==================== call_controller
call_controller, wiring by layer:
Two of the layers only.
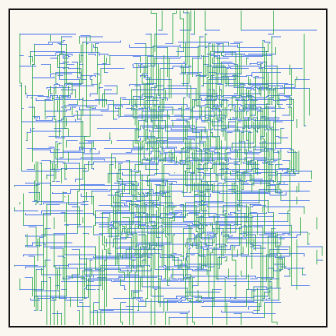

`src/rtl/call_controller.sv`:
```
// Per-node call controller: UI commands and rx packets drive the call FSM; all outputs registered, 1-cycle latency.
// Single-entry tx register holds until tx_ready; commands needing tx while it is occupied are refused with cmd_err.
module call_controller #(
   parameter logic [7:0]  MY_ADDR      = 8'h01,
   parameter logic [15:0] RING_TIMEOUT = 16'd50000
) (
   input  logic       clk,
   input  logic       reset,
   input  logic       cmd_valid,
   input  logic [2:0] command,
   input  logic [7:0] address,
   output logic       cmd_ack,
   output logic       cmd_err,
   output logic       init,
   output logic       incoming_call,
   output logic [7:0] inc_address,
   output logic       call_active,
   output logic [7:0] peer_address,
   output logic       tx_valid,
   output logic [2:0] tx_type,
   output logic [7:0] tx_addr,
   input  logic       tx_ready,
   input  logic       rx_valid,
   input  logic [2:0] rx_type,
   input  logic [7:0] rx_addr
);

   typedef enum logic [2:0] {UNINIT, INIT_WAIT, IDLE, DIALING, RINGING, CONNECTED} state_t;

   localparam logic [2:0] PKT_INIT = 3'd0, PKT_REQ = 3'd1, PKT_ACC = 3'd2, PKT_REJ = 3'd3, PKT_END = 3'd4;
   localparam logic [2:0] CMD_INIT = 3'd0, CMD_CALL = 3'd1, CMD_ACCEPT = 3'd2, CMD_REJECT = 3'd3, CMD_END = 3'd4;

   state_t      state, state_nxt;
   logic [15:0] timer, timer_nxt;
   logic        tx_valid_nxt, cmd_ack_nxt, cmd_err_nxt, init_nxt, incoming_nxt, active_nxt;
   logic [2:0]  tx_type_nxt;
   logic [7:0]  tx_addr_nxt, inc_addr_nxt, peer_nxt;
   logic        tx_busy, rx_moved, timeout, rx_from_peer, in_call;

   assign in_call      = (state == DIALING) || (state == RINGING) || (state == CONNECTED);
   assign timeout      = ((state == DIALING) || (state == RINGING)) && (timer == RING_TIMEOUT - 16'd1);
   assign rx_from_peer = (rx_addr == peer_address);

   always_comb begin
      state_nxt    = state;
      timer_nxt    = ((state == DIALING) || (state == RINGING)) ? timer + 16'd1 : 16'd0;
      tx_valid_nxt = tx_valid && !tx_ready;
      tx_type_nxt  = tx_type;
      tx_addr_nxt  = tx_addr;
      cmd_ack_nxt  = 1'b0;
      cmd_err_nxt  = 1'b0;
      init_nxt     = init;
      incoming_nxt = incoming_call;
      inc_addr_nxt = inc_address;
      peer_nxt     = peer_address;
      tx_busy      = tx_valid;
      rx_moved     = 1'b0;

      if (rx_valid) begin
         case (state)
            UNINIT, INIT_WAIT: if (rx_type == PKT_INIT) begin
               init_nxt  = 1'b1;
               state_nxt = IDLE;
               rx_moved  = 1'b1;
            end
            IDLE: if (rx_type == PKT_REQ) begin
               state_nxt    = RINGING;
               incoming_nxt = 1'b1;
               inc_addr_nxt = rx_addr;
               peer_nxt     = rx_addr;
               timer_nxt    = 16'd0;
               rx_moved     = 1'b1;
            end
            DIALING: if (rx_from_peer && rx_type == PKT_ACC) begin
               state_nxt = CONNECTED;
               rx_moved  = 1'b1;
            end else if (rx_from_peer && (rx_type == PKT_REJ || rx_type == PKT_END)) begin
               state_nxt = IDLE;
               rx_moved  = 1'b1;
            end
            RINGING: if (rx_from_peer && rx_type == PKT_END) begin
               state_nxt    = IDLE;
               incoming_nxt = 1'b0;
               rx_moved     = 1'b1;
            end
            CONNECTED: if (rx_from_peer && rx_type == PKT_END) begin
               state_nxt = IDLE;
               rx_moved  = 1'b1;
            end
            default: ;
         endcase
         // Busy rejection to a third party: best effort, dropped when tx is occupied.
         if (!rx_moved && in_call && rx_type == PKT_REQ && !rx_from_peer && !tx_busy) begin
            tx_valid_nxt = 1'b1;
            tx_type_nxt  = PKT_REJ;
            tx_addr_nxt  = rx_addr;
            tx_busy      = 1'b1;
         end
      end

      if (timeout && !rx_moved) begin
         state_nxt    = IDLE;
         incoming_nxt = 1'b0;
         timer_nxt    = 16'd0;
         if (!tx_busy) begin
            tx_valid_nxt = 1'b1;
            tx_type_nxt  = (state == DIALING) ? PKT_END : PKT_REJ;
            tx_addr_nxt  = peer_address;
            tx_busy      = 1'b1;
         end
      end

      if (state == INIT_WAIT && !rx_moved && tx_valid && tx_ready && tx_type == PKT_INIT) begin
         init_nxt  = 1'b1;
         state_nxt = IDLE;
      end

      if (cmd_valid) begin
         cmd_err_nxt = 1'b1;
         if (!rx_moved && !timeout && !tx_busy) begin
            case (state)
               UNINIT: if (command == CMD_INIT) begin
                  tx_type_nxt = PKT_INIT;
                  tx_addr_nxt = 8'hFF;
                  state_nxt   = INIT_WAIT;
                  cmd_ack_nxt = 1'b1;
               end
               IDLE: if (command == CMD_CALL && address != MY_ADDR && address != 8'hFF) begin
                  tx_type_nxt = PKT_REQ;
                  tx_addr_nxt = address;
                  peer_nxt    = address;
                  state_nxt   = DIALING;
                  timer_nxt   = 16'd0;
                  cmd_ack_nxt = 1'b1;
               end
               DIALING, CONNECTED: if (command == CMD_END) begin
                  tx_type_nxt = PKT_END;
                  tx_addr_nxt = peer_address;
                  state_nxt   = IDLE;
                  cmd_ack_nxt = 1'b1;
               end
               RINGING: if (command == CMD_ACCEPT || command == CMD_REJECT) begin
                  tx_type_nxt  = (command == CMD_ACCEPT) ? PKT_ACC : PKT_REJ;
                  tx_addr_nxt  = peer_address;
                  state_nxt    = (command == CMD_ACCEPT) ? CONNECTED : IDLE;
                  incoming_nxt = 1'b0;
                  cmd_ack_nxt  = 1'b1;
               end
               default: ;
            endcase
            if (cmd_ack_nxt) begin
               tx_valid_nxt = 1'b1;
               cmd_err_nxt  = 1'b0;
            end
         end
      end

      active_nxt = (state_nxt == CONNECTED);
   end

   always_ff @(posedge clk) begin
      if (!reset) begin
         state         <= UNINIT;
         timer         <= 16'd0;
         tx_valid      <= 1'b0;
         tx_type       <= 3'd0;
         tx_addr       <= 8'd0;
         cmd_ack       <= 1'b0;
         cmd_err       <= 1'b0;
         init          <= 1'b0;
         incoming_call <= 1'b0;
         inc_address   <= 8'd0;
         peer_address  <= 8'd0;
         call_active   <= 1'b0;
      end else begin
         state         <= state_nxt;
         timer         <= timer_nxt;
         tx_valid      <= tx_valid_nxt;
         tx_type       <= tx_type_nxt;
         tx_addr       <= tx_addr_nxt;
         cmd_ack       <= cmd_ack_nxt;
         cmd_err       <= cmd_err_nxt;
         init          <= init_nxt;
         incoming_call <= incoming_nxt;
         inc_address   <= inc_addr_nxt;
         peer_address  <= peer_nxt;
         call_active   <= active_nxt;
      end
   end

endmodule

```
`config.mk`:
```
export PLATFORM = sky130hd
export DESIGN_NAME = call_controller
export DESIGN_NICKNAME = d
export VERILOG_FILES = /design/src/rtl/call_controller.sv
export SDC_FILE = /design/constraint.sdc
export NUM_CORES = 1
export LEC_CHECK = 0
export ABC_AREA = 0
export CORE_MARGIN = 2
export CORE_UTILIZATION = 55
export CTS_CLUSTER_DIAMETER = 30
export DETAILED_ROUTE_END_ITERATION = 10
export PLACE_DENSITY_LB_ADDON = 0.05
export SLEW_MARGIN = 20
export SYNTH_ARGS = -nofsm -noshare
export SYNTH_HDL_FRONTEND = slang
export SYNTH_SLANG_ARGS = --single-unit
```
`constraint.sdc`:
```
create_clock -name clk -period 7.8 [get_ports clk]
set_input_delay 2.34 -clock clk [delete_from_list [all_inputs] [get_ports clk]]
set_output_delay 2.34 -clock clk [all_outputs]
set_load 0.005 [all_outputs]
```
==================== hero_palette_arbiter
## src/rtl/hero_palette_arbiter.sv

```systemverilog
// Round-robin shared palette lookup for up to eight sprite renderers with a registered RGB response.
// Optional chroma-key flag on index 0 enabled by defining PALETTE_CHROMA_KEY_EN.
module hero_palette_arbiter #(
  parameter int unsigned N_REQ = 4,
  parameter int unsigned IDX_W = 3
) (
  input  logic                   Clk,
  input  logic                   Reset,
  input  logic [N_REQ-1:0]       req,
  input  logic [N_REQ*IDX_W-1:0] req_index,
  output logic [N_REQ-1:0]       gnt,
  output logic                   rsp_valid,
  input  logic                   rsp_ready,
  output logic [2:0]             rsp_id,
  output logic [3:0]             rsp_red,
  output logic [3:0]             rsp_green,
  output logic [3:0]             rsp_blue,
  output logic                   rsp_transparent
);

  logic [2:0]       ptr_q, ptr_d;
  logic             can_issue;
  logic             found;
  logic [2:0]       win_id;
  logic [3:0]       cand;
  logic [3:0]       ptr_inc;
  logic [7:0]       req_ext;
  logic [7:0]       gnt_ext;
  logic [IDX_W-1:0] idx_arr [8];
  logic [IDX_W-1:0] win_idx;
  logic [11:0]      win_rgb;

  assign can_issue = !rsp_valid || rsp_ready;

  // Widen to eight lanes so indexing by a 3-bit id is legal for any N_REQ.
  always_comb begin
    req_ext = '0;
    req_ext[N_REQ-1:0] = req;
    for (int unsigned i = 0; i < 8; i++) idx_arr[i] = '0;
    for (int unsigned i = 0; i < N_REQ; i++) idx_arr[i] = req_index[i*IDX_W +: IDX_W];
  end

  always_comb begin
    found  = 1'b0;
    win_id = '0;
    cand   = '0;
    if (can_issue) begin
      for (int unsigned k = 0; k < N_REQ; k++) begin
        cand = {1'b0, ptr_q} + 4'(k);
        if (cand >= 4'(N_REQ)) cand = cand - 4'(N_REQ);
        if (!found && req_ext[cand[2:0]]) begin
          found  = 1'b1;
          win_id = cand[2:0];
        end
      end
    end
  end

  always_comb begin
    gnt_ext = '0;
    if (found) gnt_ext[win_id] = 1'b1;
    gnt = gnt_ext[N_REQ-1:0];
  end

  always_comb begin
    ptr_inc = {1'b0, win_id} + 4'd1;
    ptr_d   = ptr_q;
    if (found) ptr_d = (ptr_inc == 4'(N_REQ)) ? 3'd0 : ptr_inc[2:0];
  end

  assign win_idx = idx_arr[win_id];

  always_comb begin
    win_rgb = 12'h000;
    case (win_idx)
      3'd0: win_rgb = 12'h0E1;
      3'd1: win_rgb = 12'h04E;
      3'd2: win_rgb = 12'h000;
      3'd3: win_rgb = 12'hECA;
      3'd4: win_rgb = 12'hE30;
      3'd5: win_rgb = 12'h610;
      3'd6: win_rgb = 12'h776;
      3'd7: win_rgb = 12'h080;
      default: win_rgb = 12'h000;
    endcase
  end

  // No grant is possible while stalled, so the data only moves on issue.
  always_ff @(posedge Clk) begin
    if (Reset) begin
      ptr_q     <= '0;
      rsp_valid <= 1'b0;
      rsp_id    <= '0;
      rsp_red   <= '0;
      rsp_green <= '0;
      rsp_blue  <= '0;
    end else begin
      ptr_q <= ptr_d;
      if (found) begin
        rsp_valid <= 1'b1;
        rsp_id    <= win_id;
        {rsp_red, rsp_green, rsp_blue} <= win_rgb;
      end else if (rsp_ready) begin
        rsp_valid <= 1'b0;
      end
    end
  end

`ifdef PALETTE_CHROMA_KEY_EN
  logic transp_q;

  always_ff @(posedge Clk) begin
    if (Reset) begin
      transp_q <= 1'b0;
    end else if (found) begin
      transp_q <= (win_idx == '0);
    end
  end

  assign rsp_transparent = transp_q;
`else
  assign rsp_transparent = 1'b0;
`endif

endmodule

```

## config.mk

```make
export PLATFORM = sky130hd
export DESIGN_NAME = hero_palette_arbiter
export DESIGN_NICKNAME = d
export VERILOG_FILES = /design/src/rtl/hero_palette_arbiter.sv
export SDC_FILE = /design/constraint.sdc
export NUM_CORES = 1
export LEC_CHECK = 0
export ABC_CLOCK_PERIOD_IN_PS = 4900
export CORE_AREA = 2 2 56 58
export CTS_BUF_LIST = sky130_fd_sc_hd__clkbuf_4
export DETAILED_ROUTE_END_ITERATION = 8
export DIE_AREA = 0 0 58 60
export MAX_ROUTING_LAYER = met4
export PLACE_DENSITY = 0.84
export SLEW_MARGIN = 20
export SYNTH_ARGS = -nofsm -noshare
export SYNTH_HDL_FRONTEND = slang
export SYNTH_SLANG_ARGS = --single-unit
```

## constraint.sdc

```tcl
create_clock -name Clk -period 4.9 [get_ports Clk]
set_clock_uncertainty 0.1 [all_clocks]
set_input_delay 0.98 -clock Clk [delete_from_list [all_inputs] [get_ports Clk]]
set_output_delay 0.98 -clock Clk [all_outputs]
set_load 0.02 [all_outputs]
```

==================== bus_drv_port_fifo_flat
===== config.mk =====
export PLATFORM = sky130hd
export DESIGN_NAME = bus_drv_port_fifo_flat
export DESIGN_NICKNAME = d
export VERILOG_FILES = /design/src/rtl/bus_drv_port_fifo_if.sv /design/src/rtl/bus_drv_port_fifo.sv /design/src/flat_wrapper.sv
export SDC_FILE = /design/constraint.sdc
export NUM_CORES = 1
export LEC_CHECK = 0
export ABC_CLOCK_PERIOD_IN_PS = 4850
export CAP_MARGIN = 5
export CORE_ASPECT_RATIO = 0.9
export CORE_MARGIN = 2
export CORE_UTILIZATION = 65
export CTS_BUF_LIST = sky130_fd_sc_hd__clkbuf_4
export DETAILED_ROUTE_END_ITERATION = 8
export PLACE_DENSITY_LB_ADDON = 0.05
export SLEW_MARGIN = 25
export SYNTH_ARGS = -nofsm -noshare
export SYNTH_HDL_FRONTEND = slang
export SYNTH_SLANG_ARGS = --single-unit
export TNS_END_PERCENT = 50

===== constraint.sdc =====
create_clock -name clk -period 4.85 [get_ports clk]
set_input_delay 0.7275 -clock clk [delete_from_list [all_inputs] [get_ports clk]]
set_output_delay 0.7275 -clock clk [all_outputs]
set_load 0.01 [all_outputs]

===== src/rtl/bus_drv_port_fifo_if.sv =====
// Port bundle between one device, its per-port FIFO pair and one arbiter port.
// The slave modport is the FIFO; the master modport is whoever drives the device and bus sides.
interface bus_drv_port_fifo_if #(
    parameter int pckg_sz = 16,
    parameter int depth   = 8
);
    localparam int CW = $clog2(depth) + 1;

    logic               dev_push;
    logic [pckg_sz-1:0] dev_data_in;
    logic               dev_full;
    logic               pndng;
    logic [pckg_sz-1:0] D_pop;
    logic               pop;
    logic               push;
    logic [pckg_sz-1:0] D_push;
    logic               dev_pndng;
    logic [pckg_sz-1:0] dev_data_out;
    logic               dev_pop;
    logic [CW-1:0]      tx_count;
    logic [CW-1:0]      rx_count;
    logic               tx_ovf;
    logic               rx_ovf;

    modport slave (
        input  dev_push, dev_data_in, pop, push, D_push, dev_pop,
        output dev_full, pndng, D_pop, dev_pndng, dev_data_out,
               tx_count, rx_count, tx_ovf, rx_ovf
    );

    modport master (
        output dev_push, dev_data_in, pop, push, D_push, dev_pop,
        input  dev_full, pndng, D_pop, dev_pndng, dev_data_out,
               tx_count, rx_count, tx_ovf, rx_ovf
    );
endinterface


===== src/rtl/bus_drv_port_fifo.sv =====
// Per-port dual first-word-fall-through FIFO: TX (device -> bus) and RX (bus -> device).
// Both queues share one circular-buffer implementation, instantiated twice below.
module bus_drv_port_fifo #(
    parameter int pckg_sz = 16,
    parameter int depth   = 8
) (
    input  logic                  clk,
    input  logic                  reset,
    bus_drv_port_fifo_if.slave    bus
);
    localparam int PW = $clog2(depth);
    localparam int CW = PW + 1;

    // Index 0 is the TX queue, index 1 the RX queue.
    logic               w_wr_en   [2];
    logic [pckg_sz-1:0] w_wr_data [2];
    logic               w_rd_en   [2];
    logic [pckg_sz-1:0] w_head    [2];
    logic [CW-1:0]      w_count   [2];
    logic               w_ovf     [2];

    assign w_wr_en[0]   = bus.dev_push;
    assign w_wr_data[0] = bus.dev_data_in;
    assign w_rd_en[0]   = bus.pop;
    assign w_wr_en[1]   = bus.push;
    assign w_wr_data[1] = bus.D_push;
    assign w_rd_en[1]   = bus.dev_pop;

    for (genvar q = 0; q < 2; q++) begin : g_q
        logic [pckg_sz-1:0] r_mem [depth];
        logic [PW-1:0]      r_wr_ptr;
        logic [PW-1:0]      r_rd_ptr;
        logic [CW-1:0]      r_count;
        logic               r_ovf;
        logic               w_full;
        logic               w_empty;
        logic               w_do_rd;
        logic               w_do_wr;

        assign w_full  = (r_count == CW'(depth));
        assign w_empty = (r_count == '0);
        assign w_do_rd = w_rd_en[q] && !w_empty;
        // A pop frees the slot in the same cycle, so a write into a full queue still lands.
        assign w_do_wr = w_wr_en[q] && (!w_full || w_do_rd);

        always_ff @(posedge clk) begin
            if (!reset) begin
                r_wr_ptr <= '0;
                r_rd_ptr <= '0;
                r_count  <= '0;
                r_ovf    <= 1'b0;
            end else begin
                if (w_do_wr) r_wr_ptr <= r_wr_ptr + 1'b1;
                if (w_do_rd) r_rd_ptr <= r_rd_ptr + 1'b1;
                if (w_do_wr && !w_do_rd)      r_count <= r_count + 1'b1;
                else if (!w_do_wr && w_do_rd) r_count <= r_count - 1'b1;
                if (w_wr_en[q] && !w_do_wr) r_ovf <= 1'b1;
            end
        end

        always_ff @(posedge clk) begin
            if (reset && w_do_wr) r_mem[r_wr_ptr] <= w_wr_data[q];
        end

        assign w_head[q]  = w_empty ? '0 : r_mem[r_rd_ptr];
        assign w_count[q] = r_count;
        assign w_ovf[q]   = r_ovf;
    end

    assign bus.pndng        = (w_count[0] != '0);
    assign bus.dev_full     = (w_count[0] == CW'(depth));
    assign bus.D_pop        = w_head[0];
    assign bus.tx_count     = w_count[0];
    assign bus.tx_ovf       = w_ovf[0];
    assign bus.dev_pndng    = (w_count[1] != '0);
    assign bus.dev_data_out = w_head[1];
    assign bus.rx_count     = w_count[1];
    assign bus.rx_ovf       = w_ovf[1];
endmodule


===== src/flat_wrapper.sv =====
// flat-port wrapper written by rule: the top's interface ports become plain ports
module bus_drv_port_fifo_flat 
#(
    parameter int pckg_sz = 16,
    parameter int depth   = 8
)
  (clk, reset, bus_dev_push, bus_dev_data_in, bus_pop, bus_push, bus_D_push, bus_dev_pop, bus_dev_full, bus_pndng, bus_D_pop, bus_dev_pndng, bus_dev_data_out, bus_tx_count, bus_rx_count, bus_tx_ovf, bus_rx_ovf);
  bus_drv_port_fifo_if #(.pckg_sz(pckg_sz), .depth(depth)) bus_i ();
  input  logic clk;
  input  logic reset;
  input wire logic [$bits(bus_i.dev_push)-1:0] bus_dev_push;
  input wire logic [$bits(bus_i.dev_data_in)-1:0] bus_dev_data_in;
  input wire logic [$bits(bus_i.pop)-1:0] bus_pop;
  input wire logic [$bits(bus_i.push)-1:0] bus_push;
  input wire logic [$bits(bus_i.D_push)-1:0] bus_D_push;
  input wire logic [$bits(bus_i.dev_pop)-1:0] bus_dev_pop;
  output wire logic [$bits(bus_i.dev_full)-1:0] bus_dev_full;
  output wire logic [$bits(bus_i.pndng)-1:0] bus_pndng;
  output wire logic [$bits(bus_i.D_pop)-1:0] bus_D_pop;
  output wire logic [$bits(bus_i.dev_pndng)-1:0] bus_dev_pndng;
  output wire logic [$bits(bus_i.dev_data_out)-1:0] bus_dev_data_out;
  output wire logic [$bits(bus_i.tx_count)-1:0] bus_tx_count;
  output wire logic [$bits(bus_i.rx_count)-1:0] bus_rx_count;
  output wire logic [$bits(bus_i.tx_ovf)-1:0] bus_tx_ovf;
  output wire logic [$bits(bus_i.rx_ovf)-1:0] bus_rx_ovf;
  assign bus_i.dev_push = bus_dev_push;
  assign bus_i.dev_data_in = bus_dev_data_in;
  assign bus_i.pop = bus_pop;
  assign bus_i.push = bus_push;
  assign bus_i.D_push = bus_D_push;
  assign bus_i.dev_pop = bus_dev_pop;
  assign bus_dev_full = bus_i.dev_full;
  assign bus_pndng = bus_i.pndng;
  assign bus_D_pop = bus_i.D_pop;
  assign bus_dev_pndng = bus_i.dev_pndng;
  assign bus_dev_data_out = bus_i.dev_data_out;
  assign bus_tx_count = bus_i.tx_count;
  assign bus_rx_count = bus_i.rx_count;
  assign bus_tx_ovf = bus_i.tx_ovf;
  assign bus_rx_ovf = bus_i.rx_ovf;
  bus_drv_port_fifo #(.pckg_sz(pckg_sz), .depth(depth)) u_core (.clk(clk), .reset(reset), .bus(bus_i));
endmodule

==================== readptr_empty
**config.mk**
```make
export PLATFORM = sky130hd
export DESIGN_NAME = readptr_empty
export DESIGN_NICKNAME = d
export VERILOG_FILES = /design/src/rtl/readptr_empty.sv
export SDC_FILE = /design/constraint.sdc
export NUM_CORES = 1
export LEC_CHECK = 0
export ABC_CLOCK_PERIOD_IN_PS = 5150
export CAP_MARGIN = 0
export CORE_ASPECT_RATIO = 2
export CORE_MARGIN = 3
export CORE_UTILIZATION = 49
export DETAILED_ROUTE_END_ITERATION = 7
export HOLD_SLACK_MARGIN = 0.08
export PLACE_DENSITY_LB_ADDON = 0.08
export REMOVE_ABC_BUFFERS = 1
export SLEW_MARGIN = 20
export SYNTH_ARGS = -nofsm -noshare
export SYNTH_HDL_FRONTEND = slang
export SYNTH_SLANG_ARGS = --single-unit
```
**constraint.sdc**
```tcl
create_clock -name r_clk -period 5.15 [get_ports r_clk]
set_input_delay 1.2875 -clock r_clk [delete_from_list [all_inputs] [get_ports r_clk]]
set_output_delay 1.2875 -clock r_clk [all_outputs]
set_load 0.01 [all_outputs]
```
**src/rtl/readptr_empty.sv**
```systemverilog
// Read-side pointer and status logic of the asynchronous FIFO.
// Produces the binary read address, the Gray read pointer and registered empty/occupancy flags.
module readptr_empty #(
  parameter int unsigned A_Size   = 8,
  parameter int unsigned AE_Level = 16
) (
  input  logic              r_clk,
  input  logic              r_rst,
  input  logic              r_inc,
  input  logic [A_Size:0]   wptr_sync,
  output logic [A_Size:0]   raddr,
  output logic [A_Size:0]   rptr,
  output logic              rempty,
  output logic              aempty,
  output logic [A_Size:0]   rcount,
  output logic              rvalid,
  output logic              r_underflow
);

  localparam int unsigned PW = A_Size + 1;
  localparam logic [PW-1:0] FULL_CNT = {1'b1, {A_Size{1'b0}}};
  localparam logic [PW-1:0] AE_CNT   = PW'(AE_Level);

  logic          rd_ok;
  logic [PW-1:0] next_raddr;
  logic [PW-1:0] next_rptr;
  logic [PW-1:0] bin_wptr;
  logic [PW-1:0] next_count;
  logic          next_empty;
  logic          next_aempty;
  logic          next_underflow;

  // Next-state pointer arithmetic and flag derivation from the synchronised write pointer
  always_comb begin
    rd_ok          = 1'b0;
    next_raddr     = raddr;
    next_rptr      = rptr;
    bin_wptr       = '0;
    next_count     = '0;
    next_empty     = 1'b1;
    next_aempty    = 1'b1;
    next_underflow = r_underflow;

    rd_ok      = r_inc & ~rempty;
    next_raddr = raddr + PW'(rd_ok);
    next_rptr  = (next_raddr >> 1) ^ next_raddr;

    bin_wptr[PW-1] = wptr_sync[PW-1];
    for (int i = int'(PW) - 2; i >= 0; i--) begin
      bin_wptr[i] = bin_wptr[i+1] ^ wptr_sync[i];
    end

    next_empty     = (next_rptr == wptr_sync);
    next_count     = bin_wptr - next_raddr;
    next_aempty    = (next_count <= AE_CNT);
    next_underflow = r_underflow | (r_inc & rempty);
  end

  always_ff @(posedge r_clk or posedge r_rst) begin
    if (r_rst) begin
      raddr       <= '0;
      rptr        <= '0;
      rempty      <= 1'b1;
      aempty      <= 1'b1;
      rcount      <= '0;
      rvalid      <= 1'b0;
      r_underflow <= 1'b0;
    end else begin
      raddr       <= next_raddr;
      rptr        <= next_rptr;
      rempty      <= next_empty;
      aempty      <= next_aempty;
      rcount      <= next_count;
      rvalid      <= rd_ok;
      r_underflow <= next_underflow;
    end
  end

  // Structural invariants of the read pointer and status flags
  a_gray_match: assert property (@(posedge r_clk) disable iff (r_rst)
    rptr == ((raddr >> 1) ^ raddr));

  a_gray_onebit: assert property (@(posedge r_clk) disable iff (r_rst)
    $countones(rptr ^ $past(rptr)) <= 1);

  a_empty_count: assert property (@(posedge r_clk) disable iff (r_rst)
    rempty |-> (rcount == '0));

  a_count_max: assert property (@(posedge r_clk) disable iff (r_rst)
    rcount <= FULL_CNT);

  a_valid_src: assert property (@(posedge r_clk) disable iff (r_rst)
    rvalid |-> $past(!rempty & r_inc));

endmodule
```
readptr_empty, clock nets:
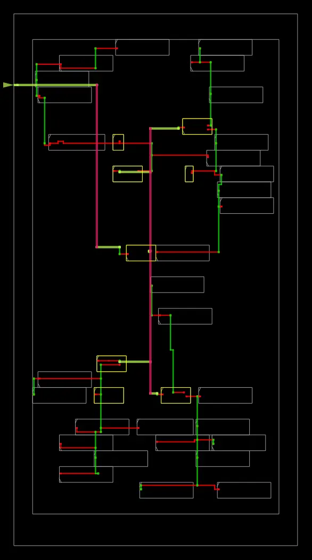
clock skew: 0.00257 ns
clock latency on the worst-skew pair: 0.27 ns

==> notes.md, readptr_empty <==
flow finished, numbers: library cell contributing the largest single delay on the critical path=sky130_fd_sc_hd__clkdlybuf4s50_1, Worst R2R End=aempty, capturing element of the worst setup path=aempty, via count of the first global-routing pass=1,543, power density relative to cell area=654 mW/mm2, Congestion Overflow GR=0, fraction of the core area covered by cells at the end of the flow=72.1%, Routed met2 length=2220 um, top cell family by delay on the critical path=XOR/XNOR gates, final wirelength=3830 um, run status=finished clean, post-CTS repair timing setup buffer count=0, path depth of the worst reg2reg path=11, startpoint of the most critical hold path=r_underflow, H-Tree Depth=2, top post-synthesis cells by area=sky130_fd_sc_hd__dfrtp_1 39%, sky130_fd_sc_hd__xnor2_1 7.3%, sky130_fd_sc_hd__ha_1 7.0%, leakage power=1.14 nW, WHS=0.487 ns, cell at the root of the clock tree=sky130_fd_sc_hd__clkbuf_8, Synth Area in Compound Gates=8.95%, Final Hold Vio Count=0, shortest period the worst path allows=4.93 ns, DIE HEIGHT=91.5 um, P_int=993 uW
readptr_empty: registers in the layout, summed over array words and instances, names as in the netlist:
name and flops:
rvalid 1, raddr 9, rptr 8, rcount 9
rempty 1, aempty 1, r_underflow 1
readptr_empty: power groups by stage:
stage	Clock (mW)	Sequential, mW	Combinational (mW)
after floorplan	0	0.446	0.546
final	0.190	0.401	1.04
after global routing	0.207	0.414	1.14
after detailed placement	0	0.405	1.01
after CTS	0.198	0.402	1.02
after global placement	0	0.400	0.983
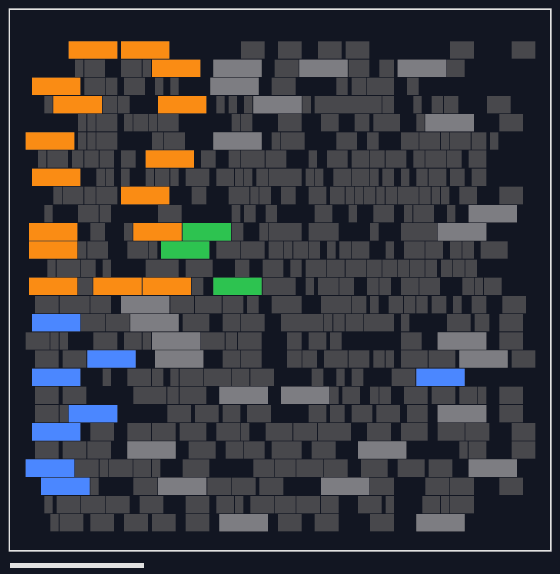
call_controller: sequential cells grouped by signal name
Bar = 20 um.
Green shows tx_type, placed flops 3. Orange shows timer, placed flops 16. Blue shows inc_address, placed flops 8.

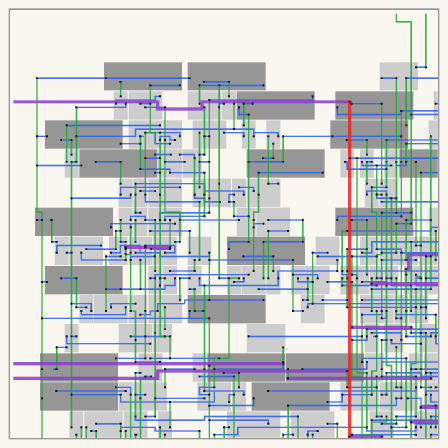
call_controller: layout detail
Region (0, 41) to (40, 81) um. Cells in gray, sequential cells in the stronger gray; small squares are vias.
Purple shows M3. Blue shows M1. Green shows M2. Red shows M4.
104 logic cells have their middle in the window. Most frequent: nor2_1 (24), dfxtp_1 (18), nand2_1 (9). Sequential cells in the window: 18. Netlist names of flops here include timer (13), tx_type (2).

Notes on 'wiring by layer' of call_controller above:
Blue shows M1, wire length 4,050 um. Green shows M2, wire length 4,100 um.

==> notes.md, call_controller <==
flow finished, numbers: clock edge transition at the registers on the reported setup and hold paths=0.09 ns, clock buffers created by TritonCTS=5, WHS Endpoint=timer[0], total stage count of the critical path=8, Sequential Power Share=52.6%, power in combinational cells=84.0 uW, Power Total=531 uW, IO Port Bufs=59, pre-CTS worst setup slack=2.77 ns, Synth Area in Simple Gates=26.1%, capturing element of the worst setup path=tx_addr[5], antenna diode count=0, run status=finished clean, post-synth top area cell=sky130_fd_sc_hd__dfxtp_1, Die ar.=0.00653 mm2, flop2flop setup slack=4.70 ns, DIE HEIGHT=80.8 um, source of the worst register-to-register timing path=state[0], Final ANT Viol Nets=0, clock group share of total power=31.6%, critical-path cell list=clkdlybuf4s50_1 -> nand4bb_1 -> a21oi_1 -> a21oi_1 -> a211o_1 -> nand3_4 -> mux2_2 -> a32o_1, clock skew=0.0163 ns, horizontal extent of the die=80.8 um, Setup TNS Final=0 ns, EDFF count, synth=0
## call_controller: layout make-up
| type | count | area (um2) | share of cell area [%] |
|---|---|---|---|
| multi-input combinational | 297 | 2050 | 52.4 |
| sequential | 52 | 1040 | 26.6 |
| timing repair buffer | 62 | 613 | 15.6 |
| tap | 72 | 90.1 | 2.30 |
| clock buffer | 7 | 86.3 | 2.20 |
| inverter | 7 | 26.3 | 0.671 |
| clock inverter | 1 | 7.51 | 0.192 |
## call_controller: metal layers
metal | up-vias | share of wire, %
met5 | - | 0
met4 | 0 | 1.1
met3 | 10 | 7.6
met2 | 126 | 46
met1 | 1473 | 45
li1 | 1508 | -
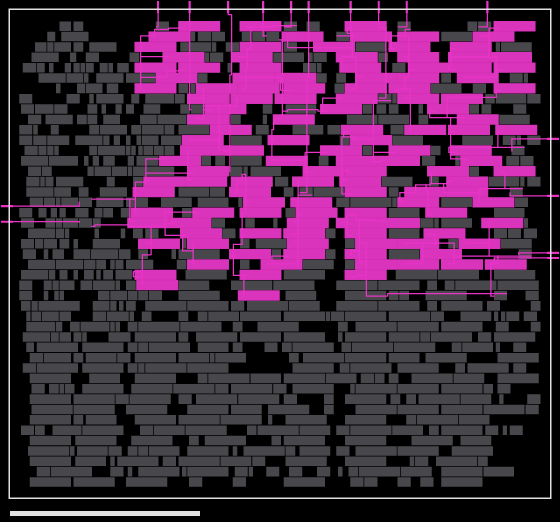
bus_drv_port_fifo_flat: nets reached from selected ports
Bar = 50 um.
Magenta shows bus_dev_data_in, bits 16, direction input, end cells 128, buffers 16, wire 1,290 um.

==> notes.md, bus_drv_port_fifo_flat <==
flow finished, numbers: run status=finished clean, number of warning messages in the logs=26, total stage count of the critical path=5, min-delay worst type=register to register, area after detailed placement=0.0123 mm2, clock edge transition at the registers on the reported setup and hold paths=0.06 ns, IO Port Bufs=82, number of fill cells in the layout=902, number of instances resized during post-cts repair=0, Worst Tran Pin Value=1.02 ns, post-synthesis to final-layout area growth=19.3%, Detail Placement HPWL=11,700 um, post-synth top area cell=sky130_fd_sc_hd__edfxtp_1, total vias in the final route=5,781, sequential-to-total area share from yosys stat=74.3%, EDFF count, synth=256
==> bus_drv_port_fifo_flat: per-layer routing <==
| metal | vias up | part of all wire (%) |
|---|---|---|
| met5 | - | 0 |
| li1 | 2590 | - |
| met4 | 0 | 1.1 |
| met3 | 22 | 8.3 |
| met2 | 249 | 50 |
| met1 | 2920 | 41 |
==> bus_drv_port_fifo_flat: area by class of cell <==
type                    count  share of cell area (%)
repair buffers             98                    7.19
multi-input cells         246                    21.4
clock inverters            21                    1.25
well taps                 211                    1.99
clock buffers              99                    5.61
flip-flops and latches    284                    62.3
inverters                   9                   0.274
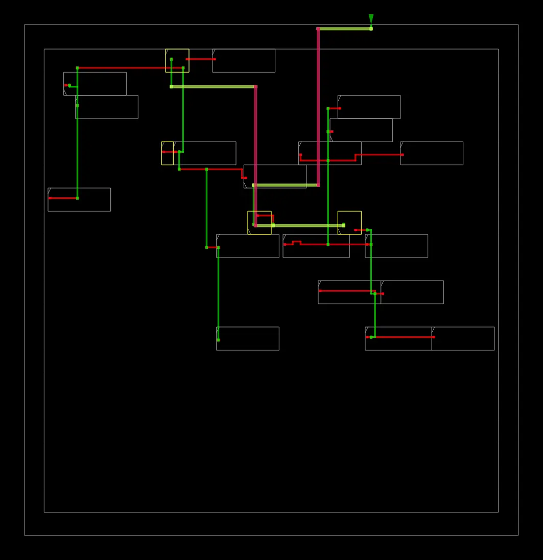
hero_palette_arbiter: clock nets
clock network power: 76.1 uW
clock latency on the worst-skew pair: 0.29 ns
clock sink count: 18
Flop Count: 18
CLK BUF: 3

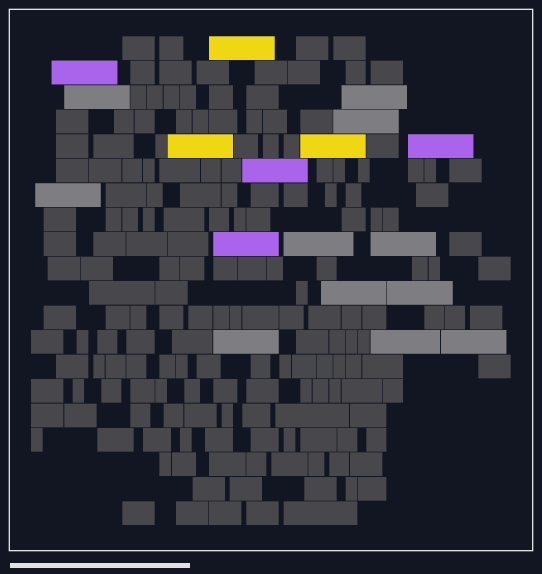
hero_palette_arbiter: sequential cells grouped by signal name
Bar = 20 um.
Purple shows rsp_blue, placed flops 4. Yellow shows rsp_red, placed flops 3.
Another 11 sequential cells are not colored.
fraction of standard cell area that is sequential: 20.8%
Sequential Power: 239 uW
fraction of the core area covered by cells at the end of the flow: 60.0%

==> notes.md, hero_palette_arbiter <==
flow finished, numbers: max_cap viols=0, via count of the first global-routing pass=1,294, number of ordinary inverters in the final layout=12, Synth Net Count=186, number of failing setup endpoints in the final timing report=0, total vias in the final route=1,342, Final Hold Vio Count=0, clock tree buffer depth=2, Largest regs=rsp_blue x4, rsp_green x4, critical-path cell list=clkdlybuf4s50_1 -> mux4_2 -> a221o_1 -> a21oi_1 -> a31oi_1 -> a21oi_1 -> clkdlybuf4s50_1, Yosys cell types=45, area reported by Yosys stat=0.00134 mm2, Main power group=combinational logic, floorplan-stage core utilization=46.0%, power spent charging and discharging nets=619 uW, library cell contributing the largest single delay on the critical path=sky130_fd_sc_hd__clkdlybuf4s50_1, run status=finished clean, Synth Area in Simple Gates=16.4%, clock group share of total power=6.1%, IO Port Bufs=38, DIE HEIGHT=60 um, met1 track utilization from global routing=26.9%
hero_palette_arbiter: metal layers:
metal | part of all wire (%) | wire (um)
met1 | 41 | 1420
met5 | 0 | 0
met2 | 49 | 1670
met4 | 1.7 | 58
met3 | 8.0 | 272
hero_palette_arbiter: per-stage QoR:
stage	setup WS, ns	instance area, um2	instances	utilization [%]	hold WS (ns)
floorplan	0.908	1340	158	-	0.388
detailed placement	0.150	1710	221	59.0	0.345
global placement	0.236	1710	221	59.0	0.341
global route	0.0829	1740	225	60.0	0.386
finish	0.300	1740	225	60.0	0.356
CTS	0.304	1740	225	59.9	0.360

==> screenshots <==
Wiring by layer.
Two of the layers only.
image #1
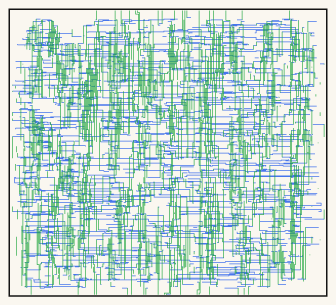
image #2
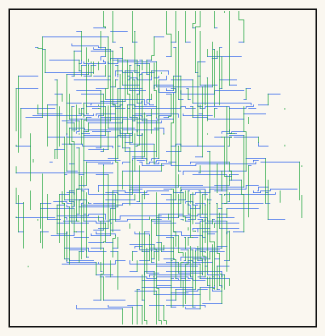
image #3
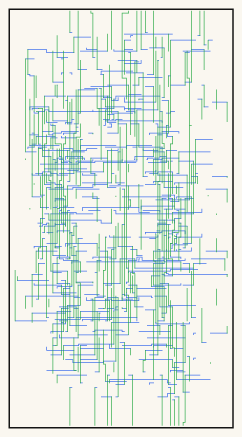
Of these, most wire: image #1
For readptr_empty, see image #3.
For hero_palette_arbiter, see image #2.
For bus_drv_port_fifo_flat, see image #1.

Key to image #1:
Green shows M2, wire length 10,400 um. Blue shows M1, wire length 8,410 um.


==================== glb_weight_loader
glb_weight_loader, clock nets:
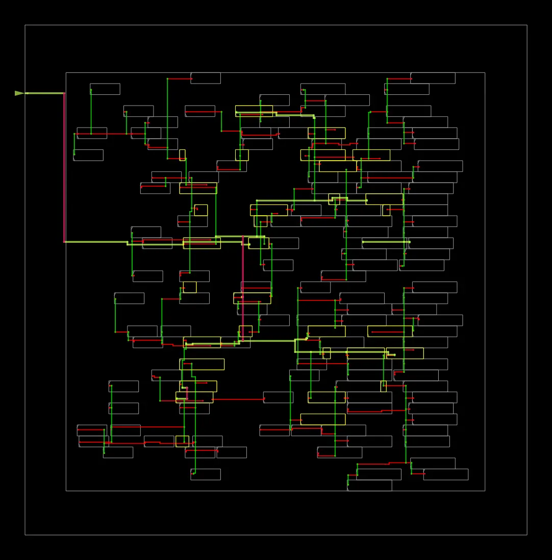

## config.mk

```make
export PLATFORM = sky130hd
export DESIGN_NAME = glb_weight_loader
export DESIGN_NICKNAME = d
export VERILOG_FILES = /design/src/rtl/glb_pkg.sv /design/src/rtl/weight_loader_fifo.sv /design/src/rtl/glb_weight_loader.sv
export SDC_FILE = /design/constraint.sdc
export NUM_CORES = 1
export LEC_CHECK = 0
export CAP_MARGIN = 0
export CORE_AREA = 10 10 114 116
export CTS_CLUSTER_SIZE = 30
export DETAILED_ROUTE_END_ITERATION = 12
export DIE_AREA = 0 0 124 126
export PLACE_DENSITY_LB_ADDON = 0.08
export SYNTH_ARGS = -nofsm -noshare
export SYNTH_HDL_FRONTEND = slang
export SYNTH_SLANG_ARGS = --single-unit
```

## constraint.sdc

```tcl
create_clock -name clk -period 3.2 [get_ports clk]
set_input_delay 0.64 -clock clk [delete_from_list [all_inputs] [get_ports clk]]
set_output_delay 0.64 -clock clk [all_outputs]
set_load 0.02 [all_outputs]
```

## src/rtl/glb_pkg.sv

```systemverilog
// glb_pkg: shared FSM encoding and default widths for the GLB weight loader.
package glb_pkg;
    typedef enum logic [1:0] {IDLE, FETCH, DRAIN} state_t;
    localparam int DEF_DATA_BITWIDTH = 16;
    localparam int DEF_ADDR_BITWIDTH = 10;
    localparam int DEF_FIFO_DEPTH = 4;
endpackage

```

## src/rtl/weight_loader_fifo.sv

```systemverilog
// weight_loader_fifo: synchronous first-word-fall-through staging FIFO with full/empty/count.
module weight_loader_fifo
    import glb_pkg::*;
#(
    parameter int WIDTH = DEF_DATA_BITWIDTH,
    parameter int DEPTH = DEF_FIFO_DEPTH
) (
    input  logic                     clk,
    input  logic                     reset,
    input  logic                     push,
    input  logic [WIDTH-1:0]         din,
    input  logic                     pop,
    output logic [WIDTH-1:0]         dout,
    output logic                     full,
    output logic                     empty,
    output logic [$clog2(DEPTH):0]   count
);
    localparam int AW = $clog2(DEPTH);
    localparam int CW = AW + 1;
    logic [WIDTH-1:0] mem [DEPTH];
    logic [AW-1:0] wr_ptr, rd_ptr;
    logic do_push, do_pop;
    // A full FIFO may still take a word when the head leaves in the same cycle
    assign do_push = push && (!full || pop);
    assign do_pop = pop && !empty;
    assign dout = mem[rd_ptr];
    assign full = count == CW'(DEPTH);
    assign empty = count == '0;
    always_ff @(posedge clk) begin
        if (reset) begin
            wr_ptr <= '0;
            rd_ptr <= '0;
            count <= '0;
        end else begin
            if (do_push) begin
                mem[wr_ptr] <= din;
                wr_ptr <= wr_ptr + AW'(1);
            end
            if (do_pop) rd_ptr <= rd_ptr + AW'(1);
            count <= count + CW'(do_push) - CW'(do_pop);
        end
    end
endmodule

```

## src/rtl/glb_weight_loader.sv

```systemverilog
// glb_weight_loader: bursts weights from the global buffer into a scratchpad through a FWFT FIFO.
// Define GLB_WEIGHT_LOADER_CHECKSUM_EN to add a running checksum output of transferred words.
module glb_weight_loader
    import glb_pkg::*;
#(
    parameter int DATA_BITWIDTH = DEF_DATA_BITWIDTH,
    parameter int ADDR_BITWIDTH = DEF_ADDR_BITWIDTH,
    parameter int FIFO_DEPTH = DEF_FIFO_DEPTH
) (
    input  logic                     clk,
    input  logic                     reset,
    input  logic                     start,
    input  logic [ADDR_BITWIDTH-1:0] base_addr,
    input  logic [ADDR_BITWIDTH:0]   num_words,
    output logic                     busy,
    output logic                     done,
    output logic                     glb_read_req,
    output logic [ADDR_BITWIDTH-1:0] glb_r_addr,
    input  logic [DATA_BITWIDTH-1:0] glb_r_data,
    output logic                     spad_w_valid,
    input  logic                     spad_w_ready,
    output logic [DATA_BITWIDTH-1:0] spad_w_data,
    output logic [ADDR_BITWIDTH-1:0] spad_w_addr
`ifdef GLB_WEIGHT_LOADER_CHECKSUM_EN
    ,
    output logic [DATA_BITWIDTH-1:0] checksum
`endif
);
    localparam int CW = $clog2(FIFO_DEPTH) + 1;
    localparam int SW = CW + 1;
    localparam int NW = ADDR_BITWIDTH + 1;
    state_t state;
    logic [NW-1:0] num, issued;
    logic pend, full, empty, pop, can_issue;
    logic [CW-1:0] count;
    logic [DATA_BITWIDTH-1:0] head;
    weight_loader_fifo #(.WIDTH(DATA_BITWIDTH), .DEPTH(FIFO_DEPTH)) u_fifo (
        .clk(clk), .reset(reset), .push(pend), .din(glb_r_data), .pop(pop),
        .dout(head), .full(full), .empty(empty), .count(count)
    );
    assign spad_w_valid = !empty;
    assign spad_w_data = empty ? '0 : head;
    assign pop = spad_w_valid && spad_w_ready;
    // Decides next cycle's read: occupancy after this edge plus the read now on the bus must leave room
    assign can_issue = !full && (SW'(count) + SW'(pend) + SW'(glb_read_req) - SW'(pop) < SW'(FIFO_DEPTH));
    always_ff @(posedge clk) begin
        if (reset) begin
            state <= IDLE;
            num <= '0;
            issued <= '0;
            pend <= 1'b0;
            busy <= 1'b0;
            done <= 1'b0;
            glb_read_req <= 1'b0;
            glb_r_addr <= '0;
            spad_w_addr <= '0;
        end else begin
            pend <= glb_read_req;
            done <= 1'b0;
            if (pop) spad_w_addr <= spad_w_addr + ADDR_BITWIDTH'(1);
            case (state)
                IDLE: if (start) begin
                    num <= num_words;
                    spad_w_addr <= '0;
                    if (num_words == '0) done <= 1'b1;
                    else begin
                        state <= FETCH;
                        busy <= 1'b1;
                        glb_read_req <= 1'b1;
                        glb_r_addr <= base_addr;
                        issued <= NW'(1);
                    end
                end
                FETCH: if (issued == num) begin
                    state <= DRAIN;
                    glb_read_req <= 1'b0;
                end else if (can_issue) begin
                    glb_read_req <= 1'b1;
                    glb_r_addr <= glb_r_addr + ADDR_BITWIDTH'(1);
                    issued <= issued + NW'(1);
                end else glb_read_req <= 1'b0;
                DRAIN: if (empty && !pend) begin
                    state <= IDLE;
                    busy <= 1'b0;
                    done <= 1'b1;
                end
                default: state <= IDLE;
            endcase
        end
    end
`ifdef GLB_WEIGHT_LOADER_CHECKSUM_EN
    always_ff @(posedge clk) begin
        if (reset || (state == IDLE && start)) checksum <= '0;
        else if (pop) checksum <= checksum + spad_w_data;
    end
`endif
endmodule

```

==================== uart_tx_sched
### config.mk
export PLATFORM = sky130hd
export DESIGN_NAME = uart_tx_sched
export DESIGN_NICKNAME = d
export VERILOG_FILES = /design/src/rtl/uart_tx_sched.sv
export SDC_FILE = /design/constraint.sdc
export NUM_CORES = 1
export LEC_CHECK = 0
export CAP_MARGIN = 20
export CORE_MARGIN = 2
export CORE_UTILIZATION = 37
export DETAILED_ROUTE_END_ITERATION = 16
export HOLD_SLACK_MARGIN = 0.15
export MAX_ROUTING_LAYER = met4
export PLACE_DENSITY_LB_ADDON = 0.1
export SLEW_MARGIN = 15
export SYNTH_ARGS = -nofsm -noshare
export SYNTH_HDL_FRONTEND = slang
export SYNTH_SLANG_ARGS = --single-unit
### constraint.sdc
create_clock -name i_clk -period 3.45 [get_ports i_clk]
set_input_delay 0.69 -clock i_clk [delete_from_list [all_inputs] [get_ports i_clk]]
set_output_delay 0.69 -clock i_clk [all_outputs]
set_load 0.005 [all_outputs]
### src/rtl/uart_tx_sched.sv
// Round-robin scheduler sharing one UART transmitter between N_REQ byte producers.
// Optional grant-hold (multi-byte messages) is built when UART_TX_SCHED_LOCK_EN is defined.
module uart_tx_sched #(
  parameter int N_REQ = 4,
  parameter int CNT_W = 16
) (
  input  logic                       i_clk,
  input  logic                       rst,
  input  logic [N_REQ-1:0]           i_req,
  input  logic [8*N_REQ-1:0]         i_data,
  input  logic [N_REQ-1:0]           i_lock,
  output logic [N_REQ-1:0]           o_ack,
  output logic                       o_tx_start,
  output logic [7:0]                 o_tx_data,
  input  logic                       i_tx_busy,
  input  logic                       i_tx_done,
  output logic [$clog2(N_REQ)-1:0]   o_grant_id,
  output logic                       o_sched_busy,
  output logic [CNT_W-1:0]           o_byte_cnt
);

  localparam int ID_W = $clog2(N_REQ);

  typedef enum logic [1:0] {S_IDLE, S_START, S_WAIT_BUSY, S_WAIT_DONE} state_t;

  state_t            r_state;
  logic [ID_W-1:0]   r_ptr;
  logic [N_REQ-1:0]  r_ack;
  logic              r_tx_start;
  logic [7:0]        r_tx_data;
  logic [ID_W-1:0]   r_grant_id;
  logic              r_busy;
  logic [CNT_W-1:0]  r_byte_cnt;

  logic [7:0]        w_bytes [N_REQ];
  logic [N_REQ-1:0]  w_req_eff;
  logic              w_found;
  logic [ID_W-1:0]   w_winner;
  logic [ID_W-1:0]   w_idx;

  genvar gi;
  generate
    for (gi = 0; gi < N_REQ; gi++) begin : g_bytes
      assign w_bytes[gi] = i_data[8*gi +: 8];
    end
  endgenerate

`ifdef UART_TX_SCHED_LOCK_EN
  logic              r_lock_vld;
  logic [ID_W-1:0]   r_lock_id;
  logic              w_lock_hold;

  // While the owner keeps its lock high only the owner is eligible.
  assign w_lock_hold = r_lock_vld & i_lock[r_lock_id];
  assign w_req_eff   = w_lock_hold ? (i_req & (N_REQ'(1) << r_lock_id)) : i_req;
`else
  logic w_unused_lock;
  assign w_unused_lock = ^i_lock;
  assign w_req_eff     = i_req;
`endif

  // Scan from the farthest distance down so the nearest requester after r_ptr wins.
  always_comb begin
    w_found  = 1'b0;
    w_winner = '0;
    w_idx    = '0;
    for (int i = N_REQ; i >= 1; i--) begin
      w_idx = ID_W'((int'(r_ptr) + i) % N_REQ);
      if (w_req_eff[w_idx]) begin
        w_found  = 1'b1;
        w_winner = w_idx;
      end
    end
  end

  always_ff @(posedge i_clk or negedge rst) begin
    if (!rst) begin
      r_state    <= S_IDLE;
      r_ptr      <= ID_W'(N_REQ - 1);
      r_ack      <= '0;
      r_tx_start <= 1'b0;
      r_tx_data  <= '0;
      r_grant_id <= '0;
      r_busy     <= 1'b0;
      r_byte_cnt <= '0;
`ifdef UART_TX_SCHED_LOCK_EN
      r_lock_vld <= 1'b0;
      r_lock_id  <= '0;
`endif
    end else begin
      r_ack      <= '0;
      r_tx_start <= 1'b0;
      case (r_state)
        S_IDLE: begin
`ifdef UART_TX_SCHED_LOCK_EN
          if (r_lock_vld && !i_lock[r_lock_id]) r_lock_vld <= 1'b0;
`endif
          if (w_found) begin
            r_tx_data  <= w_bytes[w_winner];
            r_ack      <= N_REQ'(1) << w_winner;
            r_grant_id <= w_winner;
            r_ptr      <= w_winner;
            r_busy     <= 1'b1;
            r_state    <= S_START;
`ifdef UART_TX_SCHED_LOCK_EN
            r_lock_vld <= i_lock[w_winner];
            r_lock_id  <= w_winner;
`endif
          end
        end
        S_START: begin
          r_tx_start <= 1'b1;
          r_state    <= S_WAIT_BUSY;
        end
        S_WAIT_BUSY: begin
          // A very short frame may finish before busy is ever seen.
          if (i_tx_done) begin
            r_byte_cnt <= r_byte_cnt + 1'b1;
            r_busy     <= 1'b0;
            r_state    <= S_IDLE;
          end else if (i_tx_busy) begin
            r_state <= S_WAIT_DONE;
          end
        end
        S_WAIT_DONE: begin
          if (i_tx_done) begin
            r_byte_cnt <= r_byte_cnt + 1'b1;
            r_busy     <= 1'b0;
            r_state    <= S_IDLE;
          end
        end
        default: r_state <= S_IDLE;
      endcase
    end
  end

  assign o_ack        = r_ack;
  assign o_tx_start   = r_tx_start;
  assign o_tx_data    = r_tx_data;
  assign o_grant_id   = r_grant_id;
  assign o_sched_busy = r_busy;
  assign o_byte_cnt   = r_byte_cnt;

endmodule

glb_weight_loader, sequential cells grouped by signal name:
Bar = 20 um.
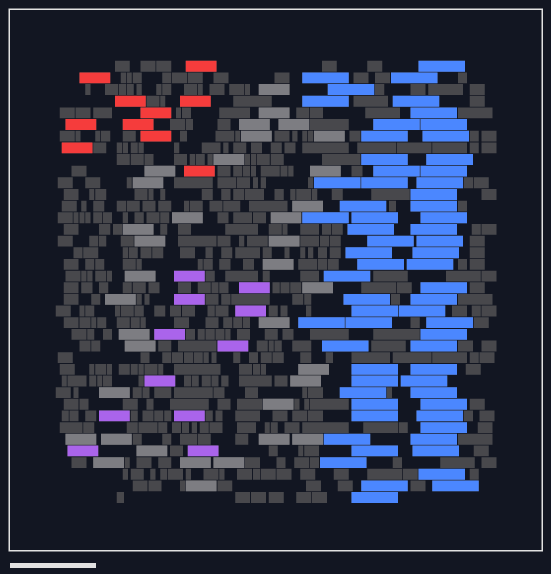
Purple shows issued, placed flops 11. Blue shows u_fifo.mem, placed flops 64, where a vertical strip on the right. Red shows spad_w_addr, placed flops 10, where north-west.
Another 36 sequential cells are not colored.

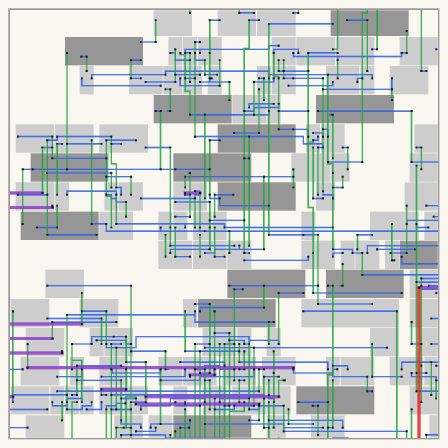
glb_weight_loader: layout detail
Region (11, 74) to (51, 114) um. Cells in gray, sequential cells in the stronger gray; small squares are vias.
Green shows M2. Blue shows M1. Red shows M4. Purple shows M3.
Most frequent: clkdlybuf4s50_1 (17), dfxtp_1 (14), nand2_1 (13). Netlist names of flops here include spad_w_addr (10), glb_r_addr (4). Sequential cells in the window: 14. 107 logic cells have their middle in the window.

Notes on 'clock nets' of glb_weight_loader above:
CLK BUF: 18
clock network power: 1.95 mW
clock buffers created by TritonCTS: 17
clock sink count: 121
Flop Count: 121

==> notes.md, glb_weight_loader <==
flow finished, numbers: Worst Tran Pin Value=1.01 ns, horizontal extent of the die=124 um, leakage power=2.58 nW, clock edge transition at the registers on the reported setup and hold paths=0.06 ns, number of warning messages in the logs=29, number of cell rows=38, Synth Area in Simple Gates=17.4%, Non-clock buffers, area share=13.5%, number of failing setup endpoints in the final timing report=0, flop2flop setup slack=0.24 ns, count of hold-fix buffers inserted at cts=0, data required time at the worst endpoint=2.56 ns, critical-path cell list=buf_4 -> mux4_2 -> and2_1 -> clkdlybuf4s50_1, data arrival time at the worst-slack endpoint=2.39 ns, synth warn=0, run status=finished clean, Min-Delay Path Depth=2, slack of the critical path=0.171 ns, Final Max Tran Viols=0, antenna diode count=0, GRT Util Overall=16.3%, type of element capturing the critical path=output port, yosys stat cell total=475, cell at the root of the clock tree=sky130_fd_sc_hd__clkbuf_8, number of storage elements in the synthesis netlist=121
-- glb_weight_loader: power by group --
part	switching, mW	internal, mW
logic	1.17	1.03
registers	0.0874	1.73
clock network	0.678	1.27
total	1.94	4.03
-- glb_weight_loader: sequential cells by signal (all words and copies together), names as in the netlist, 3 cells and up, named ones only --
name	cells
num	11
spad_w_addr	10
glb_r_addr	10
u_fifo.count	3
u_fifo.mem	64
issued	11
-- glb_weight_loader: layer usage --
layer	vias up	global-route usage, %	routed length [um]
li1	1963	-	-
met1	1964	19.9	5160
met2	110	26.8	6410
met3	11	5.05	804
met4	0	5.15	123
met5	-	0	0
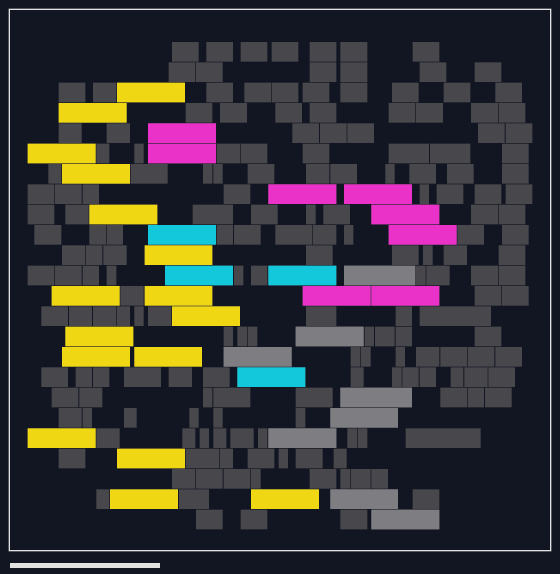
uart_tx_sched: sequential cells grouped by signal name
Bar = 20 um.
Yellow shows o_byte_cnt, placed flops 16. Cyan shows o_ack, placed flops 4, where center. Magenta shows o_tx_data, placed flops 8.
Another 8 sequential cells are not colored.
FF+latch area: 903 um2
fraction of the core area covered by cells at the end of the flow: 57.5%

==> notes.md, uart_tx_sched <==
flow finished, numbers: P_int=1.13 mW, pin count of the biggest net entering global routing=37, number of cell rows=24, switching share of total power=32.5%, FFs w/ async S/R, synth=100%, Worst Tran Pin Value=0.850 ns, data arrival time at the worst-slack endpoint=2.68 ns, combinational gate area=767 um2, leakage power=1.11 nW, power in combinational cells=728 uW, clock tree buffer depth=2, wire length of the first global-routing pass=6780 um, Synth Net Count=190, run status=finished clean, number of top-level pins=76, clock network power=280 uW, met1 track utilization from global routing=20.0%, post-DR vias/cell=5.01, library cell contributing the largest single delay on the critical path=sky130_fd_sc_hd__o221ai_4
-- uart_tx_sched: path summary, 6_finish.rpt --
| kind | slack (ns) | cells past startpoint | endpoint |
|---|---|---|---|
| worst max-delay path | 0.92 | 6 | o_tx_data[6] |
| min in group i_clk | 0.48 | 1 | o_byte_cnt[15] |
| max in group asynchronous | 2.49 | 1 | o_tx_start |
| worst min register to register | 0.48 | 1 | o_byte_cnt[15] |
| worst min-delay path | 0.48 | 1 | o_byte_cnt[9] |
| worst max register to register | 1.38 | 5 | o_tx_data[6] |

==================== scemi_pipe_sr_adapter_flat
scemi_pipe_sr_adapter_flat, layout detail:
Region (15, 85) to (55, 125) um. Cells in gray, sequential cells in the stronger gray; small squares are vias.
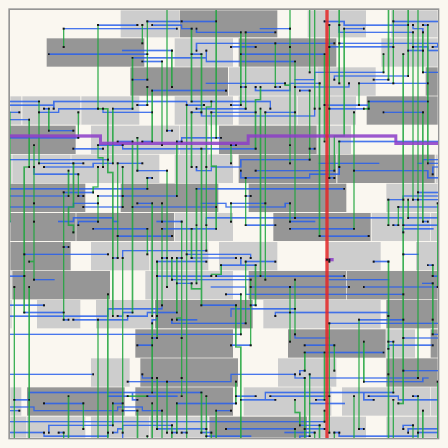

===== config.mk =====
export PLATFORM = sky130hd
export DESIGN_NAME = scemi_pipe_sr_adapter_flat
export DESIGN_NICKNAME = d
export VERILOG_FILES = /design/src/rtl/scemi_pipe_sr_adapter_if.sv /design/src/rtl/scemi_pipe_sr_adapter.sv /design/src/flat_wrapper.sv
export SDC_FILE = /design/constraint.sdc
export NUM_CORES = 1
export LEC_CHECK = 0
export CORE_MARGIN = 8
export CORE_UTILIZATION = 50
export CTS_BUF_LIST = sky130_fd_sc_hd__clkbuf_4 sky130_fd_sc_hd__clkbuf_8
export DETAILED_ROUTE_END_ITERATION = 10
export GPL_ROUTABILITY_DRIVEN = 0
export HOLD_SLACK_MARGIN = 0.1
export MAX_ROUTING_LAYER = met4
export PLACE_DENSITY = 0.79
export SETUP_SLACK_MARGIN = 0.3
export SKIP_LAST_GASP = 1
export SYNTH_ARGS = -nofsm -noshare
export SYNTH_HDL_FRONTEND = slang
export SYNTH_SLANG_ARGS = --single-unit

===== constraint.sdc =====
create_clock -name CLK -period 3.1 [get_ports CLK]
set_input_delay 0.465 -clock CLK [delete_from_list [all_inputs] [get_ports CLK]]
set_output_delay 0.465 -clock CLK [all_outputs]
set_load 0.02 [all_outputs]

===== src/rtl/scemi_pipe_sr_adapter_if.sv =====
// scemi_pipe_sr_adapter_if -- groups the proxy-facing sampled vectors and the DUT-facing
// valid/ready streams of scemi_pipe_sr_adapter.
//
// Signals:
//   PROXY_IN   {ack_tag, tx_tag, tx_data} sampled by the proxy
//   PROXY_OUT  {host_ack_tag, rx_tag, rx_data} driven by the proxy
//   TX_DATA / TX_VALID / TX_READY  DUT-to-host stream
//   RX_DATA / RX_VALID / RX_READY  host-to-DUT stream (FIFO head)
//   RX_COUNT   receive FIFO occupancy
//
// Modports: master = adapter side, slave = proxy/DUT side.
interface scemi_pipe_sr_adapter_if #(
    parameter int unsigned DATA_WIDTH_IN  = 32,
    parameter int unsigned DATA_WIDTH_OUT = 32,
    parameter int unsigned DEPTH          = 4
) ();

    localparam int unsigned CNT_W = $clog2(DEPTH) + 1;

    logic [DATA_WIDTH_IN+1:0]  PROXY_IN;
    logic [DATA_WIDTH_OUT+1:0] PROXY_OUT;
    logic [DATA_WIDTH_IN-1:0]  TX_DATA;
    logic                      TX_VALID;
    logic                      TX_READY;
    logic [DATA_WIDTH_OUT-1:0] RX_DATA;
    logic                      RX_VALID;
    logic                      RX_READY;
    logic [CNT_W-1:0]          RX_COUNT;

    modport master (
        output PROXY_IN, TX_READY, RX_DATA, RX_VALID, RX_COUNT,
        input  PROXY_OUT, TX_DATA, TX_VALID, RX_READY
    );

    modport slave (
        input  PROXY_IN, TX_READY, RX_DATA, RX_VALID, RX_COUNT,
        output PROXY_OUT, TX_DATA, TX_VALID, RX_READY
    );

endinterface


===== src/rtl/scemi_pipe_sr_adapter.sv =====
// scemi_pipe_sr_adapter -- turns the proxy's free-running sampled vectors into loss-free,
// duplicate-free valid/ready streams using one-bit toggle tags in each direction.
//
// Ports:
//   CLK    clock, all state updates on posedge
//   RST_N  asynchronous active-low reset
//   bus    scemi_pipe_sr_adapter_if.master:
//            PROXY_IN  out {ack_tag, tx_tag, tx_data}
//            PROXY_OUT in  {host_ack_tag, rx_tag, rx_data}
//            TX_*      DUT-to-host stream, one message per host round trip
//            RX_*      host-to-DUT stream out of a DEPTH-entry FIFO, RX_COUNT = occupancy
module scemi_pipe_sr_adapter #(
    parameter int unsigned DATA_WIDTH_IN  = 32,
    parameter int unsigned DATA_WIDTH_OUT = 32,
    parameter int unsigned DEPTH          = 4
) (
    input logic                     CLK,
    input logic                     RST_N,
    scemi_pipe_sr_adapter_if.master bus
);

    localparam int unsigned PTR_W = $clog2(DEPTH);
    localparam int unsigned CNT_W = PTR_W + 1;
    localparam logic [CNT_W-1:0] FULL_COUNT = CNT_W'(DEPTH);

    // Proxy word fields; only consumed by flops, plus host_ack_tag into TX_READY.
    logic                      host_ack_tag;
    logic                      rx_tag;
    logic [DATA_WIDTH_OUT-1:0] rx_data;

    assign {host_ack_tag, rx_tag, rx_data} = bus.PROXY_OUT;

    // ---------------------------------------------------------------- receive FIFO
    logic                      last_rx_tag_q;
    logic [DATA_WIDTH_OUT-1:0] mem_q [DEPTH];
    logic [PTR_W-1:0]          wr_ptr_q;
    logic [PTR_W-1:0]          rd_ptr_q;
    logic [CNT_W-1:0]          count_q;
    logic [CNT_W-1:0]          count_d;
    logic                      rx_new;
    logic                      rx_full;
    logic                      enq;
    logic                      deq;

    assign rx_new  = (rx_tag != last_rx_tag_q);
    assign rx_full = (count_q == FULL_COUNT);
    // Fullness is judged on the registered count: a same-cycle dequeue does not free a slot
    // for this cycle's message, it is simply retried on the next one.
    assign enq     = rx_new && !rx_full;
    assign deq     = (count_q != '0) && bus.RX_READY;

    always_comb begin
        count_d = count_q;
        case ({enq, deq})
            2'b10:   count_d = count_q + CNT_W'(1);
            2'b01:   count_d = count_q - CNT_W'(1);
            default: count_d = count_q;
        endcase
    end

    always_ff @(posedge CLK or negedge RST_N) begin
        if (!RST_N) begin
            last_rx_tag_q <= 1'b0;
            wr_ptr_q      <= '0;
            rd_ptr_q      <= '0;
            count_q       <= '0;
            for (int i = 0; i < int'(DEPTH); i++) begin
                mem_q[i] <= '0;
            end
        end else begin
            if (enq) begin
                mem_q[wr_ptr_q] <= rx_data;
                wr_ptr_q        <= wr_ptr_q + PTR_W'(1);
                last_rx_tag_q   <= rx_tag;
            end
            if (deq) begin
                rd_ptr_q <= rd_ptr_q + PTR_W'(1);
            end
            count_q <= count_d;
        end
    end

    // ---------------------------------------------------------------- transmit side
    typedef enum logic {
        TxIdle,
        TxBusy
    } tx_state_e;

    tx_state_e                tx_state;
    logic                     tx_tag_q;
    logic                     tx_tag_d;
    logic [DATA_WIDTH_IN-1:0] tx_data_q;
    logic [DATA_WIDTH_IN-1:0] tx_data_d;
    logic                     tx_ready;

    // The state lives in the tag pair: an outstanding message is one the host has not
    // yet acknowledged by echoing tx_tag back.
    always_comb begin
        tx_state  = (tx_tag_q == host_ack_tag) ? TxIdle : TxBusy;
        tx_tag_d  = tx_tag_q;
        tx_data_d = tx_data_q;
        tx_ready  = 1'b0;
        unique case (tx_state)
            TxIdle: begin
                tx_ready = RST_N;
                if (bus.TX_VALID) begin
                    tx_data_d = bus.TX_DATA;
                    tx_tag_d  = ~tx_tag_q;
                end
            end
            TxBusy: begin
                tx_ready = 1'b0;
            end
            default: begin
                tx_ready = 1'b0;
            end
        endcase
    end

    always_ff @(posedge CLK or negedge RST_N) begin
        if (!RST_N) begin
            tx_tag_q  <= 1'b0;
            tx_data_q <= '0;
        end else begin
            tx_tag_q  <= tx_tag_d;
            tx_data_q <= tx_data_d;
        end
    end

    // ---------------------------------------------------------------- outputs
    assign bus.PROXY_IN = {last_rx_tag_q, tx_tag_q, tx_data_q};
    assign bus.TX_READY = tx_ready;
    assign bus.RX_DATA  = mem_q[rd_ptr_q];
    assign bus.RX_VALID = (count_q != '0);
    assign bus.RX_COUNT = count_q;

endmodule


===== src/flat_wrapper.sv =====
// flat-port wrapper written by rule: the top's interface ports become plain ports
module scemi_pipe_sr_adapter_flat 
#(
    parameter int unsigned DATA_WIDTH_IN  = 32,
    parameter int unsigned DATA_WIDTH_OUT = 32,
    parameter int unsigned DEPTH          = 4
)
  (CLK, RST_N, bus_PROXY_IN, bus_TX_READY, bus_RX_DATA, bus_RX_VALID, bus_RX_COUNT, bus_PROXY_OUT, bus_TX_DATA, bus_TX_VALID, bus_RX_READY);
  scemi_pipe_sr_adapter_if #(.DATA_WIDTH_IN(DATA_WIDTH_IN), .DATA_WIDTH_OUT(DATA_WIDTH_OUT), .DEPTH(DEPTH)) bus_i ();
  input logic CLK;
  input logic RST_N;
  output wire logic [$bits(bus_i.PROXY_IN)-1:0] bus_PROXY_IN;
  output wire logic [$bits(bus_i.TX_READY)-1:0] bus_TX_READY;
  output wire logic [$bits(bus_i.RX_DATA)-1:0] bus_RX_DATA;
  output wire logic [$bits(bus_i.RX_VALID)-1:0] bus_RX_VALID;
  output wire logic [$bits(bus_i.RX_COUNT)-1:0] bus_RX_COUNT;
  input wire logic [$bits(bus_i.PROXY_OUT)-1:0] bus_PROXY_OUT;
  input wire logic [$bits(bus_i.TX_DATA)-1:0] bus_TX_DATA;
  input wire logic [$bits(bus_i.TX_VALID)-1:0] bus_TX_VALID;
  input wire logic [$bits(bus_i.RX_READY)-1:0] bus_RX_READY;
  assign bus_PROXY_IN = bus_i.PROXY_IN;
  assign bus_TX_READY = bus_i.TX_READY;
  assign bus_RX_DATA = bus_i.RX_DATA;
  assign bus_RX_VALID = bus_i.RX_VALID;
  assign bus_RX_COUNT = bus_i.RX_COUNT;
  assign bus_i.PROXY_OUT = bus_PROXY_OUT;
  assign bus_i.TX_DATA = bus_TX_DATA;
  assign bus_i.TX_VALID = bus_TX_VALID;
  assign bus_i.RX_READY = bus_RX_READY;
  scemi_pipe_sr_adapter #(.DATA_WIDTH_IN(DATA_WIDTH_IN), .DATA_WIDTH_OUT(DATA_WIDTH_OUT), .DEPTH(DEPTH)) u_core (.CLK(CLK), .RST_N(RST_N), .bus(bus_i));
endmodule

==================== reg_hex_streamer
===== src/rtl/reg_hex_pkg.sv =====
// -----------------------------------------------------------------------------
// reg_hex_pkg
// Shared definitions for the register-to-ASCII-hex streamer:
//   - ASCII constants used by the streamer and the nibble encoder
//   - streamer state enumeration
// Configuration macro: REG_HEX_STREAMER_EOL_EN adds the EOL state
// (CR/LF trailer). When undefined the EOL state does not exist.
// -----------------------------------------------------------------------------
package reg_hex_pkg;

  localparam logic [7:0] ASCII_0  = 8'h30;  // '0'
  localparam logic [7:0] ASCII_X  = 8'h78;  // 'x'
  localparam logic [7:0] ASCII_CR = 8'h0D;  // carriage return
  localparam logic [7:0] ASCII_LF = 8'h0A;  // line feed
  localparam logic [7:0] ASCII_UA = 8'h41;  // 'A'
  localparam logic [7:0] ASCII_LA = 8'h61;  // 'a'

`ifdef REG_HEX_STREAMER_EOL_EN
  typedef enum logic [1:0] {
    IDLE   = 2'd0,
    PREFIX = 2'd1,
    DIGIT  = 2'd2,
    EOL    = 2'd3
  } state_t;
`else
  typedef enum logic [1:0] {
    IDLE   = 2'd0,
    PREFIX = 2'd1,
    DIGIT  = 2'd2
  } state_t;
`endif

endpackage


===== src/rtl/hex_nibble_enc.sv =====
// -----------------------------------------------------------------------------
// hex_nibble_enc
// Purely combinational 4-bit nibble to ASCII hex digit encoder.
// Parameters:
//   UPPER : 1 -> 'A'-'F', 0 -> 'a'-'f' for nibble values 10..15
// Ports:
//   nibble : input  [3:0] value to encode
//   ascii  : output [7:0] ASCII character for the nibble
// -----------------------------------------------------------------------------
module hex_nibble_enc
  import reg_hex_pkg::*;
#(
  parameter int UPPER = 1
) (
  input  logic [3:0] nibble,
  output logic [7:0] ascii
);

  logic [7:0] alpha_base_s;

  assign alpha_base_s = (UPPER != 0) ? ASCII_UA : ASCII_LA;

  // Digits 0-9 map onto '0'..'9'; 10-15 map onto the selected letter range.
  always_comb begin
    if (nibble < 4'd10) begin
      ascii = ASCII_0 + {4'b0000, nibble};
    end else begin
      ascii = alpha_base_s + {4'b0000, nibble} - 8'd10;
    end
  end

endmodule


===== src/rtl/reg_hex_streamer.sv =====
// -----------------------------------------------------------------------------
// reg_hex_streamer
// Formats a DATA_W-bit register value as a stream of ASCII hex characters on
// a valid/ready byte interface: optional "0x" prefix, DATA_W/4 digits (MS
// nibble first, leading zeros kept) and, when REG_HEX_STREAMER_EOL_EN is
// defined, a CR/LF trailer. A one-cycle done pulse follows the final byte.
// Parameters:
//   DATA_W    : register width, multiple of 4 in 4..64
//   UPPER     : 1 -> upper-case letters, 0 -> lower-case letters
//   PREFIX_EN : 1 -> emit "0x" before the digits
// Ports:
//   clk       : rising-edge clock
//   rst_n     : synchronous active-low reset
//   start     : request to format regdata (accepted only when idle)
//   regdata   : value to format, captured on the accepting edge
//   busy      : high whenever the streamer is not idle
//   out_valid : out_data holds a valid ASCII byte
//   out_ready : sink accepts the byte
//   out_data  : ASCII byte
//   done      : one-cycle completion pulse, asserted while already idle
// Configuration macro: REG_HEX_STREAMER_EOL_EN
// -----------------------------------------------------------------------------
module reg_hex_streamer
  import reg_hex_pkg::*;
#(
  parameter int DATA_W    = 32,
  parameter int UPPER     = 1,
  parameter int PREFIX_EN = 0
) (
  input  logic              clk,
  input  logic              rst_n,
  input  logic              start,
  input  logic [DATA_W-1:0] regdata,
  output logic              busy,
  output logic              out_valid,
  input  logic              out_ready,
  output logic [7:0]        out_data,
  output logic              done
);

  localparam int NDIG  = DATA_W / 4;
  localparam int IDX_W = (NDIG > 1) ? $clog2(NDIG) : 1;
  localparam logic [IDX_W-1:0] LAST_IDX = IDX_W'(NDIG - 1);

  generate
    if ((DATA_W < 4) || (DATA_W > 64) || ((DATA_W % 4) != 0)) begin : g_bad_data_w
      $error("reg_hex_streamer: DATA_W must be a multiple of 4 in 4..64");
    end
  endgenerate

  // Registered state
  state_t            state_r;
  logic [DATA_W-1:0] shadow_r;
  logic [IDX_W-1:0]  idx_r;
  logic              sub_r;      // position within the two-byte prefix / EOL
  logic              busy_r;
  logic              out_valid_r;
  logic [7:0]        out_data_r;
  logic              done_r;

  // Next-state values
  state_t            state_n;
  logic [DATA_W-1:0] shadow_n;
  logic [IDX_W-1:0]  idx_n;
  logic              sub_n;
  logic              done_n;
  logic [7:0]        byte_n;

  logic              xfer_s;
  logic [DATA_W-1:0] shifted_s;
  logic [3:0]        nibble_s;
  logic [7:0]        enc_s;

  assign xfer_s = out_valid_r & out_ready;

  // Next-state logic: advance only on a completed byte transfer.
  always_comb begin
    state_n  = state_r;
    shadow_n = shadow_r;
    idx_n    = idx_r;
    sub_n    = sub_r;
    done_n   = 1'b0;
    case (state_r)
      IDLE: begin
        if (start) begin
          shadow_n = regdata;
          idx_n    = {IDX_W{1'b0}};
          sub_n    = 1'b0;
          state_n  = (PREFIX_EN != 0) ? PREFIX : DIGIT;
        end else begin
          state_n  = IDLE;
        end
      end
      PREFIX: begin
        if (xfer_s) begin
          if (sub_r) begin
            state_n = DIGIT;
            sub_n   = 1'b0;
          end else begin
            sub_n   = 1'b1;
          end
        end else begin
          state_n = PREFIX;
        end
      end
      DIGIT: begin
        if (xfer_s) begin
          if (idx_r == LAST_IDX) begin
`ifdef REG_HEX_STREAMER_EOL_EN
            state_n = EOL;
            sub_n   = 1'b0;
`else
            state_n = IDLE;
            done_n  = 1'b1;
`endif
          end else begin
            idx_n = idx_r + IDX_W'(1);
          end
        end else begin
          state_n = DIGIT;
        end
      end
`ifdef REG_HEX_STREAMER_EOL_EN
      EOL: begin
        if (xfer_s) begin
          if (sub_r) begin
            state_n = IDLE;
            sub_n   = 1'b0;
            done_n  = 1'b1;
          end else begin
            sub_n   = 1'b1;
          end
        end else begin
          state_n = EOL;
        end
      end
`endif
      default: begin
        state_n = IDLE;
      end
    endcase
  end

  // The output byte is precomputed from the next state so that out_data is a
  // register and is already correct in the cycle after the accepting edge.
  assign shifted_s = shadow_n << {idx_n, 2'b00};
  assign nibble_s  = shifted_s[DATA_W-1 -: 4];

  hex_nibble_enc #(
    .UPPER (UPPER)
  ) u_enc (
    .nibble (nibble_s),
    .ascii  (enc_s)
  );

  // Byte to present next cycle, selected by next state and sub-position.
  always_comb begin
    byte_n = 8'h00;
    case (state_n)
      IDLE:    byte_n = 8'h00;
      PREFIX:  byte_n = sub_n ? ASCII_X : ASCII_0;
      DIGIT:   byte_n = enc_s;
`ifdef REG_HEX_STREAMER_EOL_EN
      EOL:     byte_n = sub_n ? ASCII_LF : ASCII_CR;
`endif
      default: byte_n = 8'h00;
    endcase
  end

  // State and output registers with synchronous active-low reset.
  always_ff @(posedge clk) begin
    if (!rst_n) begin
      state_r     <= IDLE;
      shadow_r    <= {DATA_W{1'b0}};
      idx_r       <= {IDX_W{1'b0}};
      sub_r       <= 1'b0;
      busy_r      <= 1'b0;
      out_valid_r <= 1'b0;
      out_data_r  <= 8'h00;
      done_r      <= 1'b0;
    end else begin
      state_r     <= state_n;
      shadow_r    <= shadow_n;
      idx_r       <= idx_n;
      sub_r       <= sub_n;
      busy_r      <= (state_n != IDLE);
      out_valid_r <= (state_n != IDLE);
      out_data_r  <= byte_n;
      done_r      <= done_n;
    end
  end

  assign busy      = busy_r;
  assign out_valid = out_valid_r;
  assign out_data  = out_data_r;
  assign done      = done_r;

endmodule


===== config.mk =====
export PLATFORM = sky130hd
export DESIGN_NAME = reg_hex_streamer
export DESIGN_NICKNAME = d
export VERILOG_FILES = /design/src/rtl/reg_hex_pkg.sv /design/src/rtl/hex_nibble_enc.sv /design/src/rtl/reg_hex_streamer.sv
export SDC_FILE = /design/constraint.sdc
export NUM_CORES = 1
export LEC_CHECK = 0
export CORE_MARGIN = 8
export CORE_UTILIZATION = 52
export DETAILED_ROUTE_END_ITERATION = 7
export GPL_TIMING_DRIVEN = 0
export PLACE_DENSITY = 0.8
export SYNTH_ARGS = -nofsm -noshare
export SYNTH_HDL_FRONTEND = slang
export SYNTH_SLANG_ARGS = --single-unit

===== constraint.sdc =====
create_clock -name clk -period 3.1 [get_ports clk]
set_clock_uncertainty 0.2 [all_clocks]
set_input_delay 0.62 -clock clk [delete_from_list [all_inputs] [get_ports clk]]
set_output_delay 0.62 -clock clk [all_outputs]
set_load 0.05 [all_outputs]

==================== ripple_count_monitor
### src/rtl/ripple_count_monitor.sv
// Step monitor for a 4-bit ripple counter: checks q advances by +1 mod 16 each clk,
// reports lock, wraps and step errors, and latches a fault on persistent misbehaviour.
module ripple_count_monitor #(
    parameter int unsigned WRAP_W    = 8,
    parameter int unsigned ERR_W     = 8,
    parameter int unsigned LOCK_N    = 4,
    parameter int unsigned ERR_LIMIT = 3
) (
    input  logic              clk,
    input  logic              reset,
    input  logic [3:0]        q,
    input  logic              clr_err,
    output logic              locked,
    output logic              wrap,
    output logic [WRAP_W-1:0] wrap_cnt,
    output logic              err,
    output logic [ERR_W-1:0]  err_cnt,
    output logic              fault,
    output logic [3:0]        last_q
);

    localparam logic [1:0] S_IDLE  = 2'd0;
    localparam logic [1:0] S_SYNC  = 2'd1;
    localparam logic [1:0] S_TRACK = 2'd2;
    localparam logic [1:0] S_FAULT = 2'd3;

    localparam int unsigned RUN_W = 4;

    logic [1:0]        r_state;
    logic              r_locked;
    logic              r_wrap;
    logic [WRAP_W-1:0] r_wrap_cnt;
    logic              r_err;
    logic [ERR_W-1:0]  r_err_cnt;
    logic              r_fault;
    logic [3:0]        r_last_q;
    logic [RUN_W-1:0]  r_good_run;
    logic [RUN_W-1:0]  r_miss_run;

    logic [1:0]        w_state_nxt;
    logic              w_locked_nxt;
    logic              w_wrap_nxt;
    logic [WRAP_W-1:0] w_wrap_cnt_nxt;
    logic              w_err_nxt;
    logic [ERR_W-1:0]  w_err_cnt_nxt;
    logic              w_fault_nxt;
    logic [RUN_W-1:0]  w_good_run_nxt;
    logic [RUN_W-1:0]  w_miss_run_nxt;

    logic              w_step_ok;
    logic [RUN_W-1:0]  w_good_inc;
    logic [RUN_W-1:0]  w_miss_inc;

    // An unknown q makes the compare non-true, so it lands on the bad-step path.
    assign w_step_ok  = (q == 4'(r_last_q + 4'd1));
    assign w_good_inc = RUN_W'(r_good_run + RUN_W'(1));
    assign w_miss_inc = RUN_W'(r_miss_run + RUN_W'(1));

    // State register and all registered outputs.
    always_ff @(posedge clk or posedge reset) begin
        if (reset) begin
            r_state    <= S_IDLE;
            r_locked   <= 1'b0;
            r_wrap     <= 1'b0;
            r_wrap_cnt <= '0;
            r_err      <= 1'b0;
            r_err_cnt  <= '0;
            r_fault    <= 1'b0;
            r_last_q   <= 4'd0;
            r_good_run <= '0;
            r_miss_run <= '0;
        end else begin
            r_state    <= w_state_nxt;
            r_locked   <= w_locked_nxt;
            r_wrap     <= w_wrap_nxt;
            r_wrap_cnt <= w_wrap_cnt_nxt;
            r_err      <= w_err_nxt;
            r_err_cnt  <= w_err_cnt_nxt;
            r_fault    <= w_fault_nxt;
            r_last_q   <= q;
            r_good_run <= w_good_run_nxt;
            r_miss_run <= w_miss_run_nxt;
        end
    end

    // Next-state and next-output evaluation for one observed step.
    always_comb begin
        w_state_nxt    = r_state;
        w_locked_nxt   = r_locked;
        w_wrap_nxt     = 1'b0;
        w_wrap_cnt_nxt = r_wrap_cnt;
        w_err_nxt      = r_err;
        w_err_cnt_nxt  = r_err_cnt;
        w_fault_nxt    = r_fault;
        w_good_run_nxt = r_good_run;
        w_miss_run_nxt = r_miss_run;

        case (r_state)
            S_IDLE: begin
                w_state_nxt = S_SYNC;
            end
            S_SYNC: begin
                if (w_step_ok) begin
                    if (w_good_inc == RUN_W'(LOCK_N)) begin
                        w_state_nxt    = S_TRACK;
                        w_locked_nxt   = 1'b1;
                        w_good_run_nxt = '0;
                    end else begin
                        w_good_run_nxt = w_good_inc;
                    end
                end else begin
                    w_good_run_nxt = '0;
                end
            end
            S_TRACK: begin
                if (w_step_ok) begin
                    w_miss_run_nxt = '0;
                    if (r_last_q == 4'd15) begin
                        w_wrap_nxt = 1'b1;
                        if (r_wrap_cnt != {WRAP_W{1'b1}})
                            w_wrap_cnt_nxt = WRAP_W'(r_wrap_cnt + WRAP_W'(1));
                    end
                end else if (!clr_err) begin
                    w_err_nxt = 1'b1;
                    if (r_err_cnt != {ERR_W{1'b1}})
                        w_err_cnt_nxt = ERR_W'(r_err_cnt + ERR_W'(1));
                    w_miss_run_nxt = w_miss_inc;
                    if (w_miss_inc == RUN_W'(ERR_LIMIT)) begin
                        w_state_nxt  = S_FAULT;
                        w_locked_nxt = 1'b0;
                        w_fault_nxt  = 1'b1;
                    end
                end
            end
            S_FAULT: begin
                if (clr_err) begin
                    w_state_nxt    = S_SYNC;
                    w_fault_nxt    = 1'b0;
                    w_good_run_nxt = '0;
                end
            end
            default: begin
                w_state_nxt = S_IDLE;
            end
        endcase

        if (clr_err) begin
            w_err_nxt      = 1'b0;
            w_err_cnt_nxt  = '0;
            w_miss_run_nxt = '0;
        end
    end

    assign locked   = r_locked;
    assign wrap     = r_wrap;
    assign wrap_cnt = r_wrap_cnt;
    assign err      = r_err;
    assign err_cnt  = r_err_cnt;
    assign fault    = r_fault;
    assign last_q   = r_last_q;

endmodule
### config.mk
export PLATFORM = sky130hd
export DESIGN_NAME = ripple_count_monitor
export DESIGN_NICKNAME = d
export VERILOG_FILES = /design/src/rtl/ripple_count_monitor.sv
export SDC_FILE = /design/constraint.sdc
export NUM_CORES = 1
export LEC_CHECK = 0
export CAP_MARGIN = 20
export CORE_UTILIZATION = 45
export CTS_CLUSTER_DIAMETER = 100
export DETAILED_ROUTE_END_ITERATION = 12
export PLACE_DENSITY = 0.74
export SLEW_MARGIN = 20
export SYNTH_ARGS = -nofsm -noshare
export SYNTH_HDL_FRONTEND = slang
export SYNTH_SLANG_ARGS = --single-unit
### constraint.sdc
create_clock -name clk -period 2.8 [get_ports clk]
set_clock_uncertainty 0.05 [all_clocks]
set_input_delay 0.42 -clock clk [delete_from_list [all_inputs] [get_ports clk]]
set_output_delay 0.42 -clock clk [all_outputs]
set_load 0.03 [all_outputs]
==================== ibus_linebuf_responder
`src/rtl/ibus_linebuf_responder.sv`:
```
// Instruction-bus responder: serves 32-bit fetches from a one-entry 64-bit line buffer or one cbus read.
// Define FETCH_LINEBUF_EN to enable the line-buffer hit path; otherwise every fetch goes to memory.

package common;
  typedef logic [63:0] u64;
  typedef logic [31:0] u32;
  typedef logic [7:0]  strobe_t;

  typedef enum logic [2:0] {MSIZE1, MSIZE2, MSIZE4, MSIZE8} msize_t;
  typedef enum logic [3:0] {
    MLEN1  = 4'd0,
    MLEN2  = 4'd1,
    MLEN4  = 4'd3,
    MLEN8  = 4'd7,
    MLEN16 = 4'd15
  } mlen_t;
  typedef enum logic [1:0] {AXI_BURST_FIXED, AXI_BURST_INCR, AXI_BURST_WRAP} axi_burst_type_t;

  typedef struct packed {
    logic valid;
    u64   addr;
  } ibus_req_t;

  typedef struct packed {
    logic addr_ok;
    logic data_ok;
    u32   data;
  } ibus_resp_t;

  typedef struct packed {
    logic            valid;
    logic            is_write;
    msize_t          size;
    u64              addr;
    strobe_t         strobe;
    u64              data;
    mlen_t           len;
    axi_burst_type_t burst;
  } cbus_req_t;

  typedef struct packed {
    logic ready;
    logic last;
    u64   data;
  } cbus_resp_t;
endpackage

module ibus_linebuf_responder
  import common::*;
(
  input  logic       clk,
  input  logic       rst,
  input  ibus_req_t  ireq,
  output ibus_resp_t iresp,
  output cbus_req_t  creq,
  input  cbus_resp_t cresp,
  input  logic       flush
);

  typedef enum logic [1:0] {StIdle, StFetch, StResp} state_e;

  state_e      r_state;
  state_e      w_state_next;
  u64          r_req_addr;
  logic        r_lb_valid;
  logic [60:0] r_lb_tag;
  u64          r_lb_data;
  logic        r_flush_pend;
  logic        w_hit;
  logic        w_fill_done;
  logic        w_unused;

  assign w_fill_done = cresp.ready && cresp.last;

`ifdef FETCH_LINEBUF_EN
  // A flush in the request cycle forces a miss even if the tag matches.
  assign w_hit    = r_lb_valid && (r_lb_tag == ireq.addr[63:3]) && !flush;
  assign w_unused = ^r_req_addr[1:0];
`else
  assign w_hit    = 1'b0;
  assign w_unused = ^{r_req_addr[1:0], r_lb_tag, r_lb_valid, r_flush_pend, flush};
`endif

  always_ff @(posedge clk) begin
    if (rst) begin
      r_state    <= StIdle;
      r_req_addr <= '0;
      r_lb_tag   <= '0;
      r_lb_data  <= '0;
    end else begin
      r_state <= w_state_next;
      if (r_state == StIdle && ireq.valid) begin
        r_req_addr <= ireq.addr;
      end
      if (r_state == StFetch && w_fill_done) begin
        r_lb_tag  <= r_req_addr[63:3];
        r_lb_data <= cresp.data;
      end
    end
  end

`ifdef FETCH_LINEBUF_EN
  // The cbus read is never aborted; a flush during FETCH only prevents the fill from validating.
  always_ff @(posedge clk) begin
    if (rst) begin
      r_lb_valid   <= 1'b0;
      r_flush_pend <= 1'b0;
    end else begin
      case (r_state)
        StIdle: begin
          r_flush_pend <= 1'b0;
          if (flush) begin
            r_lb_valid <= 1'b0;
          end
        end
        StFetch: begin
          if (flush) begin
            r_flush_pend <= 1'b1;
          end
          if (w_fill_done) begin
            r_lb_valid <= !(r_flush_pend || flush);
          end
        end
        StResp: begin
          if (flush) begin
            r_lb_valid <= 1'b0;
          end
        end
        default: begin
          r_lb_valid <= 1'b0;
        end
      endcase
    end
  end
`else
  always_ff @(posedge clk) begin
    r_lb_valid   <= 1'b0;
    r_flush_pend <= 1'b0;
  end
`endif

  always_comb begin
    w_state_next = r_state;
    iresp        = '0;
    creq         = '0;
    unique case (r_state)
      StIdle: begin
        if (ireq.valid) begin
          w_state_next = w_hit ? StResp : StFetch;
        end
      end
      StFetch: begin
        creq.valid    = 1'b1;
        creq.is_write = 1'b0;
        creq.size     = MSIZE8;
        creq.addr     = {r_req_addr[63:3], 3'b000};
        creq.len      = MLEN1;
        creq.burst    = AXI_BURST_FIXED;
        if (w_fill_done) begin
          w_state_next = StResp;
        end
      end
      StResp: begin
        iresp.addr_ok = 1'b1;
        iresp.data_ok = 1'b1;
        iresp.data    = r_req_addr[2] ? r_lb_data[63:32] : r_lb_data[31:0];
        w_state_next  = StIdle;
      end
      default: begin
        w_state_next = StIdle;
      end
    endcase
  end

endmodule

```
`config.mk`:
```
export PLATFORM = sky130hd
export DESIGN_NAME = ibus_linebuf_responder
export DESIGN_NICKNAME = d
export VERILOG_FILES = /design/src/rtl/ibus_linebuf_responder.sv
export SDC_FILE = /design/constraint.sdc
export NUM_CORES = 1
export LEC_CHECK = 0
export CAP_MARGIN = 40
export CORE_ASPECT_RATIO = 1.75
export CORE_MARGIN = 5
export CORE_UTILIZATION = 30
export DETAILED_ROUTE_END_ITERATION = 8
export PLACE_DENSITY = 0.65
export SETUP_SLACK_MARGIN = 0.02
export SLEW_MARGIN = 10
export SYNTH_ARGS = -nofsm -noshare
export SYNTH_HDL_FRONTEND = slang
export SYNTH_SLANG_ARGS = --single-unit
```
`constraint.sdc`:
```
create_clock -name clk -period 3 [get_ports clk]
set_clock_uncertainty 0.2 [all_clocks]
set_input_delay 0.6 -clock clk [delete_from_list [all_inputs] [get_ports clk]]
set_output_delay 0.6 -clock clk [all_outputs]
set_load 0.01 [all_outputs]
```
ripple_count_monitor, clock nets:
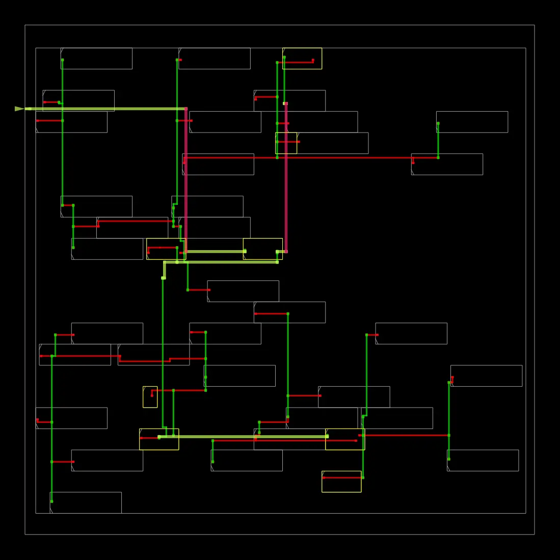
clock sink count: 34
clock network power: 381 uW
clock buffers created by TritonCTS: 5
clock latency on the worst-skew pair: 0.29 ns
CLK BUF: 6

==> notes.md, ripple_count_monitor <==
flow finished, numbers: run status=finished clean, Area leader share=46.9%, top post-synthesis cells by area=sky130_fd_sc_hd__dfrtp_1 47%, sky130_fd_sc_hd__ha_1 7.6%, sky130_fd_sc_hd__xnor2_1 4.8%, startpoint of the most critical hold path=wrap_cnt[7], number of antenna violations at the first check in global routing=0, remaining max-slew budget at the tightest pin=67.2%, most common logic cell in the routed design=sky130_fd_sc_hd__dfrtp_1, data arrival time at the worst-slack endpoint=2.58 ns, Gate Count Post-Synth=178, Detail Placement HPWL=2650 um, number of storage elements in the synthesis netlist=34, number of ordinary inverters in the final layout=8, floorplan-stage core utilization=48.1%, yosys stat cell total=178, type of element capturing the critical path=register
ripple_count_monitor: through the flow:
stage               hold slack [ns]  worst slack [ns]
global placement              0.424             0.283
floorplan                     0.401             0.348
finish                        0.454             0.347
detailed placement            0.448             0.205
CTS                           0.464             0.338
global route                  0.481             0.185
ripple_count_monitor: logic make-up after synthesis:
logic type,Yosys count,synth area share [%]
AND-OR/OR-AND,33,12.7
XOR/XNOR,15,7.99
adder cells (fa/ha/maj),11,7.58
buffers and inverters,14,3.10
flip-flops,34,46.9
multiplexers,7,4.07
AND/OR/NAND/NOR,64,17.7
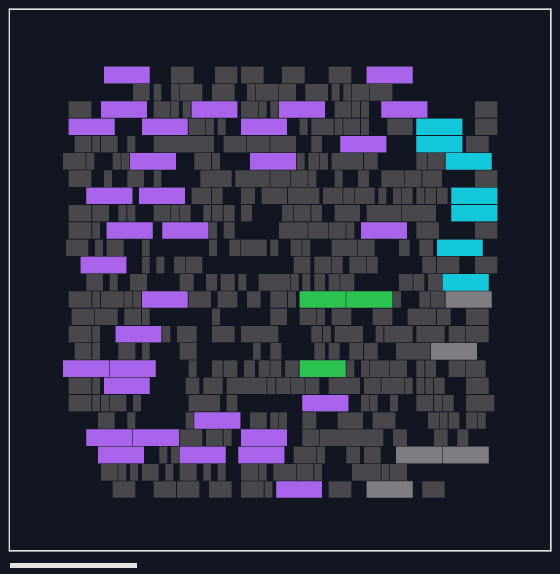
reg_hex_streamer: sequential cells grouped by signal name
Bar = 20 um.
Cyan shows out_data, placed flops 7. Green shows idx_r, placed flops 3. Purple shows shadow_r, placed flops 32.
Another 5 sequential cells are not colored.

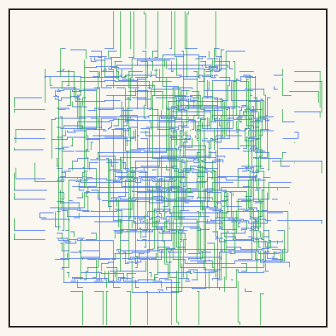
reg_hex_streamer: wiring by layer
Two of the layers only.
Blue shows M1, wire length 3,010 um. Green shows M2, wire length 2,920 um.

==> notes.md, reg_hex_streamer <==
flow finished, numbers: Most used DFF post-synth=sky130_fd_sc_hd__dfxtp_1, RSZ-0062 raised after global routing=yes, cell at the root of the clock tree=sky130_fd_sc_hd__clkbuf_8, clock tree from TritonCTS=done, largest vdd supply drop=0.233 mV, DRT met1 WL=3010 um, floorplan-stage core utilization=53.2%, Die ar.=0.00723 mm2, peak-usage layer in the global routing report=met2, CP max FO=6, mean cell area of the mapped netlist=8.26 um2, final wirelength=6460 um, total vias in the final route=2,282, Sequential Power=659 uW, most common logic cell in the routed design=sky130_fd_sc_hd__nand2_1, clock group share of total power=27.6%, GRT Util Overall=18.6%, number of cells in the design after placement=399, run status=finished clean, path depth of the worst reg2reg path=12, WHS Endpoint=shadow_r[29]
==> reg_hex_streamer: worst max path at each step <==
| stage | slack [ns] | to | cells after the start | startpoint |
|---|---|---|---|---|
| 2_1_floorplan | 0.16 | out_data[2] | 11 | out_valid |
| 3_3_place_gp | -0.73 | out_data[2] | 13 | out_ready |
| 3_5_place_dp | -0.79 | out_data[2] | 13 | out_ready |
| 4_1_cts | 0.05 | out_data[1] | 10 | start |
| 5_1_grt | -0.004 | out_data[1] | 10 | out_ready |
| 6_report | 0.19 | out_data[2] | 11 | out_ready |
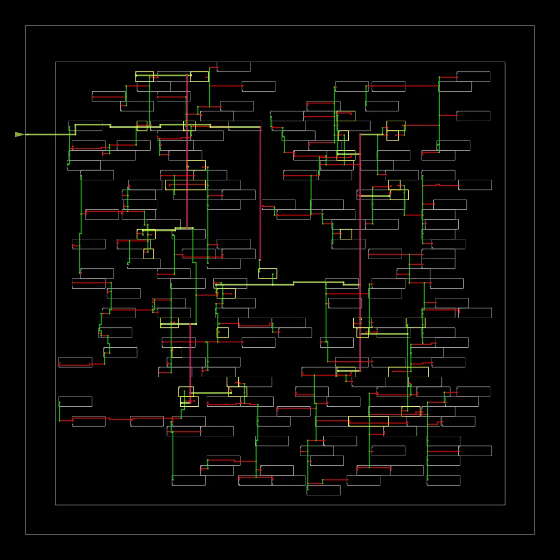
scemi_pipe_sr_adapter_flat: clock nets
clock sink count: 169
CLK BUF: 17
Flop Count: 169
clock skew: 0.0151 ns

About 'layout detail' of scemi_pipe_sr_adapter_flat:
Red shows M4. Purple shows M3. Green shows M2. Blue shows M1.
Netlist names of flops here include u_core.mem_q (28). Most frequent: dfrtp_1 (28), mux2_4 (25), mux4_2 (7). Sequential cells in the window: 28. 67 logic cells have their middle in the window.

==> notes.md, scemi_pipe_sr_adapter_flat <==
flow finished, numbers: largest vdd supply drop=0.617 mV, CP max FO=16, leakage power=4.63 nW, max_cap viols=0, most common logic cell in the routed design=sky130_fd_sc_hd__dfrtp_1, Top class by area=registers, DRT met1 WL=7880 um, slack of the critical path=0.392 ns, pin count of the biggest net entering global routing=86, mean cell area of the mapped netlist=18.3 um2, via count of the first global-routing pass=4,650, Taps Inserted=188, power in combinational cells=5.72 mW, Buffers, non-clock=155, delay of the slowest cell on the worst path=0.56 ns, most frequent cells in the layout=167 x sky130_fd_sc_hd__dfrtp_1, 125 x sky130_fd_sc_hd__clkdlybuf4s50_1, 120 x sky130_fd_sc_hd__mux2_4, run status=finished clean, Final Hold Vio Count=0, H-Tree Depth=4, GR Util met3=4.96%, area reported by Yosys stat=0.00776 mm2, clock tree buffer depth=2, fraction of the core area covered by cells at the end of the flow=64.7%, total vias in the final route=4,098, cell at the root of the clock tree=sky130_fd_sc_hd__clkbuf_8
[scemi_pipe_sr_adapter_flat: cell usage after synthesis, drive strengths merged (2+ instances only)]
library cell	n	area, um2
mux4	32	721
dfrtp	169	4230
mux2	162	2270
and2	2	12.5
ha	5	62.6
mux2i	2	20.0
xor2	4	53.8
inv	7	26.3
buf	22	190
xnor2	4	35.0
nand2	2	7.51
nand3	4	70.1
clkbuf	4	15.0
[scemi_pipe_sr_adapter_flat: metrics by stage]
step	cell area, um2	cells
detailed placement	9350	738
global placement	9350	738
finish	9840	773
CTS	9810	773
global route	9840	773
floorplan	7760	424
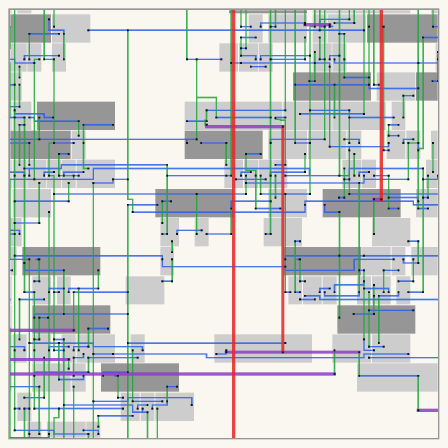
ibus_linebuf_responder: layout detail
Region (9, 129) to (49, 169) um. Cells in gray, sequential cells in the stronger gray; small squares are vias.
Blue shows M1. Green shows M2. Purple shows M3. Red shows M4.
90 logic cells have their middle in the window. Netlist names of flops here include r_lb_data (13). Most frequent: nand2_1 (29), a21oi_1 (14), dfxtp_1 (13). Sequential cells in the window: 13.

==> notes.md, ibus_linebuf_responder <==
flow finished, numbers: post-DR vias/cell=4.34, area reported by Yosys stat=0.00607 mm2, crit path kind=register to output port, WHS Endpoint=r_req_addr[61], Largest regs=r_lb_data x64, r_req_addr x62, r_state x2, CP max FO=33, met1 track utilization from global routing=13.7%, max_cap viols=0, adder and majority gate portion of the synthesized area=0%, Sequential Power Share=40.8%, clock tree buffer depth=2, IO Port Bufs=228, Synth Area in Compound Gates=10.5%, top cell family by delay on the critical path=buffers and inverters, Synth Area in Simple Gates=24.9%, switching share of total power=23.8%, count of hold-fix buffers inserted at cts=0, area after detailed placement=0.00809 mm2, multi-input logic portion of the cell area=32.1%, register containing the most flip-flops in the final layout=r_lb_data, run status=finished clean
==> ibus_linebuf_responder: power by group through the flow <==
stage	sequential (mW)	clock (mW)	combinational (mW)
after floorplan	1.84	0	0.395
after global placement	1.84	0	0.562
after detailed placement	1.85	0	0.567
after CTS	1.81	2.13	0.570
after global routing	1.82	2.21	0.621
final	1.81	2.06	0.565
==> ibus_linebuf_responder: timing repair <==
action / 4_1_cts / 5_1_grt
pin swaps: 0 / 0
gates resized: 1 / 2
endpoints found under the setup margin: 9 / 22
setup buffers: 0 / 1

==================== clock_time_setter_flat
clock_time_setter_flat, wiring by layer:
Two of the layers only.
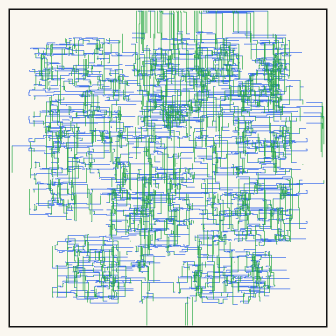

--- config.mk ---
export PLATFORM = sky130hd
export DESIGN_NAME = clock_time_setter_flat
export DESIGN_NICKNAME = d
export VERILOG_FILES = /design/src/rtl/clock_time_setter_if.sv /design/src/rtl/clock_time_setter.sv /design/src/flat_wrapper.sv
export SDC_FILE = /design/constraint.sdc
export NUM_CORES = 1
export LEC_CHECK = 0
export ABC_CLOCK_PERIOD_IN_PS = 3300
export CORE_MARGIN = 10
export CORE_UTILIZATION = 45
export DETAILED_ROUTE_END_ITERATION = 10
export PLACE_DENSITY_LB_ADDON = 0.08
export SYNTH_ARGS = -nofsm -noshare
export SYNTH_HDL_FRONTEND = slang
export SYNTH_SLANG_ARGS = --single-unit
--- constraint.sdc ---
create_clock -name pCLK -period 3.3 [get_ports pCLK]
set_clock_uncertainty 0.05 [all_clocks]
set_input_delay 0.66 -clock pCLK [delete_from_list [all_inputs] [get_ports pCLK]]
set_output_delay 0.66 -clock pCLK [all_outputs]
set_load 0.05 [all_outputs]
--- src/rtl/clock_time_setter_if.sv ---
// Signal bundle between the clock's set-time front end and its environment:
// raw tact switches and current time in, edited time, load strobe, mode and blink mask out.
interface clock_time_setter_if;
  logic [7:0] TSW;
  logic [3:0] CUR_H1;
  logic [3:0] CUR_H0;
  logic [3:0] CUR_M1;
  logic [3:0] CUR_M0;
  logic [3:0] SET_H1;
  logic [3:0] SET_H0;
  logic [3:0] SET_M1;
  logic [3:0] SET_M0;
  logic       LOAD;
  logic [1:0] MODE;
  logic [3:0] BLINK;

  modport master (
    output TSW, CUR_H1, CUR_H0, CUR_M1, CUR_M0,
    input  SET_H1, SET_H0, SET_M1, SET_M0, LOAD, MODE, BLINK
  );

  modport slave (
    input  TSW, CUR_H1, CUR_H0, CUR_M1, CUR_M0,
    output SET_H1, SET_H0, SET_M1, SET_M0, LOAD, MODE, BLINK
  );
endinterface

--- src/rtl/clock_time_setter.sv ---
// Debounces the clock's tact switches and runs the set-time state machine that edits
// hours (00..11) and minutes (00..59) in BCD, strobing LOAD when the edit is committed.
module clock_time_setter #(
  parameter int DEB_CYCLES = 50000,
  parameter int RPT_DELAY  = 25000000,
  parameter int RPT_PERIOD = 5000000,
  parameter int BLINK_W    = 22
) (
  input  logic               pCLK,
  input  logic               nRST,
  clock_time_setter_if.slave bus
);
  localparam int DW      = $clog2(DEB_CYCLES + 1);
  localparam int RPT_MAX = (RPT_DELAY > RPT_PERIOD) ? RPT_DELAY : RPT_PERIOD;
  localparam int RW      = $clog2(RPT_MAX + 1);

  typedef enum logic [1:0] {
    ST_RUN  = 2'b00,
    ST_HOUR = 2'b01,
    ST_MIN  = 2'b10
  } state_t;

  state_t             r_state, w_nextState;
  logic [3:0]         r_sync1, r_sync2, r_syncPrev, r_deb, r_debPrev;
  logic [DW-1:0]      r_debCnt [4];
  logic [RW-1:0]      r_rptCnt [2];
  logic [1:0]         r_rptArmed;
  logic [3:0]         r_setH1, r_setH0, r_setM1, r_setM0;
  logic               r_load;
  logic [BLINK_W-1:0] r_blinkCnt;

  logic [3:0] w_press;
  logic [1:0] w_held, w_rptFire;
  logic       w_inSet, w_cancelEv, w_modeEv, w_incRaw, w_decRaw, w_incEv, w_decEv;
  logic [3:0] w_nextH1, w_nextH0, w_nextM1, w_nextM0;
  logic       w_nextLoad, w_blinkClr;
  logic [7:0] w_step;

  function automatic logic [7:0] hourInc(input logic [3:0] t, input logic [3:0] u);
    if (t == 4'd1 && u == 4'd1) return 8'h00;
    else if (u == 4'd9)         return {t + 4'd1, 4'd0};
    else                        return {t, u + 4'd1};
  endfunction

  function automatic logic [7:0] hourDec(input logic [3:0] t, input logic [3:0] u);
    if (t == 4'd0 && u == 4'd0) return 8'h11;
    else if (u == 4'd0)         return {t - 4'd1, 4'd9};
    else                        return {t, u - 4'd1};
  endfunction

  function automatic logic [7:0] minInc(input logic [3:0] t, input logic [3:0] u);
    if (t == 4'd5 && u == 4'd9) return 8'h00;
    else if (u == 4'd9)         return {t + 4'd1, 4'd0};
    else                        return {t, u + 4'd1};
  endfunction

  function automatic logic [7:0] minDec(input logic [3:0] t, input logic [3:0] u);
    if (t == 4'd0 && u == 4'd0) return 8'h59;
    else if (u == 4'd0)         return {t - 4'd1, 4'd9};
    else                        return {t, u - 4'd1};
  endfunction

  // Any change of the synchronized level restarts the stability count.
  always_ff @(posedge pCLK) begin
    if (!nRST) begin
      r_sync1    <= '1;
      r_sync2    <= '1;
      r_syncPrev <= '1;
      r_deb      <= '1;
      r_debPrev  <= '1;
      for (int i = 0; i < 4; i++) r_debCnt[i] <= '0;
    end else begin
      r_sync1    <= bus.TSW[3:0];
      r_sync2    <= r_sync1;
      r_syncPrev <= r_sync2;
      r_debPrev  <= r_deb;
      for (int i = 0; i < 4; i++) begin
        if (r_sync2[i] != r_syncPrev[i])              r_debCnt[i] <= '0;
        else if (r_debCnt[i] == DW'(DEB_CYCLES - 1))  r_deb[i]    <= r_sync2[i];
        else                                          r_debCnt[i] <= r_debCnt[i] + 1'b1;
      end
    end
  end

  assign w_press = r_debPrev & ~r_deb;
  assign w_inSet = (r_state != ST_RUN);
  // Repeat only while exactly one of INC/DEC is held, so holding both stays frozen.
  assign w_held[0] = ~r_deb[1] & r_deb[2];
  assign w_held[1] = ~r_deb[2] & r_deb[1];

  always_comb begin
    w_rptFire = '0;
    for (int k = 0; k < 2; k++) begin
      w_rptFire[k] = w_inSet && w_held[k] && !w_press[k+1] &&
                     (r_rptArmed[k] ? (r_rptCnt[k] == RW'(RPT_PERIOD - 1))
                                    : (r_rptCnt[k] == RW'(RPT_DELAY - 1)));
    end
  end

  always_ff @(posedge pCLK) begin
    if (!nRST) begin
      r_rptArmed <= '0;
      for (int k = 0; k < 2; k++) r_rptCnt[k] <= '0;
    end else begin
      for (int k = 0; k < 2; k++) begin
        if (!w_inSet || !w_held[k] || w_press[k+1]) begin
          r_rptCnt[k]   <= '0;
          r_rptArmed[k] <= 1'b0;
        end else if (w_rptFire[k]) begin
          r_rptCnt[k]   <= '0;
          r_rptArmed[k] <= 1'b1;
        end else begin
          r_rptCnt[k]   <= r_rptCnt[k] + 1'b1;
        end
      end
    end
  end

  assign w_cancelEv = w_press[3];
  assign w_modeEv   = w_press[0] & ~w_press[3];
  assign w_incRaw   = w_press[1] | w_rptFire[0];
  assign w_decRaw   = w_press[2] | w_rptFire[1];
  assign w_incEv    = w_incRaw & ~w_decRaw & ~w_press[0] & ~w_press[3];
  assign w_decEv    = w_decRaw & ~w_incRaw & ~w_press[0] & ~w_press[3];

  always_comb begin
    w_nextState = r_state;
    w_nextH1    = r_setH1;
    w_nextH0    = r_setH0;
    w_nextM1    = r_setM1;
    w_nextM0    = r_setM0;
    w_nextLoad  = 1'b0;
    w_blinkClr  = 1'b0;
    w_step      = 8'h00;
    case (r_state)
      ST_RUN: begin
        if (w_modeEv) begin
          w_nextState = ST_HOUR;
          w_nextH1    = bus.CUR_H1;
          w_nextH0    = bus.CUR_H0;
          w_nextM1    = bus.CUR_M1;
          w_nextM0    = bus.CUR_M0;
          w_blinkClr  = 1'b1;
        end
      end
      ST_HOUR: begin
        if (w_cancelEv) begin
          w_nextState = ST_RUN;
        end else if (w_modeEv) begin
          w_nextState = ST_MIN;
          w_blinkClr  = 1'b1;
        end else if (w_incEv || w_decEv) begin
          w_step     = w_incEv ? hourInc(r_setH1, r_setH0) : hourDec(r_setH1, r_setH0);
          w_nextH1   = w_step[7:4];
          w_nextH0   = w_step[3:0];
          w_blinkClr = 1'b1;
        end
      end
      ST_MIN: begin
        if (w_cancelEv) begin
          w_nextState = ST_RUN;
        end else if (w_modeEv) begin
          w_nextState = ST_RUN;
          w_nextLoad  = 1'b1;
        end else if (w_incEv || w_decEv) begin
          w_step     = w_incEv ? minInc(r_setM1, r_setM0) : minDec(r_setM1, r_setM0);
          w_nextM1   = w_step[7:4];
          w_nextM0   = w_step[3:0];
          w_blinkClr = 1'b1;
        end
      end
      default: w_nextState = ST_RUN;
    endcase
  end

  always_ff @(posedge pCLK) begin
    if (!nRST) begin
      r_state    <= ST_RUN;
      r_setH1    <= '0;
      r_setH0    <= '0;
      r_setM1    <= '0;
      r_setM0    <= '0;
      r_load     <= 1'b0;
      r_blinkCnt <= '0;
    end else begin
      r_state    <= w_nextState;
      r_setH1    <= w_nextH1;
      r_setH0    <= w_nextH0;
      r_setM1    <= w_nextM1;
      r_setM0    <= w_nextM0;
      r_load     <= w_nextLoad;
      r_blinkCnt <= w_blinkClr ? '0 : r_blinkCnt + 1'b1;
    end
  end

  assign bus.SET_H1 = r_setH1;
  assign bus.SET_H0 = r_setH0;
  assign bus.SET_M1 = r_setM1;
  assign bus.SET_M0 = r_setM0;
  assign bus.LOAD   = r_load;
  assign bus.MODE   = r_state;
  assign bus.BLINK  = (r_state == ST_HOUR && r_blinkCnt[BLINK_W-1]) ? 4'b1100 :
                      (r_state == ST_MIN  && r_blinkCnt[BLINK_W-1]) ? 4'b0011 : 4'b0000;
endmodule

--- src/flat_wrapper.sv ---
// flat-port wrapper written by rule: the top's interface ports become plain ports
module clock_time_setter_flat 
#(
  parameter int DEB_CYCLES = 50000,
  parameter int RPT_DELAY  = 25000000,
  parameter int RPT_PERIOD = 5000000,
  parameter int BLINK_W    = 22
)
  (pCLK, nRST, bus_TSW, bus_CUR_H1, bus_CUR_H0, bus_CUR_M1, bus_CUR_M0, bus_SET_H1, bus_SET_H0, bus_SET_M1, bus_SET_M0, bus_LOAD, bus_MODE, bus_BLINK);
  clock_time_setter_if bus_i ();
  input  logic pCLK;
  input  logic nRST;
  input wire logic [$bits(bus_i.TSW)-1:0] bus_TSW;
  input wire logic [$bits(bus_i.CUR_H1)-1:0] bus_CUR_H1;
  input wire logic [$bits(bus_i.CUR_H0)-1:0] bus_CUR_H0;
  input wire logic [$bits(bus_i.CUR_M1)-1:0] bus_CUR_M1;
  input wire logic [$bits(bus_i.CUR_M0)-1:0] bus_CUR_M0;
  output wire logic [$bits(bus_i.SET_H1)-1:0] bus_SET_H1;
  output wire logic [$bits(bus_i.SET_H0)-1:0] bus_SET_H0;
  output wire logic [$bits(bus_i.SET_M1)-1:0] bus_SET_M1;
  output wire logic [$bits(bus_i.SET_M0)-1:0] bus_SET_M0;
  output wire logic [$bits(bus_i.LOAD)-1:0] bus_LOAD;
  output wire logic [$bits(bus_i.MODE)-1:0] bus_MODE;
  output wire logic [$bits(bus_i.BLINK)-1:0] bus_BLINK;
  assign bus_i.TSW = bus_TSW;
  assign bus_i.CUR_H1 = bus_CUR_H1;
  assign bus_i.CUR_H0 = bus_CUR_H0;
  assign bus_i.CUR_M1 = bus_CUR_M1;
  assign bus_i.CUR_M0 = bus_CUR_M0;
  assign bus_SET_H1 = bus_i.SET_H1;
  assign bus_SET_H0 = bus_i.SET_H0;
  assign bus_SET_M1 = bus_i.SET_M1;
  assign bus_SET_M0 = bus_i.SET_M0;
  assign bus_LOAD = bus_i.LOAD;
  assign bus_MODE = bus_i.MODE;
  assign bus_BLINK = bus_i.BLINK;
  clock_time_setter #(.DEB_CYCLES(DEB_CYCLES), .RPT_DELAY(RPT_DELAY), .RPT_PERIOD(RPT_PERIOD), .BLINK_W(BLINK_W)) u_core (.pCLK(pCLK), .nRST(nRST), .bus(bus_i));
endmodule
==================== multi_xfer_seq
File: src/rtl/multi_xfer_seq.sv
// Register/address sequencer for multi-register memory ops (LA/SA block, LM/SM mask).
// Emits one transfer per cycle; comp stays low until the final transfer is presented.
module multi_xfer_seq #(
  parameter int DATA_W    = 16,
  parameter int NREG      = 8,
  parameter int RA_W      = 3,
  parameter int LA_COUNT  = 7,
  parameter int ADDR_STEP = 1
) (
  input  logic              clk,
  input  logic              rst,
  input  logic [3:0]        opcode,
  input  logic [NREG-1:0]   imm_mask,
  input  logic [DATA_W-1:0] RF_d1,
  input  logic              hold,
  output logic              comp,
  output logic [RA_W-1:0]   regr,
  output logic [DATA_W-1:0] memloc,
  output logic              xfer_valid,
  output logic              is_store,
  output logic [RA_W:0]     xfer_idx
);

  typedef enum logic {IDLE, RUN} state_t;

  localparam logic [DATA_W-1:0] STEP    = DATA_W'(ADDR_STEP);
  localparam logic [RA_W:0]     CNT_ONE = (RA_W+1)'(1);
  localparam logic [NREG-1:0]   BIT_ONE = NREG'(1);

  state_t            state_reg, state_next;
  logic [NREG-1:0]   mask_reg, mask_next;
  logic [DATA_W-1:0] base_reg, base_next;
  logic [RA_W:0]     cnt_reg, cnt_next;
  logic              store_reg, store_next;

  logic [NREG-1:0]   la_mask;
  logic [NREG-1:0]   new_list;
  logic [NREG-1:0]   cur_list;
  logic [NREG-1:0]   low_bit;
  logic [RA_W-1:0]   enc_idx;
  logic              is_multi;
  logic              single;

  genvar gi;
  generate
    for (gi = 0; gi < NREG; gi++) begin : g_la_mask
      assign la_mask[gi] = (gi < LA_COUNT);
    end
  endgenerate

  // LM=0110, SM=0111, LA=1110, SA=1111 are exactly the codes with bits [2:1] set
  assign is_multi = (opcode[2:1] == 2'b11);
  assign new_list = opcode[3] ? la_mask : imm_mask;
  assign cur_list = (state_reg == IDLE) ? new_list : mask_reg;
  assign low_bit  = cur_list & (~cur_list + BIT_ONE);
  assign single   = ((cur_list & (cur_list - BIT_ONE)) == '0);

  // Priority encoder: lowest set bit of the remaining list wins
  always_comb begin
    enc_idx = '0;
    for (int i = NREG - 1; i >= 0; i--) begin
      if (cur_list[i]) enc_idx = RA_W'(i);
    end
  end

  always_comb begin
    state_next = state_reg;
    mask_next  = mask_reg;
    base_next  = base_reg;
    cnt_next   = cnt_reg;
    store_next = store_reg;
    comp       = 1'b1;
    regr       = '0;
    memloc     = '0;
    xfer_valid = 1'b0;
    is_store   = 1'b0;
    xfer_idx   = '0;
    if (!rst) begin
      case (state_reg)
        IDLE: begin
          if (is_multi && (new_list != '0)) begin
            regr       = enc_idx;
            memloc     = RF_d1;
            xfer_valid = !hold;
            is_store   = opcode[0];
            comp       = single;
            if (!hold && !single) begin
              state_next = RUN;
              base_next  = RF_d1 + STEP;
              mask_next  = new_list & ~low_bit;
              cnt_next   = CNT_ONE;
              store_next = opcode[0];
            end
          end
        end
        RUN: begin
          if (!is_multi) begin
            // Abort: present defaults and drop the partial sequence
            state_next = IDLE;
            mask_next  = '0;
            base_next  = '0;
            cnt_next   = '0;
          end else begin
            regr       = enc_idx;
            memloc     = base_reg;
            xfer_valid = !hold;
            is_store   = store_reg;
            xfer_idx   = cnt_reg;
            comp       = single;
            if (!hold) begin
              if (single) begin
                state_next = IDLE;
                mask_next  = '0;
                base_next  = '0;
                cnt_next   = '0;
              end else begin
                mask_next  = mask_reg & ~low_bit;
                base_next  = base_reg + STEP;
                cnt_next   = cnt_reg + CNT_ONE;
              end
            end
          end
        end
        default: state_next = IDLE;
      endcase
    end
  end

  always_ff @(posedge clk) begin
    if (rst) begin
      state_reg <= IDLE;
      mask_reg  <= '0;
      base_reg  <= '0;
      cnt_reg   <= '0;
      store_reg <= 1'b0;
    end else begin
      state_reg <= state_next;
      mask_reg  <= mask_next;
      base_reg  <= base_next;
      cnt_reg   <= cnt_next;
      store_reg <= store_next;
    end
  end

endmodule

File: config.mk
export PLATFORM = sky130hd
export DESIGN_NAME = multi_xfer_seq
export DESIGN_NICKNAME = d
export VERILOG_FILES = /design/src/rtl/multi_xfer_seq.sv
export SDC_FILE = /design/constraint.sdc
export NUM_CORES = 1
export LEC_CHECK = 0
export CAP_MARGIN = 20
export CELL_PAD_IN_SITES_DETAIL_PLACEMENT = 0
export CELL_PAD_IN_SITES_GLOBAL_PLACEMENT = 1
export CORE_MARGIN = 1.5
export CORE_UTILIZATION = 39
export DETAILED_ROUTE_END_ITERATION = 12
export MAX_ROUTING_LAYER = met4
export PLACE_DENSITY_LB_ADDON = 0.1
export SYNTH_ARGS = -nofsm -noshare
export SYNTH_HDL_FRONTEND = slang
export SYNTH_SLANG_ARGS = --single-unit
File: constraint.sdc
create_clock -name clk -period 6.6 [get_ports clk]
set_input_delay 0.99 -clock clk [delete_from_list [all_inputs] [get_ports clk]]
set_output_delay 0.99 -clock clk [all_outputs]
set_load 0.05 [all_outputs]

==> notes/layouts.md <==
Pictures saved along the way, in no particular order.

Sequential cells grouped by signal name.
panel A
Bar = 20 um.
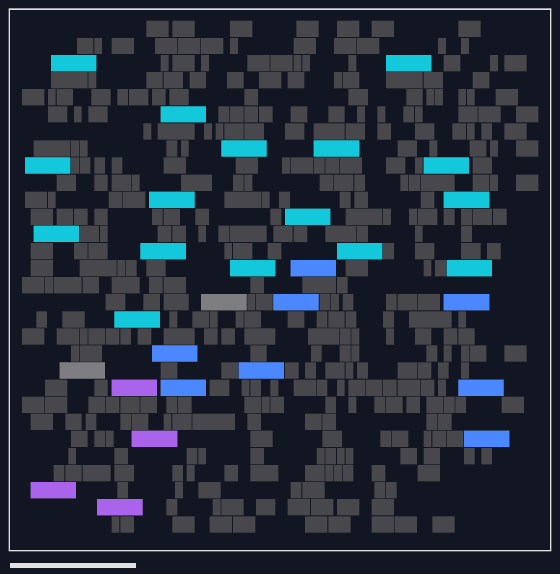
panel B
Bar = 50 um.
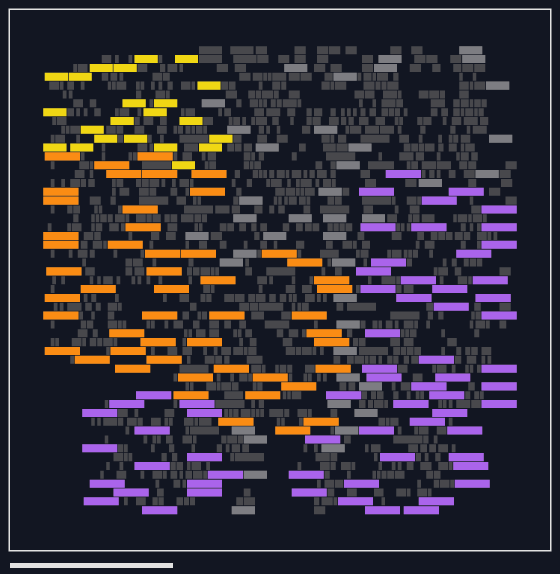
| picture | from |
|---|---|
| panel A | multi_xfer_seq |
| panel B | clock_time_setter_flat |
The one with the most sequential cells is panel B.
The one with the largest die is panel B.

Key to panel A:
Cyan shows base_reg, placed flops 16. Blue shows mask_reg, placed flops 8. Purple shows cnt_reg, placed flops 4, where south-west.
Another 2 sequential cells are not colored.

multi_xfer_seq, clock nets:
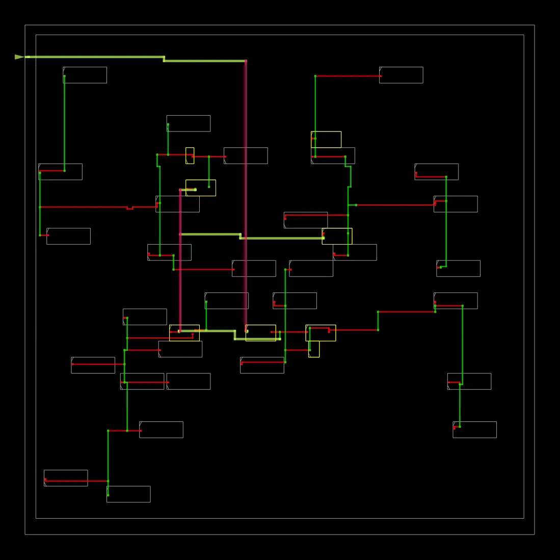
clock buffers created by TritonCTS: 5
clock skew: 0.00525 ns
Flop Count: 30
clock sink count: 30

==> notes.md, multi_xfer_seq <==
flow finished, numbers: most common cell type on the critical path=sky130_fd_sc_hd__clkdlybuf4s50_1, type of element capturing the critical path=output port, Synth top cell by count=sky130_fd_sc_hd__nor2_1, DRT met1 WL=3990 um, run status=finished clean, Taps Inserted=80, number of antenna violations at the first check in global routing=0, multi-input logic portion of the cell area=56.5%, capturing element of the worst setup path=comp, post-DR vias/cell=5.90, post-synth top area cell=sky130_fd_sc_hd__dfxtp_1, number of cells in the design after placement=473, yosys stat cell total=356, number of ordinary inverters in the final layout=18, Combinational Power Share=26.0%, Area leader share=22.4%
## multi_xfer_seq: logic make-up after synthesis
group | share of synthesized area (%)
AND-OR/OR-AND | 33.6
XOR/XNOR | 4.89
adder cells (fa/ha/maj) | 1.40
buffers and inverters | 7.18
flip-flops | 22.4
multiplexers | 0.746
AND/OR/NAND/NOR | 29.8
## multi_xfer_seq: power by group through the flow
stage                     clock network [mW]  registers [mW]  logic, mW
after floorplan                            0           0.200     0.0822
after global placement                     0           0.203      0.127
after detailed placement                   0           0.203      0.127
after CTS                              0.164           0.199      0.127
after global routing                   0.172           0.201      0.137
final                                  0.161           0.199      0.127
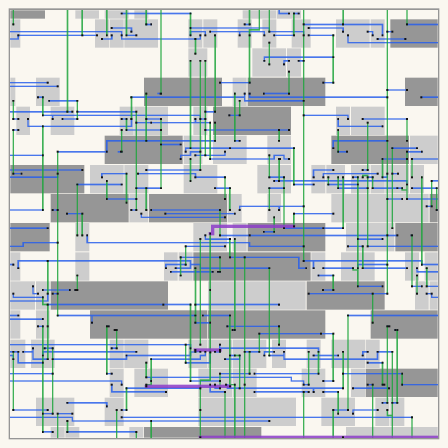
clock_time_setter_flat: layout detail
Region (22, 105) to (62, 145) um. Cells in gray, sequential cells in the stronger gray; small squares are vias.
Green shows M2. Blue shows M1. Purple shows M3.
Most frequent: nor2_1 (23), dfxtp_1 (13). Netlist names of flops here include u_core.r_blinkCnt (13), u_core.r_rptCnt (6). Sequential cells in the window: 19. 99 logic cells have their middle in the window.

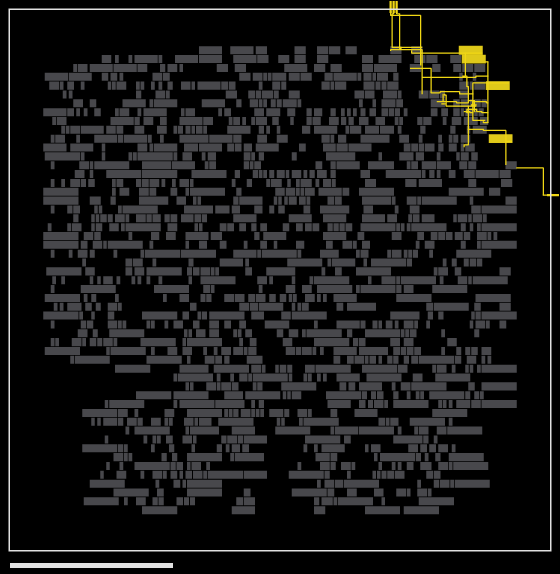
clock_time_setter_flat: nets reached from selected ports
Bar = 50 um.
Yellow shows bus_SET_H1, bits 4, direction output, end cells 4, buffers 4, wire 327 um.
number of top-level pins: 49
IO Port Bufs: 44

Notes on 'wiring by layer' of clock_time_setter_flat above:
Blue shows M1, wire length 10,100 um. Green shows M2, wire length 8,780 um.
GRT Util Overall: 14.1%
total vias in the final route: 7,163
detailed-route wire length per cell: 14.0 um
final wirelength: 19,500 um

==> notes.md, clock_time_setter_flat <==
flow finished, numbers: Top class by area=multi-input combinational cells, met1 track utilization from global routing=19.7%, antenna diode count=0, Synth Area in Compound Gates=7.70%, met2 GRT Util=21.9%, area after detailed placement=0.0106 mm2, number of storage elements in the synthesis netlist=177, fraction of the cycle the final worst path needs=89.5%, remaining max-slew budget at the tightest pin=46.9%, post-CTS repair timing setup buffer count=0, Initial DRT Pass Iterations=5, Congestion Overflow GR=0, placeable core region=0.0210 mm2, H-Tree Depth=4, critical-path cell list=or4b_4 -> nor4_4 -> o211ai_4 -> a21o_1 -> mux4_2 -> o221ai_1 -> o211a_1, number of warning messages in the logs=39, Gate Count Post-Synth=1,015, Most used DFF post-synth=sky130_fd_sc_hd__edfxtp_1, Final ANT Viol Nets=0, run status=finished clean, path depth of the worst reg2reg path=7, DIE HEIGHT=166 um, Sequential Power Share=53.5%, leakage power=3.97 nW
==> clock_time_setter_flat: power by group through the flow <==
stage / sequential (mW) / clock [mW] / combinational, mW
after global placement: 2.46 / 0 / 0.133
after floorplan: 2.45 / 0 / 0.0883
after global routing: 2.42 / 2.12 / 0.150
after detailed placement: 2.46 / 0 / 0.133
final: 2.41 / 1.97 / 0.132
after CTS: 2.41 / 2.02 / 0.134
==> clock_time_setter_flat: routing by layer <==
layer  vias up  part of all wire [%]
li1       3729                     -
met1      3345                    52
met2        76                    45
met3        13                   2.3
met4         0                  0.89
met5         -                     0

==================== reg_file_mp
reg_file_mp, wiring by layer:
Two of the layers only.
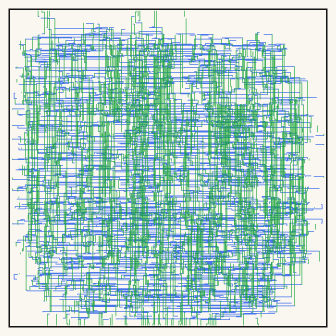

File: src/rtl/reg_file_pkg.sv
// Shared constants and types for the multi-ported register file.
package reg_file_pkg;

  localparam int WIDTH_DEF = 8;
  localparam int NREG_DEF  = 16;
  localparam int NRD_DEF   = 2;
  localparam int ZERO_REG  = 0;

  typedef enum logic [1:0] {
    FWD_ARRAY,
    FWD_P0,
    FWD_P1,
    FWD_ZERO
  } fwd_sel_t;

endpackage

File: src/rtl/rf_scoreboard.sv
// Busy scoreboard for outstanding late writes, reservation handshake and the
// sticky write-after-write error flag.
module rf_scoreboard
  import reg_file_pkg::*;
#(
  parameter int NREG = NREG_DEF,
  parameter int AW   = $clog2(NREG_DEF)
) (
  input  logic            clk,
  input  logic            reset,
  input  logic            we0,
  input  logic [AW-1:0]   wa0,
  input  logic            we1,
  input  logic [AW-1:0]   wa1,
  input  logic            rsv_en,
  input  logic [AW-1:0]   rsv_addr,
  output logic [NREG-1:0] busy_vec,
  output logic            rsv_ok,
  output logic            p0_ok,
  output logic            waw_err
);

  localparam logic [AW-1:0] ZERO_A = AW'(ZERO_REG);

  logic [NREG-1:0] busy_q, busy_d;
  logic            waw_err_q, waw_err_d;
  logic            p1_clr;
  logic            p0_hit_busy;

  always_comb begin
    p1_clr      = we1 && (wa1 != ZERO_A);
    p0_hit_busy = we0 && (wa0 != ZERO_A) && busy_q[wa0];
    p0_ok       = we0 && (wa0 != ZERO_A) && !busy_q[wa0];
    rsv_ok      = rsv_en && ((rsv_addr == ZERO_A) || !busy_q[rsv_addr] ||
                             (we1 && (wa1 == rsv_addr)));

    // Clear first so a same-cycle reservation of the same register wins.
    busy_d = busy_q;
    if (p1_clr)
      busy_d[wa1] = 1'b0;
    if (rsv_ok && (rsv_addr != ZERO_A))
      busy_d[rsv_addr] = 1'b1;
    busy_d[ZERO_REG] = 1'b0;

    waw_err_d = waw_err_q || p0_hit_busy;
  end

  always_ff @(posedge clk) begin
    if (reset) begin
      busy_q    <= '0;
      waw_err_q <= 1'b0;
    end else begin
      busy_q    <= busy_d;
      waw_err_q <= waw_err_d;
    end
  end

  assign busy_vec = busy_q;
  assign waw_err  = waw_err_q;

endmodule

File: src/rtl/reg_file_mp.sv
// Multi-ported register file: NRD forwarded read ports, ALU and late/load
// write ports, busy scoreboard, and an output-bus mirror of one register.
module reg_file_mp
  import reg_file_pkg::*;
#(
  parameter int WIDTH   = WIDTH_DEF,
  parameter int NREG    = NREG_DEF,
  parameter int NRD     = NRD_DEF,
  parameter int OUT_IDX = NREG - 1,
  localparam int AW     = $clog2(NREG)
) (
  input  logic                      clk,
  input  logic                      reset,
  input  logic [NRD-1:0][AW-1:0]    ra,
  output logic [NRD-1:0][WIDTH-1:0] rd,
  output logic [NRD-1:0]            rd_busy,
  input  logic                      we0,
  input  logic [AW-1:0]             wa0,
  input  logic [WIDTH-1:0]          wd0,
  input  logic                      we1,
  input  logic [AW-1:0]             wa1,
  input  logic [WIDTH-1:0]          wd1,
  input  logic                      rsv_en,
  input  logic [AW-1:0]             rsv_addr,
  output logic                      rsv_ok,
  output logic [NREG-1:0]           busy_vec,
  output logic                      waw_err,
  output logic [WIDTH-1:0]          cpu_out
);

  localparam logic [AW-1:0] ZERO_A = AW'(ZERO_REG);

  logic [WIDTH-1:0] rf_q [NREG];
  logic [WIDTH-1:0] rf_d [NREG];
  logic             p0_ok;
  fwd_sel_t         fwd_sel [NRD];

  rf_scoreboard #(
    .NREG (NREG),
    .AW   (AW)
  ) u_scoreboard (
    .clk      (clk),
    .reset    (reset),
    .we0      (we0),
    .wa0      (wa0),
    .we1      (we1),
    .wa1      (wa1),
    .rsv_en   (rsv_en),
    .rsv_addr (rsv_addr),
    .busy_vec (busy_vec),
    .rsv_ok   (rsv_ok),
    .p0_ok    (p0_ok),
    .waw_err  (waw_err)
  );

  // Port 1 is applied last so it wins an address collision with port 0.
  always_comb begin
    rf_d = rf_q;
    if (p0_ok)
      rf_d[wa0] = wd0;
    if (we1 && (wa1 != ZERO_A))
      rf_d[wa1] = wd1;
    rf_d[ZERO_REG] = '0;
  end

  always_ff @(posedge clk) begin
    if (reset) begin
      for (int r = 0; r < NREG; r++)
        rf_q[r] <= '0;
    end else begin
      rf_q <= rf_d;
    end
  end

  always_comb begin
    for (int i = 0; i < NRD; i++) begin
      fwd_sel[i] = FWD_ARRAY;
      if (ra[i] == ZERO_A)
        fwd_sel[i] = FWD_ZERO;
      else if (we1 && (wa1 == ra[i]))
        fwd_sel[i] = FWD_P1;
      else if (p0_ok && (wa0 == ra[i]))
        fwd_sel[i] = FWD_P0;

      rd[i] = rf_q[ra[i]];
      case (fwd_sel[i])
        FWD_ZERO:  rd[i] = '0;
        FWD_P1:    rd[i] = wd1;
        FWD_P0:    rd[i] = wd0;
        default:   rd[i] = rf_q[ra[i]];
      endcase

      rd_busy[i] = (ra[i] != ZERO_A) && busy_vec[ra[i]] &&
                   !(we1 && (wa1 == ra[i]));
    end
  end

  assign cpu_out = rf_q[OUT_IDX];

endmodule

File: config.mk
export PLATFORM = sky130hd
export DESIGN_NAME = reg_file_mp
export DESIGN_NICKNAME = d
export VERILOG_FILES = /design/src/rtl/reg_file_pkg.sv /design/src/rtl/rf_scoreboard.sv /design/src/rtl/reg_file_mp.sv
export SDC_FILE = /design/constraint.sdc
export NUM_CORES = 1
export LEC_CHECK = 0
export CAP_MARGIN = 20
export CORE_MARGIN = 2
export CORE_UTILIZATION = 40
export CTS_BUF_LIST = sky130_fd_sc_hd__clkbuf_2 sky130_fd_sc_hd__clkbuf_4 sky130_fd_sc_hd__clkbuf_8
export DETAILED_ROUTE_END_ITERATION = 6
export GPL_TIMING_DRIVEN = 0
export PLACE_DENSITY_LB_ADDON = 0.05
export SYNTH_ARGS = -nofsm -noshare
export SYNTH_HDL_FRONTEND = slang
export SYNTH_SLANG_ARGS = --single-unit
export TNS_END_PERCENT = 50
File: constraint.sdc
create_clock -name clk -period 3.28 [get_ports clk]
set_input_delay 0.656 -clock clk [delete_from_list [all_inputs] [get_ports clk]]
set_output_delay 0.656 -clock clk [all_outputs]
set_load 0.02 [all_outputs]
==================== instr_fetch
--- config.mk ---
export PLATFORM = sky130hd
export DESIGN_NAME = instr_fetch
export DESIGN_NICKNAME = d
export VERILOG_FILES = /design/src/rtl/fetch_pkg.sv /design/src/rtl/fetch_buf.sv /design/src/rtl/instr_fetch.sv
export SDC_FILE = /design/constraint.sdc
export NUM_CORES = 1
export LEC_CHECK = 0
export ABC_AREA = 1
export CORE_ASPECT_RATIO = 1.1
export CORE_UTILIZATION = 45
export CTS_CLUSTER_SIZE = 30
export DETAILED_ROUTE_END_ITERATION = 7
export GPL_TIMING_DRIVEN = 0
export HOLD_SLACK_MARGIN = 0.02
export PLACE_DENSITY_LB_ADDON = 0.1
export RECOVER_POWER = 50
export SYNTH_ARGS = -nofsm -noshare
export SYNTH_HDL_FRONTEND = slang
export SYNTH_SLANG_ARGS = --single-unit
--- constraint.sdc ---
create_clock -name clk -period 2.5 [get_ports clk]
set_clock_uncertainty 0.15 [all_clocks]
set_input_delay 0.25 -clock clk [delete_from_list [all_inputs] [get_ports clk]]
set_output_delay 0.25 -clock clk [all_outputs]
set_load 0.03 [all_outputs]
--- src/rtl/fetch_pkg.sv ---
`default_nettype none
// ============================================================================
// Module      : fetch_pkg
// Description : Shared widths, reset PC and FSM encoding for instruction fetch
// Revision    : 1.0 - initial release
// ============================================================================
package fetch_pkg;

    localparam int              c_ADDR_W   = 16;
    localparam int              c_INSTR_W  = 16;
    localparam logic [15:0]     c_RESET_PC = 16'd0;
    localparam int              c_PC_STEP  = 1;

    typedef logic [0:0] fetch_state_t;

    localparam fetch_state_t    c_ST_FETCH = 1'b0;
    localparam fetch_state_t    c_ST_DROP  = 1'b1;

endpackage : fetch_pkg
`default_nettype wire

--- src/rtl/fetch_buf.sv ---
`default_nettype none
// ============================================================================
// Module      : fetch_buf
// Description : 2-entry {pc, instr} FIFO; entry 0 is always the head so the
//               head outputs come straight from registers
// Revision    : 1.0 - initial release
// ============================================================================
module fetch_buf
    import fetch_pkg::*;
#(
    parameter int ADDR_W  = c_ADDR_W,
    parameter int INSTR_W = c_INSTR_W
) (
    input  logic               clk,
    input  logic               rst_n,
    input  logic               push,
    input  logic [ADDR_W-1:0]  push_pc,
    input  logic [INSTR_W-1:0] push_instr,
    input  logic               pop,
    input  logic               flush,
    output logic [1:0]         count,
    output logic [ADDR_W-1:0]  head_pc,
    output logic [INSTR_W-1:0] head_instr
);

    logic [ADDR_W-1:0]  r_pc0;
    logic [ADDR_W-1:0]  r_pc1;
    logic [INSTR_W-1:0] r_instr0;
    logic [INSTR_W-1:0] r_instr1;
    logic [1:0]         r_count;
    logic               w_push_to_head;

    // A push lands in the head slot when the FIFO is, or is about to become, empty
    assign w_push_to_head = (r_count == 2'd0) || ((r_count == 2'd1) && pop);

    always_ff @(posedge clk or negedge rst_n) begin
        if (!rst_n) begin
            r_pc0    <= '0;
            r_pc1    <= '0;
            r_instr0 <= '0;
            r_instr1 <= '0;
            r_count  <= 2'd0;
        end else if (flush) begin
            r_count  <= 2'd0;
        end else begin
            if (pop) begin
                r_pc0    <= r_pc1;
                r_instr0 <= r_instr1;
            end
            if (push) begin
                if (w_push_to_head) begin
                    r_pc0    <= push_pc;
                    r_instr0 <= push_instr;
                end else begin
                    r_pc1    <= push_pc;
                    r_instr1 <= push_instr;
                end
            end
            r_count <= r_count + {1'b0, push} - {1'b0, pop};
        end
    end

    assign count      = r_count;
    assign head_pc    = r_pc0;
    assign head_instr = r_instr0;

endmodule : fetch_buf
`default_nettype wire

--- src/rtl/instr_fetch.sv ---
`default_nettype none
// ============================================================================
// Module      : instr_fetch
// Description : Fetch sequencer - PC, memory req/ack, redirect/drop FSM,
//               and a 2-deep buffer presenting instructions to decode
// Revision    : 1.0 - initial release
// ============================================================================
module instr_fetch
    import fetch_pkg::*;
#(
    parameter int                ADDR_W   = c_ADDR_W,
    parameter int                INSTR_W  = c_INSTR_W,
    parameter logic [ADDR_W-1:0] RESET_PC = ADDR_W'(c_RESET_PC),
    parameter int                PC_STEP  = c_PC_STEP
) (
    input  logic               clk,
    input  logic               rst_n,
    output logic               mem_req,
    output logic [ADDR_W-1:0]  mem_addr,
    input  logic               mem_ack,
    input  logic [INSTR_W-1:0] mem_rdata,
    input  logic               redirect,
    input  logic [ADDR_W-1:0]  redirect_pc,
    output logic               ir_valid,
    input  logic               ir_ready,
    output logic [INSTR_W-1:0] ir_data,
    output logic [ADDR_W-1:0]  ir_pc
);

    localparam logic [ADDR_W-1:0] c_STEP = ADDR_W'(PC_STEP);

    fetch_state_t       r_state;
    logic               r_mem_req;
    logic [ADDR_W-1:0]  r_mem_addr;
    logic [ADDR_W-1:0]  r_pc;

    logic [1:0]         w_count;
    logic               w_xfer;
    logic               w_push;
    logic               w_pop;
    logic [1:0]         w_occ_next;
    logic [ADDR_W-1:0]  w_next_addr;

    assign w_xfer      = r_mem_req && mem_ack;
    assign w_push      = w_xfer && (r_state == c_ST_FETCH) && !redirect;
    assign w_pop       = ir_valid && ir_ready && !redirect;
    assign w_occ_next  = w_count + {1'b0, w_push} - {1'b0, w_pop};
    assign w_next_addr = r_mem_addr + c_STEP;

    // r_pc is the pending fetch PC; it only differs from r_mem_addr in DROP
    always_ff @(posedge clk or negedge rst_n) begin
        if (!rst_n) begin
            r_state    <= c_ST_FETCH;
            r_mem_req  <= 1'b0;
            r_mem_addr <= RESET_PC;
            r_pc       <= RESET_PC;
        end else if (redirect) begin
            r_pc <= redirect_pc;
            if (!r_mem_req || mem_ack) begin
                r_mem_req  <= 1'b1;
                r_mem_addr <= redirect_pc;
                r_state    <= c_ST_FETCH;
            end else begin
                r_state    <= c_ST_DROP;
            end
        end else if (r_state == c_ST_DROP) begin
            if (mem_ack) begin
                r_mem_req  <= 1'b1;
                r_mem_addr <= r_pc;
                r_state    <= c_ST_FETCH;
            end
        end else begin
            if (w_xfer) begin
                r_mem_addr <= w_next_addr;
                r_pc       <= w_next_addr;
            end
            // Keep one slot free for the response of any request in flight
            r_mem_req <= (w_occ_next < 2'd2);
        end
    end

    fetch_buf #(
        .ADDR_W  (ADDR_W),
        .INSTR_W (INSTR_W)
    ) u_fetch_buf (
        .clk        (clk),
        .rst_n      (rst_n),
        .push       (w_push),
        .push_pc    (r_mem_addr),
        .push_instr (mem_rdata),
        .pop        (w_pop),
        .flush      (redirect),
        .count      (w_count),
        .head_pc    (ir_pc),
        .head_instr (ir_data)
    );

    assign mem_req  = r_mem_req;
    assign mem_addr = r_mem_addr;
    assign ir_valid = (w_count != 2'd0);

endmodule : instr_fetch
`default_nettype wire

==================== demux_18_reg
`src/rtl/demux_18_reg_pkg.sv`:
```
`default_nettype none
// ============================================================================
// Module      : demux_18_reg_pkg
// Description : Shared constants and the one-hot helper for the 1-to-8
//               registered distributor.
// Revision    : 1.0 - initial release
// ============================================================================
package demux_18_reg_pkg;

  localparam int WIDTH_DEF  = 4;
  localparam int NUM_CH_DEF = 8;
  localparam int SEL_W_DEF  = 3;

  localparam logic [NUM_CH_DEF-1:0] FULL_MASK = {NUM_CH_DEF{1'b1}};

  function automatic logic [NUM_CH_DEF-1:0] onehot(input logic [SEL_W_DEF-1:0] sel);
    logic [NUM_CH_DEF-1:0] v;
    v      = '0;
    v[sel] = 1'b1;
    return v;
  endfunction

endpackage
`default_nettype wire

```
`src/rtl/demux_ch_reg.sv`:
```
`default_nettype none
// ============================================================================
// Module      : demux_ch_reg
// Description : One channel holding register with load enable.
// Revision    : 1.0 - initial release
// ============================================================================
module demux_ch_reg
  import demux_18_reg_pkg::*;
#(
  parameter int WIDTH = WIDTH_DEF
) (
  input  logic             clk,
  input  logic             rst_n,
  input  logic             load,
  input  logic [WIDTH-1:0] d,
  output logic [WIDTH-1:0] q
);

  logic [WIDTH-1:0] r_q;

  always_ff @(posedge clk or negedge rst_n) begin
    if (!rst_n) begin
      r_q <= '0;
    end else if (load) begin
      r_q <= d;
    end
  end

  assign q = r_q;

endmodule
`default_nettype wire

```
`src/rtl/demux_18_reg.sv`:
```
`default_nettype none
// ============================================================================
// Module      : demux_18_reg
// Description : Registered 1-to-8 distributor with auto pointer, written mask
//               and frame-completion pulse.
// Revision    : 1.0 - initial release
// ============================================================================
module demux_18_reg
  import demux_18_reg_pkg::*;
#(
  parameter int WIDTH  = WIDTH_DEF,
  parameter int NUM_CH = NUM_CH_DEF,
  parameter int SEL_W  = SEL_W_DEF
) (
  input  logic                    clk,
  input  logic                    rst_n,
  input  logic [WIDTH-1:0]        in_data,
  input  logic                    in_valid,
  input  logic [SEL_W-1:0]        in_num,
  input  logic                    auto_mode,
  input  logic                    clr,
  output logic [NUM_CH*WIDTH-1:0] out_bus,
  output logic [NUM_CH-1:0]       wr_strobe,
  output logic [SEL_W-1:0]        ptr,
  output logic [NUM_CH-1:0]       written,
  output logic                    frame_done
);

  logic [SEL_W-1:0]  r_ptr;
  logic [NUM_CH-1:0] r_written;
  logic [NUM_CH-1:0] r_strobe;
  logic              r_frame_done;

  logic [SEL_W-1:0]  w_tgt;
  logic [NUM_CH-1:0] w_tgt_oh;
  logic [NUM_CH-1:0] w_mask_next;
  logic              w_accept;

  assign w_tgt       = auto_mode ? r_ptr : in_num;
  assign w_tgt_oh    = onehot(w_tgt);
  assign w_mask_next = r_written | w_tgt_oh;
  // clr wins over a write presented in the same cycle
  assign w_accept    = in_valid & ~clr;

  generate
    for (genvar k = 0; k < NUM_CH; k++) begin : g_ch
      demux_ch_reg #(
        .WIDTH (WIDTH)
      ) u_ch (
        .clk   (clk),
        .rst_n (rst_n),
        .load  (w_accept & w_tgt_oh[k]),
        .d     (in_data),
        .q     (out_bus[k*WIDTH +: WIDTH])
      );
    end
  endgenerate

  always_ff @(posedge clk or negedge rst_n) begin
    if (!rst_n) begin
      r_ptr        <= '0;
      r_written    <= '0;
      r_strobe     <= '0;
      r_frame_done <= 1'b0;
    end else if (clr) begin
      r_ptr        <= '0;
      r_written    <= '0;
      r_strobe     <= '0;
      r_frame_done <= 1'b0;
    end else if (in_valid) begin
      r_strobe <= w_tgt_oh;
      if (auto_mode) begin
        r_ptr <= r_ptr + 1'b1;
      end
      // Completing bit is folded straight into the clear, never seen set
      if (w_mask_next == FULL_MASK) begin
        r_written    <= '0;
        r_frame_done <= 1'b1;
      end else begin
        r_written    <= w_mask_next;
        r_frame_done <= 1'b0;
      end
    end else begin
      r_strobe     <= '0;
      r_frame_done <= 1'b0;
    end
  end

  assign wr_strobe  = r_strobe;
  assign ptr        = r_ptr;
  assign written    = r_written;
  assign frame_done = r_frame_done;

endmodule
`default_nettype wire

```
`config.mk`:
```
export PLATFORM = sky130hd
export DESIGN_NAME = demux_18_reg
export DESIGN_NICKNAME = d
export VERILOG_FILES = /design/src/rtl/demux_18_reg_pkg.sv /design/src/rtl/demux_ch_reg.sv /design/src/rtl/demux_18_reg.sv
export SDC_FILE = /design/constraint.sdc
export NUM_CORES = 1
export LEC_CHECK = 0
export CORE_MARGIN = 2
export CORE_UTILIZATION = 47
export DETAILED_ROUTE_END_ITERATION = 10
export PLACE_DENSITY = 0.79
export SYNTH_ARGS = -nofsm -noshare
export SYNTH_HDL_FRONTEND = slang
export SYNTH_SLANG_ARGS = --single-unit
```
`constraint.sdc`:
```
create_clock -name clk -period 1.7 [get_ports clk]
set_input_delay 0.34 -clock clk [delete_from_list [all_inputs] [get_ports clk]]
set_output_delay 0.34 -clock clk [all_outputs]
set_load 0.005 [all_outputs]
```
demux_18_reg, nets reached from selected ports:
Bar = 20 um.
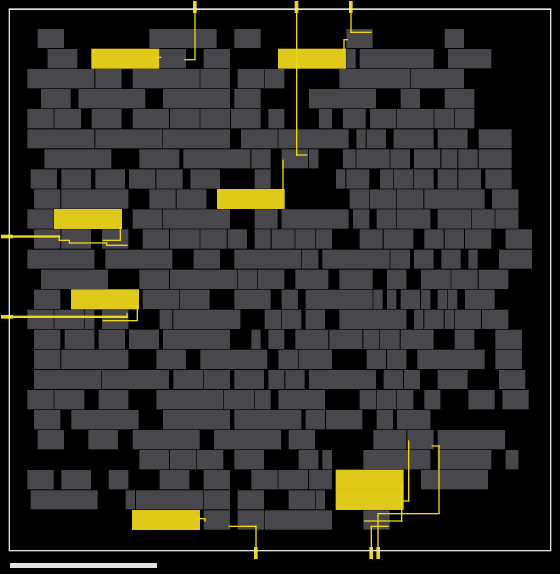
Yellow shows wr_strobe, bits 8, direction output, end cells 8, buffers 8, wire 140 um.

==> notes.md, demux_18_reg <==
flow finished, numbers: run status=finished clean, met1 track utilization from global routing=30.4%, yosys stat cell total=166, Largest register FFs=32, clock sink count=52, power spent charging and discharging nets=806 uW, number of design rule violations left after detail routing=0, delay of the slowest cell on the worst path=0.43 ns, pre-CTS worst setup slack=-0.654 ns, Combinational Power Share=27.4%, Yosys cell types=32, fraction of the core area covered by cells at the end of the flow=72.9%, slack of the critical path=0.0544 ns, Die ar.=0.00536 mm2, post-DR vias/cell=5.40, max_cap viols=0
-- demux_18_reg: path summary, 6_finish.rpt --
| path | start | endpoint | cells after the start |
|---|---|---|---|
| max in group asynchronous | rst_n | ptr[2] | 2 |
| hold / removal | rst_n | frame_done | 2 |
| min in group clk | g_ch[5].u_ch.q[1] | g_ch[5].u_ch.q[1] | 1 |
| setup / recovery | ptr[0] | g_ch[6].u_ch.q[2] | 5 |
| hold reg to reg | g_ch[5].u_ch.q[1] | g_ch[5].u_ch.q[1] | 1 |
| setup reg to reg | ptr[0] | g_ch[6].u_ch.q[2] | 5 |
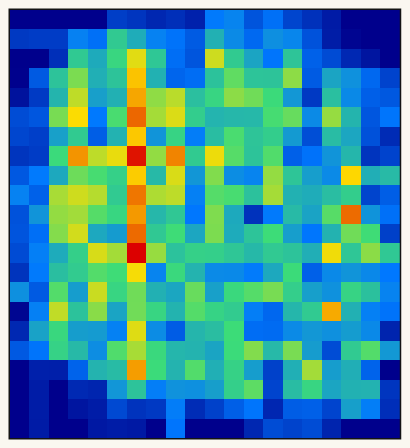
instr_fetch: routed metal per tile
20 x 22 tiles, from dark blue (low) to red (high), scaled to the fullest tile. Values are wire area over tile area, all layers added.
21% of the tiles are over half the peak. The mean over all tiles is 0.17. The fullest tile reaches 0.48.
final wirelength: 11,900 um
detailed-route wire length per cell: 14.7 um
total vias in the final route: 4,082
GRT Util Overall: 22.7%

==> notes.md, instr_fetch <==
flow finished, numbers: run status=finished with violations, violations in the final reports=max-capacitance violations, max-slew violations, Final Max Tran Viols=58, post-CTS repair timing setup buffer count=0, largest vdd supply drop=0.418 mV, max_cap viols=1, power in combinational cells=2.59 mW, WHS Endpoint=u_fetch_buf.r_pc1[11], Most used DFF post-synth=sky130_fd_sc_hd__dfrtp_1, most frequent cells after synthesis=159 x sky130_fd_sc_hd__nand2_1, 100 x sky130_fd_sc_hd__dfrtp_1, 76 x sky130_fd_sc_hd__nor2_1, RSZ-0062 raised after global routing=no, top cell family by delay on the critical path=buffers and inverters, GP Congestion=0.837, Synth top cell by count=sky130_fd_sc_hd__nand2_1, sequential-to-total area share from yosys stat=52.1%, multi-input logic portion of the cell area=32.4%, FF+latch area=0.00250 mm2, area fraction in mux cells=5.16%
==> instr_fetch: how the worst max path moves through the flow <==
stage	start	slack [ns]	end	depth (start not counted)
floorplan	u_fetch_buf.count[1]	0.30	mem_req	11
global placement	rst_n	-2.77	r_pc[12]	1
detailed placement	redirect	-0.41	mem_req	11
CTS	redirect	0.06	mem_req	11
global route	u_fetch_buf.count[1]	0.01	mem_req	11
finish	redirect	0.17	mem_req	11
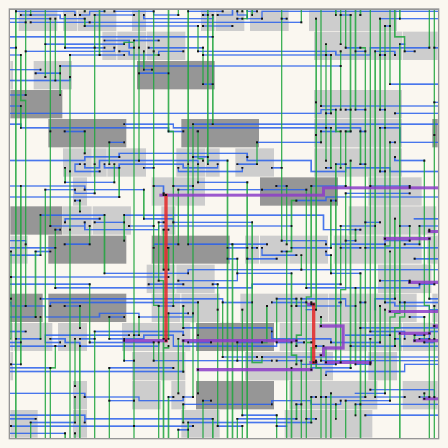
reg_file_mp: layout detail
Region (19, 98) to (59, 138) um. Cells in gray, sequential cells in the stronger gray; small squares are vias.
Purple shows M3. Blue shows M1. Red shows M4. Green shows M2.
Sequential cells in the window: 11. Netlist names of flops here include rf_q (11). 70 logic cells have their middle in the window. Most frequent: mux2i_1 (15), mux4_2 (13), nor2_1 (12).

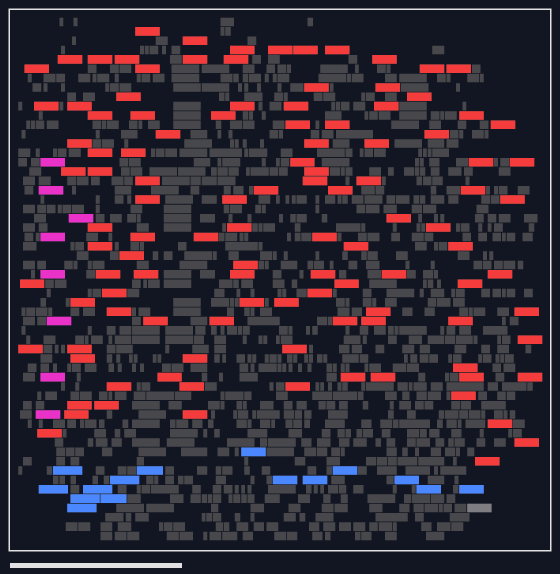
reg_file_mp: sequential cells grouped by signal name
Bar = 50 um.
Red shows rf_q, placed flops 112, where widely spread. Magenta shows cpu_out, placed flops 8, where west. Blue shows u_scoreboard.busy_vec, placed flops 15.
Another 1 sequential cells are not colored.

About 'wiring by layer' of reg_file_mp:
Green shows M2, wire length 16,900 um. Blue shows M1, wire length 17,200 um.

==> notes.md, reg_file_mp <==
flow finished, numbers: Synth Area in Simple Gates=15.1%, yosys stat cell total=1,021, critical-path cell list=buf_8 -> mux2_2 -> mux4_2 -> nor3_4 -> or3b_1 -> buf_6 -> o221ai_2 -> buf_2, uppermost layer routed=met4, Sequential Power=1.74 mW, clock skew=0.0178 ns, combinational gate area=0.00638 mm2, DRC violation total after the first TritonRoute iteration=911, Yosys cell types=63, P_int=2.75 mW, via count of the first global-routing pass=8,615, capturing element of the worst setup path=rd[0], Final Hold Vio Count=0, number of warning messages in the logs=28, violations in the final reports=negative setup slack, met2 GRT Util=47.2%, number of instances resized during post-cts repair=178, Routed met2 length=16,900 um, path depth of the worst reg2reg path=6, clock network area share=3.54%, Worst Setup SP=wa0[0], slack of the critical path=-0.0616 ns, GP Congestion=0.901, FF+latch area=0.00275 mm2, number of multi-input logic gates=752, most frequent cells after synthesis=136 x sky130_fd_sc_hd__dfxtp_1, 132 x sky130_fd_sc_hd__nor2_1, 119 x sky130_fd_sc_hd__mux2i_1, number of failing setup endpoints in the final timing report=8, Combinational Power Share=21.5%, run status=finished with violations
reg_file_mp: how the worst min path moves through the flow:
| stage | startpoint | endpoint | slack [ns] | cells after the start |
|---|---|---|---|---|
| CTS | rf_q[119] | rf_q[119] | 0.51 | 2 |
| global placement | u_scoreboard.waw_err | u_scoreboard.waw_err | 0.48 | 1 |
| detailed placement | u_scoreboard.waw_err | u_scoreboard.waw_err | 0.48 | 1 |
| global route | u_scoreboard.waw_err | u_scoreboard.waw_err | 0.53 | 1 |
| floorplan | rf_q[118] | rf_q[118] | 0.46 | 2 |
| finish | u_scoreboard.waw_err | u_scoreboard.waw_err | 0.50 | 1 |

==> notes/layouts.md <==
Pictures saved along the way, in no particular order.

Clock nets.
picture 1
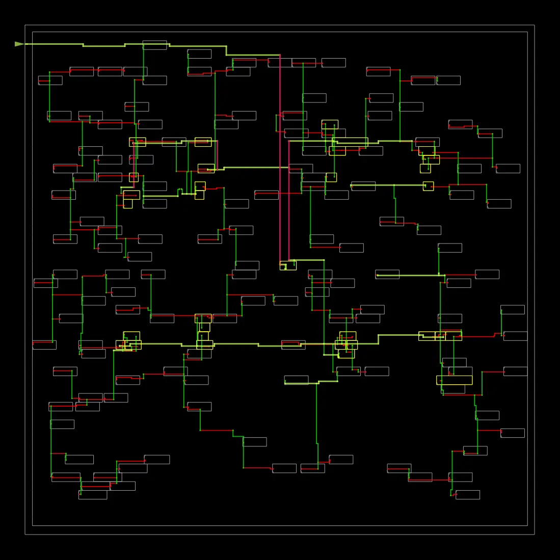
picture 2
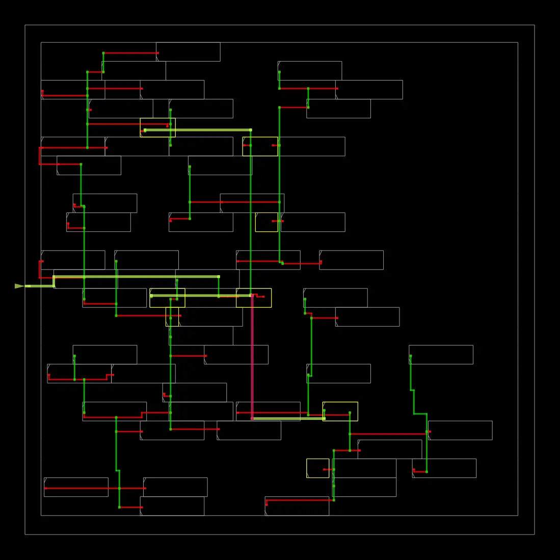
picture 3
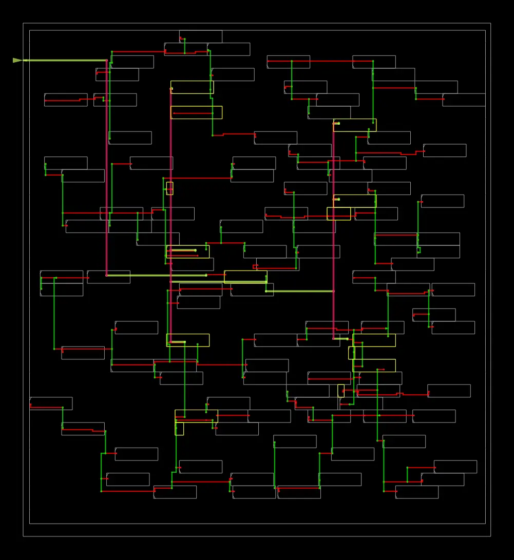
Picture 2 is demux_18_reg.
Picture 3 is instr_fetch.
Picture 1 is reg_file_mp.
The one with the fewest clock buffers is picture 2.


==================== instruction_fetch
instruction_fetch, sequential cells grouped by signal name:
Bar = 50 um.
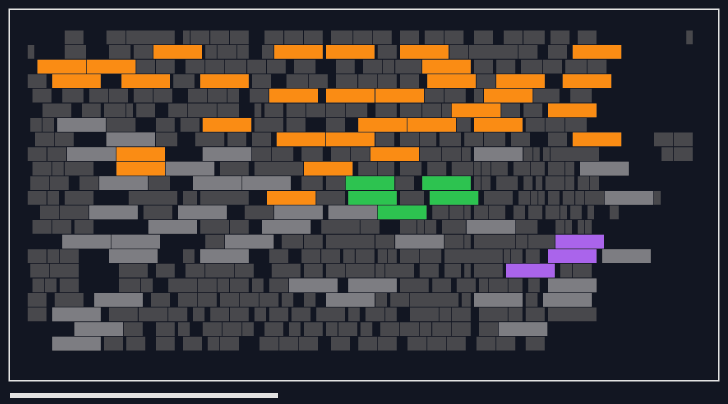

## src/rtl/instruction_fetch_pkg.sv

```systemverilog
// Shared types and constants for the instruction fetch unit: FSM state
// encoding, fault codes and the default response timeout.
package instruction_fetch_pkg;

  typedef enum logic [2:0] {
    ST_IDLE  = 3'd0,
    ST_REQ   = 3'd1,
    ST_WAIT  = 3'd2,
    ST_HOLD  = 3'd3,
    ST_FAULT = 3'd4
  } fetch_state_e;

  typedef enum logic [1:0] {
    FAULT_NONE     = 2'b00,
    FAULT_MISALIGN = 2'b01,
    FAULT_TIMEOUT  = 2'b10
  } fault_code_e;

  localparam int unsigned DEFAULT_TIMEOUT = 16;

endpackage

```

## src/rtl/fetch_timeout_counter.sv

```systemverilog
// Counts cycles spent waiting for a memory response; expired flags the
// TIMEOUT-th consecutive enabled cycle and stays asserted after that.
module fetch_timeout_counter #(
  parameter int unsigned TIMEOUT = 16
) (
  input  logic clk,
  input  logic rst,
  input  logic clear,
  input  logic enable,
  output logic expired
);

  localparam int unsigned W = $clog2(TIMEOUT + 1);

  logic [W-1:0] count_q;
  logic         at_limit;

  // Saturates one below TIMEOUT so a redirect that defers the fault cannot wrap it.
  assign at_limit = (count_q == W'(TIMEOUT - 1));
  assign expired  = enable && at_limit;

  // NOTE: sequential state is written only with non-blocking assignments so
  // every flop samples pre-edge values regardless of process ordering.
  always_ff @(posedge clk or posedge rst) begin
    if (rst) begin
      count_q <= '0;
    end else if (clear) begin
      count_q <= '0;
    end else if (enable && !at_limit) begin
      count_q <= count_q + 1'b1;
    end
  end

endmodule

```

## src/rtl/instruction_fetch.sv

```systemverilog
// Single-outstanding instruction fetch: reads imem at pc, holds the word for
// decode, drives the PC enable and flags misaligned PCs and memory timeouts.
module instruction_fetch
  import instruction_fetch_pkg::*;
#(
  parameter int unsigned N       = 32,
  parameter int unsigned TIMEOUT = DEFAULT_TIMEOUT
) (
  input  logic         clk,
  input  logic         rst,
  input  logic [N-1:0] pc,
  output logic         pc_en,
  input  logic         redirect,
  input  logic         stall,
  output logic         mem_req,
  output logic [N-1:0] mem_addr,
  input  logic         mem_ready,
  input  logic         mem_rvalid,
  input  logic [31:0]  mem_rdata,
  output logic [31:0]  instr,
  output logic [N-1:0] instr_pc,
  output logic         instr_valid,
  output logic         fetch_fault,
  output logic [1:0]   fault_code
);

  fetch_state_e state_q, state_d;
  fault_code_e  code_q, code_d;
  logic         drop_q, drop_d;
  logic         valid_q, valid_d;
  logic [31:0]  instr_q, instr_d;
  logic [N-1:0] ipc_q, ipc_d;

  logic tmo_clear, tmo_en, tmo_expired;
  logic aligned;

  assign aligned = (pc[1:0] == 2'b00);

  fetch_timeout_counter #(.TIMEOUT(TIMEOUT)) u_timeout (
    .clk     (clk),
    .rst     (rst),
    .clear   (tmo_clear),
    .enable  (tmo_en),
    .expired (tmo_expired)
  );

  // NOTE: every signal driven here gets a default first, so no path through
  // the case statement can leave one unassigned and infer a latch.
  always_comb begin
    state_d   = state_q;
    code_d    = code_q;
    drop_d    = drop_q;
    valid_d   = valid_q;
    instr_d   = instr_q;
    ipc_d     = ipc_q;
    pc_en     = 1'b0;
    mem_req   = 1'b0;
    tmo_clear = 1'b0;
    tmo_en    = 1'b0;

    // Decode consumes the slot on any cycle it is not stalling.
    if (valid_q && !stall) valid_d = 1'b0;

    unique case (state_q)
      ST_IDLE: state_d = ST_REQ;

      ST_REQ: begin
        if (redirect) begin
          pc_en   = 1'b1;
          valid_d = 1'b0;
          mem_req = aligned;
          if (aligned && mem_ready) begin
            tmo_clear = 1'b1;
            drop_d    = 1'b1;
            state_d   = ST_WAIT;
          end
        end else if (valid_q && stall) begin
          state_d = ST_HOLD;
        end else if (!aligned) begin
          code_d  = FAULT_MISALIGN;
          state_d = ST_FAULT;
        end else begin
          mem_req = 1'b1;
          if (mem_ready) begin
            ipc_d     = pc;
            tmo_clear = 1'b1;
            drop_d    = 1'b0;
            state_d   = ST_WAIT;
          end
        end
      end

      ST_WAIT: begin
        tmo_en = 1'b1;
        if (redirect) begin
          pc_en   = 1'b1;
          valid_d = 1'b0;
          if (mem_rvalid) begin
            drop_d  = 1'b0;
            state_d = ST_REQ;
          end else begin
            drop_d = 1'b1;
          end
        end else if (mem_rvalid) begin
          if (!drop_q) begin
            instr_d = mem_rdata;
            valid_d = 1'b1;
            pc_en   = 1'b1;
          end
          drop_d  = 1'b0;
          state_d = ST_REQ;
        end else if (tmo_expired) begin
          drop_d  = 1'b0;
          code_d  = FAULT_TIMEOUT;
          state_d = ST_FAULT;
        end
      end

      ST_HOLD: begin
        if (redirect) begin
          pc_en   = 1'b1;
          valid_d = 1'b0;
          state_d = ST_REQ;
        end else if (!stall) begin
          state_d = ST_REQ;
        end
      end

      ST_FAULT: begin
        if (redirect) begin
          pc_en   = 1'b1;
          valid_d = 1'b0;
          code_d  = FAULT_NONE;
          state_d = ST_REQ;
        end
      end

      default: state_d = ST_IDLE;
    endcase
  end

  // NOTE: the instruction slot is reset along with the control state because
  // decode-facing outputs must read zero while rst is held.
  always_ff @(posedge clk or posedge rst) begin
    if (rst) begin
      state_q <= ST_IDLE;
      code_q  <= FAULT_NONE;
      drop_q  <= 1'b0;
      valid_q <= 1'b0;
      instr_q <= '0;
      ipc_q   <= '0;
    end else begin
      state_q <= state_d;
      code_q  <= code_d;
      drop_q  <= drop_d;
      valid_q <= valid_d;
      instr_q <= instr_d;
      ipc_q   <= ipc_d;
    end
  end

  assign mem_addr    = mem_req ? pc : '0;
  assign instr       = instr_q;
  assign instr_pc    = ipc_q;
  assign instr_valid = valid_q;
  assign fault_code  = code_q;
  assign fetch_fault = (code_q != FAULT_NONE);

endmodule
```

## config.mk

```make
export PLATFORM = sky130hd
export DESIGN_NAME = instruction_fetch
export DESIGN_NICKNAME = d
export VERILOG_FILES = /design/src/rtl/instruction_fetch_pkg.sv /design/src/rtl/fetch_timeout_counter.sv /design/src/rtl/instruction_fetch.sv
export SDC_FILE = /design/constraint.sdc
export NUM_CORES = 1
export LEC_CHECK = 0
export CAP_MARGIN = 25
export CORE_ASPECT_RATIO = 0.5
export CORE_MARGIN = 3
export CORE_UTILIZATION = 44
export CTS_CLUSTER_SIZE = 25
export DETAILED_ROUTE_END_ITERATION = 10
export HOLD_SLACK_MARGIN = 0.03
export PLACE_DENSITY = 0.95
export SLEW_MARGIN = 15
export SYNTH_ARGS = -nofsm -noshare
export SYNTH_HDL_FRONTEND = slang
export SYNTH_SLANG_ARGS = --single-unit
```

## constraint.sdc

```tcl
create_clock -name clk -period 5.94 [get_ports clk]
set_clock_uncertainty 0.05 [all_clocks]
set_input_delay 1.188 -clock clk [delete_from_list [all_inputs] [get_ports clk]]
set_output_delay 1.188 -clock clk [all_outputs]
set_load 0.01 [all_outputs]
```

==================== rca_pipe_flat
`src/rtl/rca_pipe_if.sv`:
```
// Operand/result handshake bundle for rca_pipe.
// The master offers operands and consumes results; the slave is the adder itself.
interface rca_pipe_if #(
  parameter int WIDTH = 32
);
  logic             in_valid;
  logic             in_ready;
  logic [WIDTH-1:0] a;
  logic [WIDTH-1:0] b;
  logic             carry_in;
  logic             sub;
  logic             out_valid;
  logic             out_ready;
  logic [WIDTH-1:0] sum;
  logic             carry_out;
  logic             overflow;

  modport master (
    output in_valid, a, b, carry_in, sub, out_ready,
    input  in_ready, out_valid, sum, carry_out, overflow
  );

  modport slave (
    input  in_valid, a, b, carry_in, sub, out_ready,
    output in_ready, out_valid, sum, carry_out, overflow
  );
endinterface

```
`src/rtl/rca_pipe.sv`:
```
// Pipelined ripple-carry adder/subtractor: WIDTH bits split into STAGES chunks,
// one chunk rippled per stage with the inter-chunk carry registered.
module rca_pipe #(
  parameter int WIDTH  = 32,
  parameter int STAGES = 4
) (
  input  logic      clk,
  input  logic      rst,
  rca_pipe_if.slave bus
);
  localparam int CW = WIDTH / STAGES;

  // Returns {carry into chunk MSB, carry out, CW-bit sum}.
  function automatic logic [CW+1:0] rca_chunk(
    input logic [CW-1:0] x,
    input logic [CW-1:0] y,
    input logic          cin
  );
    logic [CW:0]   c;
    logic [CW-1:0] s;
    c[0] = cin;
    for (int i = 0; i < CW; i++) begin
      s[i]   = x[i] ^ y[i] ^ c[i];
      c[i+1] = (x[i] & y[i]) | (c[i] & (x[i] ^ y[i]));
    end
    return {c[CW-1], c[CW], s};
  endfunction

  logic             r_vld   [STAGES];
  logic             r_carry [STAGES];
  logic [WIDTH-1:0] r_sum   [STAGES];
  logic [WIDTH-1:0] r_a     [STAGES];
  logic [WIDTH-1:0] r_b     [STAGES];
  logic             r_ovf;

  logic             w_adv;
  logic [WIDTH-1:0] w_b_eff;
  logic             w_c0;
  logic [CW+1:0]    w_res   [STAGES];
  logic [WIDTH-1:0] w_sum   [STAGES];
  logic             w_carry [STAGES];
  logic             w_ovf;
  logic             w_unused;

  assign w_adv = !r_vld[STAGES-1] || bus.out_ready;

  // Per-stage chunk ripple; each stage merges its chunk into the partial sum it received.
  always_comb begin
    for (int k = 0; k < STAGES; k++) begin
      w_res[k]   = {(CW+2){1'b0}};
      w_sum[k]   = {WIDTH{1'b0}};
      w_carry[k] = 1'b0;
    end
    w_b_eff = bus.sub ? ~bus.b : bus.b;
    w_c0    = bus.sub ? 1'b1 : bus.carry_in;

    w_res[0]            = rca_chunk(bus.a[CW-1:0], w_b_eff[CW-1:0], w_c0);
    w_sum[0][CW-1:0]    = w_res[0][CW-1:0];
    w_carry[0]          = w_res[0][CW];

    for (int k = 1; k < STAGES; k++) begin
      w_res[k]             = rca_chunk(r_a[k-1][k*CW +: CW], r_b[k-1][k*CW +: CW], r_carry[k-1]);
      w_sum[k]             = r_sum[k-1];
      w_sum[k][k*CW +: CW] = w_res[k][CW-1:0];
      w_carry[k]           = w_res[k][CW];
    end

    // Signed overflow: carry into the MSB disagrees with carry out of it.
    w_ovf = w_res[STAGES-1][CW+1] ^ w_res[STAGES-1][CW];
  end

  // Pipeline registers: the whole pipe advances together or holds together.
  always_ff @(posedge clk or posedge rst) begin
    if (rst) begin
      for (int k = 0; k < STAGES; k++) begin
        r_vld[k]   <= 1'b0;
        r_carry[k] <= 1'b0;
        r_sum[k]   <= {WIDTH{1'b0}};
        r_a[k]     <= {WIDTH{1'b0}};
        r_b[k]     <= {WIDTH{1'b0}};
      end
      r_ovf <= 1'b0;
    end else if (w_adv) begin
      r_vld[0]   <= bus.in_valid;
      r_a[0]     <= bus.a;
      r_b[0]     <= w_b_eff;
      r_sum[0]   <= w_sum[0];
      r_carry[0] <= w_carry[0];
      for (int k = 1; k < STAGES; k++) begin
        r_vld[k]   <= r_vld[k-1];
        r_a[k]     <= r_a[k-1];
        r_b[k]     <= r_b[k-1];
        r_sum[k]   <= w_sum[k];
        r_carry[k] <= w_carry[k];
      end
      r_ovf <= w_ovf;
    end
  end

  // Last-stage operand copies have no consumer.
  assign w_unused = ^{r_a[STAGES-1], r_b[STAGES-1]};

  assign bus.in_ready  = w_adv;
  assign bus.out_valid = r_vld[STAGES-1];
  assign bus.sum       = r_sum[STAGES-1];
  assign bus.carry_out = r_carry[STAGES-1];
  assign bus.overflow  = r_ovf;
endmodule
```
`src/flat_wrapper.sv`:
```
// flat-port wrapper written by rule: the top's interface ports become plain ports
module rca_pipe_flat 
#(
  parameter int WIDTH  = 32,
  parameter int STAGES = 4
)
  (clk, rst, bus_in_valid, bus_a, bus_b, bus_carry_in, bus_sub, bus_out_ready, bus_in_ready, bus_out_valid, bus_sum, bus_carry_out, bus_overflow);
  rca_pipe_if #(.WIDTH(WIDTH)) bus_i ();
  input  logic clk;
  input  logic rst;
  input wire logic [$bits(bus_i.in_valid)-1:0] bus_in_valid;
  input wire logic [$bits(bus_i.a)-1:0] bus_a;
  input wire logic [$bits(bus_i.b)-1:0] bus_b;
  input wire logic [$bits(bus_i.carry_in)-1:0] bus_carry_in;
  input wire logic [$bits(bus_i.sub)-1:0] bus_sub;
  input wire logic [$bits(bus_i.out_ready)-1:0] bus_out_ready;
  output wire logic [$bits(bus_i.in_ready)-1:0] bus_in_ready;
  output wire logic [$bits(bus_i.out_valid)-1:0] bus_out_valid;
  output wire logic [$bits(bus_i.sum)-1:0] bus_sum;
  output wire logic [$bits(bus_i.carry_out)-1:0] bus_carry_out;
  output wire logic [$bits(bus_i.overflow)-1:0] bus_overflow;
  assign bus_i.in_valid = bus_in_valid;
  assign bus_i.a = bus_a;
  assign bus_i.b = bus_b;
  assign bus_i.carry_in = bus_carry_in;
  assign bus_i.sub = bus_sub;
  assign bus_i.out_ready = bus_out_ready;
  assign bus_in_ready = bus_i.in_ready;
  assign bus_out_valid = bus_i.out_valid;
  assign bus_sum = bus_i.sum;
  assign bus_carry_out = bus_i.carry_out;
  assign bus_overflow = bus_i.overflow;
  rca_pipe #(.WIDTH(WIDTH), .STAGES(STAGES)) u_core (.clk(clk), .rst(rst), .bus(bus_i));
endmodule
```
`config.mk`:
```
export PLATFORM = sky130hd
export DESIGN_NAME = rca_pipe_flat
export DESIGN_NICKNAME = d
export VERILOG_FILES = /design/src/rtl/rca_pipe_if.sv /design/src/rtl/rca_pipe.sv /design/src/flat_wrapper.sv
export SDC_FILE = /design/constraint.sdc
export NUM_CORES = 1
export LEC_CHECK = 0
export ABC_AREA = 1
export CAP_MARGIN = 10
export CELL_PAD_IN_SITES_DETAIL_PLACEMENT = 0
export CELL_PAD_IN_SITES_GLOBAL_PLACEMENT = 1
export CORE_MARGIN = 2
export CORE_UTILIZATION = 45
export DETAILED_ROUTE_END_ITERATION = 8
export PLACE_DENSITY = 0.85
export SLEW_MARGIN = 40
export SYNTH_ARGS = -nofsm -noshare
export SYNTH_HDL_FRONTEND = slang
export SYNTH_SLANG_ARGS = --single-unit
export TNS_END_PERCENT = 20
```
`constraint.sdc`:
```
create_clock -name clk -period 12.8 [get_ports clk]
set_input_delay 1.92 -clock clk [delete_from_list [all_inputs] [get_ports clk]]
set_output_delay 1.92 -clock clk [all_outputs]
set_load 0.05 [all_outputs]
```
rca_pipe_flat, layout detail:
Region (15, 85) to (55, 125) um. Cells in gray, sequential cells in the stronger gray; small squares are vias.
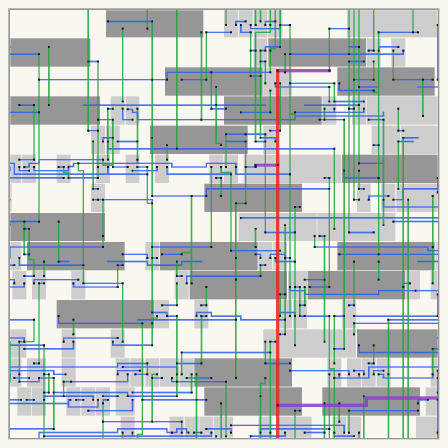
Purple shows M3. Red shows M4. Blue shows M1. Green shows M2.
Sequential cells in the window: 21. Most frequent: nand2_1 (63), dfrtp_1 (21), inv_1 (6). 106 logic cells have their middle in the window. Netlist names of flops here include u_core.r_b (14), u_core.r_a (7).

==> notes.md, rca_pipe_flat <==
flow finished, numbers: Worst Tran Pin Value=0.762 ns, clock group share of total power=20.9%, pre-CTS worst setup slack=6.45 ns, EDFF count, synth=0, Synth top cell by count=sky130_fd_sc_hd__nand2_1, P_int=1.46 mW, run status=finished clean, area reported by Yosys stat=0.00828 mm2, floorplan-stage core utilization=46.0%, final wirelength=15,100 um, Die ar.=0.0195 mm2, clock edge transition at the registers on the reported setup and hold paths=0.07 ns, most common logic cell in the routed design=sky130_fd_sc_hd__nand2_1, type of element capturing the critical path=register, crit path kind=input port to register, WHS Endpoint=u_core.bus.out_valid, number of storage elements in the synthesis netlist=185, share of the synthesized netlist area taken by xor and xnor gates=0.846%, min-delay worst type=register to register
## rca_pipe_flat: flip-flops by register name, indices dropped and copies added (netlist names)
signal	count
u_core.r_a	48
u_core.r_b	48
u_core.r_carry	3
u_core.bus.out_valid	1
u_core.r_sum	48
u_core.r_vld	3
u_core.bus.sum	32
u_core.bus.carry_out	1
u_core.bus.overflow	1
## rca_pipe_flat: layout make-up
type | count | share of cell area (%)
clock buffer | 18 | 4.48
clock inverter | 14 | 1.42
inverter | 79 | 3.10
multi-input combinational | 580 | 29.4
sequential | 185 | 47.2
tap | 229 | 2.92
timing repair buffer | 111 | 11.5
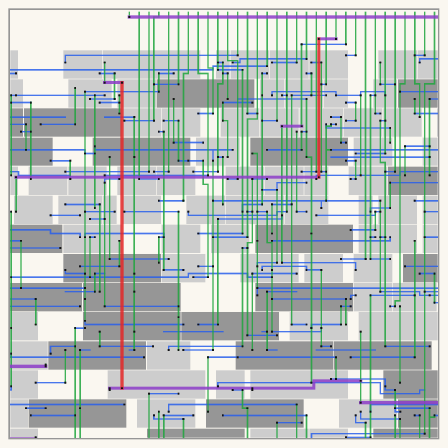
instruction_fetch: layout detail
Region (13, 29) to (53, 69) um. Cells in gray, sequential cells in the stronger gray; small squares are vias.
Purple shows M3. Red shows M4. Green shows M2. Blue shows M1.
Sequential cells in the window: 19. Netlist names of flops here include instr_pc (10), instr (9). 78 logic cells have their middle in the window. Most frequent: clkdlybuf4s50_1 (32), dfrtp_1 (19), mux2_2 (8).

About 'sequential cells grouped by signal name' of instruction_fetch:
Purple shows state_q, placed flops 3. Green shows u_timeout.count_q, placed flops 5, where center. Orange shows instr, placed flops 32.
Another 36 sequential cells are not colored.

==> notes.md, instruction_fetch <==
flow finished, numbers: number of antenna violations at the first check in global routing=0, total stage count of the critical path=6, mapped cell area=0.00350 mm2, detailed-route wire length per cell=18.2 um, Final ANT Viol Nets=0, adder and majority gate portion of the synthesized area=0.716%, power spent charging and discharging nets=692 uW, GRT Util Overall=22.2%, data required time at the worst endpoint=4.70 ns, EDFF count, synth=0, type of element capturing the critical path=output port, run status=finished clean, Max Freq=217 MHz, sequential-to-total area share from yosys stat=54.4%, final wirelength=9910 um, met2 GRT Util=39.7%, Final Hold Vio Count=0, Non-clock buffers, area share=31.1%, number of cell rows=22, cell at the root of the clock tree=sky130_fd_sc_hd__clkbuf_16, critical-path cell list=clkdlybuf4s50_1 -> nor2_1 -> nor4_4 -> buf_4 -> and2_1 -> clkdlybuf4s50_1, FFs w/ async S/R, synth=100%
## instruction_fetch: stage by stage
| step | instances | setup slack, ns | power (mW) | hold WS (ns) | area, um2 |
|---|---|---|---|---|---|
| after CTS | 544 | 1.37 | 2.38 | 0.452 | 5580 |
| after global routing | 544 | 1.24 | 2.47 | 0.464 | 5580 |
| after global placement | 528 | 1.48 | 1.76 | 0.421 | 5260 |
| final | 544 | 1.34 | 2.36 | 0.444 | 5580 |
| after floorplan | 265 | 2.46 | 1.27 | 0.414 | 3500 |
| after detailed placement | 529 | 1.39 | 1.80 | 0.420 | 5280 |

==> screenshots <==
Nets reached from selected ports.
Bar = 50 um.
shot_01.png
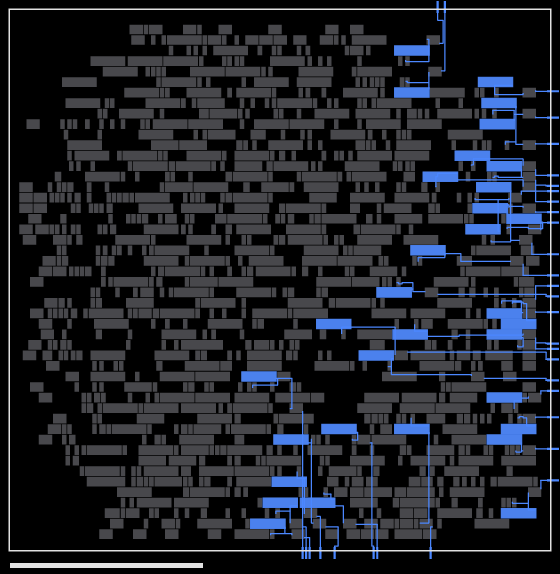
shot_02.png
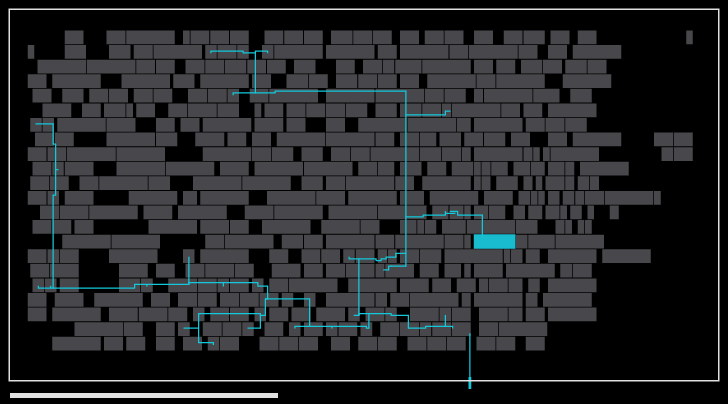
shot_01.png is rca_pipe_flat.
shot_02.png is instruction_fetch.
- largest die: shot_01.png


==================== fabric_config_loader
fabric_config_loader, routed metal per tile:
12 x 12 tiles, from dark blue (low) to red (high), scaled to the fullest tile. Values are wire area over tile area, all layers added.
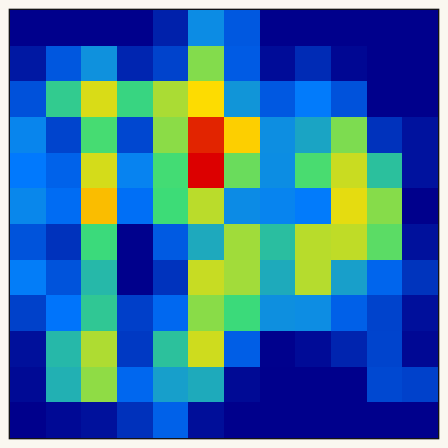

**config.mk**
```make
export PLATFORM = sky130hd
export DESIGN_NAME = fabric_config_loader
export DESIGN_NICKNAME = d
export VERILOG_FILES = /design/src/rtl/fabric_config_loader_pkg.sv /design/src/rtl/cfg_shift_reg.sv /design/src/rtl/fabric_config_loader.sv
export SDC_FILE = /design/constraint.sdc
export NUM_CORES = 1
export LEC_CHECK = 0
export ABC_AREA = 1
export CAP_MARGIN = 5
export CORE_MARGIN = 2
export CORE_UTILIZATION = 40
export DETAILED_ROUTE_END_ITERATION = 7
export SYNTH_ARGS = -nofsm -noshare
export SYNTH_HDL_FRONTEND = slang
export SYNTH_SLANG_ARGS = --single-unit
```
**constraint.sdc**
```tcl
create_clock -name i_Clock -period 1.6 [get_ports i_Clock]
set_input_delay 0.16 -clock i_Clock [delete_from_list [all_inputs] [get_ports i_Clock]]
set_output_delay 0.16 -clock i_Clock [all_outputs]
set_load 0.01 [all_outputs]
```
**src/rtl/fabric_config_loader_pkg.sv**
```systemverilog
// Shared definitions for the fabric config loader and the config-chain model.
package fabric_config_loader_pkg;

    localparam int STATE_W = 3;

    localparam logic [STATE_W-1:0] ST_IDLE  = 3'd0;
    localparam logic [STATE_W-1:0] ST_LOAD  = 3'd1;
    localparam logic [STATE_W-1:0] ST_SHIFT = 3'd2;
    localparam logic [STATE_W-1:0] ST_LATCH = 3'd3;
    localparam logic [STATE_W-1:0] ST_DONE  = 3'd4;

    // Number of incoming words needed to fill a chain; the last word may be partial.
    function automatic int words_per_chain(input int chain_len, input int word_w);
        return (chain_len + word_w - 1) / word_w;
    endfunction

endpackage

```
**src/rtl/cfg_shift_reg.sv**
```systemverilog
// Parallel-load, serial-out right shifter feeding the config chain LSB-first.
module cfg_shift_reg #(
    parameter int WORD_W = 8
) (
    input  logic              i_Clock,
    input  logic              i_Reset_n,
    input  logic              i_Load,
    input  logic              i_Shift,
    input  logic [WORD_W-1:0] i_Data,
    output logic              o_Serial
);

    logic [WORD_W-1:0] shreg;

    // Capture a whole word, or move it one bit toward the serial output.
    always_ff @(posedge i_Clock or negedge i_Reset_n) begin
        if (!i_Reset_n) begin
            shreg <= '0;
        end else if (i_Load) begin
            shreg <= i_Data;
        end else if (i_Shift) begin
            shreg <= shreg >> 1;
        end
    end

    assign o_Serial = shreg[0];

endmodule

```
**src/rtl/fabric_config_loader.sv**
```systemverilog
// Loads a fabric tile's serial config chain from a word stream, latches it,
// then releases the user-logic clock-enable.
//
//   state | meaning
//   ------+-----------------------------------------------------------
//   IDLE  | waiting for the first start request after reset
//   LOAD  | ready for the next config word
//   SHIFT | streaming the captured word into the chain, one bit a cycle
//   LATCH | one-cycle strobe moving the chain into the active config
//   DONE  | chain active, user design enabled; start reloads
module fabric_config_loader
    import fabric_config_loader_pkg::*;
#(
    parameter int CHAIN_LEN = 64,
    parameter int WORD_W    = 8
) (
    input  logic              i_Clock,
    input  logic              i_Reset_n,
    input  logic              i_Start,
    input  logic              i_WordValid,
    output logic              o_WordReady,
    input  logic [WORD_W-1:0] i_Word,
    output logic              o_CfgData,
    output logic              o_CfgShiftEn,
    output logic              o_CfgLatch,
    output logic              o_Busy,
    output logic              o_Done,
    output logic              o_UserEnable
);

    localparam int BC_W = $clog2(CHAIN_LEN + 1);
    localparam int WB_W = $clog2(WORD_W + 1);
    localparam logic [BC_W-1:0] BC_LAST = BC_W'(CHAIN_LEN - 1);
    localparam logic [WB_W-1:0] WB_LAST = WB_W'(WORD_W - 1);

    logic [STATE_W-1:0] state;
    logic [STATE_W-1:0] state_nxt;
    logic [BC_W-1:0]    bit_cnt;
    logic [WB_W-1:0]    word_bit;
    logic               start_ok;
    logic               word_accept;
    logic               shift_lsb;

    assign start_ok    = i_Start && ((state == ST_IDLE) || (state == ST_DONE));
    assign word_accept = (state == ST_LOAD) && i_WordValid;

    // Next-state decode; chain-full wins over word-exhausted so a partial
    // final word never shifts beyond the chain length.
    always_comb begin
        state_nxt = state;
        case (state)
            ST_IDLE:  if (i_Start) state_nxt = ST_LOAD;
            ST_LOAD:  if (i_WordValid) state_nxt = ST_SHIFT;
            ST_SHIFT: begin
                if (bit_cnt == BC_LAST) begin
                    state_nxt = ST_LATCH;
                end else if (word_bit == WB_LAST) begin
                    state_nxt = ST_LOAD;
                end
            end
            ST_LATCH: state_nxt = ST_DONE;
            ST_DONE:  if (i_Start) state_nxt = ST_LOAD;
            default:  state_nxt = ST_IDLE;
        endcase
    end

    // State register; reset aborts any load before the latch strobe.
    always_ff @(posedge i_Clock or negedge i_Reset_n) begin
        if (!i_Reset_n) begin
            state <= ST_IDLE;
        end else begin
            state <= state_nxt;
        end
    end

    // Chain-position and in-word bit counters.
    always_ff @(posedge i_Clock or negedge i_Reset_n) begin
        if (!i_Reset_n) begin
            bit_cnt  <= '0;
            word_bit <= '0;
        end else if (start_ok) begin
            bit_cnt  <= '0;
            word_bit <= '0;
        end else if (word_accept) begin
            word_bit <= '0;
        end else if (state == ST_SHIFT) begin
            bit_cnt  <= bit_cnt + BC_W'(1);
            word_bit <= word_bit + WB_W'(1);
        end
    end

    cfg_shift_reg #(
        .WORD_W (WORD_W)
    ) u_shift (
        .i_Clock   (i_Clock),
        .i_Reset_n (i_Reset_n),
        .i_Load    (word_accept),
        .i_Shift   (state == ST_SHIFT),
        .i_Data    (i_Word),
        .o_Serial  (shift_lsb)
    );

    assign o_WordReady  = (state == ST_LOAD);
    assign o_CfgShiftEn = (state == ST_SHIFT);
    assign o_CfgData    = (state == ST_SHIFT) && shift_lsb;
    assign o_CfgLatch   = (state == ST_LATCH);
    assign o_Busy       = (state == ST_LOAD) || (state == ST_SHIFT) || (state == ST_LATCH);
    assign o_Done       = (state == ST_DONE);
    assign o_UserEnable = (state == ST_DONE);

endmodule

```
==================== power_uart_rx
==> src/rtl/power_uart_rx.sv <==
// power_uart_rx: 8N1 LSB-first UART byte receiver for the PA control link.
// 3-sample mid-bit majority vote, false-start rejection, framing-error count.
//
// Ports:
//   clk         in   system clock
//   rst_n       in   asynchronous active-low reset
//   uart_rxd    in   asynchronous serial line, idle high
//   rx_ready    out  high while a byte is in flight; falling edge = new rx_data
//   rx_data     out  last good byte, held until the next good byte
//   rx_byte_vld out  1-clk pulse coincident with the rx_ready falling edge
//   rx_err      out  1-clk pulse when a stop bit is sampled low
//   rx_err_cnt  out  saturating framing-error count

module power_uart_rx #(
  parameter int CLKS_PER_BIT = 16,
  parameter int SYNC_STAGES  = 2
) (
  input  logic       clk,
  input  logic       rst_n,
  input  logic       uart_rxd,
  output logic       rx_ready,
  output logic [7:0] rx_data,
  output logic       rx_byte_vld,
  output logic       rx_err,
  output logic [7:0] rx_err_cnt
);

  localparam int HALF = CLKS_PER_BIT / 2;
  localparam int CW   = $clog2(CLKS_PER_BIT);

  localparam logic [CW-1:0] SMP0 = CW'(HALF - 1);
  localparam logic [CW-1:0] SMP1 = CW'(HALF);
  localparam logic [CW-1:0] SMP2 = CW'(HALF + 1);
  localparam logic [CW-1:0] LAST = CW'(CLKS_PER_BIT - 1);

  typedef enum logic [2:0] {
    S_IDLE,
    S_START,
    S_DATA,
    S_STOP,
    S_BREAK
  } state_e;

  state_e state_q, state_d;

  logic [SYNC_STAGES-1:0] sync_q;
  logic                   rxs;
  logic                   rxs_prev_q;

  logic [CW-1:0] baud_q, baud_d;
  logic [2:0]    bit_idx_q, bit_idx_d;
  logic [7:0]    shift_q, shift_d;
  logic [1:0]    smp_q;
  logic          maj;
  logic          at_smp;

  logic       ready_q, ready_d;
  logic [7:0] data_q, data_d;
  logic       vld_q, vld_d;
  logic       err_q, err_d;
  logic [7:0] errcnt_q, errcnt_d;

  assign rxs = sync_q[SYNC_STAGES-1];

  // Line idles high, so the synchroniser and edge history
  // reset to 1 to avoid a phantom start edge out of reset.
  always_ff @(posedge clk or negedge rst_n) begin
    if (!rst_n) begin
      sync_q     <= '1;
      rxs_prev_q <= 1'b1;
    end else begin
      sync_q     <= {sync_q[SYNC_STAGES-2:0], uart_rxd};
      rxs_prev_q <= rxs;
    end
  end

  // First two votes are captured; the third is the live rxs
  // at HALF+1, where the decision is made.
  always_ff @(posedge clk or negedge rst_n) begin
    if (!rst_n) begin
      smp_q <= 2'b11;
    end else begin
      if (baud_q == SMP0) smp_q[0] <= rxs;
      if (baud_q == SMP1) smp_q[1] <= rxs;
    end
  end

  assign maj = (smp_q[0] & smp_q[1]) |
               (smp_q[0] & rxs) |
               (smp_q[1] & rxs);

  assign at_smp = (baud_q == SMP2);

  always_ff @(posedge clk or negedge rst_n) begin
    if (!rst_n) begin
      state_q   <= S_IDLE;
      baud_q    <= '0;
      bit_idx_q <= '0;
      shift_q   <= '0;
      ready_q   <= 1'b0;
      data_q    <= '0;
      vld_q     <= 1'b0;
      err_q     <= 1'b0;
      errcnt_q  <= '0;
    end else begin
      state_q   <= state_d;
      baud_q    <= baud_d;
      bit_idx_q <= bit_idx_d;
      shift_q   <= shift_d;
      ready_q   <= ready_d;
      data_q    <= data_d;
      vld_q     <= vld_d;
      err_q     <= err_d;
      errcnt_q  <= errcnt_d;
    end
  end

  always_comb begin
    state_d   = state_q;
    baud_d    = (baud_q == LAST) ? '0
                                 : baud_q + CW'(1);
    bit_idx_d = bit_idx_q;
    shift_d   = shift_q;
    ready_d   = ready_q;
    data_d    = data_q;
    vld_d     = 1'b0;
    err_d     = 1'b0;
    errcnt_d  = errcnt_q;

    unique case (state_q)
      S_IDLE: begin
        baud_d = '0;
        if (rxs_prev_q && !rxs) begin
          state_d = S_START;
        end
      end

      S_START: begin
        if (at_smp) begin
          if (maj) begin
            state_d = S_IDLE;
          end else begin
            ready_d   = 1'b1;
            bit_idx_d = '0;
            state_d   = S_DATA;
          end
        end
      end

      // baud_q keeps free-running across bits so
      // every bit is exactly CLKS_PER_BIT clocks.
      S_DATA: begin
        if (at_smp) begin
          shift_d[bit_idx_q] = maj;
          if (bit_idx_q == 3'd7) begin
            state_d = S_STOP;
          end else begin
            bit_idx_d = bit_idx_q + 3'd1;
          end
        end
      end

      S_STOP: begin
        if (at_smp) begin
          if (maj) begin
            data_d  = shift_q;
            ready_d = 1'b0;
            vld_d   = 1'b1;
            state_d = S_IDLE;
          end else begin
            // rx_ready stays high so the decoder
            // never latches the bad byte.
            err_d = 1'b1;
            if (errcnt_q != 8'hFF) begin
              errcnt_d = errcnt_q + 8'd1;
            end
            state_d = S_BREAK;
          end
        end
      end

      S_BREAK: begin
        baud_d = '0;
        if (rxs) begin
          state_d = S_IDLE;
        end
      end

      default: begin
        state_d = S_IDLE;
      end
    endcase
  end

  assign rx_ready    = ready_q;
  assign rx_data     = data_q;
  assign rx_byte_vld = vld_q;
  assign rx_err      = err_q;
  assign rx_err_cnt  = errcnt_q;

endmodule

==> config.mk <==
export PLATFORM = sky130hd
export DESIGN_NAME = power_uart_rx
export DESIGN_NICKNAME = d
export VERILOG_FILES = /design/src/rtl/power_uart_rx.sv
export SDC_FILE = /design/constraint.sdc
export NUM_CORES = 1
export LEC_CHECK = 0
export ABC_AREA = 1
export CAP_MARGIN = 5
export CORE_ASPECT_RATIO = 0.75
export CORE_MARGIN = 3
export CORE_UTILIZATION = 35
export DETAILED_ROUTE_END_ITERATION = 10
export HOLD_SLACK_MARGIN = 0.15
export SYNTH_ARGS = -nofsm -noshare
export SYNTH_HDL_FRONTEND = slang
export SYNTH_SLANG_ARGS = --single-unit
==> constraint.sdc <==
create_clock -name clk -period 1.23 [get_ports clk]
set_input_delay 0.246 -clock clk [delete_from_list [all_inputs] [get_ports clk]]
set_output_delay 0.246 -clock clk [all_outputs]
set_load 0.1 [all_outputs]
==================== pll_freq_sequencer_flat
==> src/rtl/pll_freq_sequencer_if.sv <==
// rtl/pll_freq_sequencer_if.sv - request handshake and PLL reconfiguration controller signals
interface pll_freq_sequencer_if;
  logic       req_valid;
  logic       req_ready;
  logic [7:0] req_c;
  logic [7:0] pll_m;
  logic [7:0] pll_n;
  logic [7:0] pll_c;
  logic       trigger;
  logic       idle_state;
  logic       pll_locked;
  logic       done;
  logic [1:0] status;
  logic [7:0] current_c;

  modport master (
    output req_valid, req_c, idle_state, pll_locked,
    input  req_ready, pll_m, pll_n, pll_c, trigger, done, status, current_c
  );

  modport slave (
    input  req_valid, req_c, idle_state, pll_locked,
    output req_ready, pll_m, pll_n, pll_c, trigger, done, status, current_c
  );
endinterface

==> src/rtl/pll_freq_sequencer.sv <==
// rtl/pll_freq_sequencer.sv - range-checks a post-divider request, drives one PLL reconfiguration, waits for stable lock
// Optional: define PLL_SEQ_RETRY_EN to re-trigger once after the first lock timeout of a request.
module pll_freq_sequencer #(
  parameter logic [7:0] PLL_M          = 8'd12,
  parameter logic [7:0] PLL_N          = 8'd1,
  parameter logic [7:0] C_MIN          = 8'd2,
  parameter logic [7:0] C_MAX          = 8'd255,
  parameter int         START_TIMEOUT  = 8,
  parameter int         RECONF_TIMEOUT = 256,
  parameter int         LOCK_TIMEOUT   = 4096,
  parameter int         SETTLE_CYCLES  = 16
) (
  input  logic                 clock_ctr,
  input  logic                 sys_reset,
  pll_freq_sequencer_if.slave  bus
);

  localparam int MAX_A = (LOCK_TIMEOUT > RECONF_TIMEOUT) ? LOCK_TIMEOUT : RECONF_TIMEOUT;
  localparam int MAX_B = (START_TIMEOUT > SETTLE_CYCLES) ? START_TIMEOUT : SETTLE_CYCLES;
  localparam int MAX_T = (MAX_A > MAX_B) ? MAX_A : MAX_B;
  localparam int CW    = $clog2(MAX_T) + 1;

  localparam logic [CW-1:0] START_LAST  = CW'(START_TIMEOUT - 1);
  localparam logic [CW-1:0] RECONF_LAST = CW'(RECONF_TIMEOUT - 1);
  localparam logic [CW-1:0] LOCK_LAST   = CW'(LOCK_TIMEOUT - 1);
  localparam logic [CW-1:0] SETTLE_LAST = CW'(SETTLE_CYCLES - 1);

  typedef enum logic [2:0] {
    IDLE,
    CHECK,
    WAIT_IDLE,
    WAIT_START,
    WAIT_DONE,
    WAIT_LOCK
  } state_t;

  state_t        state;
  logic [CW-1:0] timer;
  logic [CW-1:0] stable_cnt;
  logic [7:0]    pll_c_q;
  logic [7:0]    current_c_q;
  logic          req_ready_q;
  logic          trigger_q;
  logic          done_q;
  logic [1:0]    status_q;
`ifdef PLL_SEQ_RETRY_EN
  logic          retried;
`endif

  // Widened compare keeps the C_MAX bound meaningful even when it equals the 8-bit maximum.
  logic [8:0] c_ext;
  logic       c_out_of_range;
  assign c_ext          = {1'b0, pll_c_q};
  assign c_out_of_range = (c_ext < {1'b0, C_MIN}) || (c_ext > {1'b0, C_MAX});

  function automatic logic [CW-1:0] sat_inc(input logic [CW-1:0] v);
    return (&v) ? v : v + CW'(1);
  endfunction

  always_ff @(posedge clock_ctr) begin
    if (sys_reset) begin
      state       <= IDLE;
      timer       <= '0;
      stable_cnt  <= '0;
      pll_c_q     <= 8'd0;
      current_c_q <= 8'd0;
      req_ready_q <= 1'b0;
      trigger_q   <= 1'b0;
      done_q      <= 1'b0;
      status_q    <= 2'b00;
`ifdef PLL_SEQ_RETRY_EN
      retried     <= 1'b0;
`endif
    end else begin
      trigger_q <= 1'b0;
      done_q    <= 1'b0;
      case (state)
        IDLE: begin
          req_ready_q <= 1'b1;
          if (bus.req_valid && req_ready_q) begin
            pll_c_q     <= bus.req_c;
            req_ready_q <= 1'b0;
            state       <= CHECK;
`ifdef PLL_SEQ_RETRY_EN
            retried     <= 1'b0;
`endif
          end
        end
        CHECK: begin
          if (c_out_of_range) begin
            status_q    <= 2'b01;
            done_q      <= 1'b1;
            pll_c_q     <= current_c_q;
            req_ready_q <= 1'b1;
            state       <= IDLE;
          end else begin
            state <= WAIT_IDLE;
          end
        end
        WAIT_IDLE: begin
          if (bus.idle_state) begin
            trigger_q <= 1'b1;
            timer     <= '0;
            state     <= WAIT_START;
          end
        end
        WAIT_START: begin
          if (!bus.idle_state) begin
            timer <= '0;
            state <= WAIT_DONE;
          end else if (timer == START_LAST) begin
            status_q    <= 2'b11;
            done_q      <= 1'b1;
            pll_c_q     <= current_c_q;
            req_ready_q <= 1'b1;
            state       <= IDLE;
          end else begin
            timer <= sat_inc(timer);
          end
        end
        WAIT_DONE: begin
          if (bus.idle_state) begin
            timer      <= '0;
            stable_cnt <= '0;
            state      <= WAIT_LOCK;
          end else if (timer == RECONF_LAST) begin
            status_q    <= 2'b11;
            done_q      <= 1'b1;
            pll_c_q     <= current_c_q;
            req_ready_q <= 1'b1;
            state       <= IDLE;
          end else begin
            timer <= sat_inc(timer);
          end
        end
        WAIT_LOCK: begin
          // Success is tested first so it wins when it lands on the timeout cycle.
          if (bus.pll_locked && (stable_cnt == SETTLE_LAST)) begin
            status_q    <= 2'b00;
            done_q      <= 1'b1;
            current_c_q <= pll_c_q;
            req_ready_q <= 1'b1;
            state       <= IDLE;
          end else if (timer == LOCK_LAST) begin
`ifdef PLL_SEQ_RETRY_EN
            if (!retried) begin
              retried <= 1'b1;
              state   <= WAIT_IDLE;
            end else begin
              status_q    <= 2'b10;
              done_q      <= 1'b1;
              pll_c_q     <= current_c_q;
              req_ready_q <= 1'b1;
              state       <= IDLE;
            end
`else
            status_q    <= 2'b10;
            done_q      <= 1'b1;
            pll_c_q     <= current_c_q;
            req_ready_q <= 1'b1;
            state       <= IDLE;
`endif
          end else begin
            timer      <= sat_inc(timer);
            stable_cnt <= bus.pll_locked ? sat_inc(stable_cnt) : '0;
          end
        end
        default: state <= IDLE;
      endcase
    end
  end

  assign bus.req_ready = req_ready_q;
  assign bus.pll_m     = PLL_M;
  assign bus.pll_n     = PLL_N;
  assign bus.pll_c     = pll_c_q;
  assign bus.trigger   = trigger_q;
  assign bus.done      = done_q;
  assign bus.status    = status_q;
  assign bus.current_c = current_c_q;

endmodule

==> src/flat_wrapper.sv <==
// flat-port wrapper written by rule: the top's interface ports become plain ports
module pll_freq_sequencer_flat 
#(
  parameter logic [7:0] PLL_M          = 8'd12,
  parameter logic [7:0] PLL_N          = 8'd1,
  parameter logic [7:0] C_MIN          = 8'd2,
  parameter logic [7:0] C_MAX          = 8'd255,
  parameter int         START_TIMEOUT  = 8,
  parameter int         RECONF_TIMEOUT = 256,
  parameter int         LOCK_TIMEOUT   = 4096,
  parameter int         SETTLE_CYCLES  = 16
)
  (clock_ctr, sys_reset, bus_req_valid, bus_req_c, bus_idle_state, bus_pll_locked, bus_req_ready, bus_pll_m, bus_pll_n, bus_pll_c, bus_trigger, bus_done, bus_status, bus_current_c);
  pll_freq_sequencer_if bus_i ();
  input  logic clock_ctr;
  input  logic sys_reset;
  input wire logic [$bits(bus_i.req_valid)-1:0] bus_req_valid;
  input wire logic [$bits(bus_i.req_c)-1:0] bus_req_c;
  input wire logic [$bits(bus_i.idle_state)-1:0] bus_idle_state;
  input wire logic [$bits(bus_i.pll_locked)-1:0] bus_pll_locked;
  output wire logic [$bits(bus_i.req_ready)-1:0] bus_req_ready;
  output wire logic [$bits(bus_i.pll_m)-1:0] bus_pll_m;
  output wire logic [$bits(bus_i.pll_n)-1:0] bus_pll_n;
  output wire logic [$bits(bus_i.pll_c)-1:0] bus_pll_c;
  output wire logic [$bits(bus_i.trigger)-1:0] bus_trigger;
  output wire logic [$bits(bus_i.done)-1:0] bus_done;
  output wire logic [$bits(bus_i.status)-1:0] bus_status;
  output wire logic [$bits(bus_i.current_c)-1:0] bus_current_c;
  assign bus_i.req_valid = bus_req_valid;
  assign bus_i.req_c = bus_req_c;
  assign bus_i.idle_state = bus_idle_state;
  assign bus_i.pll_locked = bus_pll_locked;
  assign bus_req_ready = bus_i.req_ready;
  assign bus_pll_m = bus_i.pll_m;
  assign bus_pll_n = bus_i.pll_n;
  assign bus_pll_c = bus_i.pll_c;
  assign bus_trigger = bus_i.trigger;
  assign bus_done = bus_i.done;
  assign bus_status = bus_i.status;
  assign bus_current_c = bus_i.current_c;
  pll_freq_sequencer #(.PLL_M(PLL_M), .PLL_N(PLL_N), .C_MIN(C_MIN), .C_MAX(C_MAX), .START_TIMEOUT(START_TIMEOUT), .RECONF_TIMEOUT(RECONF_TIMEOUT), .LOCK_TIMEOUT(LOCK_TIMEOUT), .SETTLE_CYCLES(SETTLE_CYCLES)) u_core (.clock_ctr(clock_ctr), .sys_reset(sys_reset), .bus(bus_i));
endmodule
==> config.mk <==
export PLATFORM = sky130hd
export DESIGN_NAME = pll_freq_sequencer_flat
export DESIGN_NICKNAME = d
export VERILOG_FILES = /design/src/rtl/pll_freq_sequencer_if.sv /design/src/rtl/pll_freq_sequencer.sv /design/src/flat_wrapper.sv
export SDC_FILE = /design/constraint.sdc
export NUM_CORES = 1
export LEC_CHECK = 0
export CAP_MARGIN = 20
export CORE_ASPECT_RATIO = 1.25
export CORE_UTILIZATION = 45
export CTS_CLUSTER_DIAMETER = 200
export DETAILED_ROUTE_END_ITERATION = 10
export GPL_TIMING_DRIVEN = 1
export PLACE_DENSITY = 0.76
export SETUP_SLACK_MARGIN = 0.5
export SLEW_MARGIN = 20
export SYNTH_ARGS = -nofsm -noshare
export SYNTH_HDL_FRONTEND = slang
export SYNTH_SLANG_ARGS = --single-unit
==> constraint.sdc <==
create_clock -name clock_ctr -period 3.2 [get_ports clock_ctr]
set_input_delay 0.64 -clock clock_ctr [delete_from_list [all_inputs] [get_ports clock_ctr]]
set_output_delay 0.64 -clock clock_ctr [all_outputs]
set_load 0.1 [all_outputs]
==================== fetch_queue
$ cat config.mk
export PLATFORM = sky130hd
export DESIGN_NAME = fetch_queue
export DESIGN_NICKNAME = d
export VERILOG_FILES = /design/src/rtl/fetch_queue.sv
export SDC_FILE = /design/constraint.sdc
export NUM_CORES = 1
export LEC_CHECK = 0
export CAP_MARGIN = 20
export CELL_PAD_IN_SITES_DETAIL_PLACEMENT = 1
export CELL_PAD_IN_SITES_GLOBAL_PLACEMENT = 2
export CORE_ASPECT_RATIO = 0.9
export CORE_MARGIN = 5
export CORE_UTILIZATION = 46
export DETAILED_ROUTE_END_ITERATION = 6
export PLACE_DENSITY = 0.82
export REMOVE_ABC_BUFFERS = 1
export SLEW_MARGIN = 20
export SYNTH_ARGS = -nofsm -noshare
export SYNTH_HDL_FRONTEND = slang
export SYNTH_SLANG_ARGS = --single-unit
$ cat constraint.sdc
create_clock -name clk -period 13.9 [get_ports clk]
set_input_delay 1.39 -clock clk [delete_from_list [all_inputs] [get_ports clk]]
set_output_delay 1.39 -clock clk [all_outputs]
set_load 0.02 [all_outputs]
$ cat src/rtl/fetch_queue.sv
// -----------------------------------------------------------------------------
// fetch_queue
//
// Instruction prefetch queue between the instruction-memory port and the
// decode stage. Sequential fetch requests are issued ahead of decode and up to
// DEPTH entries of {pc, instr, e_code} are buffered, so decode stalls are
// absorbed without re-fetching. A redirect flushes the queue and restarts
// fetch at redirect_pc. Responses to requests issued before a redirect are
// counted in a drop counter and discarded when they arrive. Fetch addresses
// that are misaligned or outside [ADDR_LO, ADDR_HI] produce an entry tagged
// EXC_ADEL with instr = 0 instead of a memory request.
//
// Optional feature macro: FQ_BYPASS_EN
//   When defined, a live response that finds the queue empty while d_ready=1
//   is forwarded combinationally to d_* in the same cycle and not stored.
//
// Ports:
//   clk            clock, all state updates on the rising edge
//   mips_rst       synchronous active-low reset
//   redirect       flush queue and restart fetch at redirect_pc
//   redirect_pc    new fetch address
//   imem_req_*     fetch request (valid/ready handshake), address
//   imem_rsp_*     in-order memory response, instruction word
//   d_valid/d_*    head entry presented to decode; zeros when empty
//   d_ready        decode consumes the head entry
//   fq_count       number of occupied queue entries
// -----------------------------------------------------------------------------
module fetch_queue #(
    parameter int unsigned     DEPTH    = 4,
    parameter int unsigned     AW       = 32,
    parameter int unsigned     DW       = 32,
    parameter logic [AW-1:0]   RESET_PC = 32'h0000_3000,
    parameter logic [AW-1:0]   ADDR_LO  = 32'h0000_3000,
    parameter logic [AW-1:0]   ADDR_HI  = 32'h0000_6fff,
    parameter logic [4:0]      EXC_ADEL = 5'd4
) (
    input  logic                   clk,
    input  logic                   mips_rst,
    input  logic                   redirect,
    input  logic [AW-1:0]          redirect_pc,
    output logic                   imem_req_valid,
    output logic [AW-1:0]          imem_req_addr,
    input  logic                   imem_req_ready,
    input  logic                   imem_rsp_valid,
    input  logic [DW-1:0]          imem_rsp_data,
    output logic                   d_valid,
    output logic [DW-1:0]          d_instr,
    output logic [AW-1:0]          d_pc,
    output logic [4:0]             d_e_code,
    input  logic                   d_ready,
    output logic [$clog2(DEPTH):0] fq_count
);

    localparam int unsigned PW  = $clog2(DEPTH);
    localparam int unsigned CW  = PW + 1;
    // Drop counter accumulates across back-to-back redirects; extra headroom
    // covers several flushes whose stale responses are still in the memory.
    localparam int unsigned DCW = PW + 4;
    localparam logic [CW:0] DepthW = (CW+1)'(DEPTH);

    // Queue storage
    logic [AW-1:0] pc_mem    [DEPTH];
    logic [DW-1:0] instr_mem [DEPTH];
    logic [4:0]    ec_mem    [DEPTH];
    // PCs of requests in flight, in issue order
    logic [AW-1:0] if_pc_mem [DEPTH];

    logic [AW-1:0]  fetch_pc_q, fetch_pc_d;
    logic [CW-1:0]  count_q, count_d;
    logic [CW-1:0]  out_q, out_d;
    logic [DCW-1:0] drop_q, drop_d;
    logic [PW-1:0]  rd_ptr_q, rd_ptr_d, wr_ptr_q, wr_ptr_d;
    logic [PW-1:0]  if_rd_q, if_rd_d, if_wr_q, if_wr_d;

    logic           pc_legal, slot_avail, req_fire, exc_push;
    logic           rsp_drop, rsp_live, head_valid, bypass;
    logic           pop, push_rsp, push;
    logic [CW:0]    slot_sum;
    logic [AW-1:0]  w_pc;
    logic [DW-1:0]  w_instr;
    logic [4:0]     w_ec;

    always_comb begin
        pc_legal   = (fetch_pc_q[1:0] == 2'b00) && (fetch_pc_q >= ADDR_LO) &&
                     (fetch_pc_q <= ADDR_HI);
        slot_sum   = {1'b0, count_q} + {1'b0, out_q};
        slot_avail = slot_sum < DepthW;

        imem_req_valid = mips_rst && !redirect && pc_legal && slot_avail;
        imem_req_addr  = fetch_pc_q;
        req_fire       = imem_req_valid && imem_req_ready;

        // An AdEL entry waits for in-flight responses to drain so that it
        // lands in the queue behind them and the queue keeps one write port.
        exc_push = mips_rst && !redirect && !pc_legal && slot_avail && (out_q == '0);

        rsp_drop = imem_rsp_valid && (drop_q != '0);
        rsp_live = imem_rsp_valid && (drop_q == '0) && (out_q != '0);

        head_valid = (count_q != '0);
`ifdef FQ_BYPASS_EN
        bypass = rsp_live && !redirect && !head_valid && d_ready;
`else
        bypass = 1'b0;
`endif

        pop      = head_valid && d_ready;
        push_rsp = rsp_live && !redirect && !bypass;
        push     = push_rsp || exc_push;

        if (push_rsp) begin
            w_pc    = if_pc_mem[if_rd_q];
            w_instr = imem_rsp_data;
            w_ec    = 5'd0;
        end else begin
            w_pc    = fetch_pc_q;
            w_instr = '0;
            w_ec    = EXC_ADEL;
        end
    end

    // Head of queue to decode; all-zero when nothing is presented
    always_comb begin
        d_valid  = 1'b0;
        d_pc     = '0;
        d_instr  = '0;
        d_e_code = '0;
        if (head_valid) begin
            d_valid  = 1'b1;
            d_pc     = pc_mem[rd_ptr_q];
            d_instr  = instr_mem[rd_ptr_q];
            d_e_code = ec_mem[rd_ptr_q];
        end else if (bypass) begin
            d_valid  = 1'b1;
            d_pc     = if_pc_mem[if_rd_q];
            d_instr  = imem_rsp_data;
            d_e_code = 5'd0;
        end
    end

    assign fq_count = count_q;

    always_comb begin
        fetch_pc_d = fetch_pc_q;
        count_d    = count_q;
        out_d      = out_q;
        drop_d     = drop_q;
        rd_ptr_d   = rd_ptr_q;
        wr_ptr_d   = wr_ptr_q;
        if_rd_d    = if_rd_q;
        if_wr_d    = if_wr_q;

        if (redirect) begin
            // No request is accepted in a redirect cycle, so every outstanding
            // request not answered live this cycle becomes a stale response.
            fetch_pc_d = redirect_pc;
            count_d    = '0;
            out_d      = '0;
            rd_ptr_d   = '0;
            wr_ptr_d   = '0;
            if_rd_d    = '0;
            if_wr_d    = '0;
            drop_d     = drop_q - DCW'(rsp_drop) + DCW'(out_q) - DCW'(rsp_live);
        end else begin
            count_d  = count_q + CW'(push) - CW'(pop);
            wr_ptr_d = wr_ptr_q + PW'(push);
            rd_ptr_d = rd_ptr_q + PW'(pop);
            out_d    = out_q + CW'(req_fire) - CW'(rsp_live);
            if_wr_d  = if_wr_q + PW'(req_fire);
            if_rd_d  = if_rd_q + PW'(rsp_live);
            drop_d   = drop_q - DCW'(rsp_drop);
            if (req_fire || exc_push) begin
                fetch_pc_d = fetch_pc_q + AW'(4);
            end
        end
    end

    always_ff @(posedge clk) begin
        if (!mips_rst) begin
            fetch_pc_q <= RESET_PC;
            count_q    <= '0;
            out_q      <= '0;
            drop_q     <= '0;
            rd_ptr_q   <= '0;
            wr_ptr_q   <= '0;
            if_rd_q    <= '0;
            if_wr_q    <= '0;
        end else begin
            fetch_pc_q <= fetch_pc_d;
            count_q    <= count_d;
            out_q      <= out_d;
            drop_q     <= drop_d;
            rd_ptr_q   <= rd_ptr_d;
            wr_ptr_q   <= wr_ptr_d;
            if_rd_q    <= if_rd_d;
            if_wr_q    <= if_wr_d;
        end
    end

    // Storage needs no reset: occupancy is tracked by the counters above
    always_ff @(posedge clk) begin
        if (push) begin
            pc_mem[wr_ptr_q]    <= w_pc;
            instr_mem[wr_ptr_q] <= w_instr;
            ec_mem[wr_ptr_q]    <= w_ec;
        end
        if (req_fire) begin
            if_pc_mem[if_wr_q] <= fetch_pc_q;
        end
    end

endmodule

==> notes/layouts.md <==
Pictures saved along the way, in no particular order.

Clock nets.
(a)
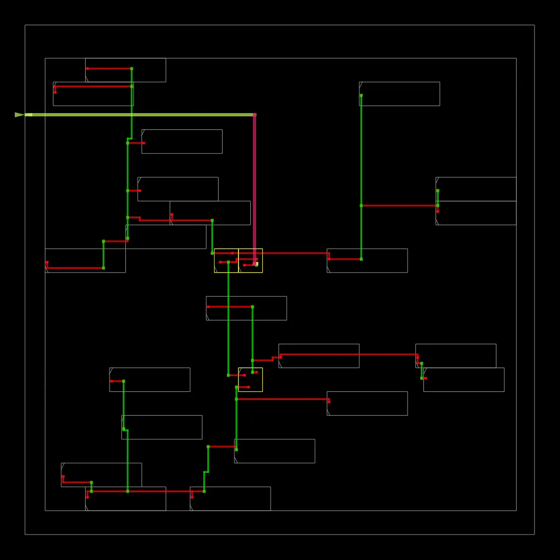
(b)
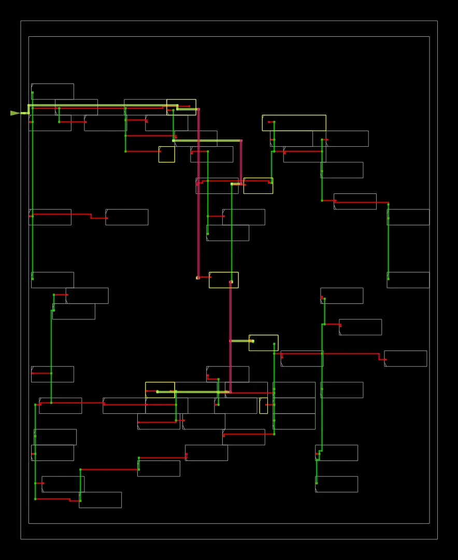
(c)
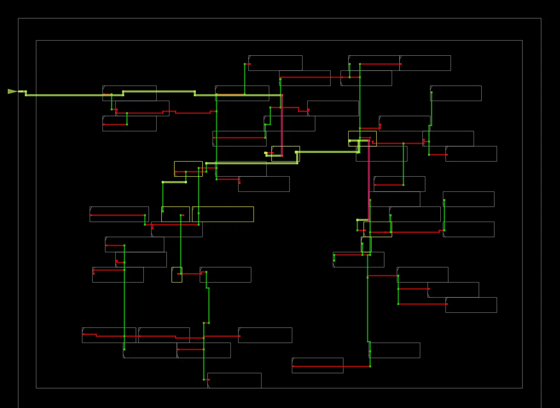
(d)
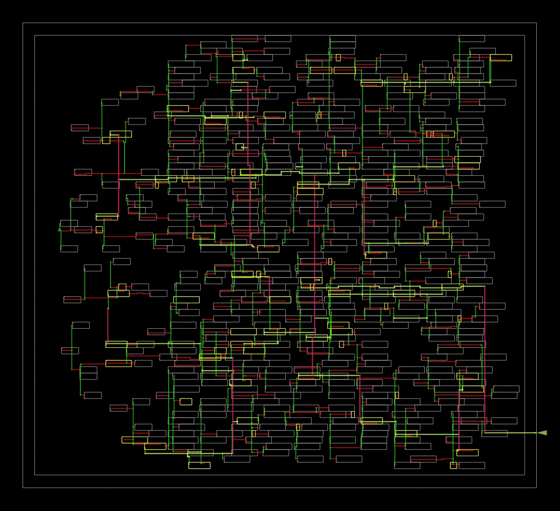
(b) -> pll_freq_sequencer_flat
(d) -> fetch_queue
(a) -> fabric_config_loader
(c) -> power_uart_rx
Of these, most sequential cells: (d)
Of these, most clock buffers: (d)

fabric_config_loader, nets reached from selected ports:
Bar = 20 um.
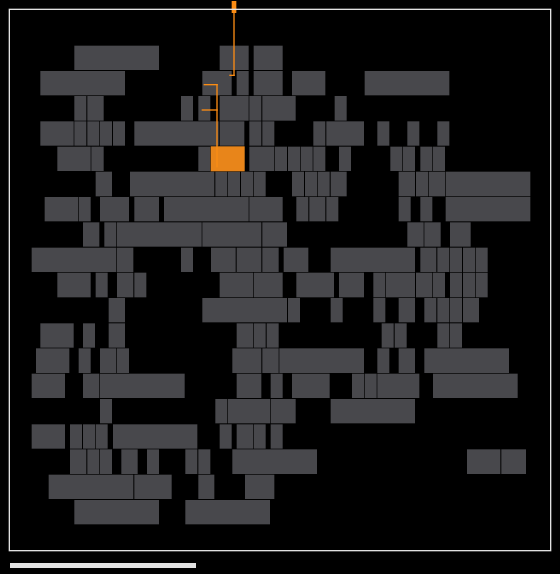
Orange shows o_CfgLatch, bits 1, direction output, end cells 1, buffers 1, wire 19.0 um.

Notes on 'routed metal per tile' of fabric_config_loader above:
The emptiest ninth of the die: south-east. The fullest tile reaches 0.41. The mean over all tiles is 0.11. The densest ninth of the die: center. 22% of the tiles are nearly empty.

==> notes.md, fabric_config_loader <==
flow finished, numbers: clock network power=250 uW, Initial DRT Pass Iterations=4, run status=finished clean, clock skew=0.00674 ns, dominant non-sequential cell family after synthesis=simple AND/OR/NAND/NOR gates, fraction of standard cell area that is sequential=38.0%, Combinational Power Share=49.8%, Buffers, non-clock=25, FF+latch area=551 um2, sequential-to-total area share from yosys stat=46.9%, clock network area share=1.56%, Synth Net Count=166, antenna diode count=0, Worst setup SP type=register, RSZ-0062 raised after global routing=no, number of design rule violations left after detail routing=0, top cell family by delay on the critical path=buffers and inverters, clock latency on the worst-skew pair=0.30 ns, number of cell rows=19, top post-synthesis cells by area=sky130_fd_sc_hd__dfrtp_1 47%, sky130_fd_sc_hd__nand2_1 17%, sky130_fd_sc_hd__nand3_1 8.1%, IO Port Bufs=18, clock sink count=22, count of hold-fix buffers inserted at cts=0, Non-clock buffers, area share=15.2%, Setup TNS Final=0 ns, number of fill cells in the layout=262, number of instances resized during post-cts repair=7, post-synth top area cell=sky130_fd_sc_hd__dfrtp_1, Die ar.=0.00339 mm2, type of element capturing the critical path=output port
-- fabric_config_loader: logic make-up (layout without fill, tap and decap cells) --
kind of cell	after synthesis	after routing
AOI/OAI and AO/OA	7	7
xor gates and xnor gates	3	3
adders and majority gates	2	2
buffers and inverters	18	43
DFF	22	22
and+or+nand+nor	100	100
-- fabric_config_loader: per-layer routing --
layer | vias to the layer above | global-route usage, % | share of wire [%]
met2 | 11 | 30.7 | 53
met1 | 495 | 19.4 | 44
li1 | 533 | - | -
met4 | 0 | 3.99 | 0.71
met5 | - | 0 | 0
met3 | 2 | 2.01 | 2.5
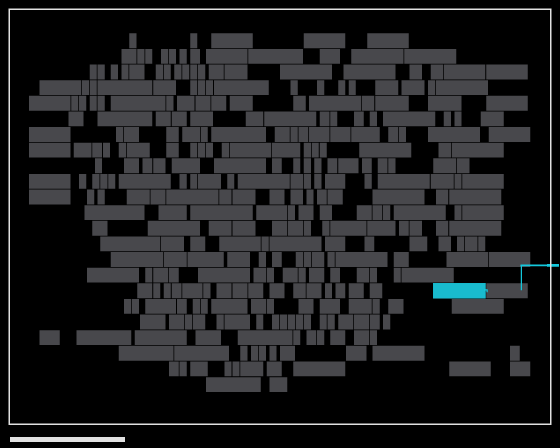
power_uart_rx: nets reached from selected ports
Bar = 20 um.
Cyan shows rx_err, bits 1, direction output, end cells 1, buffers 1, wire 9.40 um.
IO Port Bufs: 21
number of top-level pins: 22

==> notes.md, power_uart_rx <==
flow finished, numbers: total stage count of the critical path=8, data arrival time at the worst-slack endpoint=1.62 ns, path depth of the worst reg2reg path=8, post-layout net count=335, mean cell area of the mapped netlist=8.19 um2, Min-Delay Path Depth=1, type of element capturing the critical path=register, Non-clock buffers, area share=25.0%, RSZ-0062 raised after global routing=yes, Routed met2 length=2310 um, Main power group=combinational logic, Top class by area=multi-input combinational cells, library cell contributing the largest single delay on the critical path=sky130_fd_sc_hd__dfrtp_1, Die ar.=0.00677 mm2, FF+latch area=0.00107 mm2, violations in the final reports=negative setup slack, fraction of the cycle the final worst path needs=117%, slack of the critical path=-0.204 ns, yosys stat cell total=248, clock network power=1.08 mW, Gate Count Post-Synth=248, delay of the slowest cell on the worst path=0.39 ns, number of fill cells in the layout=475, run status=finished with violations, Worst setup SP type=register, number of failing setup endpoints in the final timing report=40, CLK BUF=5, area after detailed placement=0.00282 mm2, met2 GRT Util=24.8%
## power_uart_rx: synth_stat cells (all sizes together)
cell	count	share of area (%)
nand3	22	6.5
nor3	1	0.25
xnor2	1	0.43
dfrtp	37	46
o21a	1	0.37
o21ai	12	3.0
nor2	25	5.7
xor2	3	1.3
clkinv	1	0.25
a21oi	1	0.25
buf	2	0.62
nand2	101	19
dfstp	5	6.5
a31oi	1	0.31
ha	6	3.7
nand3b	3	1.1
inv	25	4.6
o22ai	1	0.31
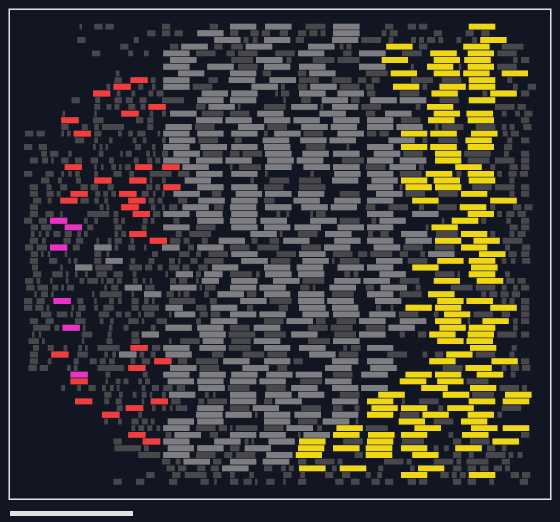
fetch_queue: sequential cells grouped by signal name
Bar = 50 um.
Red shows imem_req_addr, placed flops 32, where a vertical strip on the left. Magenta shows drop_q, placed flops 6, where west. Yellow shows instr_mem, placed flops 128, where a vertical strip on the right.
Another 274 sequential cells are not colored.

==> notes.md, fetch_queue <==
flow finished, numbers: run status=finished clean, number of top-level pins=176, Buffers, non-clock=188, Final ANT Viol Nets=0, Taps Inserted=532, Gate Count Post-Synth=1,047, Setup TNS Final=0 ns, antenna diode count=0, Most used DFF post-synth=sky130_fd_sc_hd__edfxtp_1, P_int=2.38 mW, switching share of total power=22.8%, total stage count of the critical path=6, WHS=0.535 ns, type of element capturing the critical path=output port, power density relative to cell area=140 mW/mm2, number of cell rows=69, clock tree from TritonCTS=done, pin count of the biggest net entering global routing=72, flop2flop setup slack=10.00 ns, GRT Util Overall=20.3%, number of cells in the design after placement=1,711, clock network area share=7.02%
[fetch_queue: power groups by stage]
stage | registers (mW) | logic (mW) | clock network (mW)
final | 1.50 | 0.337 | 1.25
after detailed placement | 1.53 | 0.341 | 0
after CTS | 1.50 | 0.344 | 1.27
after floorplan | 1.52 | 0.211 | 0
after global placement | 1.52 | 0.335 | 0
after global routing | 1.50 | 0.374 | 1.34
[fetch_queue: per-layer routing]
metal | GRT usage, % | wire (um)
met1 | 29.3 | 19600
met2 | 33.8 | 21600
met3 | 3.13 | 2540
met4 | 3.42 | 558
met5 | 0 | 0
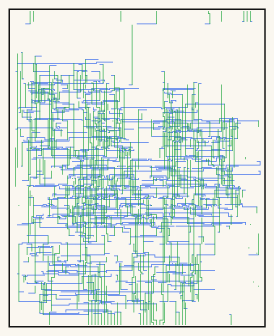
pll_freq_sequencer_flat: wiring by layer
Two of the layers only.
Blue shows M1, wire length 2,800 um. Green shows M2, wire length 2,850 um.

==> notes.md, pll_freq_sequencer_flat <==
flow finished, numbers: run status=finished clean, number of design rule violations left after detail routing=0, GRT Util Overall=19.0%, number of cells in the design after placement=430, clock tree buffer depth=2, Worst Setup SP=bus_pll_locked, power density relative to cell area=563 mW/mm2, Die ar.=0.00648 mm2, synth warn=0, clock edge transition at the registers on the reported setup and hold paths=0.09 ns, area after detailed placement=0.00304 mm2, Detail Placement HPWL=4380 um, Congestion Overflow GR=0, Sequential Power Share=39.7%, Sequential Power=711 uW
## pll_freq_sequencer_flat: final timing paths
path	to	slack, ns
worst max-delay path	u_core.stable_cnt[8]	0.64
worst min-delay path	u_core.bus.status[0]	0.49
worst max register to register	u_core.stable_cnt[11]	0.73
worst min register to register	u_core.bus.status[0]	0.49
## pll_freq_sequencer_flat: registers in the layout (all words and copies together) (netlist names), 2 cells and up
signal                flops
u_core.stable_cnt        13
u_core.bus.current_c      8
u_core.bus.status         2
u_core.timer             13
u_core.bus.pll_c          8
u_core.state              3


==> layout pictures side by side <==
Sequential cells grouped by signal name.
Plate I
Bar = 50 um.
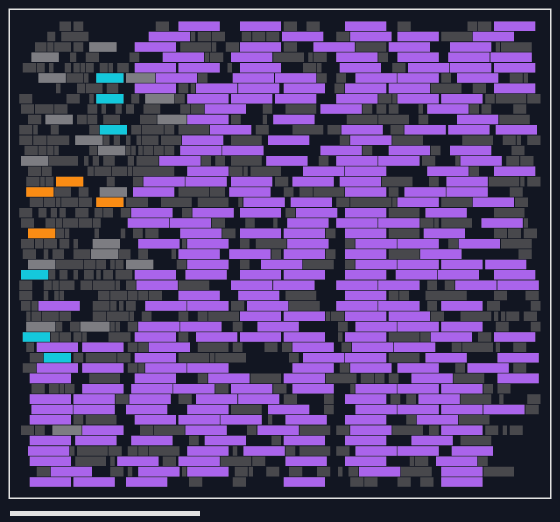
Plate II
Bar = 20 um.
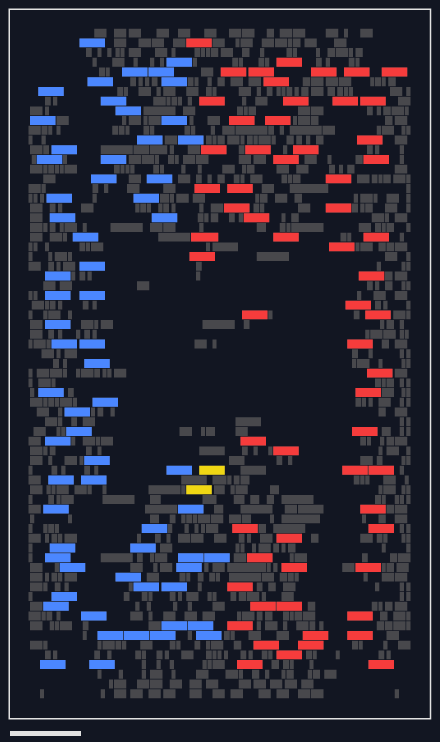
Plate III
Bar = 20 um.
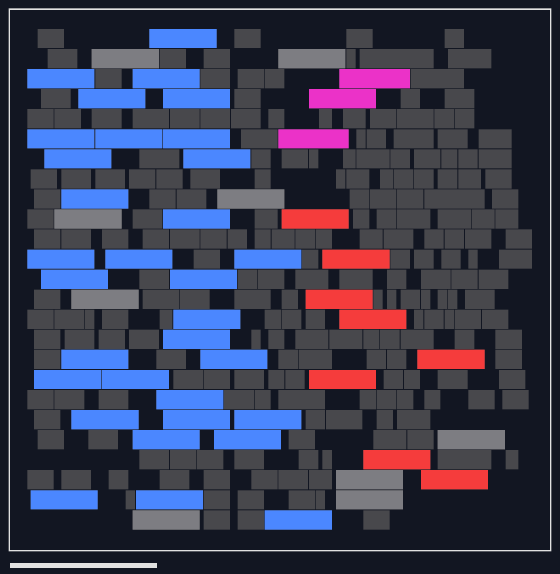
Plate IV
Bar = 20 um.
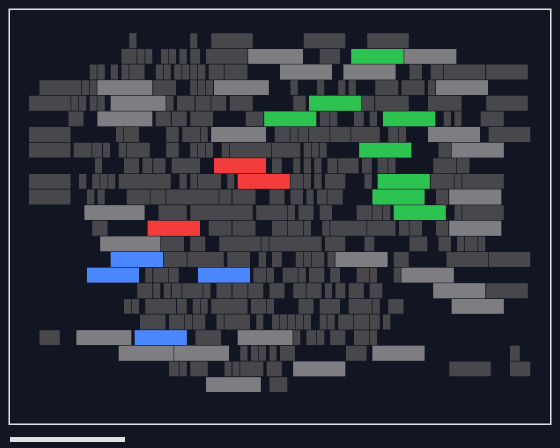
Plate V
Bar = 20 um.
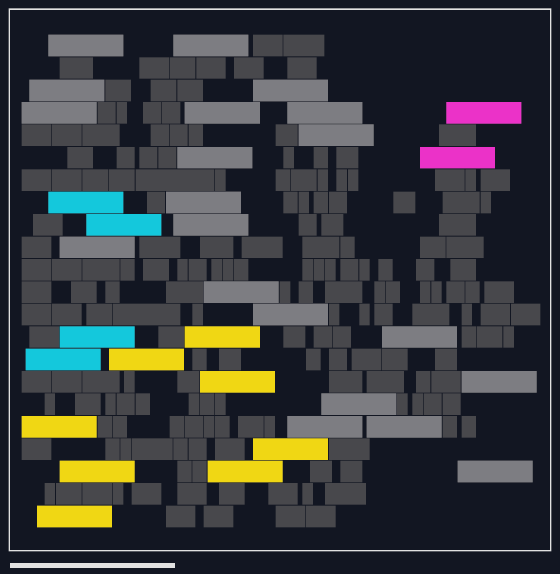
Plate VI
Bar = 50 um.
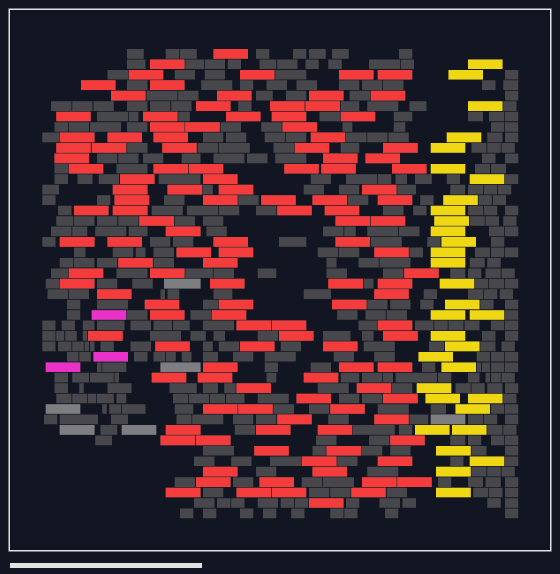
Plate I -> bus_drv_port_fifo_flat
Plate III -> demux_18_reg
Plate VI -> scemi_pipe_sr_adapter_flat
Plate IV -> power_uart_rx
Plate II -> ibus_linebuf_responder
Plate V -> ripple_count_monitor
- most cells: Plate II


==> layout pictures side by side <==
Layout detail.
shot_01.png
Region (3, 32) to (43, 72) um. Cells in gray, sequential cells in the stronger gray; small squares are vias.
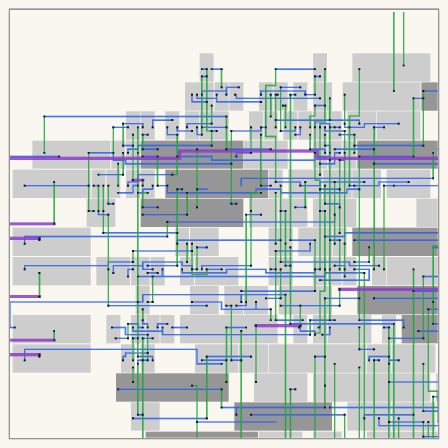
shot_02.png
Region (0, 47) to (40, 87) um. Cells in gray, sequential cells in the stronger gray; small squares are vias.
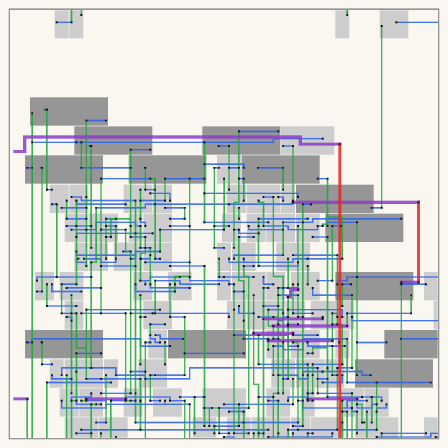
shot_03.png
Region (1, 44) to (41, 84) um. Cells in gray, sequential cells in the stronger gray; small squares are vias.
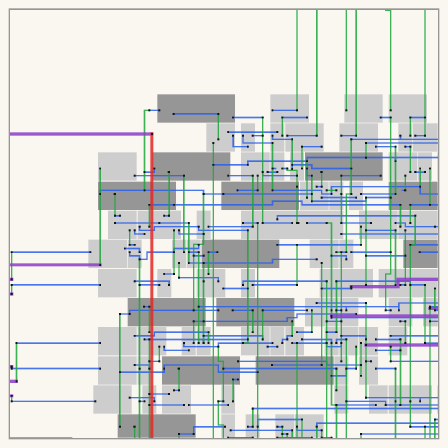
shot_04.png
Region (35, 129) to (75, 169) um. Cells in gray, sequential cells in the stronger gray; small squares are vias.
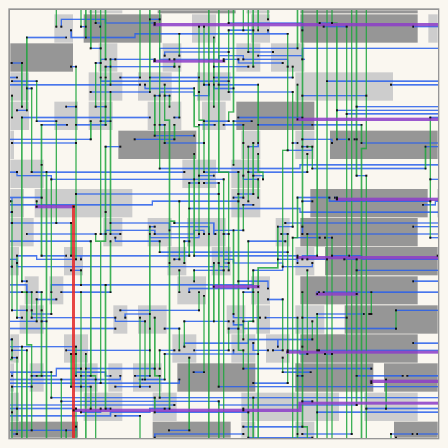
shot_05.png
Region (0, 32) to (40, 72) um. Cells in gray, sequential cells in the stronger gray; small squares are vias.
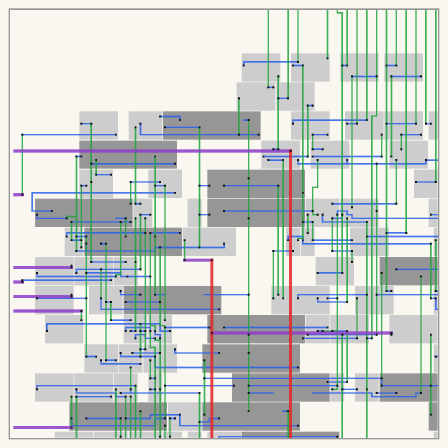
shot_06.png
Region (1, 44) to (41, 84) um. Cells in gray, sequential cells in the stronger gray; small squares are vias.
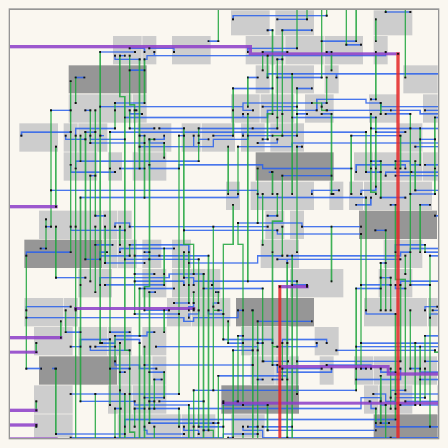
shot_02.png comes from pll_freq_sequencer_flat.
shot_01.png comes from power_uart_rx.
shot_05.png comes from uart_tx_sched.
shot_06.png comes from multi_xfer_seq.
shot_04.png comes from fetch_queue.
shot_03.png comes from reg_hex_streamer.

Key to shot_05.png:
Blue shows M1. Green shows M2. Red shows M4. Purple shows M3.
64 logic cells have their middle in the window. Sequential cells in the window: 14. Most frequent: clkdlybuf4s50_1 (21), dfrtp_1 (14), xnor2_1 (6). Netlist names of flops here include o_byte_cnt (8), o_ack (3), o_tx_data (3).

Power and IR drop assume default switching activity.
